=== block 1 ===
Block 1, clock distribution:
Scale bar: 20 um.
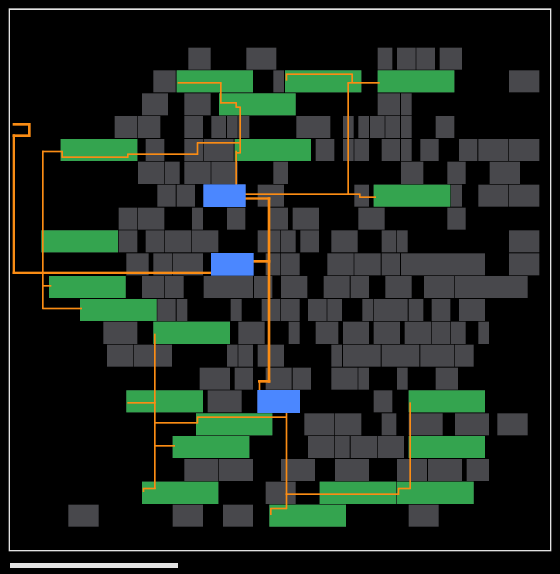
**src/rtl/strait_pkg.sv**
```systemverilog
// Shared types and constants for the P-input mux scheduler and the mux array it drives.
package strait_pkg;

  typedef enum logic [2:0] {
    IDLE,
    LOAD,
    STREAM,
    DRAIN,
    DONE
  } state_e;

  localparam int DEF_ROWS  = 4;
  localparam int DEF_COLS  = 4;
  localparam int DEF_LEN_W = 8;

  // Mux select encoding shared with the P-input mux datapath
  localparam logic SEL_TOP  = 1'b0;
  localparam logic SEL_LEFT = 1'b1;

endpackage

```
**src/rtl/p_mux_skew_gen.sv**
```systemverilog
// Wavefront select generator: row r switches to the left stream once the phase count reaches r.
module p_mux_skew_gen
  import strait_pkg::*;
#(
  parameter int ROWS  = DEF_ROWS,
  parameter int CNT_W = 8
) (
  input  logic             phase_active,
  input  logic [CNT_W-1:0] cnt,
  output logic [ROWS-1:0]  sel_vec
);

  always_comb begin
    sel_vec = '0;
    for (int r = 0; r < ROWS; r++) begin
      sel_vec[r] = (phase_active && (cnt >= CNT_W'(r))) ? SEL_LEFT : SEL_TOP;
    end
  end

endmodule

```
**src/rtl/p_mux_scheduler.sv**
```systemverilog
// Load/stream/drain sequencer for a row of P-input muxes; define STRAIT_SEL_SKEW_EN
// for a wavefront-skewed sel_vec, otherwise all rows switch together.
module p_mux_scheduler
  import strait_pkg::*;
#(
  parameter int ROWS  = DEF_ROWS,
  parameter int COLS  = DEF_COLS,
  parameter int LEN_W = DEF_LEN_W
) (
  input  logic             clk,
  input  logic             rst_n,
  input  logic             start,
  input  logic             abort,
  input  logic [LEN_W-1:0] stream_len,
  output logic [ROWS-1:0]  sel_vec,
  output logic             top_ready,
  output logic             left_ready,
  output logic             busy,
  output logic             done
);

  localparam int DRAIN_LEN = ROWS + COLS - 1;
  localparam int DRAIN_W   = $clog2(DRAIN_LEN + 1);
  // cnt runs through STREAM and DRAIN without restarting, so it must hold len + drain length
  localparam int CNT_W     = ((LEN_W > DRAIN_W) ? LEN_W : DRAIN_W) + 1;

  state_e             state_q, state_d;
  logic [CNT_W-1:0]   cnt_q, cnt_d;
  logic [LEN_W-1:0]   len_q, len_d;

  logic [CNT_W-1:0]   len_ext;
  logic [CNT_W-1:0]   load_last;
  logic [CNT_W-1:0]   stream_last;
  logic [CNT_W-1:0]   drain_last;
  logic [CNT_W-1:0]   skew_cnt;
  logic               phase_active;

  assign len_ext     = CNT_W'(len_q);
  assign load_last   = CNT_W'(ROWS - 1);
  assign stream_last = len_ext - CNT_W'(1);
  assign drain_last  = len_ext + CNT_W'(DRAIN_LEN - 1);

  always_ff @(posedge clk or negedge rst_n) begin
    if (!rst_n) begin
      state_q <= IDLE;
      cnt_q   <= '0;
      len_q   <= '0;
    end else begin
      state_q <= state_d;
      cnt_q   <= cnt_d;
      len_q   <= len_d;
    end
  end

  always_comb begin
    state_d = state_q;
    cnt_d   = cnt_q;
    len_d   = len_q;
    if ((state_q != IDLE) && abort) begin
      state_d = IDLE;
      cnt_d   = '0;
    end else begin
      case (state_q)
        IDLE: begin
          if (start && !abort) begin
            state_d = LOAD;
            cnt_d   = '0;
            len_d   = stream_len;
          end
        end
        LOAD: begin
          if (cnt_q == load_last) begin
            cnt_d   = '0;
            state_d = (len_q == '0) ? DRAIN : STREAM;
          end else begin
            cnt_d = cnt_q + CNT_W'(1);
          end
        end
        STREAM: begin
          cnt_d = cnt_q + CNT_W'(1);
          if (cnt_q == stream_last) begin
            state_d = DRAIN;
          end
        end
        DRAIN: begin
          if (cnt_q == drain_last) begin
            state_d = DONE;
            cnt_d   = '0;
          end else begin
            cnt_d = cnt_q + CNT_W'(1);
          end
        end
        DONE: begin
          state_d = IDLE;
          cnt_d   = '0;
        end
        default: begin
          state_d = IDLE;
          cnt_d   = '0;
        end
      endcase
    end
  end

  always_comb begin
    top_ready    = (state_q == LOAD);
    left_ready   = (state_q == STREAM);
    busy         = (state_q != IDLE);
    done         = (state_q == DONE);
    phase_active = (state_q == STREAM) || (state_q == DRAIN);
  end

  // Without skew, a saturated count makes every row select left for the whole active phase
`ifdef STRAIT_SEL_SKEW_EN
  assign skew_cnt = cnt_q;
`else
  assign skew_cnt = '1;
`endif

  p_mux_skew_gen #(
    .ROWS  (ROWS),
    .CNT_W (CNT_W)
  ) u_skew_gen (
    .phase_active (phase_active),
    .cnt          (skew_cnt),
    .sel_vec      (sel_vec)
  );

endmodule
```
**config.mk**
```make
export PLATFORM = sky130hd
export DESIGN_NAME = p_mux_scheduler
export DESIGN_NICKNAME = d
export VERILOG_FILES = /design/src/rtl/strait_pkg.sv /design/src/rtl/p_mux_skew_gen.sv /design/src/rtl/p_mux_scheduler.sv
export SDC_FILE = /design/constraint.sdc
export NUM_CORES = 1
export LEC_CHECK = 0
export ABC_AREA = 0
export CAP_MARGIN = 20
export CORE_MARGIN = 1
export CORE_UTILIZATION = 41
export DETAILED_ROUTE_END_ITERATION = 16
export MAX_ROUTING_LAYER = met4
export PLACE_DENSITY = 0.72
export SYNTH_ARGS = -nofsm -noshare
export SYNTH_HDL_FRONTEND = slang
export SYNTH_SLANG_ARGS = --single-unit
```
**constraint.sdc**
```tcl
create_clock -name clk -period 6.4 [get_ports clk]
set_input_delay 0.96 -clock clk [delete_from_list [all_inputs] [get_ports clk]]
set_output_delay 0.96 -clock clk [all_outputs]
set_load 0.05 [all_outputs]
```
==> CHANGELOG.md <==
## Implementation

- Power in combinational cells: 0.420 mW
- Post-route ant nets: 0
- Skew final: 7.21 ps
- Pwr dens: 408 mW/mm^2
- Mi-comb count: 131
- Place WS: 3500 ps
- Routability cong.: 0.878
- Worst-Skew Late Latency: 260 ps
- Top Ports: 20
- Antenna violations before repair: 0
- Most common reg cell: dfrtp_1
- Leak: 0.740 nW
- Endpoint of the worst hold path: len_q[7]$_DFFE_PN0P_
- Crit Path Category: reg -> out
- Comb area share: 54.8%
- Seq/total area: 27.8%
- Clock-net power: 0.0819 mW
- Setup TNS Final: 0 ps
- Sequential Power Share: 31.8%
- Reg2Reg Setup Slack: 3920 ps
- Slew Limit Headroom: 38.5%
- Final instance area: 0.00180 mm^2
- Inverter count: 6
- Aoi share: 20.0%
- Overall Global Routing Usage: 19.5%
- Init Core Util: 43.1%
- Peak VDD IR: 0.000107 V
- Arrival time worst endpoint: 2240 ps
- Mapped Cells: 172
- Status: completed
- Total power: 0.736 mW
- Number of max-cap violations: 0
- CP startpoint: state_q[1]$_DFFE_PN0P_
- Met3 wire length: 146 um
- Max Slew Vio Count: 0
- Syn Area/Cell: 9.24 um^2
- Post-CTS Hold Fix Bufs: 0
- Register share after synthesis: 31.5%
- Antenna fix cells: 0
- Hold WC Path Type: reg -> reg
- Vias: 1285
- Met1 WL: 1600 um
- Dominant comb cell: simple AND/OR/NAND/NOR gates
About 'clock distribution' of block 1:
Blue shows cells driving clock nets, count 3. Orange shows clock wires, length 279 um. Green shows flip-flops, count 20.
There are 4 routed clock nets.

-- state kept, by name, indices dropped and copies added, names as in the netlist --
| name | cells |
|---|---|
| state_q | 3 |
| cnt_q | 9 |
| len_q | 8 |
-- worst max-delay path, cell delays in order (launching register included) --
cell             delay (ps)
dfrtp_1                 480
nor2b_1                 500
nor2b_1                 190
clkdlybuf4s50_1         800
-- kinds of logic after synthesis --
family          after synthesis
flops                        20
mux                          10
fa+ha+maj                     3
simple gates                 63
compound gates               40
xor+xnor                     15
buf+inv                      21

=== block 2 ===
==> src/rtl/control_sequencer.sv <==
// Hardwired fetch/execute step sequencer for the Datapath: walks T0-T6 and
// Moore-decodes every control strobe from the current step and the latched IR.
module control_sequencer #(
    parameter logic [4:0] OP_MUL     = 5'b01111,
    parameter logic [4:0] OP_DIV     = 5'b10000,
    parameter logic [4:0] OP_ALU_MAX = 5'b01100,
    parameter logic [4:0] OP_NOP     = 5'b01101
) (
    input  logic        clock,
    input  logic        clear,
    input  logic        run,
    input  logic        mem_ready,
    input  logic [31:0] ir,
    output logic        PCout,
    output logic        MARin,
    output logic        IncPC,
    output logic        Zin,
    output logic        PCin,
    output logic        Read,
    output logic        MDRin,
    output logic        MDRout,
    output logic        IRin,
    output logic        Yin,
    output logic        Zlowout,
    output logic        Zhighout,
    output logic        HIin,
    output logic        LOin,
    output logic [15:0] Rout,
    output logic [15:0] Rin,
    output logic [4:0]  opcode,
    output logic        done
);

    typedef enum logic [2:0] {
        S_IDLE, S_T0, S_T1, S_T2, S_T3, S_T4, S_T5, S_T6
    } state_t;

    state_t     state_q, state_d;
    logic [4:0] op_q, op_d;
    logic [3:0] ra_q, ra_d;
    logic [3:0] rb_q, rb_d;
    logic [3:0] rc_q, rc_d;

    logic is_alu_q;
    logic ir_is_alu;
    logic ir_is_muldiv;

    assign is_alu_q     = (op_q <= OP_ALU_MAX);
    assign ir_is_alu    = (ir[31:27] <= OP_ALU_MAX);
    assign ir_is_muldiv = (ir[31:27] == OP_MUL) || (ir[31:27] == OP_DIV);

    always_ff @(posedge clock or negedge clear) begin
        if (!clear) begin
            state_q <= S_IDLE;
            op_q    <= 5'd0;
            ra_q    <= 4'd0;
            rb_q    <= 4'd0;
            rc_q    <= 4'd0;
        end else begin
            state_q <= state_d;
            op_q    <= op_d;
            ra_q    <= ra_d;
            rb_q    <= rb_d;
            rc_q    <= rc_d;
        end
    end

    always_comb begin
        state_d  = state_q;
        op_d     = op_q;
        ra_d     = ra_q;
        rb_d     = rb_q;
        rc_d     = rc_q;
        PCout    = 1'b0;
        MARin    = 1'b0;
        IncPC    = 1'b0;
        Zin      = 1'b0;
        PCin     = 1'b0;
        Read     = 1'b0;
        MDRin    = 1'b0;
        MDRout   = 1'b0;
        IRin     = 1'b0;
        Yin      = 1'b0;
        Zlowout  = 1'b0;
        Zhighout = 1'b0;
        HIin     = 1'b0;
        LOin     = 1'b0;
        Rout     = 16'd0;
        Rin      = 16'd0;
        opcode   = OP_NOP;
        done     = 1'b0;

        unique case (state_q)
            S_IDLE: begin
                if (run) state_d = S_T0;
            end
            S_T0: begin
                PCout   = 1'b1;
                MARin   = 1'b1;
                IncPC   = 1'b1;
                Zin     = 1'b1;
                state_d = S_T1;
            end
            S_T1: begin
                Zlowout = 1'b1;
                PCin    = 1'b1;
                Read    = 1'b1;
                MDRin   = 1'b1;
                if (mem_ready) state_d = S_T2;
            end
            S_T2: begin
                // The register fields are captured here so later ir changes cannot disturb execute.
                MDRout = 1'b1;
                IRin   = 1'b1;
                op_d   = ir[31:27];
                ra_d   = ir[26:23];
                rb_d   = ir[22:19];
                rc_d   = ir[18:15];
                if (ir_is_alu || ir_is_muldiv) begin
                    state_d = S_T3;
                end else begin
                    done    = 1'b1;
                    state_d = S_IDLE;
                end
            end
            S_T3: begin
                Yin     = 1'b1;
                Rout    = 16'd1 << (is_alu_q ? rb_q : ra_q);
                state_d = S_T4;
            end
            S_T4: begin
                Zin     = 1'b1;
                opcode  = op_q;
                Rout    = 16'd1 << (is_alu_q ? rc_q : rb_q);
                state_d = S_T5;
            end
            S_T5: begin
                Zlowout = 1'b1;
                if (is_alu_q) begin
                    Rin     = 16'd1 << ra_q;
                    done    = 1'b1;
                    state_d = S_IDLE;
                end else begin
                    LOin    = 1'b1;
                    state_d = S_T6;
                end
            end
            S_T6: begin
                Zhighout = 1'b1;
                HIin     = 1'b1;
                done     = 1'b1;
                state_d  = S_IDLE;
            end
            default: state_d = S_IDLE;
        endcase
    end

endmodule

==> config.mk <==
export PLATFORM = sky130hd
export DESIGN_NAME = control_sequencer
export DESIGN_NICKNAME = d
export VERILOG_FILES = /design/src/rtl/control_sequencer.sv
export SDC_FILE = /design/constraint.sdc
export NUM_CORES = 1
export LEC_CHECK = 0
export CAP_MARGIN = 30
export CORE_AREA = 2 2 57 72
export CTS_BUF_LIST = sky130_fd_sc_hd__clkbuf_4 sky130_fd_sc_hd__clkbuf_8
export DETAILED_ROUTE_END_ITERATION = 16
export DIE_AREA = 0 0 59 74
export MAX_ROUTING_LAYER = met4
export PLACE_DENSITY_LB_ADDON = 0.25
export RECOVER_POWER = 25
export SYNTH_ARGS = -nofsm -noshare
export SYNTH_HDL_FRONTEND = slang
export SYNTH_SLANG_ARGS = --single-unit
export TNS_END_PERCENT = 20
==> constraint.sdc <==
create_clock -name clock -period 2.7 [get_ports clock]
set_input_delay 0.54 -clock clock [delete_from_list [all_inputs] [get_ports clock]]
set_output_delay 0.54 -clock clock [all_outputs]
set_load 0.01 [all_outputs]
==> CHANGELOG.md <==
## Implementation

- Status: completed
- Clock-net power: 0.223 mW
- Slew at the pin closest to its max-slew limit: 1080 ps
- Worst Setup End Kind: primary output
- Pin count of the biggest net entering global routing: 21
- Syn_nets: 220
- Finished Layout Cells: 298
- Mi-comb count: 148
- Inverter count: 2
- Worst R2R End: rb_q[2]$_DFFE_PN0P_
- Fillcell total: 331
- Slew Limit Headroom: 28.2%
- Top cells by count: nand2_1, nor3_1, dfrtp_1, nor2_1, nand2b_1
- GRT overflow: 0
- RSZ-0062 raised after global routing: true
- FP Rows: 25
- Startpoint types: flip-flop
- Syn Std Cell Area: 0.00142 mm^2
- Worst Hold Launch: rc_q[2]$_DFFE_PN0P_
- GRT busiest layer: met2
- Dominant comb cell: simple AND/OR/NAND/NOR gates
- Adder Share, Synth: 0%
- Area Growth Syn to Fin: 65.1%
- Worst-Skew Late Latency: 250 ps
- Async S/R FF share, synth: 100%
- Yosys Chip Area: 0.00142 mm^2
- CTS buffer count: 3
- Setup TNS Final: 0 ps
- DRT iter0 DRCs: 75
- Endpoint of the worst hold path: rc_q[2]$_DFFE_PN0P_
- Post-route DRC: 0
- Number of max-cap violations: 0
- Yosys cell count: 184
- Placeable Area: 0.00369 mm^2
- Arrival time worst endpoint: 2090 ps
- Final Hold Fails: 0
- Mapped Cells: 184
- Overall Global Routing Usage: 20.1%
- Post-Route WL: 3930 um
- Hpwl dp: 2930 um
- Buffers, non-clock: 84
- CP required: 2160 ps
- Pre-antenna DRT Iters: 4
- Nets: 295
- Via/cell ratio: 5.26
- Die width: 59 um
- Clock Network Area Fraction: 2.35%
- Pint: 1.24 mW
- Met3 GRT Util: 4.00%
- Most frequent logic cell in the layout: nand2_1
- Top layer in use: met4
- Cell with the most instances after synthesis: nand2_1
- Final Util: 63.4%
- Aoi share: 15.0%
- DR WL met2: 1890 um
- EDFF count, synth: 0
- Seq. pwr: 0.671 mW
- Largest area contributor in the netlist: dfrtp_1
- Worst-path cell chain: o211a_4 -> a2111oi_1 -> or2_2 -> nand3b_1 -> nor3_1 -> dlygate4sd2_1
- Final worst-path cycle share: 97.3%
- Logic pwr share: 60.3%
## worst max path at each step
stage | start | endpoint | slack (ps) | depth (start not counted)
5_1_grt | op_q[0]$_DFFE_PN0P_ | Rout[14] | -120 | 6
2_1_floorplan | op_q[0]$_DFFE_PN0P_ | Rout[0] | 620 | 6
3_3_place_gp | ir[31] | done | -50 | 6
6_report | op_q[1]$_DFFE_PN0P_ | Rout[11] | 70 | 6
3_5_place_dp | ir[31] | done | -40 | 6
4_1_cts | op_q[1]$_DFFE_PN0P_ | Rout[12] | -170 | 6
Block 2, cell classes on the final placement:
Scale bar: 20 um.
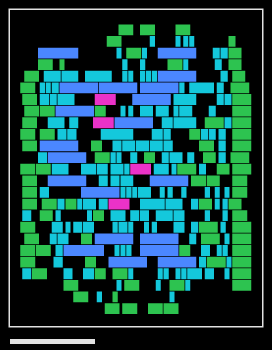
Blue shows flip-flops, cells 20. Magenta shows clock drivers and dummy loads, cells 4. Green shows other buffers and delay cells, cells 84. Cyan shows all other logic, cells 150.

Block 2, clock distribution:
Scale bar: 20 um.
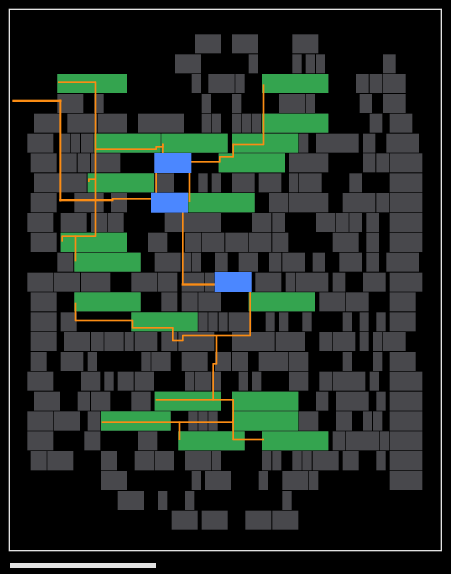
Blue shows cells driving clock nets, count 3. Orange shows clock wires, length 225 um. Green shows flip-flops, count 20.
There are 4 routed clock nets.

Block 2, sequential cells coloured by netlist name:
Scale bar: 20 um. Other sequential cells in the stronger grey, the rest of the logic in the fainter grey.
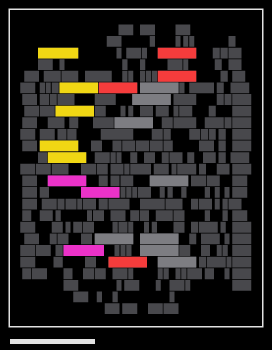
Yellow shows op_q, placed flops 5. Magenta shows state_q, placed flops 3. Red shows rb_q, placed flops 4.
Another 8 sequential cells are not coloured.


=== block 3 ===
Block 3, sequential cells coloured by netlist name:
Scale bar: 20 um. Other sequential cells in the stronger grey, the rest of the logic in the fainter grey.
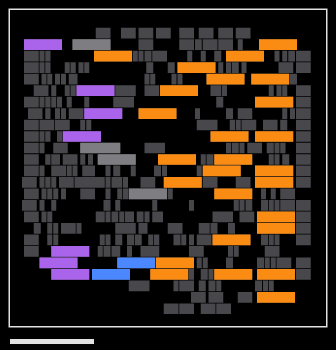
Block 3, clock distribution:
Scale bar: 20 um.
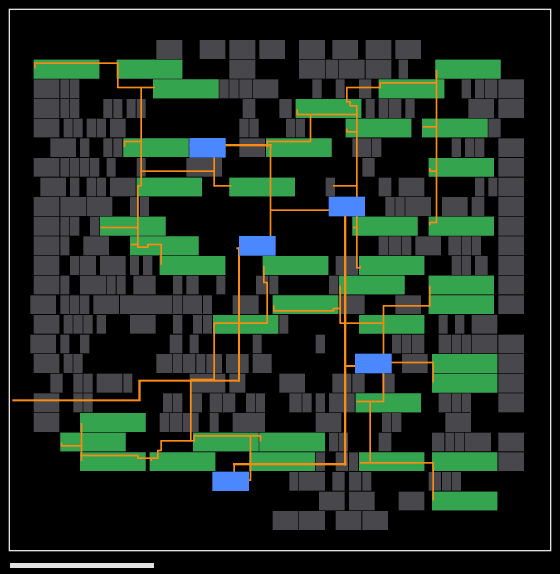
==> config.mk <==
export PLATFORM = sky130hd
export DESIGN_NAME = ctrl_issue_sched
export DESIGN_NICKNAME = d
export VERILOG_FILES = /design/src/rtl/ctrl_issue_sched.sv
export SDC_FILE = /design/constraint.sdc
export NUM_CORES = 1
export LEC_CHECK = 0
export ABC_AREA = 1
export CORE_MARGIN = 2
export CORE_UTILIZATION = 35
export DETAILED_ROUTE_END_ITERATION = 8
export GPL_TIMING_DRIVEN = 0
export HOLD_SLACK_MARGIN = 0.05
export PLACE_DENSITY = 0.77
export RECOVER_POWER = 50
export SLEW_MARGIN = 15
export SYNTH_ARGS = -nofsm -noshare
export SYNTH_HDL_FRONTEND = slang
export SYNTH_SLANG_ARGS = --single-unit
==> constraint.sdc <==
create_clock -name i_clk -period 3.7 [get_ports i_clk]
set_clock_uncertainty 0.2 [all_clocks]
set_input_delay 0.74 -clock i_clk [delete_from_list [all_inputs] [get_ports i_clk]]
set_output_delay 0.74 -clock i_clk [all_outputs]
set_load 0.02 [all_outputs]
==> src/rtl/ctrl_issue_sched.sv <==
// Round-robin opcode arbiter feeding an external control decoder; registers and issues the control word
// over valid/ready, stalling for multi-cycle ops. CTRL_SCHED_BYPASS_EN removes the DECODE cycle.
module ctrl_issue_sched #(
  parameter int OPW = 7,
  parameter int CW  = 26
) (
  input  logic           i_clk,
  input  logic           i_rst_n,
  input  logic           i_req0_valid,
  input  logic [OPW-1:0] i_req0_op,
  output logic           o_req0_ready,
  input  logic           i_req1_valid,
  input  logic [OPW-1:0] i_req1_op,
  output logic           o_req1_ready,
  output logic [OPW-1:0] o_dec_op,
  input  logic [CW-1:0]  i_dec_word,
  output logic           o_cw_valid,
  output logic [CW-1:0]  o_cw_data,
  input  logic           i_cw_ready,
  output logic           o_grant_id,
  output logic           o_busy
);
  typedef enum logic [1:0] {S_IDLE, S_DECODE, S_ISSUE, S_HOLD} state_t;

`ifdef CTRL_SCHED_BYPASS_EN
  localparam state_t GRANT_NXT = S_ISSUE;
`else
  localparam state_t GRANT_NXT = S_DECODE;
`endif

  state_t         r_state;
  state_t         w_state_nxt;
  logic [OPW-1:0] r_op_q;
  logic [CW-1:0]  r_cw_data;
  logic           r_grant_id;
  logic           r_last_grant;
  logic [1:0]     r_cnt;
  logic           w_idle;
  logic           w_sel;
  logic           w_grant;
  logic           w_accept;
  logic [OPW-1:0] w_sel_op;

  // Ready is gated by reset so nothing is granted while reset is held.
  assign w_idle   = (r_state == S_IDLE) && i_rst_n;
  assign w_sel    = (i_req0_valid && i_req1_valid) ? ~r_last_grant : i_req1_valid;
  assign w_sel_op = w_sel ? i_req1_op : i_req0_op;
  assign w_grant  = w_idle && (i_req0_valid || i_req1_valid);
  assign w_accept = (r_state == S_ISSUE) && i_cw_ready;

  always_ff @(posedge i_clk or negedge i_rst_n) begin
    if (!i_rst_n) r_state <= S_IDLE;
    else          r_state <= w_state_nxt;
  end

  always_comb begin
    w_state_nxt = r_state;
    case (r_state)
      S_IDLE:   if (w_grant) w_state_nxt = GRANT_NXT;
      S_DECODE: w_state_nxt = S_ISSUE;
      S_ISSUE:  if (i_cw_ready) w_state_nxt = r_op_q[OPW-1] ? S_HOLD : S_IDLE;
      S_HOLD:   if (r_cnt == 2'd0) w_state_nxt = S_IDLE;
      default:  w_state_nxt = S_IDLE;
    endcase
  end

  always_comb begin
    o_req0_ready = w_grant && !w_sel;
    o_req1_ready = w_grant && w_sel;
    o_cw_valid   = (r_state == S_ISSUE);
    o_busy       = (r_state != S_IDLE);
    o_dec_op     = r_op_q;
`ifdef CTRL_SCHED_BYPASS_EN
    if (w_grant) o_dec_op = w_sel_op;
`endif
  end

  always_ff @(posedge i_clk or negedge i_rst_n) begin
    if (!i_rst_n) begin
      r_op_q       <= '0;
      r_cw_data    <= '0;
      r_grant_id   <= 1'b0;
      r_last_grant <= 1'b1;
      r_cnt        <= 2'd0;
    end else begin
      if (w_grant) begin
        r_op_q       <= w_sel_op;
        r_grant_id   <= w_sel;
        r_last_grant <= w_sel;
      end
`ifdef CTRL_SCHED_BYPASS_EN
      if (w_grant) r_cw_data <= i_dec_word;
`else
      if (r_state == S_DECODE) r_cw_data <= i_dec_word;
`endif
      // Counter loads the hold field on acceptance and stops at zero.
      if (w_accept && r_op_q[OPW-1]) r_cnt <= r_op_q[OPW-2 -: 2];
      else if (r_state == S_HOLD && r_cnt != 2'd0) r_cnt <= r_cnt - 2'd1;
    end
  end

  assign o_cw_data  = r_cw_data;
  assign o_grant_id = r_grant_id;
endmodule
==> CHANGELOG.md <==
## Implementation

- Comb area share: 24.2%
- Ys Warns: 0
- Clock sinks: 39
- Setup TNS Final: 0 ps
- CTS-repair resized insts: 0
- Die Area: 0.00560 mm^2
- Mi-comb count: 153
- Yosys xor share: 0%
- Status: completed
- Area Growth Syn to Fin: 55.7%
- Sequential Power Share: 33.1%
- Die width: 74.8 um
- CP startpoint: i_req1_valid
- Met3 wire length: 345 um
- And+or+nand+nor area frac: 36.3%
- CP max FO: 9
- Sw frac: 40.6%
- Slew Limit Headroom: 12.8%
- Slew at the pin closest to its max-slew limit: 1310 ps
- Register share after synthesis: 55.6%
- Cell family with most CP delay: buffers and inverters
- Vias in the first global route: 1570
- Psw: 0.922 mW
- Log Warnings: 26
- Post-Route WL: 4150 um
- Syn Area/Cell: 8.29 um^2
Notes on 'sequential cells coloured by netlist name' of block 3 above:
Blue shows r_cnt, placed flops 2. Orange shows o_cw_data, placed flops 26. Purple shows o_dec_op, placed flops 7.

Notes on 'clock distribution' of block 3 above:
Orange shows clock wires, length 473 um. Blue shows cells driving clock nets, count 5. Green shows flip-flops, count 39.
There are 6 routed clock nets.

-- stage by stage --
| step | hold slack (ps) | util (%) | setup slack [ps] |
|---|---|---|---|
| 2_1_floorplan | 242 | - | 1460 |
| 3_3_place_gp | 252 | 55.6 | -1120 |
| 3_5_place_dp | 259 | 55.9 | 367 |
| 4_1_cts | 170 | 58.0 | 362 |
| 5_1_grt | 166 | 57.2 | 270 |
| 6_report | 155 | 57.2 | 374 |
-- flip-flops by register name (all words and copies together) (netlist names) --
signal        cells
o_cw_data        26
o_dec_op          7
o_grant_id        1
r_cnt             2
r_last_grant      1
r_state           2

=== block 4 ===
**config.mk**
```make
export PLATFORM = sky130hd
export DESIGN_NAME = spi_master_ram_ctrl
export DESIGN_NICKNAME = d
export VERILOG_FILES = /design/src/rtl/spi_master_ram_ctrl.sv
export SDC_FILE = /design/constraint.sdc
export NUM_CORES = 1
export LEC_CHECK = 0
export ABC_AREA = 1
export CAP_MARGIN = 25
export CORE_MARGIN = 1
export CORE_UTILIZATION = 50
export CTS_CLUSTER_DIAMETER = 30
export CTS_CLUSTER_SIZE = 40
export DETAILED_ROUTE_END_ITERATION = 12
export GPL_TIMING_DRIVEN = 0
export MAX_ROUTING_LAYER = met4
export PLACE_DENSITY_LB_ADDON = 0.12
export SLEW_MARGIN = 40
export SYNTH_ARGS = -nofsm -noshare
export SYNTH_HDL_FRONTEND = slang
export SYNTH_SLANG_ARGS = --single-unit
```
**constraint.sdc**
```tcl
create_clock -name clk -period 1.4 [get_ports clk]
set_input_delay 0.42 -clock clk [delete_from_list [all_inputs] [get_ports clk]]
set_output_delay 0.42 -clock clk [all_outputs]
set_load 0.02 [all_outputs]
```
**src/rtl/spi_master_ram_ctrl.sv**
```systemverilog
// SPI master that frames one {op, byte} command per SS_n-low window and,
// for read-data commands, captures the 8-bit reply shifted in on MISO.
module spi_master_ram_ctrl #(
    parameter int RD_LAT = 2,
    parameter int GAP    = 1
) (
    input  logic       clk,
    input  logic       rst,
    input  logic       cmd_valid,
    output logic       cmd_ready,
    input  logic [1:0] cmd_op,
    input  logic [7:0] cmd_data,
    output logic       rsp_valid,
    output logic [7:0] rsp_data,
    output logic       busy,
    output logic       SS_n,
    output logic       MOSI,
    input  logic       MISO
);
    localparam int MAX_A   = (RD_LAT > 10) ? RD_LAT : 10;
    localparam int MAX_CNT = (GAP > MAX_A) ? GAP : MAX_A;
    localparam int CNT_W   = $clog2(MAX_CNT + 1);

    typedef enum logic [2:0] {
        ST_IDLE,
        ST_START,
        ST_SHIFT,
        ST_WAIT_RD,
        ST_RECV,
        ST_END
    } state_t;

    state_t           state_reg, state_next;
    logic [CNT_W-1:0] cnt_reg, cnt_next;
    logic [9:0]       shreg_reg, shreg_next;
    logic [1:0]       op_reg, op_next;
    logic [7:0]       rx_reg, rx_next;
    logic [7:0]       rsp_data_reg, rsp_data_next;
    logic             rsp_valid_reg, rsp_valid_next;
    logic             ss_n_reg, ss_n_next;
    logic             mosi_reg, mosi_next;

    // SS_n and MOSI are registered, so the next-state logic computes the
    // pin values for the cycle that follows the current one.
    always_comb begin
        state_next     = state_reg;
        cnt_next       = cnt_reg;
        shreg_next     = shreg_reg;
        op_next        = op_reg;
        rx_next        = rx_reg;
        rsp_data_next  = rsp_data_reg;
        rsp_valid_next = 1'b0;
        ss_n_next      = 1'b1;
        mosi_next      = 1'b0;

        case (state_reg)
            ST_IDLE: begin
                if (cmd_valid) begin
                    shreg_next = {cmd_op, cmd_data};
                    op_next    = cmd_op;
                    state_next = ST_START;
                    ss_n_next  = 1'b0;
                    mosi_next  = cmd_op[1];
                end
            end
            ST_START: begin
                state_next = ST_SHIFT;
                cnt_next   = '0;
                ss_n_next  = 1'b0;
                mosi_next  = shreg_reg[9];
            end
            ST_SHIFT: begin
                shreg_next = {shreg_reg[8:0], 1'b0};
                if (cnt_reg == CNT_W'(9)) begin
                    cnt_next = '0;
                    if (op_reg == 2'b11) begin
                        ss_n_next  = 1'b0;
                        state_next = (RD_LAT > 0) ? ST_WAIT_RD : ST_RECV;
                    end else begin
                        state_next = ST_END;
                    end
                end else begin
                    cnt_next  = cnt_reg + 1'b1;
                    ss_n_next = 1'b0;
                    mosi_next = shreg_reg[8];
                end
            end
            ST_WAIT_RD: begin
                ss_n_next = 1'b0;
                if (cnt_reg == CNT_W'(RD_LAT - 1)) begin
                    cnt_next   = '0;
                    state_next = ST_RECV;
                end else begin
                    cnt_next = cnt_reg + 1'b1;
                end
            end
            ST_RECV: begin
                // MISO is only looked at here, so an undriven line elsewhere is harmless
                rx_next = {rx_reg[6:0], MISO};
                if (cnt_reg == CNT_W'(7)) begin
                    cnt_next       = '0;
                    state_next     = ST_END;
                    rsp_valid_next = 1'b1;
                    rsp_data_next  = {rx_reg[6:0], MISO};
                end else begin
                    cnt_next  = cnt_reg + 1'b1;
                    ss_n_next = 1'b0;
                end
            end
            ST_END: begin
                if (cnt_reg == CNT_W'(GAP - 1)) begin
                    cnt_next   = '0;
                    state_next = ST_IDLE;
                end else begin
                    cnt_next = cnt_reg + 1'b1;
                end
            end
            default: begin
                state_next = ST_IDLE;
                cnt_next   = '0;
            end
        endcase
    end

    always_ff @(posedge clk) begin
        if (rst) begin
            state_reg     <= ST_IDLE;
            cnt_reg       <= '0;
            shreg_reg     <= '0;
            op_reg        <= '0;
            rx_reg        <= '0;
            rsp_data_reg  <= '0;
            rsp_valid_reg <= 1'b0;
            ss_n_reg      <= 1'b1;
            mosi_reg      <= 1'b0;
        end else begin
            state_reg     <= state_next;
            cnt_reg       <= cnt_next;
            shreg_reg     <= shreg_next;
            op_reg        <= op_next;
            rx_reg        <= rx_next;
            rsp_data_reg  <= rsp_data_next;
            rsp_valid_reg <= rsp_valid_next;
            ss_n_reg      <= ss_n_next;
            mosi_reg      <= mosi_next;
        end
    end

    assign cmd_ready = (state_reg == ST_IDLE);
    assign busy      = (state_reg != ST_IDLE);
    assign rsp_valid = rsp_valid_reg;
    assign rsp_data  = rsp_data_reg;
    assign SS_n      = ss_n_reg;
    assign MOSI      = mosi_reg;

endmodule
```
Block 4, logic cells by family:
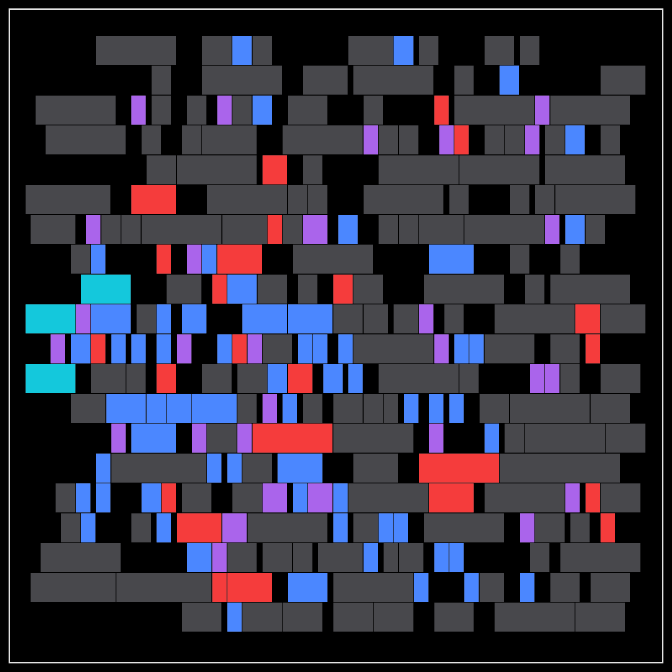
Purple shows inverters, cells 29. Red shows NOR gates, cells 24. Cyan shows adder and majority cells, cells 3. Blue shows NAND gates, cells 62.

Block 4, clock distribution:
Scale bar: 20 um.
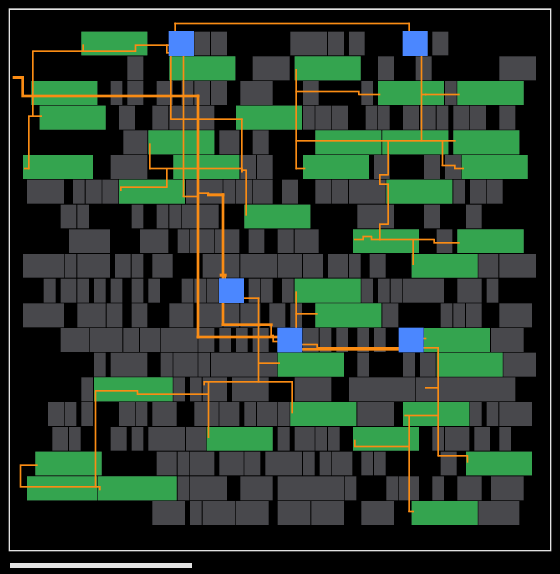
Blue shows cells driving clock nets, count 5. Green shows flip-flops, count 37. Orange shows clock wires, length 454 um.
There are 6 routed clock nets.

==> CHANGELOG.md <==
## Implementation

- FFs & Latches: 37
- Syn Std Cell Area: 0.00165 mm^2
- Syn_nets: 231
- Comb area share: 37.5%
- Endpoint of the worst hold path: shreg_reg[1]$_SDFFE_PP0P_
- Aoi share: 16.9%
- Sw frac: 39.3%
- Startpoint types: flip-flop
- Init Core Util: 53.2%
- Nets: 276
- Fillcell total: 280
- Yosys Chip Area: 0.00165 mm^2
- Logic pwr share: 49.5%
- Max reg flops: 10
- Clock-net power: 0.788 mW
- Pre-antenna DRT Iters: 6
- Clock power share: 18.1%
- Root buffer cell: clkbuf_4
- Worst Setup End Kind: primary output
- Pin count of the biggest net entering global routing: 13
- Die height: 59.5 um
- Final worst-path cycle share: 109%
- Yosys xor share: 1.06%
- Final setup viols: 2
- Max Buffers Root-to-Sink: 2
- EDFF count, synth: 0
- Ys Warns: 0
- Synth area leaders: dfxtp_1, nand2_1, o21ai_0, inv_1, a21oi_1
- Worst-path clk slew: 110 ps
- Most common reg cell: dfxtp_1
- Setup bufs post-CTS: 7
- CP startpoint: state_reg[2]$_SDFFE_PP0P_
- Place WS: -423 ps
- Dominant comb cell: simple AND/OR/NAND/NOR gates
- Avg WL per Cell: 12.6 um
- Final Hold Fails: 0
- Vias in the first global route: 1390
- Status: finished, violations left
- Final Util: 71.7%
- Worst-path cell chain: buf_6 -> inv_4 -> nand2_4 -> inv_4 -> buf_6
- Top Ports: 27
- Clock sinks: 37
- CP required: 980 ps
- First-pass GRT wire length: 6190 um
- Power in combinational cells: 2.16 mW
- Crit path buffers/inverters: 4
- Post-CTS Hold Fix Bufs: 0
- Antenna violations before repair: 0
- Peak VDD IR: 0.00110 V
- DRT iter0 DRCs: 59
- Crit Path Category: reg -> out
- Inverter count: 29
- Cell with the most instances after synthesis: nand2_1
- Finished Layout Cells: 304
- Routability cong.: 0.912
- H-Tree Level Count: 2
- Final worst setup slack: -120 ps
- Fmax: 658 MHz
- Hpwl dp: 2550 um
- Dominant cell area share: 44.9%
- Critical Path Stages: 5
- R2R depth: 10
- Failing checks: setup timing
- Buffers, non-clock: 44
- Die width: 59.5 um
- CTS tree: built
==> routing by layer <==
| metal | global-route usage, % | up-vias | wire (um) |
|---|---|---|---|
| li1 | - | 787 | - |
| met1 | 29.1 | 703 | 1700 |
| met2 | 40.6 | 36 | 1930 |
| met3 | 7.21 | 5 | 163 |
| met4 | 8.50 | 0 | 40 |
| met5 | - | - | 0 |
==> worst register-to-register path, cell delays in order, from the launching register on <==
cell     delay [ps]
dfxtp_4         370
buf_4           160
inv_4            70
nand2_1          60
nor2_2          130
nand2_1          90
nand2_2         120
inv_1            70
nand2_2          80
nand2_1          60
a21oi_1         120

=== block 5 ===
Block 5, clock distribution:
Scale bar: 20 um.
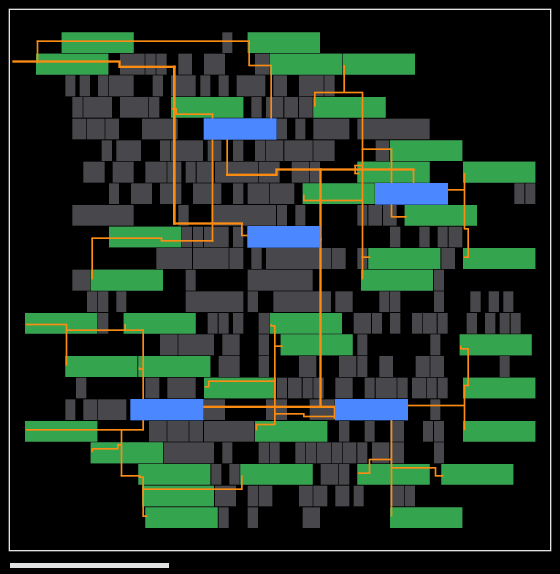
`config.mk`:
```
export PLATFORM = sky130hd
export DESIGN_NAME = oct_req_arbiter_flat
export DESIGN_NICKNAME = d
export VERILOG_FILES = /design/src/rtl/oct_req_arbiter_if.sv /design/src/rtl/oct_req_arbiter.sv /design/src/flat_wrapper.sv
export SDC_FILE = /design/constraint.sdc
export NUM_CORES = 1
export LEC_CHECK = 0
export ABC_AREA = 1
export CAP_MARGIN = 40
export CORE_MARGIN = 1.5
export CORE_UTILIZATION = 45
export CTS_BUF_LIST = sky130_fd_sc_hd__clkbuf_16
export DETAILED_ROUTE_END_ITERATION = 6
export DONT_BUFFER_PORTS = 1
export MAX_ROUTING_LAYER = met4
export PLACE_DENSITY = 0.67
export SLEW_MARGIN = 10
export SYNTH_ARGS = -nofsm -noshare
export SYNTH_HDL_FRONTEND = slang
export SYNTH_SLANG_ARGS = --single-unit
```
`constraint.sdc`:
```
create_clock -name clk -period 4 [get_ports clk]
set_input_delay 1 -clock clk [delete_from_list [all_inputs] [get_ports clk]]
set_output_delay 1 -clock clk [all_outputs]
set_load 0.01 [all_outputs]
```
`src/rtl/oct_req_arbiter_if.sv`:
```
// Request/offer bundle for oct_req_arbiter: request lines in, one-hot grant offer out.
// slave = arbiter side, master = requester/consumer side.
interface oct_req_arbiter_if #(
   parameter int DROP_CNT_W = 8
);
   logic [7:0]            req_i;
   logic                  ready_i;
   logic                  drop_clr_i;
   logic                  valid_o;
   logic [7:0]            grant_o;
   logic [2:0]            code_o;
   logic [7:0]            pend_o;
   logic [DROP_CNT_W-1:0] drop_cnt_o;
   logic                  dbg_state_o;

   // Handshake: an offer (valid_o, grant_o, code_o) is held stable while valid_o=1 and
   // ready_i=0; it is consumed on a clock edge where valid_o=1 and ready_i=1.
   // ready_i is ignored while valid_o=0.
   modport slave (
      input  req_i, ready_i, drop_clr_i,
      output valid_o, grant_o, code_o, pend_o, drop_cnt_o, dbg_state_o
   );

   modport master (
      output req_i, ready_i, drop_clr_i,
      input  valid_o, grant_o, code_o, pend_o, drop_cnt_o, dbg_state_o
   );
endinterface

```
`src/rtl/oct_req_arbiter.sv`:
```
// Eight-line rising-edge request capture with one-at-a-time one-hot offer and lost-request counter.
// Define OCT_ARB_RR_EN for round-robin selection; otherwise lowest pending index wins.
module oct_req_arbiter #(
   parameter int DROP_CNT_W = 8
) (
   input logic             clk,
   input logic             rst_n,
   oct_req_arbiter_if.slave bus
);
   typedef enum logic {S_IDLE = 1'b0, S_OFFER = 1'b1} state_e;

   localparam logic [DROP_CNT_W+3:0] CNT_MAX = {4'b0, {DROP_CNT_W{1'b1}}};

   state_e                state_q, state_d;
   logic [7:0]            req_q, pend_q, pend_d;
   logic [7:0]            grant_q, grant_d;
   logic [2:0]            code_q, code_d, sel_idx;
   logic                  valid_q, valid_d;
   logic [7:0]            edge_w, acc_vec, drop_vec;
   logic                  accept;
   logic [3:0]            drop_num;
   logic [DROP_CNT_W+3:0] drop_sum;
   logic [DROP_CNT_W-1:0] drop_cnt_q, drop_cnt_d;

   assign edge_w   = bus.req_i & ~req_q;
   assign accept   = valid_q & bus.ready_i;
   assign acc_vec  = accept ? grant_q : 8'h00;
   // An edge on a bit being accepted re-arms it instead of counting as a drop.
   assign pend_d   = edge_w | (pend_q & ~acc_vec);
   assign drop_vec = edge_w & pend_q & ~acc_vec;

   always_comb begin
      drop_num = 4'd0;
      for (int k = 0; k < 8; k++) begin
         drop_num = drop_num + {3'b000, drop_vec[k]};
      end
      drop_sum = {4'b0, drop_cnt_q} + {{DROP_CNT_W{1'b0}}, drop_num};
      if (bus.drop_clr_i) begin
         drop_cnt_d = '0;
      end else if (drop_sum > CNT_MAX) begin
         drop_cnt_d = {DROP_CNT_W{1'b1}};
      end else begin
         drop_cnt_d = drop_sum[DROP_CNT_W-1:0];
      end
   end

`ifdef OCT_ARB_RR_EN
   logic [2:0] ptr_q, ptr_d;
   logic [2:0] cand;

   // Walk downward so the candidate closest to the pointer is written last and wins.
   always_comb begin
      sel_idx = 3'd0;
      cand    = 3'd0;
      for (int off = 7; off >= 0; off--) begin
         cand = ptr_q + 3'(off);
         if (pend_q[cand]) sel_idx = cand;
      end
   end

   always_ff @(posedge clk or negedge rst_n) begin
      if (!rst_n) ptr_q <= 3'd0;
      else        ptr_q <= ptr_d;
   end
`else
   always_comb begin
      sel_idx = 3'd0;
      for (int i = 7; i >= 0; i--) begin
         if (pend_q[i]) sel_idx = 3'(i);
      end
   end
`endif

   always_comb begin
      state_d = state_q;
      valid_d = valid_q;
      grant_d = grant_q;
      code_d  = code_q;
`ifdef OCT_ARB_RR_EN
      ptr_d   = ptr_q;
`endif
      case (state_q)
         S_IDLE: begin
            if (|pend_q) begin
               state_d = S_OFFER;
               valid_d = 1'b1;
               grant_d = 8'b1 << sel_idx;
               code_d  = sel_idx;
            end
         end
         S_OFFER: begin
            if (bus.ready_i) begin
               state_d = S_IDLE;
               valid_d = 1'b0;
               grant_d = 8'h00;
               code_d  = 3'd0;
`ifdef OCT_ARB_RR_EN
               ptr_d   = code_q + 3'd1;
`endif
            end
         end
         default: state_d = S_IDLE;
      endcase
   end

   always_ff @(posedge clk or negedge rst_n) begin
      if (!rst_n) begin
         state_q    <= S_IDLE;
         req_q      <= 8'h00;
         pend_q     <= 8'h00;
         grant_q    <= 8'h00;
         code_q     <= 3'd0;
         valid_q    <= 1'b0;
         drop_cnt_q <= '0;
      end else begin
         state_q    <= state_d;
         req_q      <= bus.req_i;
         pend_q     <= pend_d;
         grant_q    <= grant_d;
         code_q     <= code_d;
         valid_q    <= valid_d;
         drop_cnt_q <= drop_cnt_d;
      end
   end

   assign bus.valid_o     = valid_q;
   assign bus.grant_o     = grant_q;
   assign bus.code_o      = code_q;
   assign bus.pend_o      = pend_q;
   assign bus.drop_cnt_o  = drop_cnt_q;
   assign bus.dbg_state_o = (state_q == S_OFFER);
endmodule
```
`src/flat_wrapper.sv`:
```
// flat-port wrapper written by rule: the top's interface ports become plain ports
module oct_req_arbiter_flat 
#(
   parameter int DROP_CNT_W = 8
)
  (clk, rst_n, bus_req_i, bus_ready_i, bus_drop_clr_i, bus_valid_o, bus_grant_o, bus_code_o, bus_pend_o, bus_drop_cnt_o, bus_dbg_state_o);
  oct_req_arbiter_if #(.DROP_CNT_W(DROP_CNT_W)) bus_i ();
  input logic clk;
  input logic rst_n;
  input wire logic [$bits(bus_i.req_i)-1:0] bus_req_i;
  input wire logic [$bits(bus_i.ready_i)-1:0] bus_ready_i;
  input wire logic [$bits(bus_i.drop_clr_i)-1:0] bus_drop_clr_i;
  output wire logic [$bits(bus_i.valid_o)-1:0] bus_valid_o;
  output wire logic [$bits(bus_i.grant_o)-1:0] bus_grant_o;
  output wire logic [$bits(bus_i.code_o)-1:0] bus_code_o;
  output wire logic [$bits(bus_i.pend_o)-1:0] bus_pend_o;
  output wire logic [$bits(bus_i.drop_cnt_o)-1:0] bus_drop_cnt_o;
  output wire logic [$bits(bus_i.dbg_state_o)-1:0] bus_dbg_state_o;
  assign bus_i.req_i = bus_req_i;
  assign bus_i.ready_i = bus_ready_i;
  assign bus_i.drop_clr_i = bus_drop_clr_i;
  assign bus_valid_o = bus_i.valid_o;
  assign bus_grant_o = bus_i.grant_o;
  assign bus_code_o = bus_i.code_o;
  assign bus_pend_o = bus_i.pend_o;
  assign bus_drop_cnt_o = bus_i.drop_cnt_o;
  assign bus_dbg_state_o = bus_i.dbg_state_o;
  oct_req_arbiter #(.DROP_CNT_W(DROP_CNT_W)) u_core (.clk(clk), .rst_n(rst_n), .bus(bus_i));
endmodule
```
==> CHANGELOG.md <==
## Implementation

- Status: finished, violations left
- Failing checks: setup timing
- DRT iter0 DRCs: 101
- R2R depth: 17
- Final setup viols: 8
- Fmax: 241 MHz
- Setup bufs post-CTS: 0
- Antenna fix cells: 0
- Number of synthesized register bits: 37
- Reg2Reg Setup Slack: 80 ps
- Port bufs: 0
- Vias in the first global route: 1443
- Synth area leaders: dfrtp_1, nand2_1, inv_1, nand3_1, fa_1
- M2 GR Usage: 30.0%
- Most common reg cell: dfrtp_1
- Post-route ant nets: 0
- Largest area contributor in the netlist: dfrtp_1
- Final Critical Period: 4140 ps
- Nets: 262
- Clock sinks: 37
- Met3 wire length: 310 um
- Aoi share: 5.72%
- Logic area: 930 um^2
- Clock Network Area Fraction: 5.69%
- Die Area: 0.00463 mm^2
- Antenna violations before repair: 0
- Total power: 1.29 mW
- GRT busiest layer: met2
- Yosys Chip Area: 0.00190 mm^2
- Fraction of cell area in non-clock buffers: 4.26%
- FFs & Latches: 37
- Worst Setup End Kind: flip-flop
- Clock buf count: 5
- Vias: 1494
- Yosys cell count: 222
- Mi-comb count: 143
- Final instance area: 0.00229 mm^2
- Psw: 0.454 mW
- Die height: 68.0 um
- Yosys xor share: 1.84%
- And+or+nand+nor area frac: 25.1%
- Dpl cell area: 0.00206 mm^2
- Largest Pwr Group: sequential cells
- EDFF count, synth: 0
- Area Growth Syn to Fin: 20.2%
- Comb area share: 40.6%
- Finished Layout Cells: 287
- Post-Place Cells: 278
- RSZ-0062 raised after global routing: true
- Routability cong.: 0.825
- Final worst setup slack: -142 ps
- Pin count of the biggest net entering global routing: 38
- Cell with the most instances after synthesis: nand2_1
- Place WS: -519 ps
- GRT overflow: 0
## Picture notes: 'clock distribution' of block 5
Orange shows clock wires, length 497 um. Green shows flip-flops, count 37. Blue shows cells driving clock nets, count 5.
There are 6 routed clock nets. Position of the flops: all over the die.

## critical path, stage by stage
cell and delay (ps):
nand3_4 60, nand2_2 80, nor3_2 40, ha_1 280
inv_2 40, fa_1 490, inv_2 40, fa_1 470
fa_2 360, inv_2 70, fa_2 450, fa_2 370
inv_2 70, nand3_2 70, nand2_4 90, nand4_4 150
a21oi_2 200
## registers in the layout, indices dropped and copies added, names as in the netlist
signal,flops
u_core.bus.code_o,3
u_core.bus.dbg_state_o,1
u_core.bus.drop_cnt_o,8
u_core.bus.grant_o,8
u_core.bus.pend_o,8
u_core.bus.valid_o,1
u_core.req_q,8

=== block 6 ===
Block 6, clock distribution:
Scale bar: 50 um.
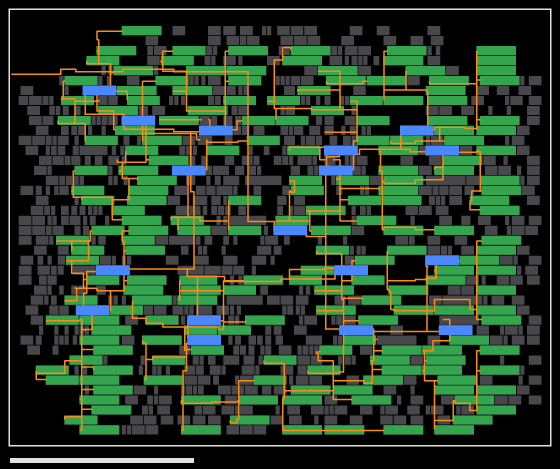
Block 6, logic cells by family:
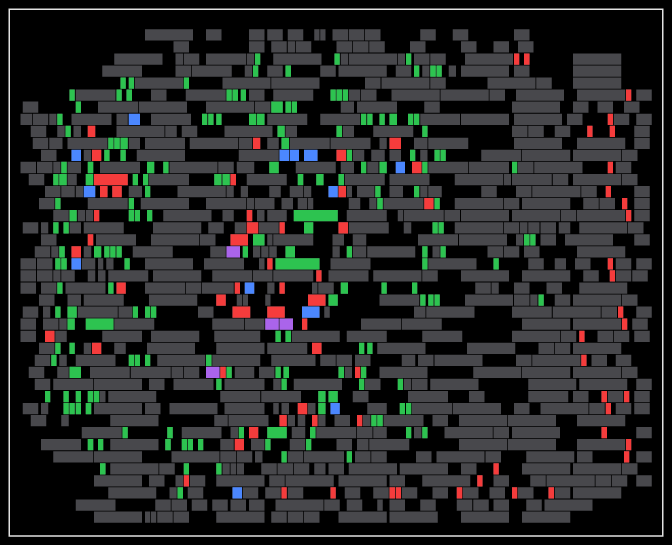
Block 6, cell classes on the final placement:
Scale bar: 50 um.
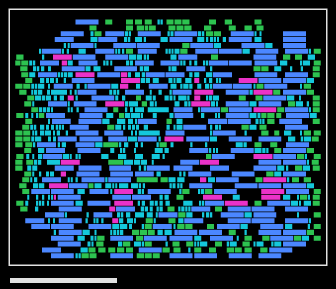
[config.mk]
export PLATFORM = sky130hd
export DESIGN_NAME = fetch_unit
export DESIGN_NICKNAME = d
export VERILOG_FILES = /design/src/rtl/fetch_unit.sv
export SDC_FILE = /design/constraint.sdc
export NUM_CORES = 1
export LEC_CHECK = 0
export CAP_MARGIN = 20
export CORE_ASPECT_RATIO = 0.8
export CORE_MARGIN = 2
export CORE_UTILIZATION = 50
export DETAILED_ROUTE_END_ITERATION = 8
export HOLD_SLACK_MARGIN = 0.03
export PLACE_DENSITY_LB_ADDON = 0.2
export SYNTH_ARGS = -nofsm -noshare
export SYNTH_HDL_FRONTEND = slang
export SYNTH_SLANG_ARGS = --single-unit
export TNS_END_PERCENT = 50
[constraint.sdc]
create_clock -name clk -period 5.75 [get_ports clk]
set_input_delay 1.15 -clock clk [delete_from_list [all_inputs] [get_ports clk]]
set_output_delay 1.15 -clock clk [all_outputs]
set_load 0.03 [all_outputs]
[src/rtl/fetch_unit.sv]
// fetch_unit: architectural PC register, single-outstanding instruction fetch, decode-facing FIFO.
// Define FETCH_PERF_CNT_EN to add the perf_stall_cycles / perf_flush_count outputs.
module fetch_unit #(
    parameter int unsigned             ADDRESS_SIZE     = 32,
    parameter int unsigned             INSTRUCTION_SIZE = 4,
    parameter int unsigned             DATA_WIDTH       = 32,
    parameter logic [ADDRESS_SIZE-1:0] RESET_VECTOR     = '0,
    parameter int unsigned             FIFO_DEPTH       = 2
) (
    input  logic                    clk,
    input  logic                    rst_n,
    input  logic                    redirect_valid,
    input  logic [ADDRESS_SIZE-1:0] redirect_addr,
    output logic                    imem_req_valid,
    input  logic                    imem_req_ready,
    output logic [ADDRESS_SIZE-1:0] imem_req_addr,
    input  logic                    imem_resp_valid,
    input  logic [DATA_WIDTH-1:0]   imem_resp_data,
    output logic                    fetch_valid,
    input  logic                    fetch_ready,
    output logic [DATA_WIDTH-1:0]   fetch_instr,
    output logic [ADDRESS_SIZE-1:0] fetch_pc
`ifdef FETCH_PERF_CNT_EN
    ,
    output logic [31:0]             perf_stall_cycles,
    output logic [31:0]             perf_flush_count
`endif
);

    localparam int unsigned PTR_W = $clog2(FIFO_DEPTH);
    localparam int unsigned CNT_W = $clog2(FIFO_DEPTH + 1);
    localparam logic [ADDRESS_SIZE-1:0] PC_INC     = ADDRESS_SIZE'(INSTRUCTION_SIZE);
    localparam logic [ADDRESS_SIZE-1:0] ALIGN_MASK = ~(PC_INC - ADDRESS_SIZE'(1));

    typedef enum logic [1:0] {S_REQ, S_WAIT, S_DRAIN} state_t;

    state_t                  state;
    logic [ADDRESS_SIZE-1:0] pc_reg;
    logic [ADDRESS_SIZE-1:0] inflight_pc;
    logic [ADDRESS_SIZE-1:0] pc_mem   [FIFO_DEPTH];
    logic [DATA_WIDTH-1:0]   data_mem [FIFO_DEPTH];
    logic [PTR_W-1:0]        rd_ptr;
    logic [PTR_W-1:0]        wr_ptr;
    logic [CNT_W-1:0]        count;
    logic                    req_fire;
    logic                    push;
    logic                    pop;

    // Issue only with a free slot, so the response of the single outstanding request always fits.
    always_comb begin
        fetch_valid    = (count != '0);
        imem_req_valid = rst_n && (state == S_REQ) && (count < CNT_W'(FIFO_DEPTH)) && !redirect_valid;
        imem_req_addr  = pc_reg;
        req_fire       = imem_req_valid && imem_req_ready;
        push           = (state == S_WAIT) && imem_resp_valid && !redirect_valid;
        pop            = fetch_valid && fetch_ready;
        fetch_instr    = fetch_valid ? data_mem[rd_ptr] : '0;
        fetch_pc       = fetch_valid ? pc_mem[rd_ptr] : pc_reg;
    end

    always_ff @(posedge clk) begin
        if (push) begin
            pc_mem[wr_ptr]   <= inflight_pc;
            data_mem[wr_ptr] <= imem_resp_data;
        end
    end

    always_ff @(posedge clk or negedge rst_n) begin
        if (!rst_n) begin
            state       <= S_REQ;
            pc_reg      <= RESET_VECTOR;
            inflight_pc <= RESET_VECTOR;
            rd_ptr      <= '0;
            wr_ptr      <= '0;
            count       <= '0;
        end else if (redirect_valid) begin
            // Flush subsumes any same-cycle dequeue; a response landing now retires the outstanding request.
            pc_reg <= redirect_addr & ALIGN_MASK;
            rd_ptr <= '0;
            wr_ptr <= '0;
            count  <= '0;
            case (state)
                S_WAIT:  state <= imem_resp_valid ? S_REQ : S_DRAIN;
                S_DRAIN: if (imem_resp_valid) state <= S_REQ;
                default: state <= S_REQ;
            endcase
        end else begin
            case (state)
                S_REQ: begin
                    if (req_fire) begin
                        inflight_pc <= pc_reg;
                        pc_reg      <= pc_reg + PC_INC;
                        state       <= S_WAIT;
                    end
                end
                S_WAIT: begin
                    if (imem_resp_valid) begin
                        wr_ptr <= wr_ptr + PTR_W'(1);
                        state  <= S_REQ;
                    end
                end
                S_DRAIN: begin
                    if (imem_resp_valid) state <= S_REQ;
                end
                default: state <= S_REQ;
            endcase
            if (pop) rd_ptr <= rd_ptr + PTR_W'(1);
            count <= count + CNT_W'(push) - CNT_W'(pop);
        end
    end

`ifdef FETCH_PERF_CNT_EN
    always_ff @(posedge clk or negedge rst_n) begin
        if (!rst_n) begin
            perf_stall_cycles <= '0;
            perf_flush_count  <= '0;
        end else begin
            if (fetch_valid && !fetch_ready && (perf_stall_cycles != '1))
                perf_stall_cycles <= perf_stall_cycles + 32'd1;
            if (redirect_valid && (perf_flush_count != '1))
                perf_flush_count <= perf_flush_count + 32'd1;
        end
    end
`endif

endmodule

==> CHANGELOG.md <==
## Implementation

- Layout cells sized above 1: 7.49%
- Fmax: 241 MHz
- Psw: 1.62 mW
- Reg2Reg Setup Slack: 2820 ps
- Synth area leaders: edfxtp_1, dfrtp_1, mux2i_1, nand2_1, o21ai_0
- Post-Place Cells: 1037
- M2 GR Usage: 35.3%
- Pint: 3.03 mW
- Vias: 5774
- First-pass GRT wire length: 30100 um
- Most numerous logic cells after layout: clkdlybuf4s50_1, nand2_1, edfxtp_1
- Met1 Use GR: 30.8%
- Avg WL per Cell: 17.6 um
- DRT iter0 DRCs: 386
- Logic area: 0.00264 mm^2
- Syn Area/Cell: 12.0 um^2
- Skew final: 6.87 ps
- Clock power share: 27.0%
- Dpl cell area: 0.0101 mm^2
- Distinct cells, synth: 49
- H-Tree Level Count: 4
- Yosys cell count: 684
- FF-to-FF Start: count[1]$_DFF_PN0_
- Place WS: 2040 ps
- Largest Pwr Group: sequential cells
- Buffers, non-clock: 175
- Async S/R FF share, synth: 34.7%
- Slew Limit Headroom: 41.2%
- Final worst setup slack: 1600 ps
- CTS tree: built
- Fraction of cell area in non-clock buffers: 16.3%
- Yosys xor share: 0.428%
- Final worst-path cycle share: 72.1%
- Antenna violations before repair: 0
- Startpoint types: flip-flop
- Register share after synthesis: 65.6%
- Clock buf count: 17
- FFs & Latches: 190
- EDFF count, synth: 124
- Status: completed
- Inverter count: 14
- Adder Share, Synth: 1.07%
- Sequential Power Share: 39.0%
- FP Rows: 41
- Pwr dens: 433 mW/mm^2
- Synth mux share: 7.71%
- CP max FO: 38
Notes on 'clock distribution' of block 6 above:
Orange shows clock wires, length 2010 um. Green shows flip-flops, count 190. Blue shows cells driving clock nets, count 17.
There are 18 routed clock nets. Position of the flops: all over the die.

Notes on 'logic cells by family' of block 6 above:
Blue shows AND and OR gates, cells 13. Purple shows XOR/XNOR gates, cells 4. Red shows NOR gates, cells 73, where all over the die. Green shows NAND gates, cells 180.

Notes on 'cell classes on the final placement' of block 6 above:
Magenta shows clock drivers and dummy loads, cells 32. Blue shows flip-flops, cells 190. Green shows other buffers and delay cells, cells 175. Cyan shows all other logic, cells 458.

## registers in the layout, indices dropped and copies added (netlist names)
register	count
count	2
data_mem	64
imem_req_addr	30
inflight_pc	30
pc_mem	60
rd_ptr	1
state	2
wr_ptr	1
## worst max-delay path, cell delays in order (launching register included)
cell and delay [ps]:
dfrtp_1 440, nor2_4 650, buf_4 480, buf_4 310, nor2_1 80, clkdlybuf4s50_1 590
## per-layer routing
metal  vias to the layer above  routed length, um
met5                         -                  0
met4                         0                293
met3                        21                991
met2                       176               8880
met1                      2815               8670
li1                       2762                  -

=== block 7 ===
Block 7, logic cells by family:
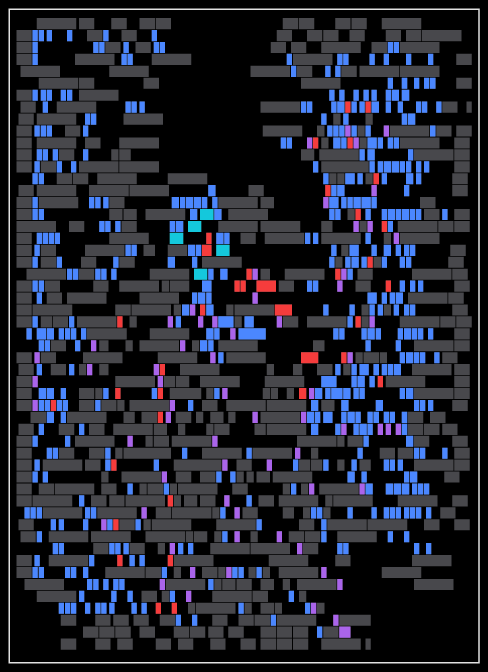
Block 7, track usage over the die:
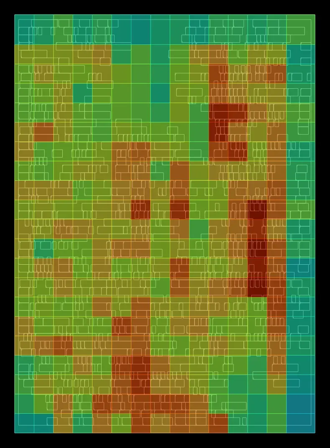
Block 7, cell classes on the final placement:
Scale bar: 20 um.
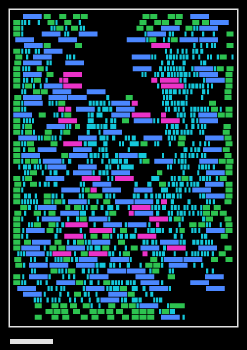
==> config.mk <==
export PLATFORM = sky130hd
export DESIGN_NAME = mem_access_unit
export DESIGN_NICKNAME = d
export VERILOG_FILES = /design/src/rtl/mem_access_unit.sv
export SDC_FILE = /design/constraint.sdc
export NUM_CORES = 1
export LEC_CHECK = 0
export ABC_AREA = 1
export CORE_ASPECT_RATIO = 1.4
export CORE_UTILIZATION = 39
export CTS_CLUSTER_DIAMETER = 200
export CTS_CLUSTER_SIZE = 16
export DETAILED_ROUTE_END_ITERATION = 12
export HOLD_SLACK_MARGIN = 0.12
export PLACE_DENSITY_LB_ADDON = 0.25
export SYNTH_ARGS = -nofsm -noshare
export SYNTH_HDL_FRONTEND = slang
export SYNTH_SLANG_ARGS = --single-unit
==> constraint.sdc <==
create_clock -name clk -period 3.7 [get_ports clk]
set_input_delay 0.925 -clock clk [delete_from_list [all_inputs] [get_ports clk]]
set_output_delay 0.925 -clock clk [all_outputs]
set_load 0.02 [all_outputs]
==> src/rtl/mem_access_unit.sv <==
// rtl/mem_access_unit.sv - MEM-stage load/store unit: req/ack data-memory access, lane steering, load extension.
// Optional MISALIGN_TRAP_EN: trap misaligned half/word accesses without touching memory.
module mem_access_unit #(
  parameter int MAX_WAIT = 255
) (
  input  logic        clk,
  input  logic        rst,
  input  logic        mem_valid,
  input  logic        mem_we,
  input  logic [2:0]  load_type,
  input  logic [1:0]  store_type,
  input  logic [31:0] addr,
  input  logic [31:0] wdata,
  output logic        stall,
  output logic [31:0] ld_data,
  output logic        done,
  output logic        err,
  output logic        dm_req,
  output logic        dm_we,
  output logic [31:0] dm_addr,
  output logic [3:0]  dm_be,
  output logic [31:0] dm_wdata,
  input  logic        dm_ack,
  input  logic [31:0] dm_rdata
);

  localparam int CW = $clog2(MAX_WAIT + 1);
  localparam logic [CW-1:0] WAIT_LAST = CW'(MAX_WAIT - 1);

  typedef enum logic [1:0] {S_IDLE, S_REQ, S_DONE} state_t;

  state_t        state, state_nx;
  logic [31:0]   a_q, wd_q, ld_q;
  logic [2:0]    lt_q;
  logic [1:0]    st_q;
  logic          store_q, err_q;
  logic [CW-1:0] wcnt;

  logic          is_store_in, is_load_in, start, misalign, expire;
  logic [7:0]    byte_sel;
  logic [15:0]   half_sel;
  logic [31:0]   ext, wd_lane;
  logic [3:0]    be_raw;

  // A store wins when the decoder flags both a load and a store.
  assign is_store_in = mem_we && (store_type != 2'd0);
  assign is_load_in  = (load_type >= 3'd1) && (load_type <= 3'd5);
  assign start       = (state == S_IDLE) && mem_valid && (is_store_in || is_load_in);
  assign expire      = (wcnt == WAIT_LAST);

`ifdef MISALIGN_TRAP_EN
  always_comb begin
    misalign = 1'b0;
    if (is_store_in)
      misalign = ((store_type == 2'd2) && addr[0]) ||
                 ((store_type == 2'd3) && (addr[1:0] != 2'b00));
    else
      misalign = (((load_type == 3'd2) || (load_type == 3'd5)) && addr[0]) ||
                 ((load_type == 3'd3) && (addr[1:0] != 2'b00));
  end
`else
  assign misalign = 1'b0;
`endif

  always_ff @(posedge clk or posedge rst) begin
    if (rst) state <= S_IDLE;
    else     state <= state_nx;
  end

  always_comb begin
    state_nx = state;
    case (state)
      S_IDLE:  if (start) state_nx = misalign ? S_DONE : S_REQ;
      S_REQ:   if (dm_ack || expire) state_nx = S_DONE;
      S_DONE:  state_nx = S_IDLE;
      default: state_nx = S_IDLE;
    endcase
  end

  always_comb begin
    byte_sel = 8'h00;
    ext      = 32'h0;
    case (a_q[1:0])
      2'd0:    byte_sel = dm_rdata[7:0];
      2'd1:    byte_sel = dm_rdata[15:8];
      2'd2:    byte_sel = dm_rdata[23:16];
      default: byte_sel = dm_rdata[31:24];
    endcase
    half_sel = a_q[1] ? dm_rdata[31:16] : dm_rdata[15:0];
    case (lt_q)
      3'd1:    ext = {{24{byte_sel[7]}}, byte_sel};
      3'd2:    ext = {{16{half_sel[15]}}, half_sel};
      3'd3:    ext = dm_rdata;
      3'd4:    ext = {24'h0, byte_sel};
      3'd5:    ext = {16'h0, half_sel};
      default: ext = 32'h0;
    endcase
  end

  always_comb begin
    be_raw  = 4'b0000;
    wd_lane = 32'h0;
    case (st_q)
      2'd1: begin
        be_raw  = 4'b0001 << a_q[1:0];
        wd_lane = {4{wd_q[7:0]}};
      end
      2'd2: begin
        be_raw  = a_q[1] ? 4'b1100 : 4'b0011;
        wd_lane = {2{wd_q[15:0]}};
      end
      2'd3: begin
        be_raw  = 4'b1111;
        wd_lane = wd_q;
      end
      default: be_raw = (lt_q != 3'd0) ? 4'b1111 : 4'b0000;
    endcase
  end

  always_ff @(posedge clk or posedge rst) begin
    if (rst) begin
      a_q     <= 32'h0;
      wd_q    <= 32'h0;
      lt_q    <= 3'd0;
      st_q    <= 2'd0;
      store_q <= 1'b0;
      err_q   <= 1'b0;
      ld_q    <= 32'h0;
      wcnt    <= '0;
    end else if (start) begin
      a_q     <= addr;
      wd_q    <= wdata;
      store_q <= is_store_in;
      lt_q    <= is_store_in ? 3'd0 : load_type;
      st_q    <= is_store_in ? store_type : 2'd0;
      wcnt    <= '0;
      err_q   <= misalign;
      if (misalign) ld_q <= 32'h0;
    end else if (state == S_REQ) begin
      // An ack landing on the expiry cycle still counts as a good completion.
      if (dm_ack) begin
        err_q <= 1'b0;
        if (!store_q) ld_q <= ext;
      end else if (expire) begin
        err_q <= 1'b1;
        if (!store_q) ld_q <= 32'h0;
      end else begin
        wcnt <= wcnt + CW'(1);
      end
    end
  end

  assign stall    = start || (state == S_REQ);
  assign done     = (state == S_DONE);
  assign err      = done && err_q;
  assign ld_data  = ld_q;
  assign dm_req   = (state == S_REQ);
  assign dm_we    = dm_req && store_q;
  assign dm_addr  = {a_q[31:2], 2'b00};
  assign dm_be    = dm_req ? be_raw : 4'b0000;
  assign dm_wdata = wd_lane;

endmodule

==> CHANGELOG.md <==
## Implementation

- Clock power share: 27.4%
- Vias: 5685
- Sequential Power Share: 30.3%
- Distinct cells, synth: 33
- Met1 WL: 6880 um
- Final Critical Period: 3350 ps
- Die Area: 0.0159 mm^2
- Met3 wire length: 1230 um
- Clock sinks: 113
- Worst Setup End Kind: primary output
- Skew final: 8.98 ps
- Final worst setup slack: 351 ps
- Leak: 4.24 nW
- Status: completed
- Post-route DRC: 0
- Number of synthesized register bits: 113
- Most numerous logic cells after layout: nand2_1, clkdlybuf4s50_1, dfrtp_1
- Ys Warns: 0
- RSZ-0062 raised after global routing: false
- Buffers, non-clock: 216
- Top cells by count: nand2_1, dfrtp_1, inv_1, nand3_1, o21ai_0
- Syn Std Cell Area: 0.00599 mm^2
- Final worst-path cycle share: 90.5%
- Area Growth Syn to Fin: 43.3%
- Fraction of cell area in non-clock buffers: 25.2%
- FFs & Latches: 113
- Hpwl dp: 12100 um
- Arrival time worst endpoint: 2420 ps
- FP Rows: 53
- Clock Network Area Fraction: 7.08%
- Yosys cell count: 816
Notes on 'logic cells by family' of block 7 above:
Red shows NOR gates, cells 37. Cyan shows XOR/XNOR gates, cells 5. Blue shows NAND gates, cells 438, where all over the die. Purple shows inverters, cells 65.

Notes on 'track usage over the die' of block 7 above:
M2 GR Usage: 38.1%
met1 Use GR: 27.8%
met3 GRT Util: 5.61%
Avg WL per Cell: 14.3 um

Notes on 'cell classes on the final placement' of block 7 above:
Cyan shows all other logic, cells 636. Green shows other buffers and delay cells, cells 216. Magenta shows clock drivers and dummy loads, cells 32. Blue shows flip-flops, cells 113.

## worst max-delay path: stages
cell,delay (ps)
clkdlybuf4s50_1,440
nor3b_2,300
nand2_2,90
nand2_1,60
clkdlybuf4s50_1,590
## through the flow
stage          hold WS (ps)  instance area, um^2  instances  power [mW]
5_1_grt                 492                 8580       1189        6.58
3_3_place_gp            461                 7980       1157        4.49
3_5_place_dp            464                 7980       1157        4.50
4_1_cts                 480                 8580       1189        6.23
2_1_floorplan           449                 6000        817        3.52
6_report                474                 8580       1189        6.17

=== block 8 ===
Block 8, sequential cells coloured by netlist name:
Scale bar: 20 um. Other sequential cells in the stronger grey, the rest of the logic in the fainter grey.
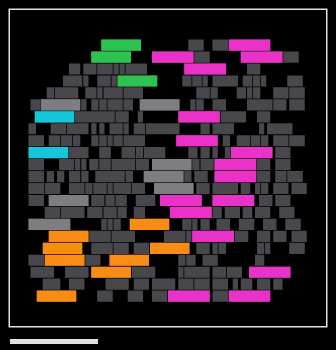
### src/rtl/econet_hdlc_tx_if.sv
// +----------------------------------------------------------------------------+
// | Module      : econet_hdlc_tx_if                                            |
// | Description : Byte handshake, serial line and FCS signals of the Econet    |
// |               HDLC transmitter, bundled for the caller (master) and the    |
// |               transmitter core (slave).                                    |
// | Revision    : 1.0 - initial release                                        |
// +----------------------------------------------------------------------------+
`default_nettype none

interface econet_hdlc_tx_if;
  logic [7:0]  tx_byte;
  logic        start_frame;
  logic        end_frame;
  logic        request_byte;
  logic        econet_data;
  logic        transmitting;
  logic        fcs_clear;
  logic        fcs_enable;
  logic [7:0]  fcs_data;
  logic [15:0] fcsval;

  modport master (
    output tx_byte,
    output start_frame,
    output end_frame,
    output fcs_clear,
    output fcs_enable,
    output fcs_data,
    input  request_byte,
    input  econet_data,
    input  transmitting,
    input  fcsval
  );

  modport slave (
    input  tx_byte,
    input  start_frame,
    input  end_frame,
    input  fcs_clear,
    input  fcs_enable,
    input  fcs_data,
    output request_byte,
    output econet_data,
    output transmitting,
    output fcsval
  );
endinterface

`default_nettype wire

### src/rtl/econet_hdlc_tx.sv
// +----------------------------------------------------------------------------+
// | Module      : econet_hdlc_tx                                               |
// | Description : Econet bit-level HDLC transmitter: flag framing, LSB-first   |
// |               serialisation with zero-bit insertion, byte request          |
// |               handshake and an independent CRC-16/X.25 FCS accumulator.    |
// |               Define ECONET_TX_DOUBLE_FLAG_EN for two opening flags.       |
// | Revision    : 1.0 - initial release                                        |
// +----------------------------------------------------------------------------+
`default_nettype none

module econet_hdlc_tx #(
  parameter logic [7:0]  FLAG     = 8'h7E,
  parameter logic [15:0] FCS_INIT = 16'hFFFF,
  parameter logic [15:0] FCS_POLY = 16'h8408
) (
  input  wire logic       econet_clk,
  input  wire logic       reset,
  econet_hdlc_tx_if.slave bus
);

  typedef enum logic [1:0] {
    ST_IDLE       = 2'd0,
    ST_OPEN_FLAG  = 2'd1,
    ST_DATA       = 2'd2,
    ST_CLOSE_FLAG = 2'd3
  } state_t;

`ifdef ECONET_TX_DOUBLE_FLAG_EN
  localparam logic c_last_open_pass = 1'b1;
`else
  localparam logic c_last_open_pass = 1'b0;
`endif

  state_t      r_state;
  logic        r_line;
  logic [7:0]  r_shift;
  logic [2:0]  r_idx;
  logic [2:0]  r_ones;
  logic        r_stuff;
  logic        r_pass;
  logic        r_close;
  logic [15:0] r_fcs;

  state_t      w_state_nxt;
  logic        w_line_nxt;
  logic [7:0]  w_shift_nxt;
  logic [2:0]  w_idx_nxt;
  logic [2:0]  w_ones_nxt;
  logic        w_stuff_nxt;
  logic        w_pass_nxt;
  logic        w_close_nxt;
  logic        w_req;

  logic        w_transmitting;
  logic [2:0]  w_idx_p1;
  logic        w_stuff_due;
  logic        w_open_done;
  logic        w_data_done;
  logic        w_at_boundary;

  assign w_transmitting = (r_state != ST_IDLE);
  assign w_idx_p1       = r_idx + 3'd1;
  // r_idx tracks the last data bit emitted; a stuff cycle leaves it in place
  assign w_stuff_due    = !r_stuff && (r_ones == 3'd5);
  assign w_open_done    = (r_idx == 3'd7) && (r_pass == c_last_open_pass);
  assign w_data_done    = (r_idx == 3'd7) && !w_stuff_due;
  assign w_at_boundary  = ((r_state == ST_OPEN_FLAG) && w_open_done) ||
                          ((r_state == ST_DATA) && w_data_done);

  always_comb begin
    w_state_nxt = r_state;
    w_line_nxt  = r_line;
    w_shift_nxt = r_shift;
    w_idx_nxt   = r_idx;
    w_ones_nxt  = r_ones;
    w_stuff_nxt = r_stuff;
    w_pass_nxt  = r_pass;
    w_close_nxt = r_close | (bus.end_frame & w_transmitting);
    w_req       = 1'b0;

    case (r_state)
      ST_IDLE: begin
        w_line_nxt = 1'b1;
        if (bus.start_frame) begin
          w_state_nxt = ST_OPEN_FLAG;
          w_line_nxt  = FLAG[0];
          w_idx_nxt   = 3'd0;
          w_pass_nxt  = 1'b0;
          w_ones_nxt  = 3'd0;
          w_stuff_nxt = 1'b0;
        end
      end
      ST_OPEN_FLAG: begin
        w_idx_nxt  = w_idx_p1;
        w_line_nxt = FLAG[w_idx_p1];
        if (r_idx == 3'd7) begin
          w_pass_nxt = 1'b1;
        end
      end
      ST_DATA: begin
        if (w_stuff_due) begin
          w_line_nxt  = 1'b0;
          w_stuff_nxt = 1'b1;
          w_ones_nxt  = 3'd0;
        end else begin
          w_idx_nxt   = w_idx_p1;
          w_line_nxt  = r_shift[w_idx_p1];
          w_ones_nxt  = r_shift[w_idx_p1] ? (r_ones + 3'd1) : 3'd0;
          w_stuff_nxt = 1'b0;
        end
      end
      ST_CLOSE_FLAG: begin
        if (r_idx == 3'd7) begin
          w_state_nxt = ST_IDLE;
          w_line_nxt  = 1'b1;
          w_close_nxt = 1'b0;
          w_ones_nxt  = 3'd0;
          w_stuff_nxt = 1'b0;
        end else begin
          w_idx_nxt  = w_idx_p1;
          w_line_nxt = FLAG[w_idx_p1];
        end
      end
      default: begin
        w_state_nxt = ST_IDLE;
        w_line_nxt  = 1'b1;
      end
    endcase

    // Boundary overrides the per-state shift: either close or fetch a byte
    if (w_at_boundary) begin
      w_idx_nxt   = 3'd0;
      w_stuff_nxt = 1'b0;
      if (r_close) begin
        w_state_nxt = ST_CLOSE_FLAG;
        w_line_nxt  = FLAG[0];
        w_ones_nxt  = 3'd0;
      end else begin
        w_req       = 1'b1;
        w_state_nxt = ST_DATA;
        w_shift_nxt = bus.tx_byte;
        w_line_nxt  = bus.tx_byte[0];
        w_ones_nxt  = bus.tx_byte[0] ? (r_ones + 3'd1) : 3'd0;
      end
    end
  end

  always_ff @(posedge econet_clk or posedge reset) begin
    if (reset) begin
      r_state <= ST_IDLE;
      r_line  <= 1'b1;
      r_shift <= 8'h00;
      r_idx   <= 3'd0;
      r_ones  <= 3'd0;
      r_stuff <= 1'b0;
      r_pass  <= 1'b0;
      r_close <= 1'b0;
    end else begin
      r_state <= w_state_nxt;
      r_line  <= w_line_nxt;
      r_shift <= w_shift_nxt;
      r_idx   <= w_idx_nxt;
      r_ones  <= w_ones_nxt;
      r_stuff <= w_stuff_nxt;
      r_pass  <= w_pass_nxt;
      r_close <= w_close_nxt;
    end
  end

  function automatic logic [15:0] fcs_fold_byte(input logic [15:0] crc, input logic [7:0] data);
    logic [15:0] c;
    logic        fb;
    c = crc;
    for (int i = 0; i < 8; i++) begin
      fb = c[0] ^ data[i];
      c  = {1'b0, c[15:1]} ^ (fb ? FCS_POLY : 16'h0000);
    end
    return c;
  endfunction

  always_ff @(posedge econet_clk or posedge reset) begin
    if (reset) begin
      r_fcs <= FCS_INIT;
    end else if (bus.fcs_clear) begin
      r_fcs <= FCS_INIT;
    end else if (bus.fcs_enable) begin
      r_fcs <= fcs_fold_byte(r_fcs, bus.fcs_data);
    end
  end

  assign bus.request_byte = w_req;
  assign bus.econet_data  = r_line;
  assign bus.transmitting = w_transmitting;
  assign bus.fcsval       = r_fcs;

endmodule

`default_nettype wire

### src/flat_wrapper.sv
// flat-port wrapper written by rule: the top's interface ports become plain ports
module econet_hdlc_tx_flat 
#(
  parameter logic [7:0]  FLAG     = 8'h7E,
  parameter logic [15:0] FCS_INIT = 16'hFFFF,
  parameter logic [15:0] FCS_POLY = 16'h8408
)
  (econet_clk, reset, bus_tx_byte, bus_start_frame, bus_end_frame, bus_fcs_clear, bus_fcs_enable, bus_fcs_data, bus_request_byte, bus_econet_data, bus_transmitting, bus_fcsval);
  econet_hdlc_tx_if bus_i ();
  input  wire logic econet_clk;
  input  wire logic reset;
  input wire logic [$bits(bus_i.tx_byte)-1:0] bus_tx_byte;
  input wire logic [$bits(bus_i.start_frame)-1:0] bus_start_frame;
  input wire logic [$bits(bus_i.end_frame)-1:0] bus_end_frame;
  input wire logic [$bits(bus_i.fcs_clear)-1:0] bus_fcs_clear;
  input wire logic [$bits(bus_i.fcs_enable)-1:0] bus_fcs_enable;
  input wire logic [$bits(bus_i.fcs_data)-1:0] bus_fcs_data;
  output wire logic [$bits(bus_i.request_byte)-1:0] bus_request_byte;
  output wire logic [$bits(bus_i.econet_data)-1:0] bus_econet_data;
  output wire logic [$bits(bus_i.transmitting)-1:0] bus_transmitting;
  output wire logic [$bits(bus_i.fcsval)-1:0] bus_fcsval;
  assign bus_i.tx_byte = bus_tx_byte;
  assign bus_i.start_frame = bus_start_frame;
  assign bus_i.end_frame = bus_end_frame;
  assign bus_i.fcs_clear = bus_fcs_clear;
  assign bus_i.fcs_enable = bus_fcs_enable;
  assign bus_i.fcs_data = bus_fcs_data;
  assign bus_request_byte = bus_i.request_byte;
  assign bus_econet_data = bus_i.econet_data;
  assign bus_transmitting = bus_i.transmitting;
  assign bus_fcsval = bus_i.fcsval;
  econet_hdlc_tx #(.FLAG(FLAG), .FCS_INIT(FCS_INIT), .FCS_POLY(FCS_POLY)) u_core (.econet_clk(econet_clk), .reset(reset), .bus(bus_i));
endmodule
### config.mk
export PLATFORM = sky130hd
export DESIGN_NAME = econet_hdlc_tx_flat
export DESIGN_NICKNAME = d
export VERILOG_FILES = /design/src/rtl/econet_hdlc_tx_if.sv /design/src/rtl/econet_hdlc_tx.sv /design/src/flat_wrapper.sv
export SDC_FILE = /design/constraint.sdc
export NUM_CORES = 1
export LEC_CHECK = 0
export CORE_MARGIN = 4
export CORE_UTILIZATION = 51
export CTS_CLUSTER_DIAMETER = 200
export DETAILED_ROUTE_END_ITERATION = 8
export PLACE_DENSITY = 0.79
export SLEW_MARGIN = 15
export SYNTH_ARGS = -nofsm -noshare
export SYNTH_HDL_FRONTEND = slang
export SYNTH_SLANG_ARGS = --single-unit
### constraint.sdc
create_clock -name econet_clk -period 2.33 [get_ports econet_clk]
set_clock_uncertainty 0.2 [all_clocks]
set_input_delay 0.3495 -clock econet_clk [delete_from_list [all_inputs] [get_ports econet_clk]]
set_output_delay 0.3495 -clock econet_clk [all_outputs]
set_load 0.005 [all_outputs]
==> CHANGELOG.md <==
## Implementation

- Mapped Cells: 189
- Hpwl dp: 3040 um
- Number of synthesized register bits: 36
- Most Frequent Cell on Critical Path: inv_2
- Slew at the pin closest to its max-slew limit: 483 ps
- And+or+nand+nor area frac: 12.8%
- Top cells by count: dfrtp_1, a21oi_1, dfstp_2, nor2_1, xor2_1
- Async S/R FF share, synth: 100%
- Arrival time worst endpoint: 1720 ps
- CTS-repair resized insts: 9
- Vias in the first global route: 1572
- Reg area: 922 um^2
- GRT overflow: 0
- Cell with the most instances after synthesis: dfrtp_1
- Worst-path cell chain: inv_2 -> buf_4 -> ha_1 -> inv_2 -> clkdlybuf4s50_1
- Worst R2R End: u_core.r_ones[0]$_DFFE_PP0P_
- Top Ports: 41
- Post-route DRC: 0
- CP required: 1780 ps
- CTS buffer count: 5
- First-pass GRT wire length: 7340 um
- Worst Setup End Kind: primary output
- Inverter count: 7
- Crit Path Category: reg -> out
- Worst-path clk slew: 70 ps
- Status: completed
- CTS tree: built
- H-Tree Level Count: 2
- Cell family with most CP delay: buffers and inverters
- Via/cell ratio: 5.29
- Antenna violations before repair: 0
- Final Critical Period: 2270 ps
- Worst path max stage delay: 500 ps
- Antenna fix cells: 0
- Crit-path slowest cell: clkdlybuf4s50_1
- Yosys xor share: 12.3%
- Pin count of the biggest net entering global routing: 37
- Pre-antenna DRT Iters: 4
- Power in combinational cells: 1.36 mW
- Dpl cell area: 0.00255 mm^2
- Root buffer cell: clkbuf_8
- Slew Limit Headroom: 67.7%
- Syn Std Cell Area: 0.00208 mm^2
- Place WS: 90.5 ps
- Overall Global Routing Usage: 18.1%
- Finished Layout Cells: 288
Notes on 'sequential cells coloured by netlist name' of block 8 above:
Cyan shows u_core.r_state, placed flops 2. Orange shows u_core.r_shift, placed flops 8, where bottom left. Green shows u_core.r_ones, placed flops 3. Magenta shows u_core.bus.fcsval, placed flops 16.
Another 7 sequential cells are not coloured.

## state kept, by name, summed over array words and instances (netlist names)
signal	flops
u_core.r_stuff	1
u_core.r_idx	3
u_core.bus.econet_data	1
u_core.r_shift	8
u_core.r_state	2
u_core.r_close	1
u_core.r_ones	3
u_core.r_pass	1
u_core.bus.fcsval	16
## metal layers
layer	vias to the layer above	track usage [%]	share of wire, %
met1	734	22.1	44
met4	0	6.26	1.3
li1	746	-	-
met2	39	30.8	50
met5	-	0	0
met3	5	4.71	5.4

=== block 9 ===
Block 9, logic cells by family:
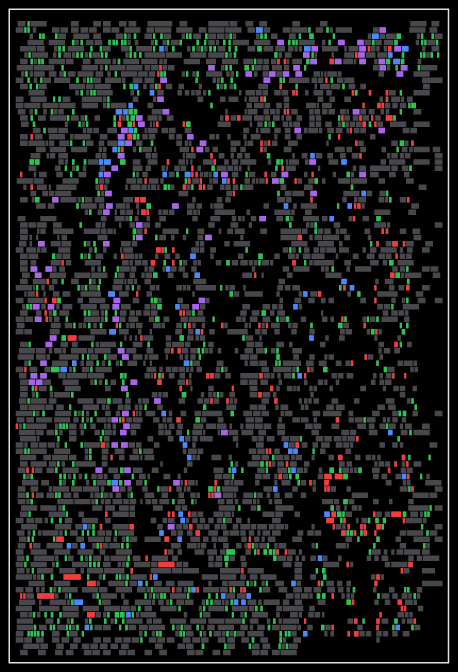
Block 9, wiring heat map:
Scale bar: 50 um. 19 x 28 tiles, from dark blue (low) to red (high), scaled to the fullest tile. Values are wire area over tile area, all layers added.
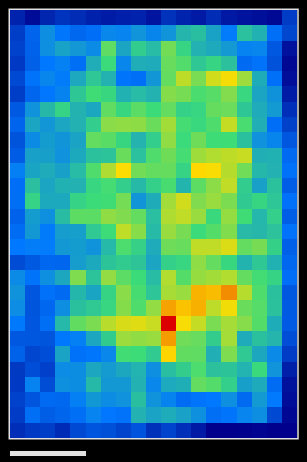
Block 9, cell classes on the final placement:
Scale bar: 50 um.
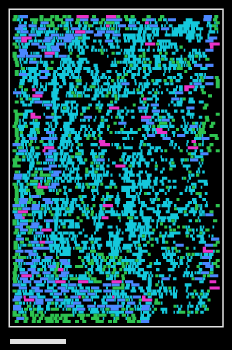
===== src/rtl/alu_exec_unit.sv =====
// Two-stage integer execution unit: S1 reads operands from the register file,
// S2 executes and holds the result on the CDB until the arbiter grants it.
module alu_exec_unit #(
  parameter int PREG_WIDTH = 7,
  parameter int ROB_WIDTH  = 4
) (
  input  logic                  clk,
  input  logic                  reset,
  input  logic                  i_issue_valid,
  input  logic [PREG_WIDTH-1:0] i_issue_prs1,
  input  logic [PREG_WIDTH-1:0] i_issue_prs2,
  input  logic [PREG_WIDTH-1:0] i_issue_prd,
  input  logic [ROB_WIDTH-1:0]  i_issue_rob_tag,
  input  logic [31:0]           i_issue_imm,
  input  logic [31:0]           i_issue_pc,
  input  logic [3:0]            i_issue_alu_op,
  input  logic                  i_issue_alusrc,
  output logic                  o_eu_ready,
  output logic [PREG_WIDTH-1:0] o_rf_raddr1,
  output logic [PREG_WIDTH-1:0] o_rf_raddr2,
  input  logic [31:0]           i_rf_rdata1,
  input  logic [31:0]           i_rf_rdata2,
  output logic                  o_cdb_req,
  output logic [PREG_WIDTH-1:0] o_cdb_prd,
  output logic [ROB_WIDTH-1:0]  o_cdb_rob_tag,
  output logic [31:0]           o_cdb_data,
  input  logic                  i_cdb_grant,
  input  logic                  branch_mispredict,
  input  logic [ROB_WIDTH-1:0]  mispredict_rob_tag,
  input  logic [ROB_WIDTH-1:0]  i_rob_head
);

  localparam logic [3:0] OP_ADD   = 4'd0;
  localparam logic [3:0] OP_SUB   = 4'd1;
  localparam logic [3:0] OP_AND   = 4'd2;
  localparam logic [3:0] OP_OR    = 4'd3;
  localparam logic [3:0] OP_XOR   = 4'd4;
  localparam logic [3:0] OP_SLL   = 4'd5;
  localparam logic [3:0] OP_SRL   = 4'd6;
  localparam logic [3:0] OP_SRA   = 4'd7;
  localparam logic [3:0] OP_SLT   = 4'd8;
  localparam logic [3:0] OP_SLTU  = 4'd9;
  localparam logic [3:0] OP_LUI   = 4'd10;
  localparam logic [3:0] OP_AUIPC = 4'd11;
  localparam logic [3:0] OP_LINK  = 4'd12;

  // Ages are distances from the ROB head, so the comparison survives tag wrap.
  function automatic logic is_younger(input logic [ROB_WIDTH-1:0] tag,
                                      input logic [ROB_WIDTH-1:0] head,
                                      input logic [ROB_WIDTH-1:0] br);
    logic [ROB_WIDTH-1:0] tag_age;
    logic [ROB_WIDTH-1:0] br_age;
    tag_age = tag - head;
    br_age  = br - head;
    return tag_age > br_age;
  endfunction

  // S1 state
  logic                  s1_valid_q, s1_valid_d;
  logic [PREG_WIDTH-1:0] s1_prs1_q, s1_prs1_d;
  logic [PREG_WIDTH-1:0] s1_prs2_q, s1_prs2_d;
  logic [PREG_WIDTH-1:0] s1_prd_q, s1_prd_d;
  logic [ROB_WIDTH-1:0]  s1_tag_q, s1_tag_d;
  logic [31:0]           s1_imm_q, s1_imm_d;
  logic [31:0]           s1_pc_q, s1_pc_d;
  logic [3:0]            s1_alu_op_q, s1_alu_op_d;
  logic                  s1_alusrc_q, s1_alusrc_d;
  logic                  s1_captured_q, s1_captured_d;
  logic [31:0]           s1_rs1_q, s1_rs1_d;
  logic [31:0]           s1_rs2_q, s1_rs2_d;

  // S2 state
  logic                  s2_valid_q, s2_valid_d;
  logic [PREG_WIDTH-1:0] s2_prd_q, s2_prd_d;
  logic [ROB_WIDTH-1:0]  s2_tag_q, s2_tag_d;
  logic [31:0]           s2_result_q, s2_result_d;

  logic        s1_killed, s2_killed, issue_killed;
  logic        s2_free, s1_adv, eu_ready, issue_fire;
  logic [31:0] rs1_raw, rs2_raw, op_a, op_b, alu_result;

  assign s1_killed    = branch_mispredict & is_younger(s1_tag_q, i_rob_head, mispredict_rob_tag);
  assign s2_killed    = branch_mispredict & is_younger(s2_tag_q, i_rob_head, mispredict_rob_tag);
  assign issue_killed = branch_mispredict & is_younger(i_issue_rob_tag, i_rob_head, mispredict_rob_tag);

  assign s2_free    = !s2_valid_q | i_cdb_grant | s2_killed;
  assign s1_adv     = s1_valid_q & s2_free;
  assign eu_ready   = !s1_valid_q | s1_adv;
  assign issue_fire = i_issue_valid & eu_ready;

  assign o_eu_ready    = eu_ready;
  assign o_rf_raddr1   = i_issue_prs1;
  assign o_rf_raddr2   = i_issue_prs2;
  assign o_cdb_req     = s2_valid_q & !s2_killed;
  assign o_cdb_prd     = s2_prd_q;
  assign o_cdb_rob_tag = s2_tag_q;
  assign o_cdb_data    = s2_result_q;

  // The RF port is already re-addressed by the next issue, so a stalled op
  // must use its latched copy rather than the live read data.
  assign rs1_raw = s1_captured_q ? s1_rs1_q : i_rf_rdata1;
  assign rs2_raw = s1_captured_q ? s1_rs2_q : i_rf_rdata2;
  assign op_a    = (s1_prs1_q == '0) ? 32'd0 : rs1_raw;
  assign op_b    = s1_alusrc_q ? s1_imm_q : ((s1_prs2_q == '0) ? 32'd0 : rs2_raw);

  always_comb begin
    alu_result = 32'd0;
    case (s1_alu_op_q)
      OP_ADD:   alu_result = op_a + op_b;
      OP_SUB:   alu_result = op_a - op_b;
      OP_AND:   alu_result = op_a & op_b;
      OP_OR:    alu_result = op_a | op_b;
      OP_XOR:   alu_result = op_a ^ op_b;
      OP_SLL:   alu_result = op_a << op_b[4:0];
      OP_SRL:   alu_result = op_a >> op_b[4:0];
      OP_SRA:   alu_result = $unsigned($signed(op_a) >>> op_b[4:0]);
      OP_SLT:   alu_result = {31'd0, $signed(op_a) < $signed(op_b)};
      OP_SLTU:  alu_result = {31'd0, op_a < op_b};
      OP_LUI:   alu_result = s1_imm_q;
      OP_AUIPC: alu_result = s1_pc_q + s1_imm_q;
      OP_LINK:  alu_result = s1_pc_q + 32'd4;
      default:  alu_result = 32'd0;
    endcase
  end

  always_comb begin
    s1_valid_d    = s1_valid_q;
    s1_prs1_d     = s1_prs1_q;
    s1_prs2_d     = s1_prs2_q;
    s1_prd_d      = s1_prd_q;
    s1_tag_d      = s1_tag_q;
    s1_imm_d      = s1_imm_q;
    s1_pc_d       = s1_pc_q;
    s1_alu_op_d   = s1_alu_op_q;
    s1_alusrc_d   = s1_alusrc_q;
    s1_captured_d = s1_captured_q;
    s1_rs1_d      = s1_rs1_q;
    s1_rs2_d      = s1_rs2_q;
    if (issue_fire) begin
      // A wrong-path issue is still acknowledged but never becomes valid.
      s1_valid_d    = !issue_killed;
      s1_prs1_d     = i_issue_prs1;
      s1_prs2_d     = i_issue_prs2;
      s1_prd_d      = i_issue_prd;
      s1_tag_d      = i_issue_rob_tag;
      s1_imm_d      = i_issue_imm;
      s1_pc_d       = i_issue_pc;
      s1_alu_op_d   = i_issue_alu_op;
      s1_alusrc_d   = i_issue_alusrc;
      s1_captured_d = 1'b0;
    end else if (s1_adv) begin
      s1_valid_d = 1'b0;
    end else if (s1_valid_q) begin
      s1_valid_d    = !s1_killed;
      s1_captured_d = 1'b1;
      s1_rs1_d      = rs1_raw;
      s1_rs2_d      = rs2_raw;
    end
  end

  always_comb begin
    s2_valid_d  = s2_valid_q;
    s2_prd_d    = s2_prd_q;
    s2_tag_d    = s2_tag_q;
    s2_result_d = s2_result_q;
    if (s1_adv) begin
      s2_valid_d  = !s1_killed;
      s2_prd_d    = s1_prd_q;
      s2_tag_d    = s1_tag_q;
      s2_result_d = alu_result;
    end else if (s2_free) begin
      s2_valid_d = 1'b0;
    end
  end

  always_ff @(posedge clk) begin
    if (reset) begin
      s1_valid_q    <= 1'b0;
      s1_prs1_q     <= '0;
      s1_prs2_q     <= '0;
      s1_prd_q      <= '0;
      s1_tag_q      <= '0;
      s1_imm_q      <= 32'd0;
      s1_pc_q       <= 32'd0;
      s1_alu_op_q   <= 4'd0;
      s1_alusrc_q   <= 1'b0;
      s1_captured_q <= 1'b0;
      s1_rs1_q      <= 32'd0;
      s1_rs2_q      <= 32'd0;
      s2_valid_q    <= 1'b0;
      s2_prd_q      <= '0;
      s2_tag_q      <= '0;
      s2_result_q   <= 32'd0;
    end else begin
      s1_valid_q    <= s1_valid_d;
      s1_prs1_q     <= s1_prs1_d;
      s1_prs2_q     <= s1_prs2_d;
      s1_prd_q      <= s1_prd_d;
      s1_tag_q      <= s1_tag_d;
      s1_imm_q      <= s1_imm_d;
      s1_pc_q       <= s1_pc_d;
      s1_alu_op_q   <= s1_alu_op_d;
      s1_alusrc_q   <= s1_alusrc_d;
      s1_captured_q <= s1_captured_d;
      s1_rs1_q      <= s1_rs1_d;
      s1_rs2_q      <= s1_rs2_d;
      s2_valid_q    <= s2_valid_d;
      s2_prd_q      <= s2_prd_d;
      s2_tag_q      <= s2_tag_d;
      s2_result_q   <= s2_result_d;
    end
  end

endmodule


===== config.mk =====
export PLATFORM = sky130hd
export DESIGN_NAME = alu_exec_unit
export DESIGN_NICKNAME = d
export VERILOG_FILES = /design/src/rtl/alu_exec_unit.sv
export SDC_FILE = /design/constraint.sdc
export NUM_CORES = 1
export LEC_CHECK = 0
export CAP_MARGIN = 20
export CORE_ASPECT_RATIO = 1.5
export CORE_MARGIN = 2
export CORE_UTILIZATION = 40
export CTS_CLUSTER_DIAMETER = 50
export DETAILED_ROUTE_END_ITERATION = 10
export GPL_TIMING_DRIVEN = 1
export HOLD_SLACK_MARGIN = 0.05
export PLACE_DENSITY_LB_ADDON = 0.05
export SYNTH_ARGS = -nofsm -noshare
export SYNTH_HDL_FRONTEND = slang
export SYNTH_SLANG_ARGS = --single-unit

===== constraint.sdc =====
create_clock -name clk -period 5.1 [get_ports clk]
set_input_delay 1.02 -clock clk [delete_from_list [all_inputs] [get_ports clk]]
set_output_delay 1.02 -clock clk [all_outputs]
set_load 0.005 [all_outputs]

==> CHANGELOG.md <==
## Implementation

- Status: completed
- Worst-path cell chain: clkdlybuf4s50_1 -> ha_1 -> inv_1 -> fa_1 -> inv_1 -> ha_1 -> a2111oi_2 -> o31ai_1 -> buf_4 -> nor2_1 -> nand2_1 -> clkdlybuf4s50_1
- CP startpoint: i_rob_head[0]
- Register share after synthesis: 19.8%
- Dominant comb cell: AND-OR/OR-AND gates
- Hpwl dp: 90800 um
- Max Slew Vio Count: 0
- Met3 GRT Util: 12.1%
- Clock-net power: 2.04 mW
- Inverter count: 115
- Top layer in use: met5
- Area Growth Syn to Fin: 27.2%
- Die height: 282 um
- Skew final: 39.8 ps
- Psw: 3.35 mW
- Reg2Reg Setup Slack: 300 ps
- Worst Setup EP: o_eu_ready
- Avg WL per Cell: 29.8 um
- CTS tree: built
- CTS buffer count: 28
- Overall Global Routing Usage: 42.8%
- Vias: 24800
- Slew at the pin closest to its max-slew limit: 1080 ps
- Post-Route WL: 116000 um
- Sw frac: 43.9%
- Final Critical Period: 4920 ps
- Fin Hold WS: 450 ps
- Root buffer cell: clkbuf_16
- Clock sinks: 204
- Cell with the most instances after synthesis: nand2_1
- Antenna violations before repair: 10
- Num tapcells: 669
- Antenna fix cells: 6
- Total power: 7.63 mW
- Port bufs: 229
- Hold Path Stages: 2
- Worst path max stage delay: 530 ps
- Worst-path clk slew: 60 ps
- Number of synthesized register bits: 204
- FP Rows: 101
- FFs & Latches: 204
- Final worst-path cycle share: 96.4%
- Syn Std Cell Area: 0.0206 mm^2
- Final Util: 51.6%
- Crit-path slowest cell: clkdlybuf4s50_1
- Worst-Skew Late Latency: 610 ps
- Place WS: -201 ps
- Met1 WL: 40000 um
- Clock power share: 26.7%
- Arrival time worst endpoint: 3900 ps
- Pint: 4.28 mW
- Vias in the first global route: 24300
- Routability cong.: 1.11
- DR WL met2: 52000 um
- Via/cell ratio: 6.36
- Largest cell class: combinational gates
- Comb area share: 58.1%
- Clock buf count: 34
- Pin count of the biggest net entering global routing: 76
Notes on 'logic cells by family' of block 9 above:
Red shows NOR gates, cells 253, where all over the die. Blue shows AND and OR gates, cells 79. Purple shows XOR/XNOR gates, cells 94. Green shows NAND gates, cells 620, where all over the die.

Notes on 'wiring heat map' of block 9 above:
The fullest tile reaches 1.0. 1.7% of the tiles are nearly empty. The densest ninth of the die: middle. The emptiest ninth of the die: bottom left. 28% of the tiles are over half the peak.

Notes on 'cell classes on the final placement' of block 9 above:
Blue shows flip-flops, cells 204. Cyan shows all other logic, cells 2441. Green shows other buffers and delay cells, cells 527. Magenta shows clock drivers and dummy loads, cells 52.

==> cells in the final DEF, fill, tap and decap left out, types with 34 or more instances in the layout <==
cell type,n
a21o_1,46
a21oi_1,327
a221oi_1,42
buf_4,288
clkdlybuf4s50_1,228
dfxtp_1,203
ha_1,155
inv_1,110
mux2_2,40
mux2i_1,141
nand2_1,522
nand3_1,56
nor2_1,184
o211ai_1,34
o21ai_0,151
xnor2_1,61
==> critical path, delay by kind of cell <==
| family | cells | cell delay (ps) |
|---|---|---|
| fa+ha+maj | 3 | 950 |
| buf+inv | 5 | 1260 |
| compound gates | 2 | 450 |
| simple gates | 2 | 210 |

=== block 10 ===
Block 10, logic cells by family:
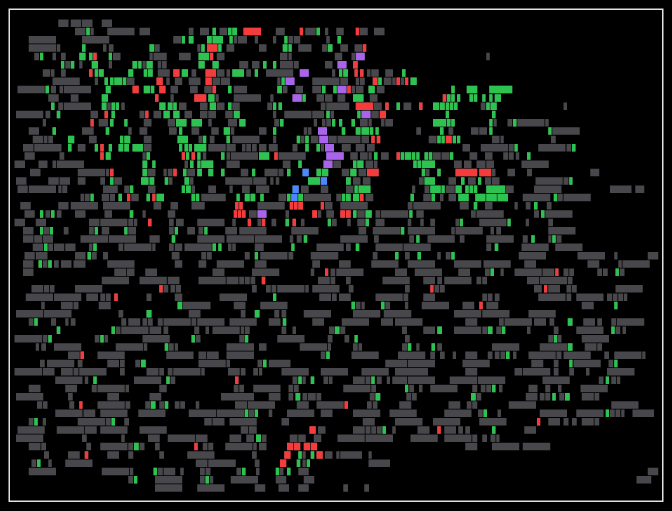
Block 10, cell classes on the final placement:
Scale bar: 50 um.
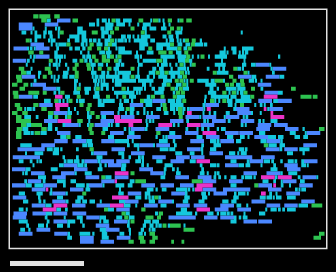
### src/rtl/datapath.sv
`default_nettype none
// datapath: 16-bit execution datapath with an 8x16 register file, A/B operand
// registers, B-path shifter, 4-function ALU, result register C and zero flag.
// Revision: 1.0
module datapath (
  input  logic        clk,
  input  logic        rst_n,
  input  logic [2:0]  readnum,
  input  logic        vsel,
  input  logic        loada,
  input  logic        loadb,
  input  logic [1:0]  shift,
  input  logic        asel,
  input  logic        bsel,
  input  logic [1:0]  ALUop,
  input  logic        loadc,
  input  logic        loads,
  input  logic [2:0]  writenum,
  input  logic        write,
  input  logic [15:0] datapath_in,
  output logic        Z_out,
  output logic [15:0] datapath_out
);

  localparam logic [1:0] SH_PASS = 2'b00;
  localparam logic [1:0] SH_LSL  = 2'b01;
  localparam logic [1:0] SH_LSR  = 2'b10;
  localparam logic [1:0] SH_ASR  = 2'b11;

  localparam logic [1:0] ALU_ADD = 2'b00;
  localparam logic [1:0] ALU_SUB = 2'b01;
  localparam logic [1:0] ALU_AND = 2'b10;
  localparam logic [1:0] ALU_NOT = 2'b11;

  logic [15:0] rf_q [8];
  logic [15:0] a_q, b_q, c_q;
  logic        z_q;

  logic [15:0] data_in_d;
  logic [15:0] data_out;
  logic [15:0] sout;
  logic [15:0] ain;
  logic [15:0] bin;
  logic [15:0] alu_d;
  logic        z_d;

  assign data_in_d = vsel ? datapath_in : c_q;
  // Plain array read: a register being written shows its old value until the edge.
  assign data_out  = rf_q[readnum];

  always_ff @(posedge clk or negedge rst_n) begin
    if (!rst_n) begin
      for (int i = 0; i < 8; i++) begin
        rf_q[i] <= '0;
      end
    end else if (write) begin
      rf_q[writenum] <= data_in_d;
    end
  end

  always_ff @(posedge clk or negedge rst_n) begin
    if (!rst_n) begin
      a_q <= '0;
      b_q <= '0;
    end else begin
      if (loada) a_q <= data_out;
      if (loadb) b_q <= data_out;
    end
  end

  always_comb begin
    sout = b_q;
    unique case (shift)
      SH_PASS: sout = b_q;
      SH_LSL:  sout = {b_q[14:0], 1'b0};
      SH_LSR:  sout = {1'b0, b_q[15:1]};
      SH_ASR:  sout = {b_q[15], b_q[15:1]};
      default: sout = b_q;
    endcase
  end

  assign ain = asel ? 16'd0 : a_q;
  assign bin = bsel ? {11'b0, datapath_in[4:0]} : sout;

  always_comb begin
    alu_d = '0;
    unique case (ALUop)
      ALU_ADD: alu_d = ain + bin;
      ALU_SUB: alu_d = ain - bin;
      ALU_AND: alu_d = ain & bin;
      ALU_NOT: alu_d = ~bin;
      default: alu_d = '0;
    endcase
  end

  assign z_d = (alu_d == 16'd0);

  always_ff @(posedge clk or negedge rst_n) begin
    if (!rst_n) begin
      c_q <= '0;
      z_q <= 1'b0;
    end else begin
      if (loadc) c_q <= alu_d;
      if (loads) z_q <= z_d;
    end
  end

  assign datapath_out = c_q;
  assign Z_out        = z_q;

endmodule
`default_nettype wire

### config.mk
export PLATFORM = sky130hd
export DESIGN_NAME = datapath
export DESIGN_NICKNAME = d
export VERILOG_FILES = /design/src/rtl/datapath.sv
export SDC_FILE = /design/constraint.sdc
export NUM_CORES = 1
export LEC_CHECK = 0
export ABC_AREA = 1
export ABC_CLOCK_PERIOD_IN_PS = 2900
export CORE_ASPECT_RATIO = 0.75
export CORE_UTILIZATION = 30
export CTS_CLUSTER_DIAMETER = 60
export DETAILED_ROUTE_END_ITERATION = 16
export PLACE_DENSITY_LB_ADDON = 0.1
export SLEW_MARGIN = 30
export SYNTH_ARGS = -nofsm -noshare
export SYNTH_HDL_FRONTEND = slang
export SYNTH_SLANG_ARGS = --single-unit
### constraint.sdc
create_clock -name clk -period 2.9 [get_ports clk]
set_input_delay 0.29 -clock clk [delete_from_list [all_inputs] [get_ports clk]]
set_output_delay 0.29 -clock clk [all_outputs]
set_load 0.02 [all_outputs]
==> CHANGELOG.md <==
## Implementation

- Avg WL per Cell: 17.7 um
- Critical Path Stages: 26
- Final setup viols: 7
- Pwr dens: 634 mW/mm^2
- Worst R2R End: Z_out$_DFFE_PN0P_
- Met1 Use GR: 32.7%
- Mapped Cells: 1259
- Status: finished, violations left
- Worst Setup EP: Z_out$_DFFE_PN0P_
- Final worst setup slack: -319 ps
- Dominant comb cell: simple AND/OR/NAND/NOR gates
- Log Warnings: 30
- And+or+nand+nor area frac: 19.2%
- Post-route ant nets: 0
- Place WS: -943 ps
- Fin Hold WS: 434 ps
- Failing checks: setup timing
- Antenna violations before repair: 0
- Vias: 8776
- Pin count of the biggest net entering global routing: 83
- Crit path buffers/inverters: 5
- Cell family with most CP delay: simple AND/OR/NAND/NOR gates
- Cell with the most instances after synthesis: nand2_1
About 'logic cells by family' of block 10:
Green shows NAND gates, cells 351. Red shows NOR gates, cells 89. Blue shows AND and OR gates, cells 4. Purple shows XOR/XNOR gates, cells 13, where top middle.

About 'cell classes on the final placement' of block 10:
Cyan shows all other logic, cells 1023. Green shows other buffers and delay cells, cells 204. Blue shows flip-flops, cells 177. Magenta shows clock drivers and dummy loads, cells 32.

[per-stage QoR]
stage               TNS [ps]  power [mW]
floorplan              -55.6        4.69
global placement      -11230        5.76
detailed placement    -10960        5.78
CTS                    -1220        8.29
global route           -3510        8.83
finish                 -1580        8.31
[registers in the layout (all words and copies together), names as in the netlist]
| name | count |
|---|---|
| a_q | 16 |
| rf_q | 128 |
| Z_out | 1 |
| datapath_out | 16 |
| b_q | 16 |
[power by group]
| part | switching (mW) | internal [mW] |
|---|---|---|
| sequential | 0.259 | 3.05 |
| clock | 1.02 | 1.32 |
| combinational | 1.47 | 1.19 |
| total | 2.75 | 5.56 |

=== block 11 ===
File: config.mk
export PLATFORM = sky130hd
export DESIGN_NAME = fios_operand_server
export DESIGN_NICKNAME = d
export VERILOG_FILES = /design/src/rtl/fios_operand_server.sv
export SDC_FILE = /design/constraint.sdc
export NUM_CORES = 1
export LEC_CHECK = 0
export ABC_AREA = 0
export CAP_MARGIN = 20
export CORE_MARGIN = 2
export CORE_UTILIZATION = 43
export DETAILED_ROUTE_END_ITERATION = 6
export DONT_BUFFER_PORTS = 1
export PLACE_DENSITY_LB_ADDON = 0.2
export RECOVER_POWER = 50
export SYNTH_ARGS = -nofsm -noshare
export SYNTH_HDL_FRONTEND = slang
export SYNTH_SLANG_ARGS = --single-unit
File: constraint.sdc
create_clock -name clock_i -period 7.05 [get_ports clock_i]
set_input_delay 1.0575 -clock clock_i [delete_from_list [all_inputs] [get_ports clock_i]]
set_output_delay 1.0575 -clock clock_i [all_outputs]
set_load 0.005 [all_outputs]
File: src/rtl/fios_operand_server.sv
// fios_operand_server
//   Responder-side companion to the cascaded FIOS Montgomery multiplier.
//   The host loads operands A, B and P (s words of 17 bits each) while the
//   block is idle. A host start then launches the multiplier. While the
//   multiplier runs, this block serves its A-window shifts and its B/P word
//   fetches, and it captures the result words the multiplier pushes back.
//   It reports completion and any protocol error to the host.
//
// Ports
//   clock_i, reset_i           clock; synchronous active-high reset
//   op_we_i/op_sel_i/
//   op_addr_i/op_data_i        host operand write (sel 0=A 1=B 2=P 3=none)
//   start_i, busy_o            host start request, busy indication
//   done_o, error_o            completion pulse, sticky protocol error
//   res_addr_i, res_rdata_o    host result read port (1-cycle latency)
//   mm_start_o                 start pulse to the multiplier
//   a_shift_i, a_o             next-A-group request, PE_NB-word A window
//   b_fetch_i, b_o             next-B-word request, current B word
//   p_fetch_i, p_o             next-P-word request, current P word
//   res_push_i, res_i          result word push from the multiplier
//   mm_done_i                  multiplier completion
//
// Handshake: every request input (a_shift_i, b_fetch_i, p_fetch_i,
//   res_push_i, mm_done_i) is a single-cycle strobe with no back-pressure.
//   A request is acted on in the cycle it is high, and only in RUN.
//   Served data appears on the outputs the following cycle.
module fios_operand_server #(
   parameter  int s     = 8,
   parameter  int PE_NB = 8,
   localparam int AW    = (s > 1) ? $clog2(s) : 1,
   localparam int NG    = (s + PE_NB - 1) / PE_NB
) (
   input  logic                  clock_i,
   input  logic                  reset_i,
   input  logic                  op_we_i,
   input  logic [1:0]            op_sel_i,
   input  logic [AW-1:0]         op_addr_i,
   input  logic [16:0]           op_data_i,
   input  logic                  start_i,
   output logic                  busy_o,
   output logic                  mm_start_o,
   input  logic                  a_shift_i,
   input  logic                  b_fetch_i,
   input  logic                  p_fetch_i,
   input  logic                  res_push_i,
   input  logic [16:0]           res_i,
   input  logic                  mm_done_i,
   output logic [PE_NB*17-1:0]   a_o,
   output logic [16:0]           b_o,
   output logic [16:0]           p_o,
   input  logic [AW-1:0]         res_addr_i,
   output logic [16:0]           res_rdata_o,
   output logic                  done_o,
   output logic                  error_o
);

   localparam int             GW       = $clog2(NG + 1);
   localparam logic [AW:0]    RES_FULL = (AW+1)'(s);
   localparam logic [AW-1:0]  LAST     = AW'(s - 1);

   typedef enum logic [1:0] {S_IDLE, S_LOAD, S_RUN, S_DONE} state_t;

   state_t               r_state, w_state_nxt;

   logic [16:0]          r_mem_a   [0:s-1];
   logic [16:0]          r_mem_b   [0:s-1];
   logic [16:0]          r_mem_p   [0:s-1];
   logic [16:0]          r_mem_res [0:s-1];

   logic [PE_NB*17-1:0]  r_a;
   logic [16:0]          r_b, r_p, r_res_rdata;
   logic [GW-1:0]        r_grp;
   logic [AW-1:0]        r_b_ptr, r_p_ptr;
   logic [AW:0]          r_res_ptr;
   logic                 r_err;

   logic                 w_start_acc, w_run, w_push_ok, w_push_ovf, w_done_bad;
   logic [AW:0]          w_res_cnt;
   logic [GW-1:0]        w_grp_sel;
   logic [PE_NB*17-1:0]  w_a_win;

   // ---------------- FSM ----------------
   always_ff @(posedge clock_i) begin
      if (reset_i) r_state <= S_IDLE;
      else         r_state <= w_state_nxt;
   end

   always_comb begin
      w_state_nxt = r_state;
      busy_o      = 1'b1;
      mm_start_o  = 1'b0;
      done_o      = 1'b0;
      case (r_state)
         S_IDLE: begin
            busy_o = 1'b0;
            if (start_i) w_state_nxt = S_LOAD;
         end
         S_LOAD: begin
            mm_start_o  = 1'b1;
            w_state_nxt = S_RUN;
         end
         S_RUN: begin
            if (mm_done_i) w_state_nxt = S_DONE;
         end
         default: begin
            done_o      = 1'b1;
            w_state_nxt = S_IDLE;
         end
      endcase
   end

   // ---------------- control decode ----------------
   assign w_start_acc = (r_state == S_IDLE) && start_i;
   assign w_run       = (r_state == S_RUN);
   assign w_push_ok   = w_run && res_push_i && (r_res_ptr != RES_FULL);
   assign w_push_ovf  = w_run && res_push_i && (r_res_ptr == RES_FULL);
   // A push and a done in the same cycle: the pushed word counts.
   assign w_res_cnt   = r_res_ptr + ((AW+1)'(w_push_ok));
   assign w_done_bad  = w_run && mm_done_i && (w_res_cnt != RES_FULL);

   // The window for group 0 is loaded on the start edge, so it is already
   // valid while mm_start_o is high.
   assign w_grp_sel = w_start_acc ? '0 : r_grp;

   // A group window. Indices past the end read as zero. This also covers a
   // saturated group counter, because NG*PE_NB >= s.
   always_comb begin
      w_a_win = '0;
      for (int j = 0; j < PE_NB; j++) begin
         if ((int'(w_grp_sel) * PE_NB + j) < s)
            w_a_win[17*j +: 17] = r_mem_a[AW'(int'(w_grp_sel) * PE_NB + j)];
      end
   end

   // ---------------- serving datapath ----------------
   always_ff @(posedge clock_i) begin
      if (reset_i) begin
         r_a       <= '0;
         r_b       <= '0;
         r_p       <= '0;
         r_grp     <= '0;
         r_b_ptr   <= '0;
         r_p_ptr   <= '0;
         r_res_ptr <= '0;
         r_err     <= 1'b0;
      end else begin
         if (w_start_acc) begin
            r_a       <= w_a_win;
            r_grp     <= GW'(1);
            r_b_ptr   <= '0;
            r_p_ptr   <= '0;
            r_res_ptr <= '0;
            r_err     <= 1'b0;
         end
         if (w_run) begin
            if (a_shift_i) begin
               r_a <= w_a_win;
               // Saturate: the multiplier shifts once more after its last group.
               if (r_grp != GW'(NG)) r_grp <= r_grp + GW'(1);
            end
            // B and P are re-streamed every outer iteration, so the pointers wrap.
            if (b_fetch_i) begin
               r_b     <= r_mem_b[r_b_ptr];
               r_b_ptr <= (r_b_ptr == LAST) ? '0 : r_b_ptr + AW'(1);
            end
            if (p_fetch_i) begin
               r_p     <= r_mem_p[r_p_ptr];
               r_p_ptr <= (r_p_ptr == LAST) ? '0 : r_p_ptr + AW'(1);
            end
            if (w_push_ok) r_res_ptr <= r_res_ptr + (AW+1)'(1);
            if (w_push_ovf || w_done_bad) r_err <= 1'b1;
         end
      end
   end

   // ---------------- memories (deliberately not reset) ----------------
   always_ff @(posedge clock_i) begin
      if ((r_state == S_IDLE) && op_we_i && ({1'b0, op_addr_i} < RES_FULL)) begin
         case (op_sel_i)
            2'd0:    r_mem_a[op_addr_i] <= op_data_i;
            2'd1:    r_mem_b[op_addr_i] <= op_data_i;
            2'd2:    r_mem_p[op_addr_i] <= op_data_i;
            default: ;
         endcase
      end
      if (w_push_ok) r_mem_res[r_res_ptr[AW-1:0]] <= res_i;
   end

   // Read-before-write: a read colliding with a push returns the old word.
   always_ff @(posedge clock_i) begin
      if (reset_i) r_res_rdata <= '0;
      else         r_res_rdata <= r_mem_res[res_addr_i];
   end

   assign a_o         = r_a;
   assign b_o         = r_b;
   assign p_o         = r_p;
   assign res_rdata_o = r_res_rdata;
   assign error_o     = r_err;

endmodule

==> CHANGELOG.md <==
## Implementation

- Leak: 9.63 nW
- Syn Area/Cell: 17.7 um^2
- Max Buffers Root-to-Sink: 3
- DRT iter0 DRCs: 1125
- Inverter count: 8
- CP required: 7520 ps
- Area Growth Syn to Fin: 13.0%
- Yosys Chip Area: 0.0262 mm^2
- Distinct cells, synth: 37
- Startpoint types: flip-flop
- Worst Hold Launch: r_mem_a[0][2]$_DFFE_PP_
- Post-route ant nets: 0
- Arrival time worst endpoint: 3510 ps
- Dominant cell area share: 62.4%
- Worst-path cell chain: inv_1 -> ha_1 -> and2_0 -> nand2_1 -> inv_1 -> ha_1 -> ha_1 -> or4b_2 -> o211ai_1 -> a41o_1 -> a21oi_1
- Status: completed
- Largest area contributor in the netlist: edfxtp_1
- Antenna fix cells: 1
- Number of synthesized register bits: 745
- Setup TNS Final: 0 ps
- CTS tree: built
- Worst-path clk slew: 60 ps
- Die Area: 0.0628 mm^2
- And+or+nand+nor area frac: 4.77%
- Number of max-cap violations: 0
- Logic area: 0.00533 mm^2
- Yosys cell count: 1476
- Top Ports: 242
- FF-to-FF Start: r_state[0]$_SDFFE_PP0P_
- Pin count of the biggest net entering global routing: 202
- Post-Place Cells: 2203
- Hpwl dp: 36400 um
- Clock buf count: 107
- Final instance area: 0.0296 mm^2
- Fraction of cell area in non-clock buffers: 0.994%
- Final setup viols: 0
- Most Frequent Cell on Critical Path: ha_1
- Setup bufs post-CTS: 0
- Init Core Util: 43.4%
- CTS-repair resized insts: 0
- Pwr dens: 350 mW/mm^2
- Critical Path Stages: 11
- Most common reg cell: edfxtp_1
- Port bufs: 0
- Hold Path Stages: 2
- Die width: 251 um
- Die height: 251 um
- Antenna violations before repair: 4
- Final Critical Period: 3040 ps
- Met3 GRT Util: 8.01%
- Worst R2R End: error_o$_SDFF_PP0_
- Post-CTS Hold Fix Bufs: 0
- H-Tree Level Count: 3
- Largest cell class: flip-flops and latches
- Routability cong.: 0.745
- Total power: 10.3 mW
- Clock Network Area Fraction: 8.71%
- Pre-antenna DRT Iters: 6
- Crit-path slowest cell: or4b_2
- Final worst-path cycle share: 43.1%
- Top layer in use: met5
- Seq/total area: 68.9%
- Clock sinks: 745
- Endpoint of the worst hold path: a_o[2]$_SDFF_PP0_
- Num tapcells: 782
- GRT overflow: 0
- Max Slew Vio Count: 0
[worst register-to-register path, delay by kind of cell (launching register included)]
family | cells | cell delay [ps]
AND/OR/NAND/NOR | 3 | 1060
adder cells (fa/ha/maj) | 3 | 890
AND-OR/OR-AND | 3 | 390
flip-flops | 1 | 330
buffers and inverters | 2 | 240
[report_power, final]
part	leakage [nW]	switching, mW	total, mW	internal (mW)
clock network	1.27	1.67	4.08	2.42
logic	1.82	0.632	1.00	0.367
registers	6.54	0.279	5.26	4.98
total	9.63	2.58	10.3	7.77
Block 11, cell classes on the final placement:
Scale bar: 100 um.
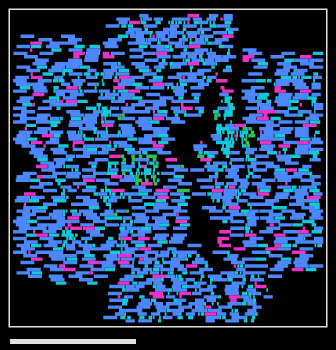
Cyan shows all other logic, cells 639. Magenta shows clock drivers and dummy loads, cells 145. Blue shows flip-flops, cells 745. Green shows other buffers and delay cells, cells 37.


=== block 12 ===
==> config.mk <==
export PLATFORM = sky130hd
export DESIGN_NAME = pet2001_rx232_fifo
export DESIGN_NICKNAME = d
export VERILOG_FILES = /design/src/rtl/pet2001_rx232_pkg.sv /design/src/rtl/pet2001_fifo_sync.sv /design/src/rtl/pet2001_rx232_fifo.sv
export SDC_FILE = /design/constraint.sdc
export NUM_CORES = 1
export LEC_CHECK = 0
export CAP_MARGIN = 5
export CORE_AREA = 2 2 185 187
export DETAILED_ROUTE_END_ITERATION = 6
export DIE_AREA = 0 0 187 189
export GPL_ROUTABILITY_DRIVEN = 0
export GPL_TIMING_DRIVEN = 1
export PLACE_DENSITY = 0.43
export SLEW_MARGIN = 20
export SYNTH_ARGS = -nofsm -noshare
export SYNTH_HDL_FRONTEND = slang
export SYNTH_SLANG_ARGS = --single-unit
==> constraint.sdc <==
create_clock -name clk -period 3.65 [get_ports clk]
set_input_delay 0.365 -clock clk [delete_from_list [all_inputs] [get_ports clk]]
set_output_delay 0.365 -clock clk [all_outputs]
set_load 0.05 [all_outputs]
==> src/rtl/pet2001_rx232_pkg.sv <==
// Shared state encoding, oversampling constants and helpers for the PET 2001 RS-232 receiver.
package pet2001_rx232_pkg;

    typedef enum logic [2:0] {
        IDLE,
        START,
        DATA,
        PARITY,
        STOP,
        BREAK
    } rx_state_t;

    localparam int unsigned OVERSAMPLE = 16;
    localparam int unsigned VOTE_LO    = 7;
    localparam int unsigned VOTE_HI    = 9;

    // Rounded clock divisor giving OVERSAMPLE ticks per bit.
    function automatic int unsigned baud_div(input int unsigned clk_hz, input int unsigned baud);
        return (clk_hz + baud * 8) / (baud * OVERSAMPLE);
    endfunction

    function automatic logic majority3(input logic a, input logic b, input logic c);
        return (a & b) | (a & c) | (b & c);
    endfunction

endpackage

==> src/rtl/pet2001_fifo_sync.sv <==
// First-word fall-through FIFO; a push while full without a pop is dropped and flagged.
module pet2001_fifo_sync #(
    parameter int unsigned DEPTH = 16,
    parameter int unsigned WIDTH = 8
) (
    input  logic                     clk,
    input  logic                     reset_n,
    input  logic                     push,
    input  logic [WIDTH-1:0]         wr_data,
    input  logic                     rd_ready,
    output logic [WIDTH-1:0]         rd_data,
    output logic                     rd_valid,
    output logic [$clog2(DEPTH):0]   fill,
    output logic                     overrun
);

    localparam int unsigned PTR_W = $clog2(DEPTH);

    logic [WIDTH-1:0] mem [DEPTH];
    logic [PTR_W-1:0] wr_ptr;
    logic [PTR_W-1:0] rd_ptr;
    logic             empty;
    logic             full;
    logic             pop;
    logic             wr_en;

    assign empty = (fill == '0);
    assign full  = (fill == (PTR_W + 1)'(DEPTH));
    assign pop   = rd_ready & ~empty;
    // When full, a simultaneous pop frees the slot the write lands in.
    assign wr_en = push & (~full | pop);

    always_ff @(posedge clk or negedge reset_n) begin
        if (!reset_n) begin
            for (int unsigned i = 0; i < DEPTH; i++) begin
                mem[PTR_W'(i)] <= '0;
            end
            wr_ptr  <= '0;
            rd_ptr  <= '0;
            fill    <= '0;
            overrun <= 1'b0;
        end else begin
            if (wr_en) begin
                mem[wr_ptr] <= wr_data;
                wr_ptr      <= wr_ptr + 1'b1;
            end
            if (pop) begin
                rd_ptr <= rd_ptr + 1'b1;
            end
            if (wr_en && !pop) begin
                fill <= fill + 1'b1;
            end else if (pop && !wr_en) begin
                fill <= fill - 1'b1;
            end
            overrun <= push & ~wr_en;
        end
    end

    assign rd_data  = mem[rd_ptr];
    assign rd_valid = ~empty;

endmodule

==> src/rtl/pet2001_rx232_fifo.sv <==
// RS-232 receive front end: 8N1 deserialiser (8E1 when RX232_PARITY_EN is defined),
// byte FIFO and cts232n flow control with hysteresis.
module pet2001_rx232_fifo
    import pet2001_rx232_pkg::*;
#(
    parameter int unsigned CLK_HZ = 100_000_000,
    parameter int unsigned BAUD   = 38_400,
    parameter int unsigned DEPTH  = 16,
    parameter int unsigned HIWAT  = 12,
    parameter int unsigned LOWAT  = 4
) (
    input  logic                   clk,
    input  logic                   reset_n,
    input  logic                   rx232,
    output logic                   cts232n,
    output logic [7:0]             rd_data,
    output logic                   rd_valid,
    input  logic                   rd_ready,
    output logic                   frame_err,
    output logic                   overrun,
    output logic [$clog2(DEPTH):0] fill
);

    localparam int unsigned DIV    = baud_div(CLK_HZ, BAUD);
    localparam int unsigned DIV_W  = (DIV > 1) ? $clog2(DIV) : 1;
    localparam int unsigned SMP_W  = $clog2(OVERSAMPLE);
    localparam int unsigned FILL_W = $clog2(DEPTH) + 1;

    rx_state_t        state;
    rx_state_t        state_next;
    logic             rx_meta;
    logic             rx_sync;
    logic             rx_prev;
    logic [DIV_W-1:0] div_cnt;
    logic [SMP_W-1:0] smp_cnt;
    logic [1:0]       votes;
    logic [2:0]       bit_cnt;
    logic [7:0]       shift;
    logic             par_bad;
    logic             push;
    logic             fall;
    logic             start_det;
    logic             tick;
    logic             vote_evt;
    logic             bit_val;
    logic             push_req;
    logic             ferr_req;

    always_ff @(posedge clk or negedge reset_n) begin
        if (!reset_n) begin
            rx_meta <= 1'b1;
            rx_sync <= 1'b1;
            rx_prev <= 1'b1;
        end else begin
            rx_meta <= rx232;
            rx_sync <= rx_meta;
            rx_prev <= rx_sync;
        end
    end

    assign fall      = rx_prev & ~rx_sync;
    assign start_det = (state == IDLE) & fall;
    assign tick      = (div_cnt == DIV_W'(DIV - 1));
    assign vote_evt  = tick & (smp_cnt == SMP_W'(VOTE_HI));
    // Samples VOTE_LO..VOTE_HI-1 are held in votes; the live sample completes the vote.
    assign bit_val   = majority3(votes[1], votes[0], rx_sync);

    always_ff @(posedge clk or negedge reset_n) begin
        if (!reset_n) begin
            div_cnt <= '0;
            smp_cnt <= '0;
            votes   <= '1;
        end else if (start_det) begin
            div_cnt <= '0;
            smp_cnt <= '0;
        end else begin
            div_cnt <= tick ? '0 : div_cnt + 1'b1;
            if (tick) begin
                smp_cnt <= smp_cnt + 1'b1;
                if (smp_cnt >= SMP_W'(VOTE_LO) && smp_cnt < SMP_W'(VOTE_HI)) begin
                    votes <= {votes[0], rx_sync};
                end
            end
        end
    end

    always_ff @(posedge clk or negedge reset_n) begin
        if (!reset_n) begin
            state <= IDLE;
        end else begin
            state <= state_next;
        end
    end

    always_comb begin
        state_next = state;
        case (state)
            IDLE:   if (fall) state_next = START;
            START:  if (vote_evt) state_next = bit_val ? IDLE : DATA;
`ifdef RX232_PARITY_EN
            DATA:   if (vote_evt && bit_cnt == 3'd7) state_next = PARITY;
            PARITY: if (vote_evt) state_next = STOP;
`else
            DATA:   if (vote_evt && bit_cnt == 3'd7) state_next = STOP;
`endif
            STOP:   if (vote_evt) state_next = bit_val ? IDLE : BREAK;
            BREAK:  if (rx_sync) state_next = IDLE;
            default: state_next = IDLE;
        endcase
    end

    always_comb begin
        push_req = 1'b0;
        ferr_req = 1'b0;
        if (state == STOP && vote_evt) begin
            push_req = bit_val & ~par_bad;
            ferr_req = ~bit_val | par_bad;
        end
    end

    always_ff @(posedge clk or negedge reset_n) begin
        if (!reset_n) begin
            bit_cnt   <= '0;
            shift     <= '0;
            push      <= 1'b0;
            frame_err <= 1'b0;
        end else begin
            push      <= push_req;
            frame_err <= ferr_req;
            if (state == START) begin
                bit_cnt <= '0;
            end else if (state == DATA && vote_evt) begin
                shift   <= {bit_val, shift[7:1]};
                bit_cnt <= bit_cnt + 1'b1;
            end
        end
    end

`ifdef RX232_PARITY_EN
    always_ff @(posedge clk or negedge reset_n) begin
        if (!reset_n) begin
            par_bad <= 1'b0;
        end else if (state == START) begin
            par_bad <= 1'b0;
        end else if (state == PARITY && vote_evt) begin
            par_bad <= bit_val ^ (^shift);
        end
    end
`else
    assign par_bad = 1'b0;
`endif

    pet2001_fifo_sync #(
        .DEPTH (DEPTH),
        .WIDTH (8)
    ) u_fifo (
        .clk      (clk),
        .reset_n  (reset_n),
        .push     (push),
        .wr_data  (shift),
        .rd_ready (rd_ready),
        .rd_data  (rd_data),
        .rd_valid (rd_valid),
        .fill     (fill),
        .overrun  (overrun)
    );

    always_ff @(posedge clk or negedge reset_n) begin
        if (!reset_n) begin
            cts232n <= 1'b1;
        end else if (fill >= FILL_W'(HIWAT)) begin
            cts232n <= 1'b1;
        end else if (fill <= FILL_W'(LOWAT)) begin
            cts232n <= 1'b0;
        end
    end

endmodule
==> CHANGELOG.md <==
## Implementation

- Status: completed
- Worst-path clk slew: 70 ps
- Max Slew Vio Count: 0
- Final Util: 29.1%
- Top cells by count: dfrtp_1, mux2_2, mux4_2, nand2_1, clkbuf_1
- Dominant comb cell: multiplexers
- Final worst-path cycle share: 88.2%
- Sequential Power Share: 49.4%
- Avg WL per Cell: 17.9 um
- Async S/R FF share, synth: 100%
- Most common reg cell: dfrtp_1
- Nets: 620
- Place WS: 640 ps
- Peak VDD IR: 0.000239 V
- DR WL met2: 9060 um
- Startpoint types: flip-flop
- CP required: 3280 ps
- Max reg flops: 128
- Worst Setup EP: rd_data[7]
- FP Rows: 67
- Arrival time worst endpoint: 2850 ps
- GRT overflow: 0
- Mi-comb count: 360
- Dominant cell area share: 51.5%
- Synth area leaders: dfrtp_1, mux2_2, mux4_2, ha_1, dfstp_2
- Most numerous logic cells after layout: dfrtp_1, mux2_2, mux4_2, nand2_1, clkdlybuf4s50_1
- Vias in the first global route: 5195
- Log Warnings: 34
- Fmax: 311 MHz
- Ys Warns: 0
- Fin Hold WS: 340 ps
-- routing by layer --
layer	vias up	global-route usage, %
li1	2151	-
met1	2501	14.7
met2	82	18.3
met3	22	2.56
met4	0	3.51
met5	-	0
-- worst max-delay path, stage by stage, from the launching register on --
cell and delay [ps]:
dfrtp_2 390, buf_12 230, mux4_2 530, a22oi_1 400, nand2_1 120, clkdlybuf4s50_1 720
-- timing repair --
| item | 4_1_cts | 5_1_grt |
|---|---|---|
| hold buffers | 1 | 0 |
| resized | 0 | 0 |
| hold endpoints to repair | 50 | 0 |
Block 12, logic cells by family:
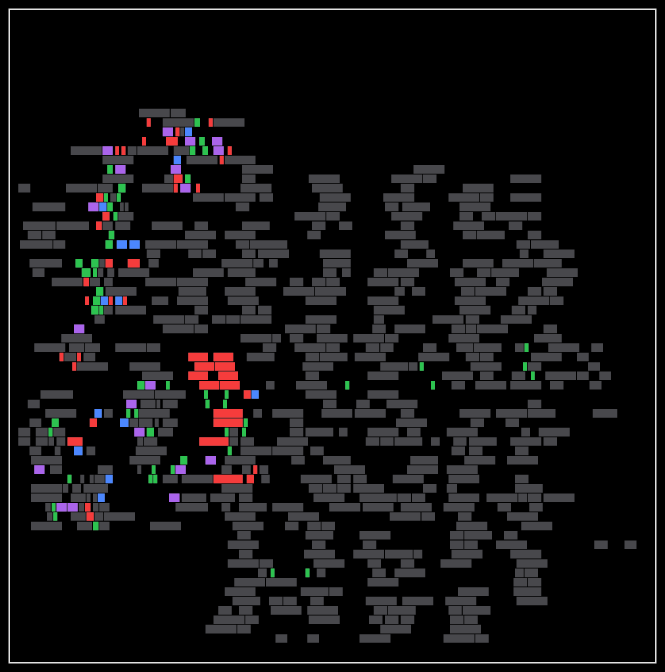
Blue shows AND and OR gates, cells 13. Purple shows XOR/XNOR gates, cells 19. Green shows NAND gates, cells 53. Red shows NOR gates, cells 43.

Block 12, sequential cells coloured by netlist name:
Scale bar: 50 um. Other sequential cells in the stronger grey, the rest of the logic in the fainter grey.
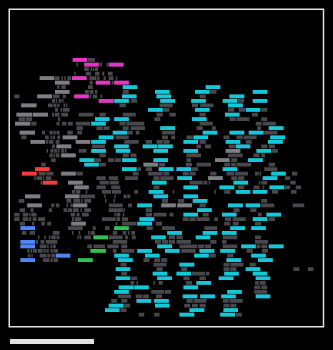
Magenta shows div_cnt, placed flops 8, where top left. Blue shows u_fifo.fill, placed flops 5, where bottom left. Green shows u_fifo.rd_ptr, placed flops 4. Cyan shows u_fifo.mem, placed flops 128. Red shows bit_cnt, placed flops 3.
Another 28 sequential cells are not coloured.


=== block 13 ===
Block 13, clock distribution:
Scale bar: 20 um.
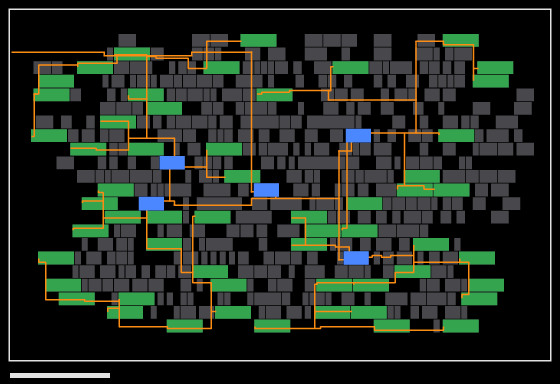
Block 13, logic cells by family:
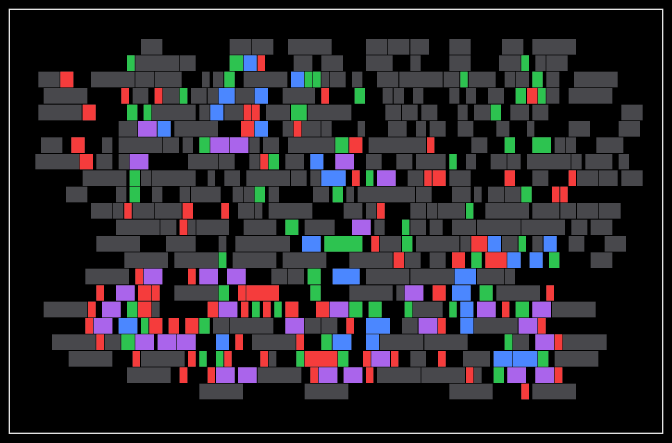
**config.mk**
```make
export PLATFORM = sky130hd
export DESIGN_NAME = clock_time_set_ctrl
export DESIGN_NICKNAME = d
export VERILOG_FILES = /design/src/rtl/clock_time_set_ctrl.sv
export SDC_FILE = /design/constraint.sdc
export NUM_CORES = 1
export LEC_CHECK = 0
export ABC_AREA = 0
export ABC_CLOCK_PERIOD_IN_PS = 2200
export CAP_MARGIN = 20
export CORE_AREA = 3 3 105 67
export CTS_CLUSTER_DIAMETER = 60
export DETAILED_ROUTE_END_ITERATION = 8
export DIE_AREA = 0 0 108 70
export PLACE_DENSITY = 0.69
export SYNTH_ARGS = -nofsm -noshare
export SYNTH_HDL_FRONTEND = slang
export SYNTH_SLANG_ARGS = --single-unit
```
**constraint.sdc**
```tcl
create_clock -name clk -period 2.2 [get_ports clk]
set_input_delay 0.22 -clock clk [delete_from_list [all_inputs] [get_ports clk]]
set_output_delay 0.22 -clock clk [all_outputs]
set_load 0.02 [all_outputs]
```
**src/rtl/clock_time_set_ctrl.sv**
```systemverilog
// Digital clock timekeeper and SET-mode sequencer (RUN -> SET_HR -> SET_MIN -> SET_SEC -> RUN).
// Optional feature: define BLINK_EN to blink the selected field on led while in a SET state.
module clock_time_set_ctrl #(
    parameter int CLK_DIV = 100_000_000
) (
    input  logic       clk,
    input  logic       rst,
    input  logic       btn_mode,
    input  logic [5:0] sw,
    output logic [4:0] hr,
    output logic [5:0] min,
    output logic [5:0] sec,
    output logic [1:0] mode,
    output logic [5:0] led,
    output logic       tick
);

    typedef enum logic [1:0] {
        ST_RUN     = 2'd0,
        ST_SET_HR  = 2'd1,
        ST_SET_MIN = 2'd2,
        ST_SET_SEC = 2'd3
    } state_t;

    localparam int            PW        = $clog2(CLK_DIV);
    localparam logic [PW-1:0] PRESC_MAX = PW'(CLK_DIV - 1);

    state_t        r_state;
    state_t        w_state_next;
    logic          r_btn_s1;
    logic          r_btn_s2;
    logic          r_btn_d;
    logic          r_btn_evt;
    logic [PW-1:0] r_presc;
    logic [4:0]    r_hr;
    logic [5:0]    r_min;
    logic [5:0]    r_sec;
    logic [5:0]    r_prev_sw;
    logic          w_tick;
    logic          w_sw_chg;
    logic [5:0]    w_field;

    // Two-flop synchronizer, then a registered rising-edge pulse
    always_ff @(posedge clk) begin
        if (rst) begin
            r_btn_s1  <= 1'b0;
            r_btn_s2  <= 1'b0;
            r_btn_d   <= 1'b0;
            r_btn_evt <= 1'b0;
        end else begin
            r_btn_s1  <= btn_mode;
            r_btn_s2  <= r_btn_s1;
            r_btn_d   <= r_btn_s2;
            r_btn_evt <= r_btn_s2 & ~r_btn_d;
        end
    end

    always_comb begin
        w_state_next = r_state;
        if (r_btn_evt) begin
            case (r_state)
                ST_RUN:     w_state_next = ST_SET_HR;
                ST_SET_HR:  w_state_next = ST_SET_MIN;
                ST_SET_MIN: w_state_next = ST_SET_SEC;
                default:    w_state_next = ST_RUN;
            endcase
        end
    end

    always_ff @(posedge clk) begin
        if (rst) r_state <= ST_RUN;
        else     r_state <= w_state_next;
    end

    assign w_tick   = (r_state == ST_RUN) && (r_presc == PRESC_MAX);
    assign w_sw_chg = (sw != r_prev_sw);

    // Cleared on a mode event too, so SET states always see a zero prescaler
    always_ff @(posedge clk) begin
        if (rst || r_state != ST_RUN || w_tick || r_btn_evt) r_presc <= '0;
        else                                                 r_presc <= r_presc + PW'(1);
    end

    always_ff @(posedge clk) begin
        if (rst) begin
            r_hr      <= 5'd0;
            r_min     <= 6'd0;
            r_sec     <= 6'd0;
            r_prev_sw <= 6'd0;
        end else begin
            if (w_tick) begin
                if (r_sec == 6'd59) begin
                    r_sec <= 6'd0;
                    if (r_min == 6'd59) begin
                        r_min <= 6'd0;
                        r_hr  <= (r_hr == 5'd23) ? 5'd0 : r_hr + 5'd1;
                    end else begin
                        r_min <= r_min + 6'd1;
                    end
                end else begin
                    r_sec <= r_sec + 6'd1;
                end
            end
            // A mode change only re-arms prev_sw; the field is written on the next switch move
            if (r_btn_evt) begin
                r_prev_sw <= sw;
            end else if (r_state != ST_RUN && w_sw_chg) begin
                r_prev_sw <= sw;
                case (r_state)
                    ST_SET_HR:  if (sw <= 6'd23) r_hr  <= sw[4:0];
                    ST_SET_MIN: if (sw <= 6'd59) r_min <= sw;
                    default:    if (sw <= 6'd59) r_sec <= sw;
                endcase
            end
        end
    end

    always_comb begin
        case (r_state)
            ST_SET_HR:  w_field = {1'b0, r_hr};
            ST_SET_MIN: w_field = r_min;
            default:    w_field = r_sec;
        endcase
    end

`ifdef BLINK_EN
    localparam int            BW         = (CLK_DIV / 2 > 1) ? $clog2(CLK_DIV / 2) : 1;
    localparam logic [BW-1:0] BLINK_LAST = BW'(CLK_DIV / 2 - 1);
    localparam logic [BW-1:0] BLINK_HALF = BW'(CLK_DIV / 4);

    logic [BW-1:0] r_blink;
    logic          w_blink_on;

    // Restarts on every mode change so a freshly entered SET state shows its value first
    always_ff @(posedge clk) begin
        if (rst || r_btn_evt || r_blink == BLINK_LAST) r_blink <= '0;
        else                                            r_blink <= r_blink + BW'(1);
    end

    assign w_blink_on = (r_blink < BLINK_HALF);
    assign led        = (r_state != ST_RUN && !w_blink_on) ? 6'd0 : w_field;
`else
    assign led = w_field;
`endif

    assign hr   = r_hr;
    assign min  = r_min;
    assign sec  = r_sec;
    assign mode = r_state;
    assign tick = w_tick;

endmodule

```
==> CHANGELOG.md <==
## Implementation

- Fin Hold WS: 387 ps
- Antenna fix cells: 0
- Top Ports: 35
- Synth mux share: 0.667%
- Finished Layout Cells: 512
- Hpwl dp: 6240 um
- CTS-repair resized insts: 8
- DR WL met2: 3100 um
- Largest area contributor in the netlist: dfxtp_1
- Via/cell ratio: 5.79
- M2 GR Usage: 28.5%
- Final Critical Period: 2090 ps
- Max reg flops: 27
- Status: completed
- Post-Place Cells: 503
- Cell family with most CP delay: simple AND/OR/NAND/NOR gates
- Async S/R FF share, synth: 0%
- Post-CTS Hold Fix Bufs: 0
- Root buffer cell: clkbuf_8
- Hold WC Path Type: reg -> reg
- RSZ-0062 raised after global routing: false
- Area Growth Syn to Fin: 27.8%
- DRT iter0 DRCs: 289
About 'clock distribution' of block 13:
Green shows flip-flops, count 56. Blue shows cells driving clock nets, count 5. Orange shows clock wires, length 718 um.
There are 6 routed clock nets. Position of the flops: all over the die.

About 'logic cells by family' of block 13:
Red shows NOR gates, cells 76. Purple shows XOR/XNOR gates, cells 32. Green shows NAND gates, cells 60. Blue shows AND and OR gates, cells 26.

power by group:
part,leakage [nW],switching (mW),internal [mW]
Clock,0.0445,0.344,0.257
Sequential,0.453,0.0142,1.03
Combinational,0.915,0.123,0.0914
Total,1.41,0.481,1.38
cell families after synthesis:
kind of cell	Yosys count
adders and majority gates	8
muxes	2
xor gates and xnor gates	32
DFF	56
buffers and inverters	25
and+or+nand+nor	162
AOI/OAI and AO/OA	72

=== block 14 ===
### src/rtl/led_pwm_driver.sv
// Multi-channel LED PWM driver: duty writes land in shadow registers and are
// committed together at each PWM period boundary. Optional gamma curve: LED_PWM_GAMMA_EN.
module led_pwm_driver #(
  parameter int CHANNELS = 8,
  parameter int DUTY_W   = 8,
  parameter int PRESCALE = 16
) (
  input  logic                        clk,
  input  logic                        rst_n,
  input  logic                        duty_valid,
  output logic                        duty_ready,
  input  logic [$clog2(CHANNELS)-1:0] duty_ch,
  input  logic [DUTY_W-1:0]           duty_data,
  output logic                        frame_start,
  output logic [CHANNELS-1:0]         led
);
  localparam int CH_W  = $clog2(CHANNELS);
  localparam int PRE_W = (PRESCALE > 1) ? $clog2(PRESCALE) : 1;

  logic [PRE_W-1:0]  pre_q, pre_d;
  logic [DUTY_W-1:0] cnt_q, cnt_d;
  logic              ready_q;
  logic              frame_q;
  logic              tick;
  logic              commit;
  logic              wr_en;

  assign tick   = (pre_q == PRE_W'(PRESCALE - 1));
  assign commit = tick && (cnt_q == {DUTY_W{1'b1}});
  assign wr_en  = duty_valid && ready_q;

  always_comb begin
    pre_d = tick ? '0 : pre_q + 1'b1;
    cnt_d = tick ? cnt_q + 1'b1 : cnt_q;
  end

  always_ff @(posedge clk or negedge rst_n) begin
    if (!rst_n) begin
      pre_q   <= '0;
      cnt_q   <= '0;
      ready_q <= 1'b0;
      frame_q <= 1'b0;
    end else begin
      pre_q   <= pre_d;
      cnt_q   <= cnt_d;
      ready_q <= 1'b1;
      frame_q <= commit;
    end
  end

  assign duty_ready  = ready_q;
  assign frame_start = frame_q;

  genvar gi;
  generate
    for (gi = 0; gi < CHANNELS; gi++) begin : g_ch
      logic [DUTY_W-1:0] shadow_q;
      logic [DUTY_W-1:0] active_q;
      logic [DUTY_W-1:0] mapped;
      logic              led_q;
      logic              hit;

      // Out-of-range channel indices simply match no channel.
      assign hit = wr_en && (duty_ch == CH_W'(gi));

`ifdef LED_PWM_GAMMA_EN
      logic [2*DUTY_W-1:0] prod;
      assign prod   = {{DUTY_W{1'b0}}, shadow_q} * ({{DUTY_W{1'b0}}, shadow_q} + 1'b1);
      assign mapped = prod[2*DUTY_W-1:DUTY_W];
`else
      assign mapped = shadow_q;
`endif

      always_ff @(posedge clk or negedge rst_n) begin
        if (!rst_n) begin
          shadow_q <= '0;
          active_q <= '0;
          led_q    <= 1'b0;
        end else begin
          if (hit) begin
            shadow_q <= duty_data;
          end
          if (commit) begin
            active_q <= mapped;
          end
          led_q <= (cnt_q < active_q);
        end
      end

      assign led[gi] = led_q;
    end
  endgenerate

endmodule

### config.mk
export PLATFORM = sky130hd
export DESIGN_NAME = led_pwm_driver
export DESIGN_NICKNAME = d
export VERILOG_FILES = /design/src/rtl/led_pwm_driver.sv
export SDC_FILE = /design/constraint.sdc
export NUM_CORES = 1
export LEC_CHECK = 0
export CAP_MARGIN = 5
export CORE_ASPECT_RATIO = 1.4
export CORE_MARGIN = 3
export CORE_UTILIZATION = 45
export DETAILED_ROUTE_END_ITERATION = 10
export PLACE_DENSITY = 0.7
export SLEW_MARGIN = 25
export SYNTH_ARGS = -nofsm -noshare
export SYNTH_HDL_FRONTEND = slang
export SYNTH_SLANG_ARGS = --single-unit
### constraint.sdc
create_clock -name clk -period 4 [get_ports clk]
set_input_delay 0.8 -clock clk [delete_from_list [all_inputs] [get_ports clk]]
set_output_delay 0.8 -clock clk [all_outputs]
set_load 0.1 [all_outputs]
Block 14, track usage over the die:
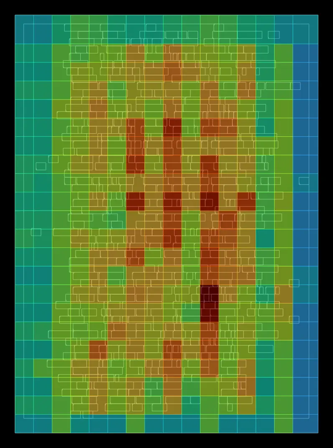
met3 GRT Util: 2.99%
Avg WL per Cell: 18.6 um
met1 Use GR: 21.2%
GRT busiest layer: met2
Overall Global Routing Usage: 17.3%

==> CHANGELOG.md <==
## Implementation

- Final Critical Period: 2710 ps
- Area Growth Syn to Fin: 14.4%
- Place WS: 1320 ps
- Top layer in use: met4
- Mapped Cells: 516
- Worst Setup EP: duty_ready
- Synth mux share: 23.3%
- Ys Warns: 0
- Arrival time worst endpoint: 1910 ps
- Fmax: 369 MHz
- Synth area leaders: dfrtp_1, mux2_4, mux2_2, ha_1, inv_1
- First-pass GRT wire length: 23500 um
- Worst Setup End Kind: primary output
- Die Area: 0.0176 mm^2
- Dominant cell area share: 52.2%
- Final worst-path cycle share: 67.8%
- Placeable Area: 0.0156 mm^2
- Max Buffers Root-to-Sink: 2
- Reg2Reg Setup Slack: 1330 ps
- Met3 wire length: 319 um
- Fraction of cell area in non-clock buffers: 3.24%
- Post-Route WL: 13900 um
- Status: completed
- Largest area contributor in the netlist: dfrtp_1
- Mi-comb count: 291
- Dpl cell area: 0.00756 mm^2
- Nets: 615
- Setup bufs post-CTS: 0
- Clock sinks: 150
- Seq/total area: 45.6%
- Pin count of the biggest net entering global routing: 85
- DR WL met2: 7380 um
- H-Tree Level Count: 4
- Cell family with most CP delay: buffers and inverters
- Slew Limit Headroom: 35.1%
- Worst R2R End: g_ch[5].active_q[7]$_DFFE_PN0P_
- Clock buf count: 19
- Yosys xor share: 0.974%
- Setup TNS Final: 0 ps
- Top Ports: 24
- Finished Layout Cells: 751
- FP Rows: 54
- CP max FO: 3
Block 14, logic cells by family:
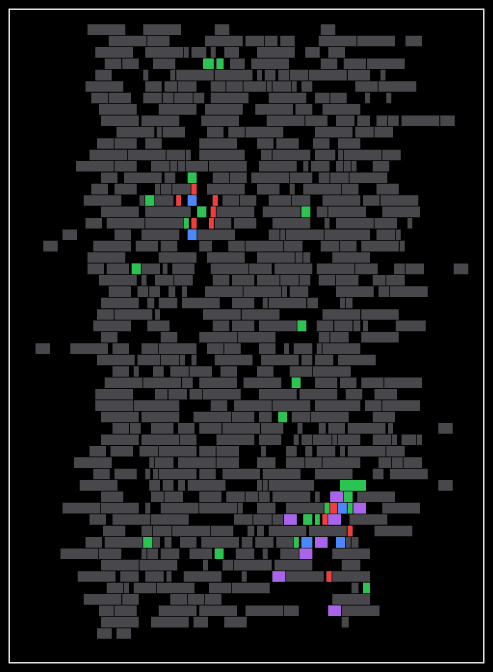
Blue shows AND and OR gates, cells 5. Red shows NOR gates, cells 10. Green shows NAND gates, cells 21. Purple shows XOR/XNOR gates, cells 8.

## routing by layer
layer  GRT usage (%)  vias to the layer above
met1            21.2                     2050
met2            30.5                       56
met5               0                        -
met3            2.99                       20
met4            6.70                        0
li1                -                     1858
## report_power, final
part / leakage, nW / switching, mW / internal, mW / total [mW]
Clock: 0.319 / 0.602 / 1.18 / 1.79
Combinational: 1.70 / 0.0965 / 0.132 / 0.228
Sequential: 1.97 / 0.0768 / 1.67 / 1.75

=== block 15 ===
<file path="src/rtl/dmem_access_unit.sv">
// Load/store initiator for the word-wide Data_Memory. Sub-word stores use read-modify-write,
// and each request completes with a single-cycle response that carries the extended load data or an error.
module dmem_access_unit #(
    parameter int REG_BITS  = 32,
    parameter int MEM_WORDS = 256
) (
    input  logic                clk,
    input  logic                reset,
    input  logic                req_valid,
    output logic                req_ready,
    input  logic                req_write,
    input  logic [1:0]          req_size,
    input  logic                req_signed,
    input  logic [REG_BITS-1:0] req_addr,
    input  logic [REG_BITS-1:0] req_wdata,
    output logic                resp_valid,
    output logic [REG_BITS-1:0] resp_rdata,
    output logic                resp_err,
    output logic                MemRead,
    output logic                MemWrite,
    output logic [REG_BITS-1:0] addr,
    output logic [REG_BITS-1:0] write_data,
    input  logic [REG_BITS-1:0] read_data
);

    // state  | meaning
    // IDLE   | ready for a request
    // RD     | memory read (load, or first half of a sub-word store)
    // WR     | memory write of the full word
    // RESP   | one-cycle response to the core
    typedef enum logic [1:0] {S_IDLE, S_RD, S_WR, S_RESP} state_t;

    localparam logic [REG_BITS-3:0] MEM_WORDS_W = (REG_BITS-2)'(MEM_WORDS);

    state_t              state_q, state_d;
    logic                write_q, signed_q, err_q;
    logic [1:0]          size_q;
    logic [REG_BITS-1:0] addr_q, wdata_q, word_q;
    logic [REG_BITS-1:0] addr_hold_q, wdata_hold_q;

    logic                accept, req_err;
    logic [REG_BITS-1:0] merged, load_data;
    logic [7:0]          lane8;
    logic [15:0]         lane16;

    assign accept = req_valid && (state_q == S_IDLE);

    always_comb begin
        req_err = 1'b0;
        case (req_size)
            2'b11:   req_err = 1'b1;
            2'b01:   req_err = req_addr[0];
            2'b10:   req_err = (req_addr[1:0] != 2'b00);
            default: req_err = 1'b0;
        endcase
        if (req_addr[REG_BITS-1:2] >= MEM_WORDS_W)
            req_err = 1'b1;
    end

    always_comb begin
        state_d = state_q;
        case (state_q)
            S_IDLE: begin
                if (accept) begin
                    if (req_err)
                        state_d = S_RESP;
                    else if (!req_write || req_size != 2'b10)
                        state_d = S_RD;
                    else
                        state_d = S_WR;
                end
            end
            S_RD:    state_d = write_q ? S_WR : S_RESP;
            S_WR:    state_d = S_RESP;
            S_RESP:  state_d = S_IDLE;
            default: state_d = S_IDLE;
        endcase
    end

    // Lane merge for sub-word stores; a word store passes the request data straight through.
    always_comb begin
        merged = word_q;
        case (size_q)
            2'b00:   merged[{addr_q[1:0], 3'b000} +: 8]  = wdata_q[7:0];
            2'b01:   merged[{addr_q[1], 4'b0000} +: 16] = wdata_q[15:0];
            default: merged = wdata_q;
        endcase
    end

    assign lane8  = word_q[{addr_q[1:0], 3'b000} +: 8];
    assign lane16 = word_q[{addr_q[1], 4'b0000} +: 16];

    always_comb begin
        case (size_q)
            2'b00:   load_data = signed_q ? {{(REG_BITS-8){lane8[7]}}, lane8}
                                          : {{(REG_BITS-8){1'b0}}, lane8};
            2'b01:   load_data = signed_q ? {{(REG_BITS-16){lane16[15]}}, lane16}
                                          : {{(REG_BITS-16){1'b0}}, lane16};
            default: load_data = word_q;
        endcase
    end

    assign req_ready  = (state_q == S_IDLE);
    assign resp_valid = (state_q == S_RESP);
    assign resp_err   = resp_valid && err_q;
    assign resp_rdata = (resp_valid && !err_q && !write_q) ? load_data : '0;

    // Strobes are gated by reset so an aborted RMW never commits a write.
    assign MemRead    = (state_q == S_RD) && !reset;
    assign MemWrite   = (state_q == S_WR) && !reset;
    assign addr       = (state_q == S_RD || state_q == S_WR) ? {2'b00, addr_q[REG_BITS-1:2]}
                                                             : addr_hold_q;
    assign write_data = (state_q == S_WR) ? merged : wdata_hold_q;

    always_ff @(posedge clk) begin
        if (reset) begin
            state_q      <= S_IDLE;
            write_q      <= 1'b0;
            signed_q     <= 1'b0;
            err_q        <= 1'b0;
            size_q       <= 2'b00;
            addr_q       <= '0;
            wdata_q      <= '0;
            word_q       <= '0;
            addr_hold_q  <= '0;
            wdata_hold_q <= '0;
        end else begin
            state_q <= state_d;
            if (accept) begin
                write_q  <= req_write;
                signed_q <= req_signed;
                err_q    <= req_err;
                size_q   <= req_size;
                addr_q   <= req_addr;
                wdata_q  <= req_wdata;
            end
            if (state_q == S_RD)
                word_q <= read_data;
            if (MemRead || MemWrite)
                addr_hold_q <= addr;
            if (MemWrite)
                wdata_hold_q <= write_data;
        end
    end

endmodule

</file>
<file path="config.mk">
export PLATFORM = sky130hd
export DESIGN_NAME = dmem_access_unit
export DESIGN_NICKNAME = d
export VERILOG_FILES = /design/src/rtl/dmem_access_unit.sv
export SDC_FILE = /design/constraint.sdc
export NUM_CORES = 1
export LEC_CHECK = 0
export CAP_MARGIN = 20
export CORE_AREA = 2 2 128 130
export DETAILED_ROUTE_END_ITERATION = 7
export DIE_AREA = 0 0 130 132
export GPL_TIMING_DRIVEN = 0
export PLACE_DENSITY = 0.85
export SLEW_MARGIN = 5
export SYNTH_ARGS = -nofsm -noshare
export SYNTH_HDL_FRONTEND = slang
export SYNTH_SLANG_ARGS = --single-unit
</file>
<file path="constraint.sdc">
create_clock -name clk -period 4.1 [get_ports clk]
set_input_delay 0.615 -clock clk [delete_from_list [all_inputs] [get_ports clk]]
set_output_delay 0.615 -clock clk [all_outputs]
set_load 0.05 [all_outputs]
</file>
==> CHANGELOG.md <==
## Implementation

- Comb area share: 39.9%
- Hold Path Stages: 2
- Finished Layout Cells: 1431
- Status: completed
- Yosys cell count: 982
- Routability cong.: 0.910
- Max Slew Vio Count: 0
- DRT iter0 DRCs: 573
- Yosys Chip Area: 0.00834 mm^2
- Final Critical Period: 4100 ps
- Logic pwr share: 51.5%
- Dpl cell area: 0.0106 mm^2
- Max Buffers Root-to-Sink: 2
- Sw frac: 46.0%
- Fmax: 244 MHz
- Peak VDD IR: 0.000434 V
- Final worst setup slack: 4.92 ps
- Cell family with most CP delay: buffers and inverters
- Met1 Use GR: 37.5%
- Hold WC Path Type: reg -> reg
- Root buffer cell: clkbuf_16
- Buffers, non-clock: 287
- Most numerous logic cells after layout: clkdlybuf4s50_1, dfxtp_1, nand2_1
- Mi-comb count: 703
- Worst-path clk slew: 60 ps
- CTS tree: built
- Most Frequent Cell on Critical Path: buf_4
- R2R depth: 9
- M2 GR Usage: 52.6%
- DR WL met2: 13000 um
- Mapped Cells: 982
- Final worst-path cycle share: 99.9%
- Overall Global Routing Usage: 31.3%
- FFs & Latches: 167
- Worst Hold Launch: addr_q[8]$_SDFFE_PP0P_
- RSZ-0062 raised after global routing: false
- Largest cell class: combinational gates
- Clock power share: 20.9%
- Via/cell ratio: 5.79
- Psw: 3.70 mW
- FP Rows: 46
- Post-CTS Hold Fix Bufs: 0
- Startpoint types: flip-flop
- Crit-path slowest cell: clkdlybuf4s15_1
- Distinct cells, synth: 48
- Worst Setup EP: write_data[8]
- Post-Place Cells: 1400
- EDFF count, synth: 0
- Seq/total area: 29.8%
- Arrival time worst endpoint: 3480 ps
- Init Core Util: 53.1%
- Antenna violations before repair: 0
- Log Warnings: 33
- Register share after synthesis: 40.1%
- Setup TNS Final: 0 ps
- Antenna fix cells: 0
## cell families (layout without fill, tap and decap cells)
group / count (synthesis) / after routing / share of synthesized area [%]
AND-OR/OR-AND: 187 / 187 / 16.6
adder cells (fa/ha/maj): 9 / 9 / 1.35
buffers and inverters: 112 / 345 / 6.29
flip-flops: 167 / 167 / 40.1
multiplexers: 112 / 112 / 14.1
AND/OR/NAND/NOR: 395 / 395 / 21.5
## timing repair
action | CTS | global route
buffers inserted | 0 | 0
setup endpoints to repair | 23 | 22
resized | 23 | 30
Block 15, clock distribution:
Scale bar: 50 um.
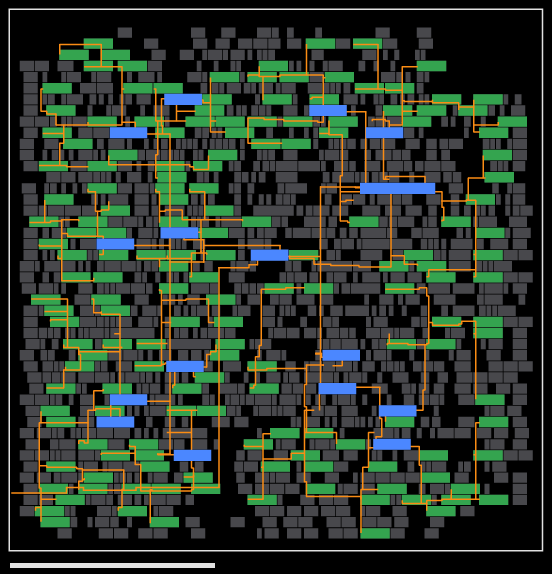
Orange shows clock wires, length 1990 um. Blue shows cells driving clock nets, count 17. Green shows flip-flops, count 167.
There are 18 routed clock nets.


=== block 16 ===
Block 16, logic cells by family:
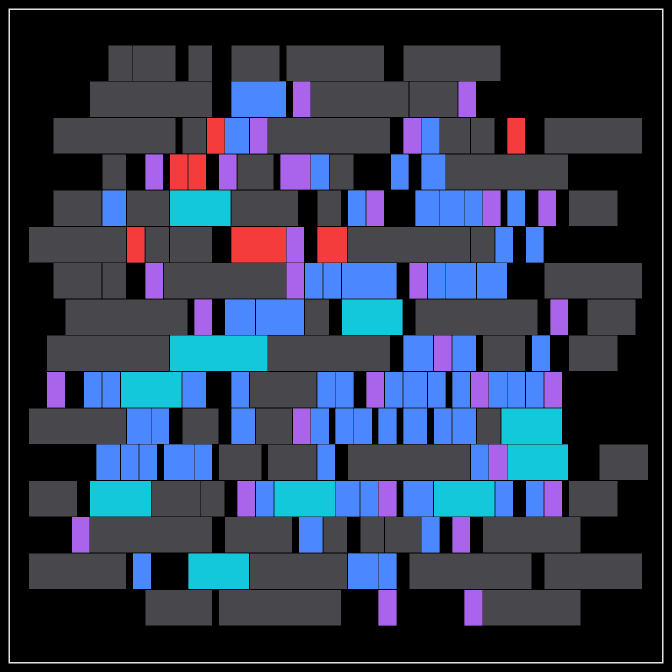
`config.mk`:
```
export PLATFORM = sky130hd
export DESIGN_NAME = signed_accumulator
export DESIGN_NICKNAME = d
export VERILOG_FILES = /design/src/rtl/signed_accumulator.sv
export SDC_FILE = /design/constraint.sdc
export NUM_CORES = 1
export LEC_CHECK = 0
export ABC_AREA = 1
export CORE_UTILIZATION = 49
export CTS_BUF_LIST = sky130_fd_sc_hd__clkbuf_8 sky130_fd_sc_hd__clkbuf_16
export CTS_CLUSTER_DIAMETER = 50
export CTS_CLUSTER_SIZE = 24
export DETAILED_ROUTE_END_ITERATION = 10
export PLACE_DENSITY = 0.89
export REMOVE_ABC_BUFFERS = 1
export SKIP_LAST_GASP = 1
export SYNTH_ARGS = -nofsm -noshare
export SYNTH_HDL_FRONTEND = slang
export SYNTH_SLANG_ARGS = --single-unit
```
`constraint.sdc`:
```
create_clock -name clk -period 1.9 [get_ports clk]
set_input_delay 0.38 -clock clk [delete_from_list [all_inputs] [get_ports clk]]
set_output_delay 0.38 -clock clk [all_outputs]
set_load 0.1 [all_outputs]
```
`src/rtl/signed_accumulator.sv`:
```
// rtl/signed_accumulator.sv - frame accumulator summing COUNT signed 8-bit samples with sticky overflow
//
// Ports:
//   clk          rising-edge clock
//   rst          asynchronous active-high reset
//   clear        synchronous abort of the current frame (wins over any handshake)
//   in_valid     in_data holds a sample
//   in_ready     block accepts a sample this cycle (high in ACCUM)
//   in_data      two's-complement sample
//   out_valid    frame result available (high in DONE)
//   out_ready    consumer takes the result this cycle
//   out_sum      frame sum modulo 2^8, zero while out_valid is low
//   out_overflow sticky signed-overflow flag, zero while out_valid is low
//   busy         a frame is in progress with at least one sample accepted
module signed_accumulator #(
  parameter int COUNT = 4
) (
  input  logic       clk,
  input  logic       rst,
  input  logic       clear,
  input  logic       in_valid,
  output logic       in_ready,
  input  logic [7:0] in_data,
  output logic       out_valid,
  input  logic       out_ready,
  output logic [7:0] out_sum,
  output logic       out_overflow,
  output logic       busy
);

  typedef enum logic {ACCUM, DONE} state_t;

  // Counter is sized for the largest legal COUNT (15).
  localparam logic [3:0] LAST = 4'(COUNT - 1);

  state_t     state;
  logic [7:0] acc;
  logic       ovf;
  logic [3:0] cnt;

  logic [7:0] sum_next;
  logic       ovf_step;

  assign sum_next = acc + in_data;
  // Signed overflow: operands share a sign and the result's sign differs.
  assign ovf_step = (acc[7] == in_data[7]) && (sum_next[7] != acc[7]);

  always_ff @(posedge clk or posedge rst) begin
    if (rst) begin
      state <= ACCUM;
      acc   <= 8'h00;
      ovf   <= 1'b0;
      cnt   <= 4'd0;
    end else if (clear) begin
      state <= ACCUM;
      acc   <= 8'h00;
      ovf   <= 1'b0;
      cnt   <= 4'd0;
    end else begin
      case (state)
        ACCUM: begin
          if (in_valid) begin
            acc <= sum_next;
            ovf <= ovf | ovf_step;
            cnt <= cnt + 4'd1;
            if (cnt == LAST) begin
              state <= DONE;
            end
          end
        end
        DONE: begin
          if (out_ready) begin
            state <= ACCUM;
            acc   <= 8'h00;
            ovf   <= 1'b0;
            cnt   <= 4'd0;
          end
        end
        default: begin
          state <= ACCUM;
        end
      endcase
    end
  end

  assign in_ready     = (state == ACCUM);
  assign out_valid    = (state == DONE);
  assign out_sum      = out_valid ? acc : 8'h00;
  assign out_overflow = out_valid & ovf;
  assign busy         = (state == ACCUM) && (cnt != 4'd0);

endmodule

```
==> CHANGELOG.md <==
## Implementation

- M2 GR Usage: 43.3%
- Top cells by count: nand2_1, inv_1, nand3_1, dfrtp_1, ha_1
- DRT iter0 DRCs: 58
- FP Rows: 16
- Seq/total area: 22.7%
- Critical Path Stages: 4
- Clock Network Area Fraction: 3.57%
- Worst path max stage delay: 380 ps
- Status: completed
- Biggest regs: acc: 8 flops, cnt: 4 flops
- Fillcell total: 144
- Buffers, non-clock: 27
- Post-route ant nets: 0
- Yosys Chip Area: 0.00108 mm^2
- Placeable Area: 0.00202 mm^2
- FF-to-FF Start: acc[0]$_DFFE_PP0P_
- CTS-repair resized insts: 0
- Clock sinks: 14
- Distinct cells, synth: 23
- Leak: 0.852 nW
- Die Area: 0.00239 mm^2
- Worst-path cell chain: inv_1 -> ha_1 -> a21oi_1 -> buf_12
- Max Buffers Root-to-Sink: 2
- Worst Setup EP: busy
- CTS buffer count: 3
- Peak VDD IR: 0.00127 V
- Die height: 48.9 um
- Reg2Reg Setup Slack: 300 ps
- Met3 GRT Util: 4.98%
- Mapped Cells: 150
- Number of synthesized register bits: 14
- Setup bufs post-CTS: 0
- Logic area: 607 um^2
- CP startpoint: cnt[0]$_DFFE_PP0P_
- Pwr dens: 992 mW/mm^2
- Slew Limit Headroom: 61.1%
- Layout cells sized above 1: 19.4%
Notes on 'logic cells by family' of block 16 above:
Purple shows inverters, cells 30, where all over the die. Blue shows NAND gates, cells 66. Red shows NOR gates, cells 7. Cyan shows adder and majority cells, cells 10.

[stage by stage]
stage / setup WS (ps) / instance area, um^2 / cells / hold WS [ps]
floorplan: -995 / 1070 / 149 / 269
global placement: -4.75 / 1490 / 203 / 476
detailed placement: -71.7 / 1490 / 203 / 505
CTS: 104 / 1540 / 207 / 495
global route: 45.3 / 1540 / 207 / 547
finish: 94.5 / 1540 / 207 / 472
[power breakdown]
part	internal [mW]	leakage (nW)	switching [mW]	total, mW
sequential	0.359	0.187	0.0706	0.430
combinational	0.292	0.637	0.500	0.792
clock	0.184	0.0288	0.126	0.310

=== block 17 ===
[src/rtl/cfg_loader_pkg.sv]
// ---------------------------------------------------------------------------
// cfg_loader_pkg
// Shared definitions for the configuration-chain loader.
//   - Chain length building blocks (one CLB config field plus two LUT fields)
//   - FSM state encoding used by cfg_loader
//   - idx_w(): width helper for bit/word indices that stays legal for n == 1
// ---------------------------------------------------------------------------
package cfg_loader_pkg;

  localparam int CLB_CONFIG_LEN = 4;
  localparam int LUT_CONFIG_LEN = 16;

  // Default chain: CLB config bits followed by two LUT truth tables (36 bits).
  localparam int CHAIN_LEN_DEF  = CLB_CONFIG_LEN + 2 * LUT_CONFIG_LEN;
  localparam int WORD_W_DEF     = 8;

  typedef enum logic [2:0] {
    CFGL_IDLE      = 3'd0,
    CFGL_WAIT_WORD = 3'd1,
    CFGL_SETUP     = 3'd2,
    CFGL_PULSE     = 3'd3,
    CFGL_FINISH    = 3'd4
  } cfgl_state_e;

  // Index width for a field of n bits; a 1-bit field still needs a 1-bit index.
  function automatic int idx_w(input int n);
    return (n > 1) ? $clog2(n) : 1;
  endfunction

endpackage

[src/rtl/cfg_loader_if.sv]
// ---------------------------------------------------------------------------
// cfg_loader_if
// Bundles the loader's control, word-stream, chain and readback signals.
//   start, abort          pass control (host -> loader)
//   in_data/in_valid      configuration word stream (host -> loader)
//   in_ready              word accepted this cycle (loader -> host)
//   shift_clk, shift_i    chain clock and serial data (loader -> chain)
//   shift_o               serial data from the chain tail (chain -> loader)
//   rb_data/rb_valid      readback of previous chain contents (loader -> host)
//   busy, done            status (loader -> host)
// Modports: master = host/chain side, slave = loader.
// ---------------------------------------------------------------------------
interface cfg_loader_if
  import cfg_loader_pkg::*;
#(
  parameter int WORD_W = WORD_W_DEF
) ();

  logic              start;
  logic              abort;
  logic [WORD_W-1:0] in_data;
  logic              in_valid;
  logic              in_ready;
  logic              shift_clk;
  logic              shift_i;
  logic              shift_o;
  logic [WORD_W-1:0] rb_data;
  logic              rb_valid;
  logic              busy;
  logic              done;

  modport master (
    output start, abort, in_data, in_valid, shift_o,
    input  in_ready, shift_clk, shift_i, rb_data, rb_valid, busy, done
  );

  modport slave (
    input  start, abort, in_data, in_valid, shift_o,
    output in_ready, shift_clk, shift_i, rb_data, rb_valid, busy, done
  );

endinterface

[src/rtl/cfg_loader.sv]
// ---------------------------------------------------------------------------
// cfg_loader
// Streams CHAIN_LEN configuration bits (LSB of each word first) into a serial
// configuration chain, two clk cycles per bit: SETUP presents the data bit
// with shift_clk low, PULSE raises shift_clk with the data held. The bit
// leaving the chain tail is captured at the end of each SETUP and packed into
// WORD_W-bit readback words, so a pass also returns the previous contents.
//
// Ports:
//   clk  system clock, all state on its rising edge
//   rst  synchronous active-high reset
//   bus  cfg_loader_if.slave (see interface for signal list)
// All outputs come straight from flops.
// ---------------------------------------------------------------------------
module cfg_loader
  import cfg_loader_pkg::*;
#(
  parameter int CHAIN_LEN = CHAIN_LEN_DEF,
  parameter int WORD_W    = WORD_W_DEF
) (
  input logic        clk,
  input logic        rst,
  cfg_loader_if.slave bus
);

  localparam int CNT_W = $clog2(CHAIN_LEN + 1);
  localparam int IDX_W = idx_w(WORD_W);

  localparam logic [CNT_W-1:0] LAST_CNT    = CNT_W'(CHAIN_LEN);
  localparam logic [CNT_W-1:0] LAST_SAMPLE = CNT_W'(CHAIN_LEN - 1);
  localparam logic [IDX_W-1:0] LAST_IDX    = IDX_W'(WORD_W - 1);

  cfgl_state_e       state;
  logic [CNT_W-1:0]  cnt;       // bits fully shifted this pass
  logic [IDX_W-1:0]  bit_idx;   // bit of the held word currently on shift_i
  logic [WORD_W-1:0] word;
  logic [WORD_W-1:0] rb_pack;   // readback bits gathered so far
  logic [IDX_W-1:0]  rb_idx;

  logic              in_ready_q;
  logic              shift_clk_q;
  logic              shift_i_q;
  logic [WORD_W-1:0] rb_data_q;
  logic              rb_valid_q;
  logic              busy_q;
  logic              done_q;

  logic [CNT_W-1:0]  next_cnt;
  logic [IDX_W-1:0]  next_idx;

  assign next_cnt = cnt + 1'b1;
  assign next_idx = bit_idx + 1'b1;

  // NOTE: every register here, including the word and readback storage, is
  // cleared in the synchronous reset branch so reset leaves no stale readback.
  // NOTE: all state is written with non-blocking assignments so each branch
  // below reads the values from before this edge.
  always_ff @(posedge clk) begin
    if (rst) begin
      state       <= CFGL_IDLE;
      cnt         <= '0;
      bit_idx     <= '0;
      word        <= '0;
      rb_pack     <= '0;
      rb_idx      <= '0;
      in_ready_q  <= 1'b0;
      shift_clk_q <= 1'b0;
      shift_i_q   <= 1'b0;
      rb_data_q   <= '0;
      rb_valid_q  <= 1'b0;
      busy_q      <= 1'b0;
      done_q      <= 1'b0;
    end else begin
      done_q     <= 1'b0;
      rb_valid_q <= 1'b0;

      if (state != CFGL_IDLE && bus.abort) begin
        // Abort drops the pass on the spot: no done, no partial readback.
        state       <= CFGL_IDLE;
        shift_clk_q <= 1'b0;
        in_ready_q  <= 1'b0;
        busy_q      <= 1'b0;
      end else begin
        case (state)
          CFGL_IDLE: begin
            if (bus.start && !bus.abort) begin
              state      <= CFGL_WAIT_WORD;
              cnt        <= '0;
              rb_pack    <= '0;
              rb_idx     <= '0;
              in_ready_q <= 1'b1;
              busy_q     <= 1'b1;
            end
          end

          CFGL_WAIT_WORD: begin
            if (bus.in_valid && in_ready_q) begin
              word       <= bus.in_data;
              bit_idx    <= '0;
              shift_i_q  <= bus.in_data[0];
              in_ready_q <= 1'b0;
              state      <= CFGL_SETUP;
            end
          end

          CFGL_SETUP: begin
            shift_clk_q <= 1'b1;
            state       <= CFGL_PULSE;
            // The tail bit seen now is old chain bit number cnt. Emit on a
            // full word or on the last bit of the chain (upper bits stay 0).
            if (rb_idx == LAST_IDX || cnt == LAST_SAMPLE) begin
              rb_data_q  <= rb_pack | (WORD_W'(bus.shift_o) << rb_idx);
              rb_valid_q <= 1'b1;
              rb_pack    <= '0;
              rb_idx     <= '0;
            end else begin
              rb_pack[rb_idx] <= bus.shift_o;
              rb_idx          <= rb_idx + 1'b1;
            end
          end

          CFGL_PULSE: begin
            shift_clk_q <= 1'b0;
            cnt         <= next_cnt;
            if (next_cnt == LAST_CNT) begin
              // Remaining bits of the final word are never shifted.
              state  <= CFGL_FINISH;
              done_q <= 1'b1;
            end else if (bit_idx != LAST_IDX) begin
              bit_idx   <= next_idx;
              shift_i_q <= word[next_idx];
              state     <= CFGL_SETUP;
            end else begin
              in_ready_q <= 1'b1;
              state      <= CFGL_WAIT_WORD;
            end
          end

          CFGL_FINISH: begin
            state  <= CFGL_IDLE;
            busy_q <= 1'b0;
          end

          default: state <= CFGL_IDLE;
        endcase
      end
    end
  end

  assign bus.in_ready  = in_ready_q;
  assign bus.shift_clk = shift_clk_q;
  assign bus.shift_i   = shift_i_q;
  assign bus.rb_data   = rb_data_q;
  assign bus.rb_valid  = rb_valid_q;
  assign bus.busy      = busy_q;
  assign bus.done      = done_q;

endmodule

[src/flat_wrapper.sv]
// flat-port wrapper written by rule: the top's interface ports become plain ports
module cfg_loader_flat import cfg_loader_pkg::*;
#(
  parameter int CHAIN_LEN = CHAIN_LEN_DEF,
  parameter int WORD_W    = WORD_W_DEF
)
  (clk, rst, bus_start, bus_abort, bus_in_data, bus_in_valid, bus_shift_o, bus_in_ready, bus_shift_clk, bus_shift_i, bus_rb_data, bus_rb_valid, bus_busy, bus_done);
  cfg_loader_if #(.WORD_W(WORD_W)) bus_i ();
  input logic clk;
  input logic rst;
  input wire logic [$bits(bus_i.start)-1:0] bus_start;
  input wire logic [$bits(bus_i.abort)-1:0] bus_abort;
  input wire logic [$bits(bus_i.in_data)-1:0] bus_in_data;
  input wire logic [$bits(bus_i.in_valid)-1:0] bus_in_valid;
  input wire logic [$bits(bus_i.shift_o)-1:0] bus_shift_o;
  output wire logic [$bits(bus_i.in_ready)-1:0] bus_in_ready;
  output wire logic [$bits(bus_i.shift_clk)-1:0] bus_shift_clk;
  output wire logic [$bits(bus_i.shift_i)-1:0] bus_shift_i;
  output wire logic [$bits(bus_i.rb_data)-1:0] bus_rb_data;
  output wire logic [$bits(bus_i.rb_valid)-1:0] bus_rb_valid;
  output wire logic [$bits(bus_i.busy)-1:0] bus_busy;
  output wire logic [$bits(bus_i.done)-1:0] bus_done;
  assign bus_i.start = bus_start;
  assign bus_i.abort = bus_abort;
  assign bus_i.in_data = bus_in_data;
  assign bus_i.in_valid = bus_in_valid;
  assign bus_i.shift_o = bus_shift_o;
  assign bus_in_ready = bus_i.in_ready;
  assign bus_shift_clk = bus_i.shift_clk;
  assign bus_shift_i = bus_i.shift_i;
  assign bus_rb_data = bus_i.rb_data;
  assign bus_rb_valid = bus_i.rb_valid;
  assign bus_busy = bus_i.busy;
  assign bus_done = bus_i.done;
  cfg_loader #(.CHAIN_LEN(CHAIN_LEN), .WORD_W(WORD_W)) u_core (.clk(clk), .rst(rst), .bus(bus_i));
endmodule
[config.mk]
export PLATFORM = sky130hd
export DESIGN_NAME = cfg_loader_flat
export DESIGN_NICKNAME = d
export VERILOG_FILES = /design/src/rtl/cfg_loader_pkg.sv /design/src/rtl/cfg_loader_if.sv /design/src/rtl/cfg_loader.sv /design/src/flat_wrapper.sv
export SDC_FILE = /design/constraint.sdc
export NUM_CORES = 1
export LEC_CHECK = 0
export ABC_AREA = 0
export CORE_MARGIN = 5
export CORE_UTILIZATION = 55
export DETAILED_ROUTE_END_ITERATION = 8
export PLACE_DENSITY = 0.79
export SETUP_SLACK_MARGIN = 0.05
export SYNTH_ARGS = -nofsm -noshare
export SYNTH_HDL_FRONTEND = slang
export SYNTH_SLANG_ARGS = --single-unit
[constraint.sdc]
create_clock -name clk -period 2.3 [get_ports clk]
set_input_delay 0.345 -clock clk [delete_from_list [all_inputs] [get_ports clk]]
set_output_delay 0.345 -clock clk [all_outputs]
set_load 0.005 [all_outputs]
==> CHANGELOG.md <==
## Implementation

- Status: completed
- Setup bufs post-CTS: 0
- And+or+nand+nor area frac: 19.6%
- Most numerous logic cells after layout: dfxtp_1, clkdlybuf4s50_1, a21oi_1
- Clock sinks: 45
- Buffers, non-clock: 37
- Vias in the first global route: 1897
- Largest cell class: combinational gates
- GRT overflow: 0
- Pre-antenna DRT Iters: 4
- Distinct cells, synth: 60
- Die height: 74.5 um
- Max Slew Vio Count: 0
- Peak VDD IR: 0.000428 V
- Synth area leaders: dfxtp_1, a21oi_1, mux2i_1, a211oi_2, nor2_1
- Largest Pwr Group: sequential cells
- Met1 Use GR: 26.9%
- GRT busiest layer: met2
- FP Rows: 23
- Final worst-path cycle share: 82.8%
- Worst-path cell chain: ha_1 -> ha_1 -> a21o_1 -> and2_4 -> a311oi_2
- M2 GR Usage: 31.4%
- RSZ-0062 raised after global routing: false
- Final setup viols: 0
- Inverter count: 9
- Startpoint types: flip-flop
- Setup TNS Final: 0 ps
- Top layer in use: met4
- Final Critical Period: 1910 ps
- Adder Share, Synth: 2.73%
- Pint: 1.08 mW
- Hpwl dp: 3650 um
- Hold WC Path Type: reg -> reg
- Pin count of the biggest net entering global routing: 31
- Avg WL per Cell: 16.1 um
- Post-Route WL: 5190 um
- Clock Network Area Fraction: 3.57%
- DRT iter0 DRCs: 191
- Overall Global Routing Usage: 20.1%
- FF-to-FF Start: u_core.rb_idx[1]$_SDFFE_PP0P_
- Reg2Reg Setup Slack: 390 ps
- Met1 WL: 2380 um
- Worst-path clk slew: 90 ps
- Hold Path Stages: 2
- Sequential Power Share: 55.6%
- Arrival time worst endpoint: 2100 ps
- Most Frequent Cell on Critical Path: ha_1
- Die width: 74.5 um
- Worst Setup End Kind: flip-flop
- Placeable Area: 0.00403 mm^2
- Init Core Util: 56.9%
- Sw frac: 24.3%
- Comb area share: 46.6%
- Power in combinational cells: 0.113 mW
- R2R depth: 5
- Worst R2R End: u_core.bus.rb_data[7]$_SDFFE_PP0P_
- Post-CTS Hold Fix Bufs: 0
- FFs & Latches: 45
- Met3 GRT Util: 4.19%
- Log Warnings: 26
- Syn Std Cell Area: 0.00229 mm^2
- Total power: 1.43 mW
- Final Hold Fails: 0
- Via/cell ratio: 6.19
- CP max FO: 12
- Syn_nets: 264
worst max-delay path: cells and delay by family, from the launching register on:
| kind | cells | cell delay, ps |
|---|---|---|
| flip-flops | 1 | 560 |
| adder cells (fa/ha/maj) | 2 | 500 |
| AND-OR/OR-AND | 2 | 440 |
| AND/OR/NAND/NOR | 1 | 290 |
per-stage QoR:
stage                     instances  cell area, um^2  hold WS [ps]  setup slack (ps)
after floorplan                 245             2290           428               667
after global placement          314             2600           441               297
after detailed placement        314             2600           444               256
after CTS                       322             2700           459               409
after global routing            322             2700           482               300
final                           322             2700           462               395
Block 17, sequential cells coloured by netlist name:
Scale bar: 20 um. Other sequential cells in the stronger grey, the rest of the logic in the fainter grey.
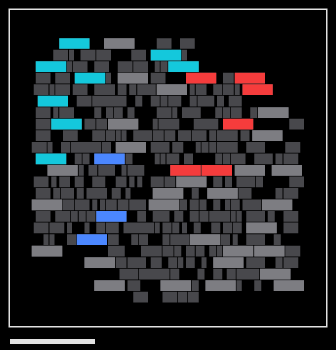
Cyan shows u_core.word, placed flops 8, where top left. Blue shows u_core.state, placed flops 3. Red shows u_core.cnt, placed flops 6.


=== block 18 ===
==> config.mk <==
export PLATFORM = sky130hd
export DESIGN_NAME = dl166_run_ctrl
export DESIGN_NICKNAME = d
export VERILOG_FILES = /design/src/rtl/dl166_pkg.sv /design/src/rtl/dl166_prog_mem.sv /design/src/rtl/dl166_run_ctrl.sv
export SDC_FILE = /design/constraint.sdc
export NUM_CORES = 1
export LEC_CHECK = 0
export CAP_MARGIN = 15
export CORE_ASPECT_RATIO = 1.75
export CORE_MARGIN = 2
export CORE_UTILIZATION = 53
export DETAILED_ROUTE_END_ITERATION = 6
export PLACE_DENSITY = 0.76
export SYNTH_ARGS = -nofsm -noshare
export SYNTH_HDL_FRONTEND = slang
export SYNTH_SLANG_ARGS = --single-unit
export TNS_END_PERCENT = 10
==> constraint.sdc <==
create_clock -name clk -period 3.61 [get_ports clk]
set_input_delay 0.361 -clock clk [delete_from_list [all_inputs] [get_ports clk]]
set_output_delay 0.361 -clock clk [all_outputs]
set_load 0.02 [all_outputs]
==> src/rtl/dl166_pkg.sv <==
// rtl/dl166_pkg.sv - shared types and constants for the DL166 run controller
// Purpose: controller state encoding, program memory geometry, and the JMP opcode
//          used to park the core.
// Contents: state_t, JMP_OP, PROG_DEPTH, PROG_AW, jmp_self().
package dl166_pkg;

    typedef enum logic [1:0] {
        ST_HALT = 2'd0,
        ST_LOAD = 2'd1,
        ST_RUN  = 2'd2,
        ST_STEP = 2'd3
    } state_t;

    localparam logic [3:0] JMP_OP     = 4'b1001;
    localparam int         PROG_DEPTH = 16;
    localparam int         PROG_AW    = 4;

    // "JMP self": the core re-fetches the same PC, leaves c_flag alone and
    // writes no register, which is how the core is held still.
    function automatic logic [7:0] jmp_self(input logic [PROG_AW-1:0] adr);
        return {JMP_OP, adr};
    endfunction

endpackage

==> src/rtl/dl166_prog_mem.sv <==
// rtl/dl166_prog_mem.sv - 16x8 program memory, sync write, async read
// Purpose: holds the DL166 program; every word returns to PROG_INIT on reset.
// Ports:
//   clk      in   system clock
//   reset    in   synchronous active-low reset (refills memory)
//   i_we     in   write enable
//   i_waddr  in   write address
//   i_wdata  in   write data
//   i_raddr  in   read address
//   o_rdata  out  read data (combinational)
module dl166_prog_mem
    import dl166_pkg::*;
#(
    parameter logic [7:0] PROG_INIT = 8'h90
) (
    input  logic               clk,
    input  logic               reset,
    input  logic               i_we,
    input  logic [PROG_AW-1:0] i_waddr,
    input  logic [7:0]         i_wdata,
    input  logic [PROG_AW-1:0] i_raddr,
    output logic [7:0]         o_rdata
);

    logic [7:0] r_mem [PROG_DEPTH];

    always_ff @(posedge clk) begin
        if (!reset) begin
            for (int i = 0; i < PROG_DEPTH; i++) begin
                r_mem[i] <= PROG_INIT;
            end
        end else if (i_we) begin
            r_mem[i_waddr] <= i_wdata;
        end
    end

    assign o_rdata = r_mem[i_raddr];

endmodule

==> src/rtl/dl166_run_ctrl.sv <==
// rtl/dl166_run_ctrl.sv - run/halt/step/load controller for the DL166 4-bit core
// Purpose: owns program memory, feeds the core its instruction from its PC, loads
//          programs from a byte stream and sequences run, halt and single-step.
// Optional feature macro: DL166_BREAKPOINT_EN (adds bp_en, bp_addr, bp_hit).
// Ports:
//   clk, reset                 clock, synchronous active-low reset
//   cpu_adr / cpu_dout         core PC in, instruction out
//   cpu_reset                  core reset (active-low)
//   ld_start/valid/data/last   program load stream; ld_ready out
//   cmd_run/halt/step          control pulses
//   running, step_done         status
//   cyc_cnt                    saturating executed-instruction count
module dl166_run_ctrl
    import dl166_pkg::*;
#(
    parameter int         CYC_W     = 16,
    parameter logic [7:0] PROG_INIT = 8'h90
) (
    input  logic             clk,
    input  logic             reset,
    input  logic [3:0]       cpu_adr,
    output logic [7:0]       cpu_dout,
    output logic             cpu_reset,
    input  logic             ld_start,
    input  logic             ld_valid,
    input  logic [7:0]       ld_data,
    output logic             ld_ready,
    input  logic             ld_last,
    input  logic             cmd_run,
    input  logic             cmd_halt,
    input  logic             cmd_step,
    output logic             running,
    output logic             step_done,
    output logic [CYC_W-1:0] cyc_cnt
`ifdef DL166_BREAKPOINT_EN
    ,
    input  logic             bp_en,
    input  logic [3:0]       bp_addr,
    output logic             bp_hit
`endif
);

    localparam logic [CYC_W-1:0] CYC_ONE = 1;

    state_t             r_state;
    state_t             w_next;
    logic [PROG_AW-1:0] r_ptr;
    logic               r_cpu_resetn;
    logic               r_step_done;
    logic [CYC_W-1:0]   r_cyc_cnt;
    logic               w_bp_match;
    logic               w_wr;
    logic               w_exec;
    logic               w_core_rst;
    logic [7:0]         w_mem_rdata;

`ifdef DL166_BREAKPOINT_EN
    logic r_bp_hit;

    assign w_bp_match = (r_state == ST_RUN) && bp_en && (cpu_adr == bp_addr);
    assign bp_hit     = r_bp_hit;

    always_ff @(posedge clk) begin
        if (!reset) begin
            r_bp_hit <= 1'b0;
        end else begin
            r_bp_hit <= w_bp_match;
        end
    end
`else
    assign w_bp_match = 1'b0;
`endif

    dl166_prog_mem #(
        .PROG_INIT (PROG_INIT)
    ) u_prog_mem (
        .clk     (clk),
        .reset   (reset),
        .i_we    (w_wr),
        .i_waddr (r_ptr),
        .i_wdata (ld_data),
        .i_raddr (cpu_adr),
        .o_rdata (w_mem_rdata)
    );

    always_comb begin
        w_next = r_state;
        case (r_state)
            ST_HALT: begin
                if (ld_start) begin
                    w_next = ST_LOAD;
                end else if (cmd_step) begin
                    w_next = ST_STEP;
                end else if (cmd_run) begin
                    w_next = ST_RUN;
                end
            end
            ST_LOAD: begin
                // Pointer at 15 means this byte is the 16th: the load ends here.
                if (ld_valid && (ld_last || (r_ptr == 4'd15))) begin
                    w_next = ST_HALT;
                end
            end
            ST_RUN: begin
                if (w_bp_match || cmd_halt) begin
                    w_next = ST_HALT;
                end
            end
            ST_STEP: begin
                w_next = ST_HALT;
            end
            default: begin
                w_next = ST_HALT;
            end
        endcase
    end

    assign w_wr   = (r_state == ST_LOAD) && ld_valid;
    // A breakpoint cycle presents JMP self, so nothing is executed that cycle.
    assign w_exec = ((r_state == ST_RUN) && !w_bp_match) || (r_state == ST_STEP);
    // Core held in reset while loading; registering this gives the extra cycle after LOAD.
    assign w_core_rst = (r_state == ST_LOAD) || (w_next == ST_LOAD);

    always_ff @(posedge clk) begin
        if (!reset) begin
            r_state      <= ST_HALT;
            r_ptr        <= '0;
            r_cpu_resetn <= 1'b0;
            r_step_done  <= 1'b0;
            r_cyc_cnt    <= '0;
        end else begin
            r_state      <= w_next;
            r_cpu_resetn <= !w_core_rst;
            r_step_done  <= (r_state == ST_STEP);
            if ((r_state == ST_HALT) && ld_start) begin
                r_ptr <= '0;
            end else if (w_wr) begin
                r_ptr <= r_ptr + 4'd1;
            end
            if (w_core_rst) begin
                r_cyc_cnt <= '0;
            end else if (w_exec && (r_cyc_cnt != '1)) begin
                r_cyc_cnt <= r_cyc_cnt + CYC_ONE;
            end
        end
    end

    assign cpu_dout  = w_exec ? w_mem_rdata : jmp_self(cpu_adr);
    assign cpu_reset = r_cpu_resetn;
    assign ld_ready  = (r_state == ST_LOAD);
    assign running   = (r_state == ST_RUN);
    assign step_done = r_step_done;
    assign cyc_cnt   = r_cyc_cnt;

endmodule

Block 18, cell classes on the final placement:
Scale bar: 20 um.
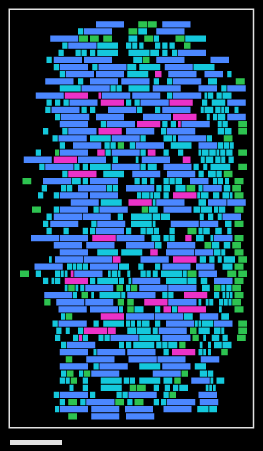
Cyan shows all other logic, cells 357. Magenta shows clock drivers and dummy loads, cells 32. Green shows other buffers and delay cells, cells 74. Blue shows flip-flops, cells 152.

Block 18, clock distribution:
Scale bar: 20 um.
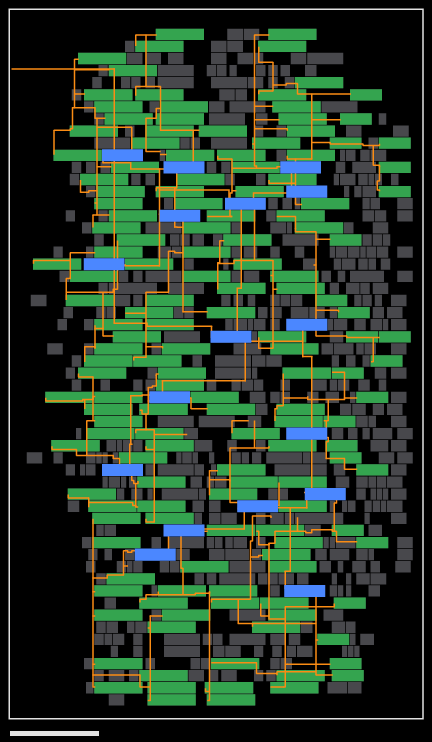
Green shows flip-flops, count 152. Blue shows cells driving clock nets, count 17. Orange shows clock wires, length 1790 um.
There are 18 routed clock nets.

==> CHANGELOG.md <==
## Implementation

- Inverter count: 9
- Pint: 3.07 mW
- Final instance area: 0.00856 mm^2
- CP startpoint: cpu_adr[3]
- Ys Warns: 0
- Max Slew Vio Count: 0
- Top Ports: 48
- Top reg by flops: u_prog_mem.r_mem
- Async S/R FF share, synth: 0%
- Dpl cell area: 0.00799 mm^2
- Final Util: 63.6%
- Reg area: 0.00432 mm^2
- Final worst-path cycle share: 87.6%
- Fmax: 316 MHz
- Met1 WL: 5950 um
- Arrival time worst endpoint: 2800 ps
- Hold Path Stages: 2
- Slew at the pin closest to its max-slew limit: 734 ps
- Via/cell ratio: 6.03
- CTS buffer count: 17
- Top layer in use: met4
- Critical Path Stages: 6
- Yosys cell count: 547
- Overall Global Routing Usage: 24.2%
- Number of max-cap violations: 0
- Antenna violations before repair: 0
- Most frequent logic cell in the layout: edfxtp_1
- Peak VDD IR: 0.000359 V
- Worst Setup EP: cpu_dout[2]
- Num tapcells: 174
- Synth area leaders: edfxtp_1, mux4_2, and2_1, dfxtp_1, or3_1
- Comb area share: 32.0%
- DRT iter0 DRCs: 301
- Most common reg cell: edfxtp_1
- GRT overflow: 0
- Max reg flops: 128
- Skew final: 10.1 ps
- Pre-antenna DRT Iters: 5
- Clock sinks: 152
- Endpoint of the worst hold path: cyc_cnt[13]$_SDFFE_PP0P_
- Pin count of the biggest net entering global routing: 26
- DR WL met2: 9650 um
- Final Critical Period: 3160 ps
- Met3 GRT Util: 4.35%
- Number of synthesized register bits: 152
- Sw frac: 22.6%
- Adder Share, Synth: 0.858%
- Placeable Area: 0.0135 mm^2
- Dominant cell area share: 52.7%
- H-Tree Level Count: 4
- Aoi share: 5.99%
- Status: completed
- Worst-Skew Late Latency: 430 ps
- Yosys Chip Area: 0.00729 mm^2
- Pwr dens: 464 mW/mm^2
- Clock buf count: 17
- FFs & Latches: 152
- Vias: 4754
- Most numerous logic cells after layout: edfxtp_1, and2_1, clkdlybuf4s50_1
- Largest cell class: flip-flops and latches
- Port bufs: 47
- Hpwl dp: 12400 um
- R2R depth: 5
- FF-to-FF Start: r_state[0]$_SDFF_PN0_
[tightest hold or removal path: stages, from the launching register on]
cell and delay [ps]:
dfxtp_1 350, nand2_1 70, mux2i_1 60
[power by group through the flow]
stage / registers (mW) / clock network [mW] / logic [mW]
5_1_grt: 1.96 / 1.84 / 0.283
3_3_place_gp: 1.99 / 0 / 0.260
2_1_floorplan: 1.99 / 0 / 0.161
4_1_cts: 1.96 / 1.76 / 0.267
3_5_place_dp: 2.00 / 0 / 0.266
6_report: 1.96 / 1.74 / 0.266

=== block 19 ===
**config.mk**
```make
export PLATFORM = sky130hd
export DESIGN_NAME = mio_bus_arbiter
export DESIGN_NICKNAME = d
export VERILOG_FILES = /design/src/rtl/mio_bus_arbiter_pkg.sv /design/src/rtl/mio_bus_arbiter_timeout_ctr.sv /design/src/rtl/mio_bus_arbiter.sv
export SDC_FILE = /design/constraint.sdc
export NUM_CORES = 1
export LEC_CHECK = 0
export ABC_CLOCK_PERIOD_IN_PS = 11300
export CORE_MARGIN = 2
export CORE_UTILIZATION = 35
export DETAILED_ROUTE_END_ITERATION = 16
export PLACE_DENSITY_LB_ADDON = 0.3
export SLEW_MARGIN = 20
export SYNTH_ARGS = -nofsm -noshare
export SYNTH_HDL_FRONTEND = slang
export SYNTH_SLANG_ARGS = --single-unit
```
**constraint.sdc**
```tcl
create_clock -name clk -period 11.3 [get_ports clk]
set_input_delay 1.695 -clock clk [delete_from_list [all_inputs] [get_ports clk]]
set_output_delay 1.695 -clock clk [all_outputs]
set_load 0.1 [all_outputs]
```
**src/rtl/mio_bus_arbiter_pkg.sv**
```systemverilog
// Shared types for the CPU_MIO bus arbiter: FSM state encoding, grant IDs and
// the IF/MEM arbitration rule.
package mio_bus_arbiter_pkg;

    typedef enum logic [1:0] {
        ST_IDLE    = 2'd0,
        ST_BUS_IF  = 2'd1,
        ST_BUS_MEM = 2'd2
    } state_e;

    typedef enum logic {
        GNT_IF  = 1'b0,
        GNT_MEM = 1'b1
    } gnt_e;

    // Single requester wins outright; a tie favours MEM unless MEM had the last grant.
    function automatic gnt_e arb_pick(input logic if_p, input logic mem_p, input gnt_e last);
        gnt_e pick;
        if (if_p && mem_p) begin
            if (last == GNT_MEM) pick = GNT_IF;
            else                 pick = GNT_MEM;
        end else if (mem_p) begin
            pick = GNT_MEM;
        end else begin
            pick = GNT_IF;
        end
        return pick;
    endfunction

endpackage

```
**src/rtl/mio_bus_arbiter_timeout_ctr.sv**
```systemverilog
// Wait-state counter for the bus arbiter; exists only when MIO_TIMEOUT_EN is
// defined. expire flags the wait cycle that brings the count to LIMIT.
`ifdef MIO_TIMEOUT_EN
module mio_timeout_ctr #(
    parameter int LIMIT = 255
) (
    input  logic clk,
    input  logic reset,
    input  logic clr,
    input  logic inc,
    output logic expire
);
    localparam int W = $clog2(LIMIT + 1);

    logic [W-1:0] cnt_q;
    logic [W-1:0] cnt_d;

    always_comb begin
        cnt_d = cnt_q;
        if (clr)      cnt_d = '0;
        else if (inc) cnt_d = cnt_q + W'(1);
    end

    assign expire = inc && (cnt_q == W'(LIMIT - 1));

    always_ff @(posedge clk or posedge reset) begin
        if (reset) cnt_q <= '0;
        else       cnt_q <= cnt_d;
    end
endmodule
`endif

```
**src/rtl/mio_bus_arbiter.sv**
```systemverilog
// Shares the CPU_MIO port between instruction fetch (IF) and data access (MEM).
// Define MIO_TIMEOUT_EN to abort stuck bus cycles and raise a sticky bus_err.
module mio_bus_arbiter
    import mio_bus_arbiter_pkg::*;
#(
    parameter int ADDR_W         = 32,
    parameter int DATA_W         = 32,
    parameter int TIMEOUT_CYCLES = 255
) (
    input  logic              clk,
    input  logic              reset,
    input  logic              if_req,
    input  logic [ADDR_W-1:0] if_addr,
    output logic [DATA_W-1:0] if_rdata,
    output logic              if_done,
    input  logic              mem_req,
    input  logic              mem_we,
    input  logic [ADDR_W-1:0] mem_addr,
    input  logic [DATA_W-1:0] mem_wdata,
    output logic [DATA_W-1:0] mem_rdata,
    output logic              mem_done,
    output logic              stall,
    output logic              bus_req,
    output logic              bus_we,
    output logic [ADDR_W-1:0] bus_addr,
    output logic [DATA_W-1:0] bus_wdata,
    input  logic [DATA_W-1:0] bus_rdata,
    input  logic              bus_ready,
    output logic              bus_err
);

    state_e            state_q,     state_d;
    gnt_e              last_gnt_q,  last_gnt_d;
    logic [ADDR_W-1:0] bus_addr_q,  bus_addr_d;
    logic              bus_we_q,    bus_we_d;
    logic [DATA_W-1:0] bus_wdata_q, bus_wdata_d;
    logic [DATA_W-1:0] if_rdata_q,  if_rdata_d;
    logic [DATA_W-1:0] mem_rdata_q, mem_rdata_d;
    logic              if_done_q,   if_done_d;
    logic              mem_done_q,  mem_done_d;

    logic grant_fire;
    gnt_e gnt_sel;
    logic finish;
    logic expire;

`ifdef MIO_TIMEOUT_EN
    logic wait_cycle;
    logic bus_err_q;

    assign wait_cycle = (state_q != ST_IDLE) && !bus_ready;

    mio_timeout_ctr #(.LIMIT(TIMEOUT_CYCLES)) u_timeout (
        .clk    (clk),
        .reset  (reset),
        .clr    (grant_fire),
        .inc    (wait_cycle),
        .expire (expire)
    );

    always_ff @(posedge clk or posedge reset) begin
        if (reset)       bus_err_q <= 1'b0;
        else if (expire) bus_err_q <= 1'b1;
    end

    assign bus_err = bus_err_q;
`else
    logic unused_timeout;

    assign unused_timeout = (TIMEOUT_CYCLES == 0);
    assign expire         = 1'b0;
    assign bus_err        = 1'b0;
`endif

    // An aborted (timed-out) cycle completes like a normal one but returns zero data.
    assign finish = (state_q != ST_IDLE) && (bus_ready || expire);

    // NOTE: every signal written below gets a default first, so no latch is inferred.
    always_comb begin
        state_d     = state_q;
        last_gnt_d  = last_gnt_q;
        bus_addr_d  = bus_addr_q;
        bus_we_d    = bus_we_q;
        bus_wdata_d = bus_wdata_q;
        if_rdata_d  = if_rdata_q;
        mem_rdata_d = mem_rdata_q;
        if_done_d   = 1'b0;
        mem_done_d  = 1'b0;
        grant_fire  = 1'b0;
        gnt_sel     = GNT_IF;

        case (state_q)
            ST_IDLE: begin
                if (if_req || mem_req) begin
                    grant_fire = 1'b1;
                    gnt_sel    = arb_pick(if_req, mem_req, last_gnt_q);
                end
            end
            ST_BUS_IF: begin
                if (finish) begin
                    if_done_d  = 1'b1;
                    if_rdata_d = expire ? '0 : bus_rdata;
                    if (mem_req) begin
                        grant_fire = 1'b1;
                        gnt_sel    = GNT_MEM;
                    end else begin
                        state_d = ST_IDLE;
                    end
                end
            end
            ST_BUS_MEM: begin
                if (finish) begin
                    mem_done_d  = 1'b1;
                    mem_rdata_d = expire ? '0 : bus_rdata;
                    if (if_req) begin
                        grant_fire = 1'b1;
                        gnt_sel    = GNT_IF;
                    end else begin
                        state_d = ST_IDLE;
                    end
                end
            end
            default: state_d = ST_IDLE;
        endcase

        if (grant_fire) begin
            last_gnt_d = gnt_sel;
            if (gnt_sel == GNT_MEM) begin
                state_d     = ST_BUS_MEM;
                bus_addr_d  = mem_addr;
                bus_we_d    = mem_we;
                bus_wdata_d = mem_wdata;
            end else begin
                state_d     = ST_BUS_IF;
                bus_addr_d  = if_addr;
                bus_we_d    = 1'b0;
                bus_wdata_d = '0;
            end
        end
    end

    // NOTE: state is updated with non-blocking assignments so all flops sample together.
    always_ff @(posedge clk or posedge reset) begin
        if (reset) begin
            state_q     <= ST_IDLE;
            last_gnt_q  <= GNT_IF;
            bus_addr_q  <= '0;
            bus_we_q    <= 1'b0;
            bus_wdata_q <= '0;
            if_rdata_q  <= '0;
            mem_rdata_q <= '0;
            if_done_q   <= 1'b0;
            mem_done_q  <= 1'b0;
        end else begin
            state_q     <= state_d;
            last_gnt_q  <= last_gnt_d;
            bus_addr_q  <= bus_addr_d;
            bus_we_q    <= bus_we_d;
            bus_wdata_q <= bus_wdata_d;
            if_rdata_q  <= if_rdata_d;
            mem_rdata_q <= mem_rdata_d;
            if_done_q   <= if_done_d;
            mem_done_q  <= mem_done_d;
        end
    end

    // bus_req follows the state flop, so an asynchronous reset drops it at once.
    assign bus_req   = (state_q != ST_IDLE);
    assign bus_we    = bus_we_q && (state_q == ST_BUS_MEM);
    assign bus_addr  = bus_addr_q;
    assign bus_wdata = bus_wdata_q;
    assign if_rdata  = if_rdata_q;
    assign mem_rdata = mem_rdata_q;
    assign if_done   = if_done_q;
    assign mem_done  = mem_done_q;
    assign stall     = (if_req && !if_done_q) || (mem_req && !mem_done_q);

endmodule

```
Block 19, clock distribution:
Scale bar: 50 um.
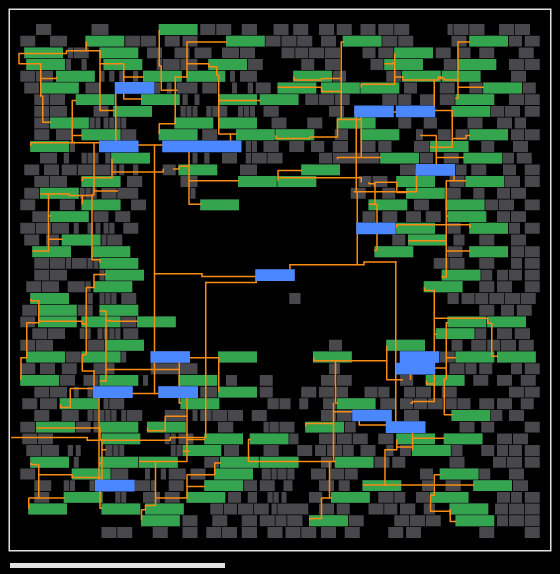
Blue shows cells driving clock nets, count 17. Green shows flip-flops, count 134. Orange shows clock wires, length 1710 um.
There are 18 routed clock nets. Position of the flops: all over the die.

==> CHANGELOG.md <==
## Implementation

- Status: completed
- Dominant comb cell: AND-OR/OR-AND gates
- Crit path buffers/inverters: 3
- Final setup viols: 0
- Cell with the most instances after synthesis: dfrtp_1
- H-Tree Level Count: 4
- Skew final: 7.45 ps
- GRT overflow: 0
- Top layer in use: met4
- CP required: 9610 ps
- Synth area leaders: dfrtp_1, a22o_1, nand2_1, mux2_2, a21o_1
- Largest area contributor in the netlist: dfrtp_1
- Reg area: 0.00335 mm^2
- Post-route ant nets: 0
- Max Slew Vio Count: 0
-- how the worst max path moves through the flow --
stage | from | to | slack (ps)
finish | if_req | stall | 5990
floorplan | reset | bus_addr[0]$_DFFE_PP0P_ | 6020
global placement | if_req | stall | 6010
global route | if_req | stall | 5930
CTS | if_req | stall | 6000
detailed placement | if_req | stall | 6010
-- area by class of cell --
cell class              count  area share, %
inverters                   6          0.321
clock inverters            10           1.39
well taps                 184           2.68
repair buffers            269           31.3
clock buffers              22           5.65
flip-flops and latches    134           39.1
multi-input cells         245           19.6

=== block 20 ===
`config.mk`:
```
export PLATFORM = sky130hd
export DESIGN_NAME = uart_tx_arb
export DESIGN_NICKNAME = d
export VERILOG_FILES = /design/src/rtl/uart_pkg.sv /design/src/rtl/rr_arbiter.sv /design/src/rtl/uart_tx_arb.sv
export SDC_FILE = /design/constraint.sdc
export NUM_CORES = 1
export LEC_CHECK = 0
export CORE_ASPECT_RATIO = 1.2
export CORE_MARGIN = 4
export CORE_UTILIZATION = 40
export DETAILED_ROUTE_END_ITERATION = 6
export GPL_TIMING_DRIVEN = 0
export MAX_ROUTING_LAYER = met4
export PLACE_DENSITY = 0.72
export SETUP_SLACK_MARGIN = 0.1
export SLEW_MARGIN = 0
export SYNTH_ARGS = -nofsm -noshare
export SYNTH_HDL_FRONTEND = slang
export SYNTH_SLANG_ARGS = --single-unit
```
`constraint.sdc`:
```
create_clock -name clk -period 4.14 [get_ports clk]
set_input_delay 0.414 -clock clk [delete_from_list [all_inputs] [get_ports clk]]
set_output_delay 0.414 -clock clk [all_outputs]
set_load 0.005 [all_outputs]
```
`src/rtl/uart_pkg.sv`:
```
// Shared definitions for the UART transmit arbiter: FSM encoding and the
// transmitter acknowledge timeout.
package uart_pkg;

   typedef enum logic [1:0] {
      IDLE      = 2'd0,
      LOAD      = 2'd1,
      WAIT_ACK  = 2'd2,
      WAIT_DONE = 2'd3
   } arb_state_t;

   localparam int ACK_TIMEOUT = 4;
   localparam int ACK_TW      = $clog2(ACK_TIMEOUT);

endpackage

```
`src/rtl/rr_arbiter.sv`:
```
// Combinational round-robin pick: first requester at or above (last + 1),
// wrapping, returned one-hot.
module rr_arbiter #(
   parameter int N_REQ = 4
) (
   input  logic [N_REQ-1:0]         req,
   input  logic [$clog2(N_REQ)-1:0] last,
   output logic [N_REQ-1:0]         winner
);

   localparam int IW = $clog2(N_REQ);

   logic [IW-1:0] idx;

   // Walk offsets from farthest to nearest so the nearest set bit wins.
   always_comb begin
      winner = '0;
      idx    = '0;
      for (int k = N_REQ; k >= 1; k--) begin
         idx = IW'((int'(last) + k) % N_REQ);
         if (req[idx]) begin
            winner      = '0;
            winner[idx] = 1'b1;
         end
      end
   end

endmodule

```
`src/rtl/uart_tx_arb.sv`:
```
// Arbitrates N_REQ byte-stream requesters onto one UART transmitter core,
// with round-robin grant, per-grant burst limit and ack timeout.
//
// state     | meaning
// IDLE      | no owner; pick round-robin winner when any request is valid
// LOAD      | owner holds grant; accept next byte once transmitter is free
// WAIT_ACK  | byte launched; wait for tx_busy to rise (bounded)
// WAIT_DONE | wait for transmitter to finish; release or load next byte
module uart_tx_arb
   import uart_pkg::*;
#(
   parameter int N_REQ     = 4,
   parameter int MAX_BURST = 16
) (
   input  logic               clk,
   input  logic               rst,
   input  logic [N_REQ-1:0]   req_valid,
   input  logic [8*N_REQ-1:0] req_data,
   input  logic [N_REQ-1:0]   req_last,
   output logic [N_REQ-1:0]   req_ready,
   output logic [N_REQ-1:0]   grant,
   output logic [7:0]         tx_data,
   output logic               tx_start,
   input  logic               tx_busy
);

   localparam int IW = $clog2(N_REQ);
   localparam int BW = $clog2(MAX_BURST + 1);

   arb_state_t        state_q, state_d;
   logic [N_REQ-1:0]  grant_q, grant_d;
   logic [IW-1:0]     owner_q, owner_d;
   logic [BW-1:0]     burst_q, burst_d;
   logic [ACK_TW-1:0] timer_q, timer_d;
   logic              last_q, last_d;
   logic [7:0]        data_q, data_d;
   logic              start_q, start_d;

   logic [N_REQ-1:0]  winner;
   logic [IW-1:0]     g_idx;
   logic              sel_valid, sel_last;
   logic [7:0]        sel_data;

   rr_arbiter #(.N_REQ(N_REQ)) u_rr (
      .req    (req_valid),
      .last   (owner_q),
      .winner (winner)
   );

   // One-hot mux of the current owner's inputs.
   always_comb begin
      g_idx    = '0;
      sel_data = '0;
      for (int i = 0; i < N_REQ; i++) begin
         if (grant_q[i]) g_idx = IW'(i);
         sel_data = sel_data | (req_data[8*i +: 8] & {8{grant_q[i]}});
      end
      sel_valid = |(req_valid & grant_q);
      sel_last  = |(req_last & grant_q);
   end

   always_comb begin
      state_d   = state_q;
      grant_d   = grant_q;
      owner_d   = owner_q;
      burst_d   = burst_q;
      timer_d   = timer_q;
      last_d    = last_q;
      data_d    = data_q;
      start_d   = 1'b0;
      req_ready = '0;
      case (state_q)
         IDLE: begin
            if (|req_valid) begin
               grant_d = winner;
               state_d = LOAD;
            end
         end
         LOAD: begin
            if (!tx_busy) begin
               if (sel_valid) begin
                  req_ready = grant_q;
                  data_d    = sel_data;
                  start_d   = 1'b1;
                  last_d    = sel_last;
                  if (burst_q != BW'(MAX_BURST)) burst_d = burst_q + 1'b1;
                  timer_d   = ACK_TW'(ACK_TIMEOUT - 1);
                  state_d   = WAIT_ACK;
               end else begin
                  grant_d = '0;
                  owner_d = g_idx;
                  burst_d = '0;
                  state_d = IDLE;
               end
            end
         end
         WAIT_ACK: begin
            if (tx_busy || timer_q == '0) state_d = WAIT_DONE;
            else                          timer_d = timer_q - 1'b1;
         end
         WAIT_DONE: begin
            if (!tx_busy) begin
               if (last_q || burst_q == BW'(MAX_BURST)) begin
                  grant_d = '0;
                  owner_d = g_idx;
                  burst_d = '0;
                  state_d = IDLE;
               end else begin
                  state_d = LOAD;
               end
            end
         end
         default: state_d = IDLE;
      endcase
   end

   always_ff @(posedge clk) begin
      if (rst) begin
         state_q <= IDLE;
         grant_q <= '0;
         owner_q <= IW'(N_REQ - 1);
         burst_q <= '0;
         timer_q <= '0;
         last_q  <= 1'b0;
         data_q  <= 8'h00;
         start_q <= 1'b0;
      end else begin
         state_q <= state_d;
         grant_q <= grant_d;
         owner_q <= owner_d;
         burst_q <= burst_d;
         timer_q <= timer_d;
         last_q  <= last_d;
         data_q  <= data_d;
         start_q <= start_d;
      end
   end

   assign grant    = grant_q;
   assign tx_data  = data_q;
   assign tx_start = start_q;

endmodule

```
Block 20, clock distribution:
Scale bar: 20 um.
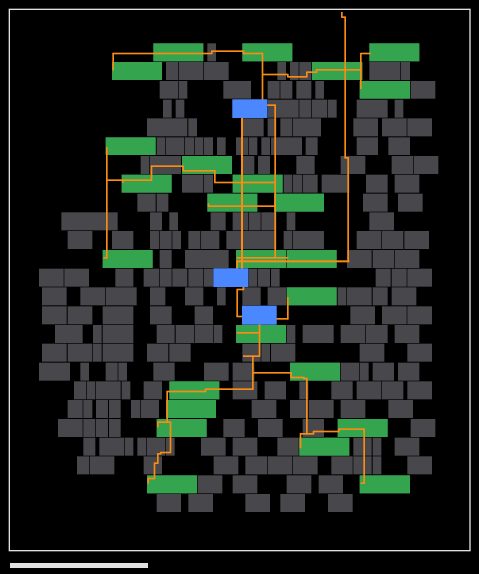
Orange shows clock wires, length 326 um. Green shows flip-flops, count 25. Blue shows cells driving clock nets, count 3.
There are 4 routed clock nets.

==> CHANGELOG.md <==
## Implementation

- Status: completed
- Final setup viols: 0
- FFs & Latches: 25
- Crit-path slowest cell: clkdlybuf4s50_1
- Max reg flops: 8
- Dominant comb cell: AND-OR/OR-AND gates
- Vias: 1705
- Register share after synthesis: 30.5%
- Clock sinks: 25
- Leak: 0.841 nW
- Overall Global Routing Usage: 18.6%
- Die Area: 0.00520 mm^2
- H-Tree Level Count: 1
- Peak VDD IR: 0.000132 V
- EDFF count, synth: 0
- Endpoint of the worst hold path: timer_q[0]$_SDFFE_PP0P_
- Startpoint types: input port
- Sw frac: 32.2%
- Syn_nets: 242
- Async S/R FF share, synth: 0%
- Mapped Cells: 191
- Final Util: 59.4%
- Logic pwr share: 37.3%
- Worst R2R End: grant[2]$_SDFFE_PP0P_
- CTS tree: built
- Inverter count: 9
- Total power: 0.678 mW
- First-pass GRT wire length: 7600 um
- Init Core Util: 41.7%
- Nets: 305
- Hold Path Stages: 1
- Log Warnings: 31
- Area Growth Syn to Fin: 42.4%
- Yosys xor share: 0%
- CP max FO: 10
- Post-Route WL: 4540 um
- Via/cell ratio: 5.55
- Largest cell class: combinational gates
- Clock Network Area Fraction: 2.09%
- Vias in the first global route: 1686
## power by group through the flow
| stage | clock [mW] | combinational (mW) | sequential, mW |
|---|---|---|---|
| 6_report | 0.149 | 0.253 | 0.276 |
| 3_3_place_gp | 0 | 0.251 | 0.282 |
| 3_5_place_dp | 0 | 0.253 | 0.282 |
| 2_1_floorplan | 0 | 0.152 | 0.279 |
| 5_1_grt | 0.164 | 0.280 | 0.279 |
| 4_1_cts | 0.154 | 0.254 | 0.276 |
## critical path: cells and delay by family
family,cells,cell delay [ps]
compound gates,2,540
buf+inv,3,1210
simple gates,2,300

=== block 21 ===
--- src/rtl/stencil_stream_ctrl.sv ---
// -----------------------------------------------------------------------------
// stencil_stream_ctrl
//
// Sequencer for one 3D stencil core. A start pulse (accepted only while idle)
// latches the weight vector and streams INPUT_NO words from a 1-cycle-latency
// input RAM into the core. An upstream hold pauses the reads. It then collects
// exactly OUTPUT_NO core results, forwards each with its 0-based index, and
// pulses done.
//
// Optional feature: define STENCIL_CTRL_TIMEOUT_EN to enable a drain watchdog.
// The watchdog ends a run (err_timeout + done) after TIMEOUT idle DRAIN cycles.
// Without the macro, DRAIN waits indefinitely and err_timeout is tied to 0.
//
// Ports
//   clock, reset       : rising-edge clock, asynchronous active-low reset
//   start, hold        : run request (idle only) / pause input reads
//   cfg_weight         : weight vector, sampled on an accepted start
//   in_rd_en, in_addr  : input RAM read strobe and address
//   in_rd_data         : RAM data, valid the cycle after in_rd_en
//   core_in_ready/matrix/weight : core io_in_* drive
//   core_out_data/valid         : core io_out_* results
//   res_valid/data/index        : forwarded result stream
//   busy, done         : state != IDLE / one-cycle completion pulse
//   err_extra          : sticky, an unexpected core result arrived
//   err_timeout        : sticky, the drain watchdog fired
// -----------------------------------------------------------------------------
module stencil_stream_ctrl #(
  parameter int BW        = 32,
  parameter int ST        = 1,
  parameter int POINTS    = 7,
  parameter int INPUT_NO  = 113,
  parameter int OUTPUT_NO = 27,
  parameter int TIMEOUT   = 256,
  localparam int AW       = $clog2(INPUT_NO),
  localparam int IW       = $clog2(OUTPUT_NO)
) (
  input  logic                 clock,
  input  logic                 reset,
  input  logic                 start,
  input  logic                 hold,
  input  logic [POINTS*BW-1:0] cfg_weight,
  output logic                 in_rd_en,
  output logic [AW-1:0]        in_addr,
  input  logic [ST*BW-1:0]     in_rd_data,
  output logic                 core_in_ready,
  output logic [ST*BW-1:0]     core_in_matrix,
  output logic [POINTS*BW-1:0] core_in_weight,
  input  logic [ST*BW-1:0]     core_out_data,
  input  logic                 core_out_valid,
  output logic                 res_valid,
  output logic [ST*BW-1:0]     res_data,
  output logic [IW-1:0]        res_index,
  output logic                 busy,
  output logic                 done,
  output logic                 err_extra,
  output logic                 err_timeout
);

  // Counters must be able to hold the terminal counts themselves.
  localparam int CW = $clog2(INPUT_NO + 1);
  localparam int RW = $clog2(OUTPUT_NO + 1);

  localparam logic [CW-1:0] RD_TOTAL  = CW'(INPUT_NO);
  localparam logic [CW-1:0] RD_LAST   = CW'(INPUT_NO - 1);
  localparam logic [RW-1:0] RES_TOTAL = RW'(OUTPUT_NO);

  typedef enum logic [1:0] {
    S_IDLE,
    S_STREAM,
    S_DRAIN,
    S_DONE
  } state_t;

  state_t                state, state_nxt;
  logic [CW-1:0]         rd_cnt;
  logic [RW-1:0]         res_cnt;
  logic [POINTS*BW-1:0]  weight_q;
  logic [ST*BW-1:0]      matrix_q;
  logic                  ready_q;

  logic start_acc;
  logic rd_fire;
  logic last_rd;
  logic collecting;
  logic capture;
  logic extra;
  logic timeout_hit;

  // ---------------------------------------------------------------------------
  // Decode
  // ---------------------------------------------------------------------------
  assign start_acc  = (state == S_IDLE) && start;
  assign rd_fire    = (state == S_STREAM) && !hold && (rd_cnt < RD_TOTAL);
  assign last_rd    = rd_fire && (rd_cnt == RD_LAST);
  assign collecting = (state == S_STREAM) || (state == S_DRAIN);
  assign capture    = core_out_valid && collecting && (res_cnt < RES_TOTAL);
  // Anything the core emits that cannot be captured is flagged, never forwarded.
  assign extra      = core_out_valid && !capture;

  // ---------------------------------------------------------------------------
  // FSM
  // ---------------------------------------------------------------------------
  always_ff @(posedge clock or negedge reset) begin
    if (!reset) begin
      state <= S_IDLE;
    end else begin
      // NOTE: sequential state uses non-blocking assignments so every register
      // samples pre-edge values regardless of block ordering.
      state <= state_nxt;
    end
  end

  always_comb begin
    // NOTE: default assigned first so no path leaves state_nxt unassigned,
    // which would otherwise infer a latch.
    state_nxt = state;
    case (state)
      S_IDLE:   if (start_acc) state_nxt = S_STREAM;
      // Leave STREAM the cycle the final beat reaches the core.
      S_STREAM: if (last_rd) state_nxt = S_DRAIN;
      S_DRAIN:  if (res_cnt == RES_TOTAL || timeout_hit) state_nxt = S_DONE;
      S_DONE:   state_nxt = S_IDLE;
      default:  state_nxt = S_IDLE;
    endcase
  end

  assign busy     = (state != S_IDLE);
  assign done     = (state == S_DONE);
  assign in_rd_en = rd_fire;
  assign in_addr  = rd_cnt[AW-1:0];

  // ---------------------------------------------------------------------------
  // Input alignment: the RAM answers one cycle after the strobe, so the core
  // sees the word in the same cycle as the delayed strobe; matrix_q keeps the
  // last presented word visible while the stream is paused.
  // ---------------------------------------------------------------------------
  assign core_in_ready  = ready_q;
  assign core_in_matrix = ready_q ? in_rd_data : matrix_q;
  assign core_in_weight = weight_q;

  always_ff @(posedge clock or negedge reset) begin
    if (!reset) begin
      // NOTE: the weight register is reset (not left free) because
      // core_in_weight must read 0 straight out of reset.
      weight_q  <= '0;
      matrix_q  <= '0;
      ready_q   <= 1'b0;
      rd_cnt    <= '0;
      res_cnt   <= '0;
      res_valid <= 1'b0;
      res_data  <= '0;
      res_index <= '0;
      err_extra <= 1'b0;
    end else begin
      ready_q   <= rd_fire;
      res_valid <= capture;
      if (ready_q) matrix_q <= in_rd_data;

      if (start_acc) begin
        weight_q <= cfg_weight;
        rd_cnt   <= '0;
        res_cnt  <= '0;
      end else begin
        if (rd_fire) rd_cnt  <= rd_cnt + CW'(1);
        if (capture) res_cnt <= res_cnt + RW'(1);
      end

      if (capture) begin
        res_data  <= core_out_data;
        res_index <= res_cnt[IW-1:0];
      end

      // Cleared by an accepted start; a new error in the same cycle still wins.
      err_extra <= (err_extra && !start_acc) || extra;
    end
  end

  // ---------------------------------------------------------------------------
  // Drain watchdog
  // ---------------------------------------------------------------------------
`ifdef STENCIL_CTRL_TIMEOUT_EN
  localparam int TW = $clog2(TIMEOUT + 1);
  localparam logic [TW-1:0] WD_LAST = TW'(TIMEOUT - 1);

  logic [TW-1:0] wd_cnt;
  logic          err_timeout_q;

  // wd_cnt is 0 on the first DRAIN cycle and in the cycle after each capture;
  // firing at TIMEOUT-1 puts done exactly TIMEOUT cycles after that point.
  assign timeout_hit = (state == S_DRAIN) && !capture &&
                       (res_cnt != RES_TOTAL) && (wd_cnt == WD_LAST);
  assign err_timeout = err_timeout_q;

  always_ff @(posedge clock or negedge reset) begin
    if (!reset) begin
      wd_cnt        <= '0;
      err_timeout_q <= 1'b0;
    end else begin
      if (state != S_DRAIN || capture) wd_cnt <= '0;
      else                             wd_cnt <= wd_cnt + TW'(1);

      if (start_acc)        err_timeout_q <= 1'b0;
      else if (timeout_hit) err_timeout_q <= 1'b1;
    end
  end
`else
  logic timeout_unused;

  assign timeout_hit    = 1'b0;
  assign err_timeout    = 1'b0;
  assign timeout_unused = ^TIMEOUT;
`endif

endmodule

--- config.mk ---
export PLATFORM = sky130hd
export DESIGN_NAME = stencil_stream_ctrl
export DESIGN_NICKNAME = d
export VERILOG_FILES = /design/src/rtl/stencil_stream_ctrl.sv
export SDC_FILE = /design/constraint.sdc
export NUM_CORES = 1
export LEC_CHECK = 0
export CORE_AREA = 2 2 234 236
export DETAILED_ROUTE_END_ITERATION = 16
export DIE_AREA = 0 0 236 238
export PLACE_DENSITY_LB_ADDON = 0.25
export SLEW_MARGIN = 20
export SYNTH_ARGS = -nofsm -noshare
export SYNTH_HDL_FRONTEND = slang
export SYNTH_SLANG_ARGS = --single-unit
export TNS_END_PERCENT = 10
--- constraint.sdc ---
create_clock -name clock -period 2.8 [get_ports clock]
set_input_delay 0.56 -clock clock [delete_from_list [all_inputs] [get_ports clock]]
set_output_delay 0.56 -clock clock [all_outputs]
set_load 0.05 [all_outputs]
Block 21, clock distribution:
Scale bar: 50 um.
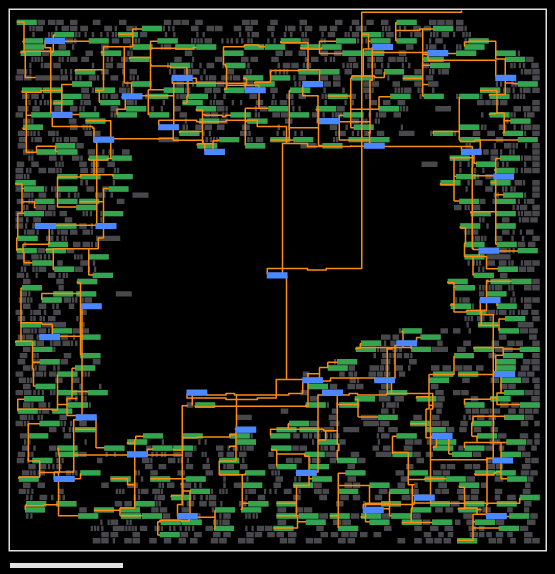
Green shows flip-flops, count 310. Orange shows clock wires, length 4860 um. Blue shows cells driving clock nets, count 40.
There are 41 routed clock nets. Position of the flops: all over the die.

==> CHANGELOG.md <==
## Implementation

- DRT iter0 DRCs: 362
- RSZ-0062 raised after global routing: false
- Seq/total area: 38.6%
- Worst Setup EP: in_rd_en
- Top cells by count: nand2_1, dfrtp_1, mux2_2, clkbuf_1, nor2_1
- Max Slew Vio Count: 0
- Crit path buffers/inverters: 3
- Vias: 10100
- Routability cong.: 0.776
- Clock power share: 18.1%
- Max reg flops: 224
- Antenna fix cells: 1
- Register share after synthesis: 65.9%
- Power in combinational cells: 16.2 mW
- Cell family with most CP delay: buffers and inverters
- Root buffer cell: clkbuf_16
- Slew at the pin closest to its max-slew limit: 664 ps
- Largest cell class: flip-flops and latches
- Largest area contributor in the netlist: dfrtp_1
- Total power: 29.2 mW
- Layout cells sized above 1: 11.1%
- CTS buffer count: 40
- Dominant cell area share: 65.9%
- Overall Global Routing Usage: 14.4%
- Init Core Util: 22.0%
- Most numerous logic cells after layout: nand2_1, clkdlybuf4s50_1, dfrtp_1
- Crit Path Category: reg -> out
- Final worst setup slack: 211 ps
- Final worst-path cycle share: 92.5%
- Distinct cells, synth: 36
- Log Warnings: 31
- Post-Place Cells: 2449
- Worst path max stage delay: 400 ps
- Num tapcells: 696
- Placeable Area: 0.0535 mm^2
- CTS-repair resized insts: 1
- Top Ports: 600
- EDFF count, synth: 0
- Startpoint types: flip-flop
- Logic pwr share: 55.6%
- CP required: 2240 ps
- Finished Layout Cells: 2521
- Die height: 238 um
- Psw: 14.0 mW
- Pre-antenna DRT Iters: 4
- Slew Limit Headroom: 55.6%
- Status: completed
- CP startpoint: state[1]$_DFFE_PN0P_
- Port bufs: 598
- Clock sinks: 310
- Fin Hold WS: 469 ps
[layer usage]
layer / global-route usage (%) / up-vias / share of wire [%]
met2: 25.1 / 387 / 50
met1: 16.8 / 4795 / 40
met3: 4.97 / 62 / 8.0
met4: 4.05 / 0 / 2.2
li1: - / 4893 / -
met5: 0 / - / 0
[cell families after synthesis]
kind of cell | count (synthesis) | synth area share, %
other cells | 1 | 0.0319
mux | 71 | 6.79
buf+inv | 68 | 2.22
flops | 310 | 65.9
simple gates | 705 | 22.9
xor+xnor | 6 | 0.446
compound gates | 13 | 0.829
fa+ha+maj | 8 | 0.850

=== block 22 ===
===== src/rtl/mips_mc_ctrl_if.sv =====
`default_nettype none
// ============================================================================
// Module      : mips_mc_ctrl_if
// Description : Bus between the multi-cycle MIPS controller and its datapath.
//               Carries the IR contents, the ALU zero flag, and the memory
//               req/rdy handshake. It also carries every control, debug and
//               performance output.
//               modport slave  : controller side (mips_mc_ctrl)
//               modport master : datapath / memory side
// Ports       : instruction[31:0], zero, mem_rdy         (datapath -> ctrl)
//               mem_req, PCWr, IRWr, RegWr, MemWr          (ctrl -> datapath)
//               RegDst, ALUSrc, MemtoReg, j_sel, jal_sel,
//               jr_sel, lb_sel, ExtOp[1:0], nPC_sel[1:0],
//               ALUctr[ALUCTR_W-1:0]                       (ctrl -> datapath)
//               state[2:0], err, cyc_cnt[31:0], instret[31:0] (debug/perf)
// Revision    : 1.0 - initial release
// ============================================================================
interface mips_mc_ctrl_if #(
  parameter int ALUCTR_W = 4
);
  logic [31:0]         instruction;
  logic                zero;
  logic                mem_rdy;
  logic                mem_req;
  logic                PCWr;
  logic                IRWr;
  logic                RegWr;
  logic                MemWr;
  logic                RegDst;
  logic                ALUSrc;
  logic                MemtoReg;
  logic                j_sel;
  logic                jal_sel;
  logic                jr_sel;
  logic                lb_sel;
  logic [1:0]          ExtOp;
  logic [1:0]          nPC_sel;
  logic [ALUCTR_W-1:0] ALUctr;
  logic [2:0]          state;
  logic                err;
  logic [31:0]         cyc_cnt;
  logic [31:0]         instret;

  modport slave (
    input  instruction, zero, mem_rdy,
    output mem_req, PCWr, IRWr, RegWr, MemWr,
    output RegDst, ALUSrc, MemtoReg, j_sel, jal_sel, jr_sel, lb_sel,
    output ExtOp, nPC_sel, ALUctr, state, err, cyc_cnt, instret
  );

  modport master (
    output instruction, zero, mem_rdy,
    input  mem_req, PCWr, IRWr, RegWr, MemWr,
    input  RegDst, ALUSrc, MemtoReg, j_sel, jal_sel, jr_sel, lb_sel,
    input  ExtOp, nPC_sel, ALUctr, state, err, cyc_cnt, instret
  );
endinterface
`default_nettype wire


===== src/rtl/mips_mc_ctrl.sv =====
`default_nettype none
// ============================================================================
// Module      : mips_mc_ctrl
// Description : Multi-cycle MIPS control unit. A Moore FSM steps each
//               instruction through IF/ID/EXE/MEM/WB. Memory accesses use a
//               req/rdy handshake, so memory may insert wait states, and a
//               timeout guards each access. Write enables are qualified by
//               state. Datapath selects are decoded from IR in every
//               non-reset state.
// Ports       : clk          - clock, rising edge
//               rst          - asynchronous active-high reset
//               bus (slave)  - mips_mc_ctrl_if: instruction/zero/mem_rdy in;
//                              write enables, selects, state, err, cyc_cnt,
//                              instret out
// Parameters  : ALUCTR_W     - ALUctr width
//               MEM_TIMEOUT  - wait cycles before a memory error (0 = never)
//               TO_W         - timeout counter width (must hold MEM_TIMEOUT)
// Config      : MC_CTRL_PERF_EN - when defined, cyc_cnt/instret count;
//                                 otherwise both are tied to zero.
// Revision    : 1.0 - initial release
// ============================================================================
module mips_mc_ctrl #(
  parameter int ALUCTR_W    = 4,
  parameter int MEM_TIMEOUT = 15,
  parameter int TO_W        = 4
) (
  input  logic          clk,
  input  logic          rst,
  mips_mc_ctrl_if.slave bus
);

  typedef enum logic [2:0] {
    S_RST = 3'd0,
    S_IF  = 3'd1,
    S_ID  = 3'd2,
    S_EXE = 3'd3,
    S_MEM = 3'd4,
    S_WB  = 3'd5,
    S_ERR = 3'd7
  } state_t;

  localparam logic [5:0] c_OP_RTYPE = 6'b000000;
  localparam logic [5:0] c_OP_ORI   = 6'b001101;
  localparam logic [5:0] c_OP_LUI   = 6'b001111;
  localparam logic [5:0] c_OP_LW    = 6'b100011;
  localparam logic [5:0] c_OP_LB    = 6'b100000;
  localparam logic [5:0] c_OP_SW    = 6'b101011;
  localparam logic [5:0] c_OP_BEQ   = 6'b000100;
  localparam logic [5:0] c_OP_J     = 6'b000010;
  localparam logic [5:0] c_OP_JAL   = 6'b000011;
  localparam logic [5:0] c_FN_ADDU  = 6'b100001;
  localparam logic [5:0] c_FN_SUBU  = 6'b100011;
  localparam logic [5:0] c_FN_JR    = 6'b001000;

  // The last count value before the timeout fires. Hitting it while still
  // waiting makes the access's MEM_TIMEOUT-th wait cycle the final one.
  localparam logic [TO_W-1:0] c_TO_LAST =
    TO_W'((MEM_TIMEOUT > 0) ? (MEM_TIMEOUT - 1) : 0);

  // --------------------------------------------------------------------------
  // Instruction decode
  // --------------------------------------------------------------------------
  logic [5:0] w_op;
  logic [5:0] w_fn;
  logic       w_addu, w_subu, w_jr, w_ori, w_lui;
  logic       w_lw, w_lb, w_sw, w_beq, w_j, w_jal;
  logic       w_unused;

  assign w_op   = bus.instruction[31:26];
  assign w_fn   = bus.instruction[5:0];
  assign w_addu = (w_op == c_OP_RTYPE) && (w_fn == c_FN_ADDU);
  assign w_subu = (w_op == c_OP_RTYPE) && (w_fn == c_FN_SUBU);
  assign w_jr   = (w_op == c_OP_RTYPE) && (w_fn == c_FN_JR);
  assign w_ori  = (w_op == c_OP_ORI);
  assign w_lui  = (w_op == c_OP_LUI);
  assign w_lw   = (w_op == c_OP_LW);
  assign w_lb   = (w_op == c_OP_LB);
  assign w_sw   = (w_op == c_OP_SW);
  assign w_beq  = (w_op == c_OP_BEQ);
  assign w_j    = (w_op == c_OP_J);
  assign w_jal  = (w_op == c_OP_JAL);
  // Register and immediate fields feed the datapath, not this block.
  assign w_unused = &{1'b0, bus.instruction[25:6]};

  // --------------------------------------------------------------------------
  // FSM state register
  // --------------------------------------------------------------------------
  state_t          r_state;
  state_t          w_next;
  logic [TO_W-1:0] r_to_cnt;
  logic            w_to_hit;
  logic            w_mem_req, w_pcwr, w_irwr, w_regwr, w_memwr;

  assign w_to_hit = (MEM_TIMEOUT != 0) && (r_to_cnt == c_TO_LAST);

  always_ff @(posedge clk or posedge rst) begin
    if (rst) begin
      r_state <= S_RST;
    end else begin
      r_state <= w_next;
    end
  end

  // --------------------------------------------------------------------------
  // Next state and write enables
  // --------------------------------------------------------------------------
  always_comb begin
    w_next    = r_state;
    w_mem_req = 1'b0;
    w_pcwr    = 1'b0;
    w_irwr    = 1'b0;
    w_regwr   = 1'b0;
    w_memwr   = 1'b0;
    case (r_state)
      S_RST: w_next = S_IF;
      S_IF: begin
        w_mem_req = 1'b1;
        if (bus.mem_rdy) begin
          w_irwr = 1'b1;
          w_pcwr = 1'b1;
          w_next = S_ID;
        end else if (w_to_hit) begin
          w_next = S_ERR;
        end
      end
      S_ID: begin
        if (w_addu || w_subu || w_ori || w_lui || w_lw || w_lb || w_sw || w_beq) begin
          w_next = S_EXE;
        end else if (w_j || w_jr) begin
          w_pcwr = 1'b1;
          w_next = S_IF;
        end else if (w_jal) begin
          // PC is redirected now; the link register is written in WB.
          w_pcwr = 1'b1;
          w_next = S_WB;
        end else begin
          w_next = S_ERR;
        end
      end
      S_EXE: begin
        if (w_lw || w_lb || w_sw) begin
          w_next = S_MEM;
        end else if (w_beq) begin
          w_pcwr = bus.zero;
          w_next = S_IF;
        end else if (w_addu || w_subu || w_ori || w_lui) begin
          w_next = S_WB;
        end else begin
          w_next = S_ERR;
        end
      end
      S_MEM: begin
        w_mem_req = 1'b1;
        // Store data is held valid for the whole access, wait states included.
        w_memwr   = w_sw;
        if (bus.mem_rdy) begin
          w_next = w_sw ? S_IF : S_WB;
        end else if (w_to_hit) begin
          w_next = S_ERR;
        end
      end
      S_WB: begin
        w_regwr = 1'b1;
        w_next  = S_IF;
      end
      S_ERR:   w_next = S_ERR;
      default: w_next = S_ERR;
    endcase
  end

  // --------------------------------------------------------------------------
  // Memory wait timeout: cleared on every state change, so each IF or MEM
  // access starts from zero.
  // --------------------------------------------------------------------------
  always_ff @(posedge clk or posedge rst) begin
    if (rst) begin
      r_to_cnt <= '0;
    end else if (w_next != r_state) begin
      r_to_cnt <= '0;
    end else if (w_mem_req && !bus.mem_rdy) begin
      r_to_cnt <= r_to_cnt + TO_W'(1);
    end
  end

  // --------------------------------------------------------------------------
  // Datapath selects, decoded from IR in every non-reset state
  // --------------------------------------------------------------------------
  logic                w_regdst, w_alusrc, w_memtoreg;
  logic                w_jsel, w_jalsel, w_jrsel, w_lbsel;
  logic [1:0]          w_extop, w_npcsel;
  logic [ALUCTR_W-1:0] w_aluctr;

  always_comb begin
    w_regdst   = 1'b0;
    w_alusrc   = 1'b0;
    w_memtoreg = 1'b0;
    w_jsel     = 1'b0;
    w_jalsel   = 1'b0;
    w_jrsel    = 1'b0;
    w_lbsel    = 1'b0;
    w_extop    = 2'b00;
    w_npcsel   = 2'b00;
    w_aluctr   = '0;
    if (r_state != S_RST) begin
      w_regdst   = w_addu || w_subu;
      w_alusrc   = w_ori || w_lui || w_lw || w_lb || w_sw;
      w_memtoreg = w_lw || w_lb;
      w_jsel     = w_j || w_jal;
      w_jalsel   = w_jal;
      w_jrsel    = w_jr;
      w_lbsel    = w_lb;
      if (w_lui) begin
        w_extop = 2'b10;
      end else if (w_lw || w_lb || w_sw || w_beq) begin
        w_extop = 2'b01;
      end
      // IF always advances to PC+4; IR still holds the previous instruction.
      if (w_beq && (r_state != S_IF)) begin
        w_npcsel = 2'b01;
      end
      if (w_subu || w_beq) begin
        w_aluctr = ALUCTR_W'(1);
      end else if (w_ori) begin
        w_aluctr = ALUCTR_W'(2);
      end
    end
  end

  // --------------------------------------------------------------------------
  // Performance counters
  // --------------------------------------------------------------------------
`ifdef MC_CTRL_PERF_EN
  logic [31:0] r_cyc_cnt;
  logic [31:0] r_instret;
  logic        w_retire;

  assign w_retire = (w_next == S_IF) &&
                    ((r_state == S_ID) || (r_state == S_EXE) ||
                     (r_state == S_MEM) || (r_state == S_WB));

  always_ff @(posedge clk or posedge rst) begin
    if (rst) begin
      r_cyc_cnt <= '0;
      r_instret <= '0;
    end else begin
      if ((r_state != S_RST) && (r_state != S_ERR)) begin
        r_cyc_cnt <= r_cyc_cnt + 32'd1;
      end
      if (w_retire) begin
        r_instret <= r_instret + 32'd1;
      end
    end
  end

  assign bus.cyc_cnt = r_cyc_cnt;
  assign bus.instret = r_instret;
`else
  assign bus.cyc_cnt = '0;
  assign bus.instret = '0;
`endif

  // --------------------------------------------------------------------------
  // Outputs
  // --------------------------------------------------------------------------
  assign bus.mem_req  = w_mem_req;
  assign bus.PCWr     = w_pcwr;
  assign bus.IRWr     = w_irwr;
  assign bus.RegWr    = w_regwr;
  assign bus.MemWr    = w_memwr;
  assign bus.RegDst   = w_regdst;
  assign bus.ALUSrc   = w_alusrc;
  assign bus.MemtoReg = w_memtoreg;
  assign bus.j_sel    = w_jsel;
  assign bus.jal_sel  = w_jalsel;
  assign bus.jr_sel   = w_jrsel;
  assign bus.lb_sel   = w_lbsel;
  assign bus.ExtOp    = w_extop;
  assign bus.nPC_sel  = w_npcsel;
  assign bus.ALUctr   = w_aluctr;
  assign bus.state    = r_state;
  // ERR is absorbing until reset, so this flag is sticky.
  assign bus.err      = (r_state == S_ERR);

endmodule
`default_nettype wire


===== src/flat_wrapper.sv =====
// flat-port wrapper written by rule: the top's interface ports become plain ports
module mips_mc_ctrl_flat 
#(
  parameter int ALUCTR_W    = 4,
  parameter int MEM_TIMEOUT = 15,
  parameter int TO_W        = 4
)
  (clk, rst, bus_instruction, bus_zero, bus_mem_rdy, bus_mem_req, bus_PCWr, bus_IRWr, bus_RegWr, bus_MemWr, bus_RegDst, bus_ALUSrc, bus_MemtoReg, bus_j_sel, bus_jal_sel, bus_jr_sel, bus_lb_sel, bus_ExtOp, bus_nPC_sel, bus_ALUctr, bus_state, bus_err, bus_cyc_cnt, bus_instret);
  mips_mc_ctrl_if #(.ALUCTR_W(ALUCTR_W)) bus_i ();
  input  logic clk;
  input  logic rst;
  input wire logic [$bits(bus_i.instruction)-1:0] bus_instruction;
  input wire logic [$bits(bus_i.zero)-1:0] bus_zero;
  input wire logic [$bits(bus_i.mem_rdy)-1:0] bus_mem_rdy;
  output wire logic [$bits(bus_i.mem_req)-1:0] bus_mem_req;
  output wire logic [$bits(bus_i.PCWr)-1:0] bus_PCWr;
  output wire logic [$bits(bus_i.IRWr)-1:0] bus_IRWr;
  output wire logic [$bits(bus_i.RegWr)-1:0] bus_RegWr;
  output wire logic [$bits(bus_i.MemWr)-1:0] bus_MemWr;
  output wire logic [$bits(bus_i.RegDst)-1:0] bus_RegDst;
  output wire logic [$bits(bus_i.ALUSrc)-1:0] bus_ALUSrc;
  output wire logic [$bits(bus_i.MemtoReg)-1:0] bus_MemtoReg;
  output wire logic [$bits(bus_i.j_sel)-1:0] bus_j_sel;
  output wire logic [$bits(bus_i.jal_sel)-1:0] bus_jal_sel;
  output wire logic [$bits(bus_i.jr_sel)-1:0] bus_jr_sel;
  output wire logic [$bits(bus_i.lb_sel)-1:0] bus_lb_sel;
  output wire logic [$bits(bus_i.ExtOp)-1:0] bus_ExtOp;
  output wire logic [$bits(bus_i.nPC_sel)-1:0] bus_nPC_sel;
  output wire logic [$bits(bus_i.ALUctr)-1:0] bus_ALUctr;
  output wire logic [$bits(bus_i.state)-1:0] bus_state;
  output wire logic [$bits(bus_i.err)-1:0] bus_err;
  output wire logic [$bits(bus_i.cyc_cnt)-1:0] bus_cyc_cnt;
  output wire logic [$bits(bus_i.instret)-1:0] bus_instret;
  assign bus_i.instruction = bus_instruction;
  assign bus_i.zero = bus_zero;
  assign bus_i.mem_rdy = bus_mem_rdy;
  assign bus_mem_req = bus_i.mem_req;
  assign bus_PCWr = bus_i.PCWr;
  assign bus_IRWr = bus_i.IRWr;
  assign bus_RegWr = bus_i.RegWr;
  assign bus_MemWr = bus_i.MemWr;
  assign bus_RegDst = bus_i.RegDst;
  assign bus_ALUSrc = bus_i.ALUSrc;
  assign bus_MemtoReg = bus_i.MemtoReg;
  assign bus_j_sel = bus_i.j_sel;
  assign bus_jal_sel = bus_i.jal_sel;
  assign bus_jr_sel = bus_i.jr_sel;
  assign bus_lb_sel = bus_i.lb_sel;
  assign bus_ExtOp = bus_i.ExtOp;
  assign bus_nPC_sel = bus_i.nPC_sel;
  assign bus_ALUctr = bus_i.ALUctr;
  assign bus_state = bus_i.state;
  assign bus_err = bus_i.err;
  assign bus_cyc_cnt = bus_i.cyc_cnt;
  assign bus_instret = bus_i.instret;
  mips_mc_ctrl #(.ALUCTR_W(ALUCTR_W), .MEM_TIMEOUT(MEM_TIMEOUT), .TO_W(TO_W)) u_core (.clk(clk), .rst(rst), .bus(bus_i));
endmodule

===== config.mk =====
export PLATFORM = sky130hd
export DESIGN_NAME = mips_mc_ctrl_flat
export DESIGN_NICKNAME = d
export VERILOG_FILES = /design/src/rtl/mips_mc_ctrl_if.sv /design/src/rtl/mips_mc_ctrl.sv /design/src/flat_wrapper.sv
export SDC_FILE = /design/constraint.sdc
export NUM_CORES = 1
export LEC_CHECK = 0
export ABC_AREA = 1
export CORE_MARGIN = 5
export CORE_UTILIZATION = 35
export DETAILED_ROUTE_END_ITERATION = 6
export PLACE_DENSITY_LB_ADDON = 0.25
export SETUP_SLACK_MARGIN = 0.1
export SLEW_MARGIN = 20
export SYNTH_ARGS = -nofsm -noshare
export SYNTH_HDL_FRONTEND = slang
export SYNTH_SLANG_ARGS = --single-unit

===== constraint.sdc =====
create_clock -name clk -period 3.9 [get_ports clk]
set_input_delay 0.78 -clock clk [delete_from_list [all_inputs] [get_ports clk]]
set_output_delay 0.78 -clock clk [all_outputs]
set_load 0.005 [all_outputs]

Block 22, clock distribution:
Scale bar: 20 um.
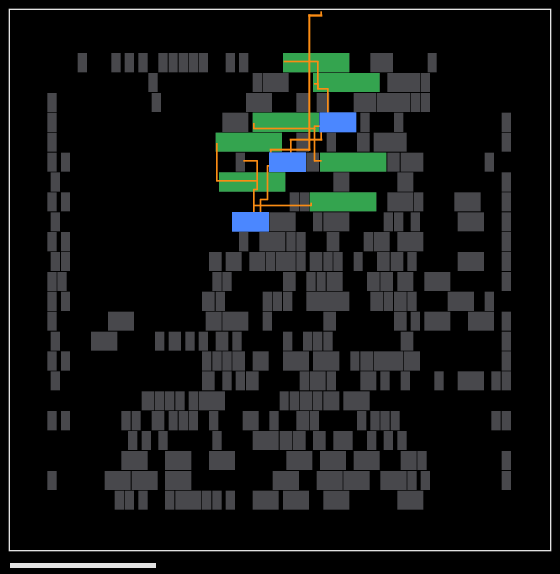
Green shows flip-flops, count 7. Blue shows cells driving clock nets, count 3. Orange shows clock wires, length 121 um.
There are 4 routed clock nets. Position of the flops: top middle.

==> CHANGELOG.md <==
## Implementation

- Status: completed
- Ys Warns: 0
- H-Tree Level Count: 1
- Dpl cell area: 0.00158 mm^2
- Max Buffers Root-to-Sink: 2
- Init Core Util: 35.9%
- Pwr dens: 143 mW/mm^2
- Slew Limit Headroom: 59.3%
- Clock Network Area Fraction: 2.77%
- Area Growth Syn to Fin: 14.1%
- Worst R2R End: u_core.r_to_cnt[3]$_DFFE_PP0P_
- Post-CTS Hold Fix Bufs: 0
- Top Ports: 124
- Layout cells sized above 1: 10.0%
- Synth area leaders: buf_4, dfrtp_1, nand2_1, nor2_1, inv_1
- Sequential Power Share: 31.4%
- Worst path max stage delay: 540 ps
- Number of max-cap violations: 0
- Crit-path slowest cell: clkdlybuf4s50_1
- R2R depth: 8
- Nets: 299
- CTS tree: built
- Worst Hold Launch: u_core.r_to_cnt[3]$_DFFE_PP0P_
- Total power: 0.233 mW
- Placeable Area: 0.00397 mm^2
- Buffers, non-clock: 36
- Routability cong.: 0.841
- FFs & Latches: 7
- Most frequent logic cell in the layout: conb_1
- Worst-path cell chain: clkdlybuf4s50_1 -> nor2_1 -> nand3_1 -> nor2_1 -> nor2_1 -> o21ai_0 -> clkdlybuf4s50_1
- Antenna fix cells: 0
- CP required: 3120 ps
- Log Warnings: 47
- GRT overflow: 0
- Post-route ant nets: 0
- Overall Global Routing Usage: 10.2%
- Number of synthesized register bits: 7
- Setup TNS Final: 0 ps
- Seq/total area: 10.8%
- Worst-Skew Late Latency: 220 ps
- Crit Path Category: in -> out
- Fraction of cell area in non-clock buffers: 22.1%
- Pin count of the biggest net entering global routing: 11
- Post-Place Cells: 306
- First-pass GRT wire length: 4510 um
- Syn Area/Cell: 6.43 um^2
- Vias in the first global route: 1077
- Final instance area: 0.00163 mm^2
- Reg area: 175 um^2
- Clock power share: 43.4%
- Port bufs: 36
- Final worst-path cycle share: 85.0%
- Max Slew Vio Count: 0
- CTS-repair resized insts: 0
- Die height: 73.8 um
- Final Critical Period: 3310 ps
- Yosys Chip Area: 0.00143 mm^2
- Comb area share: 54.0%
- Num tapcells: 50
- Die Area: 0.00545 mm^2
- Pre-antenna DRT Iters: 4
- Hold WC Path Type: reg -> reg
- Hpwl dp: 2700 um
- Post-Route WL: 3070 um
- Psw: 0.0673 mW
- Peak VDD IR: 0.0000707 V
- Top reg by flops: u_core.r_to_cnt
- Most numerous logic cells after layout: conb_1, clkdlybuf4s50_1, nand2_1
- Worst-path clk slew: 40 ps
- Logic area: 880 um^2
Block 22, sequential cells coloured by netlist name:
Scale bar: 20 um. Other cells in grey.
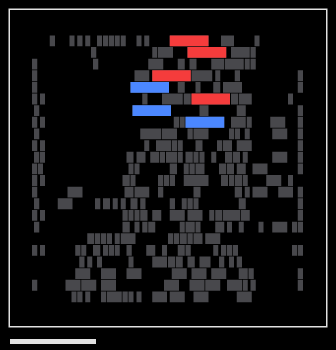
Red shows u_core.r_to_cnt, placed flops 4, where top middle. Blue shows u_core.bus.state, placed flops 3.

-- cell families after synthesis --
| logic type | synth area share, % |
|---|---|
| fa+ha+maj | 1.75 |
| buf+inv | 43.4 |
| other cells | 0.263 |
| compound gates | 3.07 |
| xor+xnor | 1.84 |
| simple gates | 37.4 |
| flops | 12.3 |
-- worst max-delay path, delay by kind of cell --
kind | cells | cell delay, ps
simple gates | 4 | 580
compound gates | 1 | 150
buf+inv | 2 | 1010
-- metal layers --
metal	part of all wire, %	GRT usage, %	vias to the layer above
li1	-	-	637
met3	11	1.78	2
met1	41	12.7	534
met5	0	0	-
met2	47	18.0	68
met4	0.59	2.41	0

=== block 23 ===
File: config.mk
export PLATFORM = sky130hd
export DESIGN_NAME = conv_stream_ctrl
export DESIGN_NICKNAME = d
export VERILOG_FILES = /design/src/rtl/conv_pkg.sv /design/src/rtl/conv_res_fifo.sv /design/src/rtl/conv_stream_ctrl.sv
export SDC_FILE = /design/constraint.sdc
export NUM_CORES = 1
export LEC_CHECK = 0
export CORE_MARGIN = 3
export CORE_UTILIZATION = 49
export CTS_BUF_LIST = sky130_fd_sc_hd__clkbuf_16
export CTS_CLUSTER_SIZE = 24
export DETAILED_ROUTE_END_ITERATION = 10
export PLACE_DENSITY = 0.8
export SYNTH_ARGS = -nofsm -noshare
export SYNTH_HDL_FRONTEND = slang
export SYNTH_HIERARCHICAL = 1
export SYNTH_SLANG_ARGS = --single-unit
File: constraint.sdc
create_clock -name i_clk -period 3.2 [get_ports i_clk]
set_input_delay 0.32 -clock i_clk [delete_from_list [all_inputs] [get_ports i_clk]]
set_output_delay 0.32 -clock i_clk [all_outputs]
set_load 0.05 [all_outputs]
File: src/rtl/conv_pkg.sv
// Shared constants and state encoding for the convolution stream sequencer.
package conv_pkg;
  localparam int DEF_BIT_LEN  = 8;
  localparam int DEF_M_LEN    = 3;
  localparam int DEF_CONV_LEN = 20;
  localparam int DEF_M_ARRAY  = DEF_BIT_LEN * DEF_M_LEN;

  typedef enum logic [1:0] {
    IDLE   = 2'd0,
    LOAD_K = 2'd1,
    LOAD_I = 2'd2,
    DRAIN  = 2'd3
  } state_t;
endpackage

File: src/rtl/conv_res_fifo.sv
// Synchronous result FIFO; head reads as zero while empty.
module conv_res_fifo #(
  parameter int WIDTH = 20,
  parameter int DEPTH = 4
) (
  input  logic                     clk,
  input  logic                     rst,
  input  logic                     push,
  input  logic [WIDTH-1:0]         wdata,
  input  logic                     pop,
  output logic [WIDTH-1:0]         rdata,
  output logic                     empty,
  output logic [$clog2(DEPTH):0]   count
);
  localparam int AW = $clog2(DEPTH);
  localparam logic [AW:0] FULL_CNT = (AW+1)'(DEPTH);

  logic [WIDTH-1:0] mem [DEPTH];
  logic [AW-1:0]    wr_ptr, rd_ptr;
  logic             full, do_push, do_pop;

  assign empty   = (count == '0);
  assign full    = (count == FULL_CNT);
  assign do_pop  = pop & ~empty;
  // a push into a full FIFO is only taken when the head leaves in the same cycle
  assign do_push = push & (~full | do_pop);
  assign rdata   = empty ? '0 : mem[rd_ptr];

  always_ff @(posedge clk or posedge rst) begin
    if (rst) begin
      wr_ptr <= '0;
      rd_ptr <= '0;
      count  <= '0;
    end else begin
      if (do_push) wr_ptr <= wr_ptr + 1'b1;
      if (do_pop)  rd_ptr <= rd_ptr + 1'b1;
      count <= count + (AW+1)'(do_push) - (AW+1)'(do_pop);
    end
  end

  always_ff @(posedge clk) begin
    if (do_push) mem[wr_ptr] <= wdata;
  end

  a_no_overflow: assert property (@(posedge clk) disable iff (rst) !(push && full && !pop));
endmodule

File: src/rtl/conv_stream_ctrl.sv
// Sequences kernel/image rows into the convolution core and queues its window results.
module conv_stream_ctrl
  import conv_pkg::*;
#(
  parameter int BIT_LEN   = DEF_BIT_LEN,
  parameter int M_LEN     = DEF_M_LEN,
  parameter int CONV_LEN  = DEF_CONV_LEN,
  parameter int IMG_ROWS  = 5,
  parameter int CONV_LAT  = 1,
  parameter int RES_DEPTH = 4
) (
  input  logic                      i_clk,
  input  logic                      i_reset,
  input  logic                      i_start,
  input  logic                      i_reuse_k,
  input  logic                      i_k_valid,
  output logic                      o_k_ready,
  input  logic [BIT_LEN*M_LEN-1:0]  i_k_data,
  input  logic                      i_img_valid,
  output logic                      o_img_ready,
  input  logic [BIT_LEN*M_LEN-1:0]  i_img_data,
  output logic                      o_selec_K,
  output logic                      o_selec_I,
  output logic [BIT_LEN*M_LEN-1:0]  o_data_kernel,
  output logic [BIT_LEN*M_LEN-1:0]  o_data_img,
  input  logic [CONV_LEN-1:0]       i_conv_data,
  output logic                      o_res_valid,
  input  logic                      i_res_ready,
  output logic [CONV_LEN-1:0]       o_res_data,
  output logic                      o_busy,
  output logic                      o_done
);
  localparam int CW = $clog2(IMG_ROWS + 1);
  localparam int FW = $clog2(RES_DEPTH) + 1;
  localparam logic [CW-1:0] K_LAST = CW'(M_LEN - 1);
  localparam logic [CW-1:0] I_LAST = CW'(IMG_ROWS - 1);
  localparam logic [CW-1:0] W_FIRST = CW'(M_LEN - 1);

  state_t          state, state_nx;
  logic [CW-1:0]   cnt;
  logic [CONV_LAT:0] vld_pipe;
  logic            k_loaded, done_nx;
  logic            k_fire, img_fire, win_fire;
  logic            res_empty;
  logic [FW-1:0]   res_cnt, res_free, in_flight;

  // windows in flight must already own a FIFO slot, so the FIFO cannot overflow
  always_comb begin
    in_flight = '0;
    for (int i = 0; i <= CONV_LAT; i++) in_flight = in_flight + FW'(vld_pipe[i]);
  end

  assign res_free    = FW'(RES_DEPTH) - res_cnt;
  assign o_k_ready   = (state == LOAD_K);
  assign o_img_ready = (state == LOAD_I) && (res_free > in_flight);
  assign o_busy      = (state != IDLE);
  assign o_res_valid = ~res_empty;
  assign k_fire      = i_k_valid & o_k_ready;
  assign img_fire    = i_img_valid & o_img_ready;
  assign win_fire    = img_fire && (cnt >= W_FIRST);

  always_comb begin
    state_nx = state;
    done_nx  = 1'b0;
    case (state)
      IDLE:    if (i_start) state_nx = (i_reuse_k && k_loaded) ? LOAD_I : LOAD_K;
      LOAD_K:  if (k_fire && cnt == K_LAST) state_nx = LOAD_I;
      LOAD_I:  if (img_fire && cnt == I_LAST) state_nx = DRAIN;
      DRAIN: begin
        if (vld_pipe == '0) begin
          state_nx = IDLE;
          done_nx  = 1'b1;
        end
      end
      default: state_nx = IDLE;
    endcase
  end

  always_ff @(posedge i_clk or posedge i_reset) begin
    if (i_reset) begin
      state         <= IDLE;
      cnt           <= '0;
      vld_pipe      <= '0;
      k_loaded      <= 1'b0;
      o_done        <= 1'b0;
      o_selec_K     <= 1'b0;
      o_selec_I     <= 1'b0;
      o_data_kernel <= '0;
      o_data_img    <= '0;
    end else begin
      state  <= state_nx;
      o_done <= done_nx;
      if (state_nx != state)        cnt <= '0;
      else if (k_fire || img_fire)  cnt <= cnt + 1'b1;
      if (k_fire && cnt == K_LAST)  k_loaded <= 1'b1;
      vld_pipe[0] <= win_fire;
      for (int i = 1; i <= CONV_LAT; i++) vld_pipe[i] <= vld_pipe[i-1];
      o_selec_K <= k_fire;
      o_selec_I <= img_fire;
      if (k_fire)   o_data_kernel <= i_k_data;
      if (img_fire) o_data_img    <= i_img_data;
    end
  end

  conv_res_fifo #(
    .WIDTH (CONV_LEN),
    .DEPTH (RES_DEPTH)
  ) u_res_fifo (
    .clk   (i_clk),
    .rst   (i_reset),
    .push  (vld_pipe[CONV_LAT]),
    .wdata (i_conv_data),
    .pop   (o_res_valid & i_res_ready),
    .rdata (o_res_data),
    .empty (res_empty),
    .count (res_cnt)
  );
endmodule

Block 23, track usage over the die:
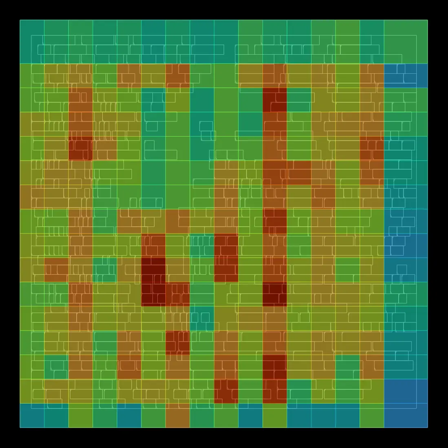
M2 GR Usage: 32.0%
Final Util: 69.9%
Avg WL per Cell: 16.8 um

==> CHANGELOG.md <==
## Implementation

- Status: completed
- Synth mux share: 12.4%
- Inverter count: 20
- Pin count of the biggest net entering global routing: 60
- Sequential Power Share: 30.8%
- Crit-path slowest cell: dlygate4sd2_1
- Syn Area/Cell: 15.3 um^2
- Skew final: 8.38 ps
- Most numerous logic cells after layout: clkdlybuf4s50_1, nand2_1, edfxtp_1
- Placeable Area: 0.0116 mm^2
- Clock Network Area Fraction: 6.82%
- Dpl cell area: 0.00757 mm^2
- Worst path max stage delay: 420 ps
- Worst Setup EP: o_img_ready
- Log Warnings: 32
- Post-Place Cells: 675
- Init Core Util: 50.9%
- Pint: 5.01 mW
- First-pass GRT wire length: 19100 um
- Max Buffers Root-to-Sink: 2
- DRT iter0 DRCs: 202
- Post-route ant nets: 0
- Post-route DRC: 0
- Total power: 8.60 mW
- Adder Share, Synth: 3.30%
- Fmax: 340 MHz
- Slew at the pin closest to its max-slew limit: 730 ps
- FFs & Latches: 146
- Worst-path cell chain: inv_1 -> ha_1 -> ha_1 -> nor2b_1 -> o21ai_1 -> nand2_1 -> and3_1 -> dlygate4sd2_1
- Syn Std Cell Area: 0.00592 mm^2
- Seq/total area: 49.9%
Block 23, logic cells by family:
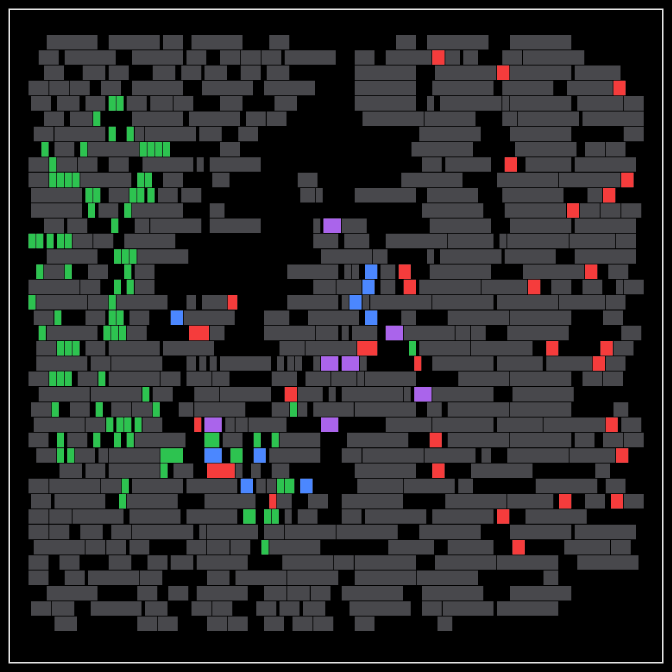
Blue shows AND and OR gates, cells 9, where middle. Green shows NAND gates, cells 85. Red shows NOR gates, cells 30. Purple shows XOR/XNOR gates, cells 7, where middle.

-- power groups by stage --
stage / sequential, mW / clock (mW) / combinational [mW]
finish: 2.65 / 1.82 / 4.13
global route: 2.70 / 1.95 / 4.39
CTS: 2.65 / 1.86 / 4.19
detailed placement: 2.68 / 0 / 4.17
global placement: 2.66 / 0 / 4.10
floorplan: 3.59 / 0 / 1.91
-- metal layers --
metal | track usage [%] | vias to the layer above | part of all wire (%)
met5 | 0 | - | 0
met4 | 7.42 | 0 | 1.4
met3 | 7.73 | 13 | 10
met2 | 32.0 | 135 | 51
met1 | 21.6 | 1744 | 38
li1 | - | 1683 | -


## Gallery

Sequential cells coloured by netlist name.
image #1
Scale bar: 20 um. Other sequential cells in the stronger grey, the rest of the logic in the fainter grey.
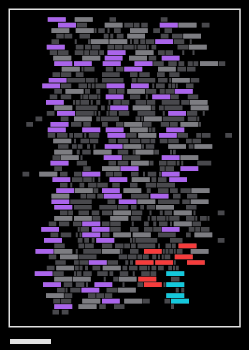
image #2
Scale bar: 20 um. Other sequential cells in the stronger grey, the rest of the logic in the fainter grey.
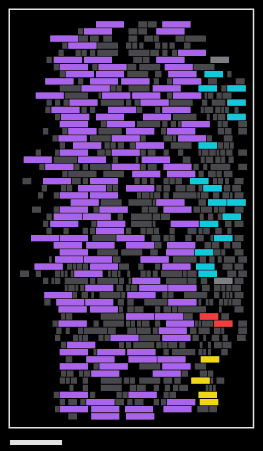
image #3
Scale bar: 20 um. Other sequential cells in the stronger grey, the rest of the logic in the fainter grey.
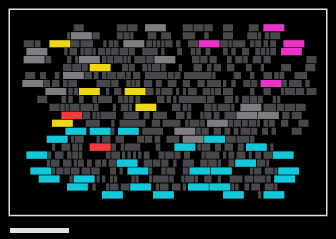
image #4
Scale bar: 20 um. Other sequential cells in the stronger grey, the rest of the logic in the fainter grey.
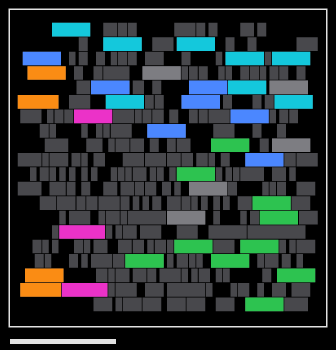
image #5
Scale bar: 20 um. Other sequential cells in the stronger grey, the rest of the logic in the fainter grey.
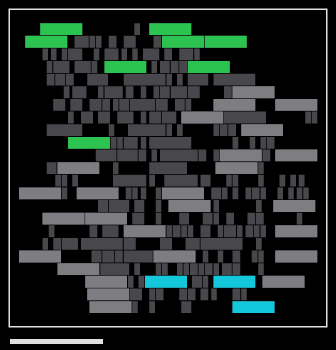
image #6
Scale bar: 10 um. Other sequential cells in the stronger grey, the rest of the logic in the fainter grey.
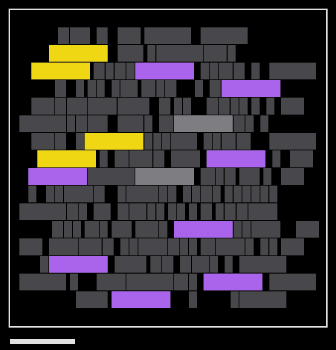
Image #4 is block 4.
Image #3 is block 13.
Image #1 is block 14.
Image #5 is block 5.
Image #6 is block 16.
Image #2 is block 18.

Key to image #1:
Cyan shows pre_q, placed flops 4, where bottom right. Purple shows g_ch.mapped, placed flops 64. Red shows cnt_q, placed flops 8.
Another 74 sequential cells are not coloured.


==> gallery <==
Sequential cells coloured by netlist name.
shot_01.png
Scale bar: 20 um. Other sequential cells in the stronger grey, the rest of the logic in the fainter grey.
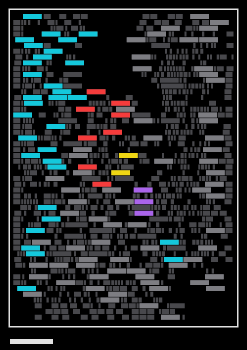
shot_02.png
Scale bar: 20 um. Other cells in grey.
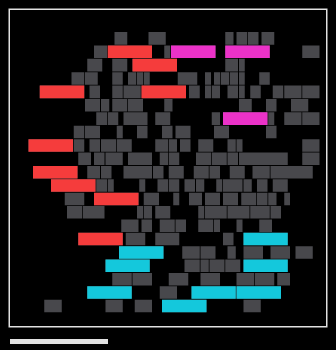
shot_03.png
Scale bar: 20 um. Other sequential cells in the stronger grey, the rest of the logic in the fainter grey.
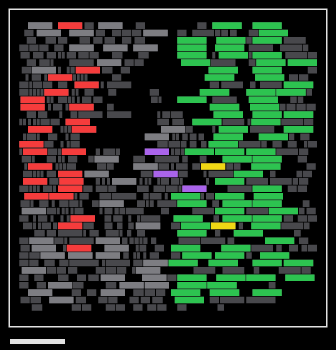
shot_04.png
Scale bar: 50 um. Other sequential cells in the stronger grey, the rest of the logic in the fainter grey.
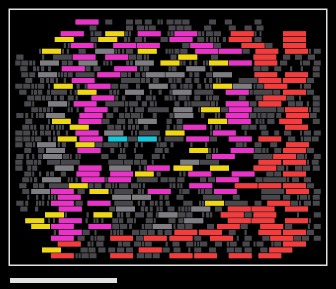
shot_05.png
Scale bar: 50 um. Other sequential cells in the stronger grey, the rest of the logic in the fainter grey.
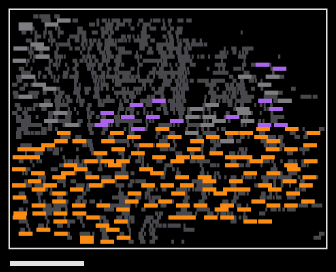
shot_06.png
Scale bar: 50 um. Other sequential cells in the stronger grey, the rest of the logic in the fainter grey.
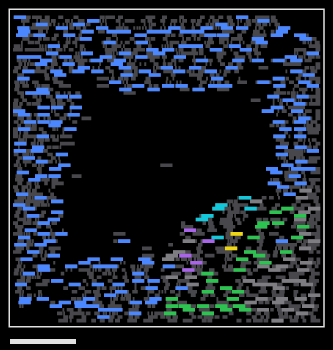
The one with the fewest sequential cells is shot_02.png.
The one with the most sequential cells is shot_06.png.
| picture | from |
|---|---|
| shot_01.png | block 7 |
| shot_02.png | block 1 |
| shot_04.png | block 6 |
| shot_06.png | block 21 |
| shot_05.png | block 10 |
| shot_03.png | block 23 |

Key to shot_02.png:
Magenta shows state_q, placed flops 3. Red shows cnt_q, placed flops 9. Cyan shows len_q, placed flops 8.

No activity file was given, so power comes from the tool's default toggle rates.
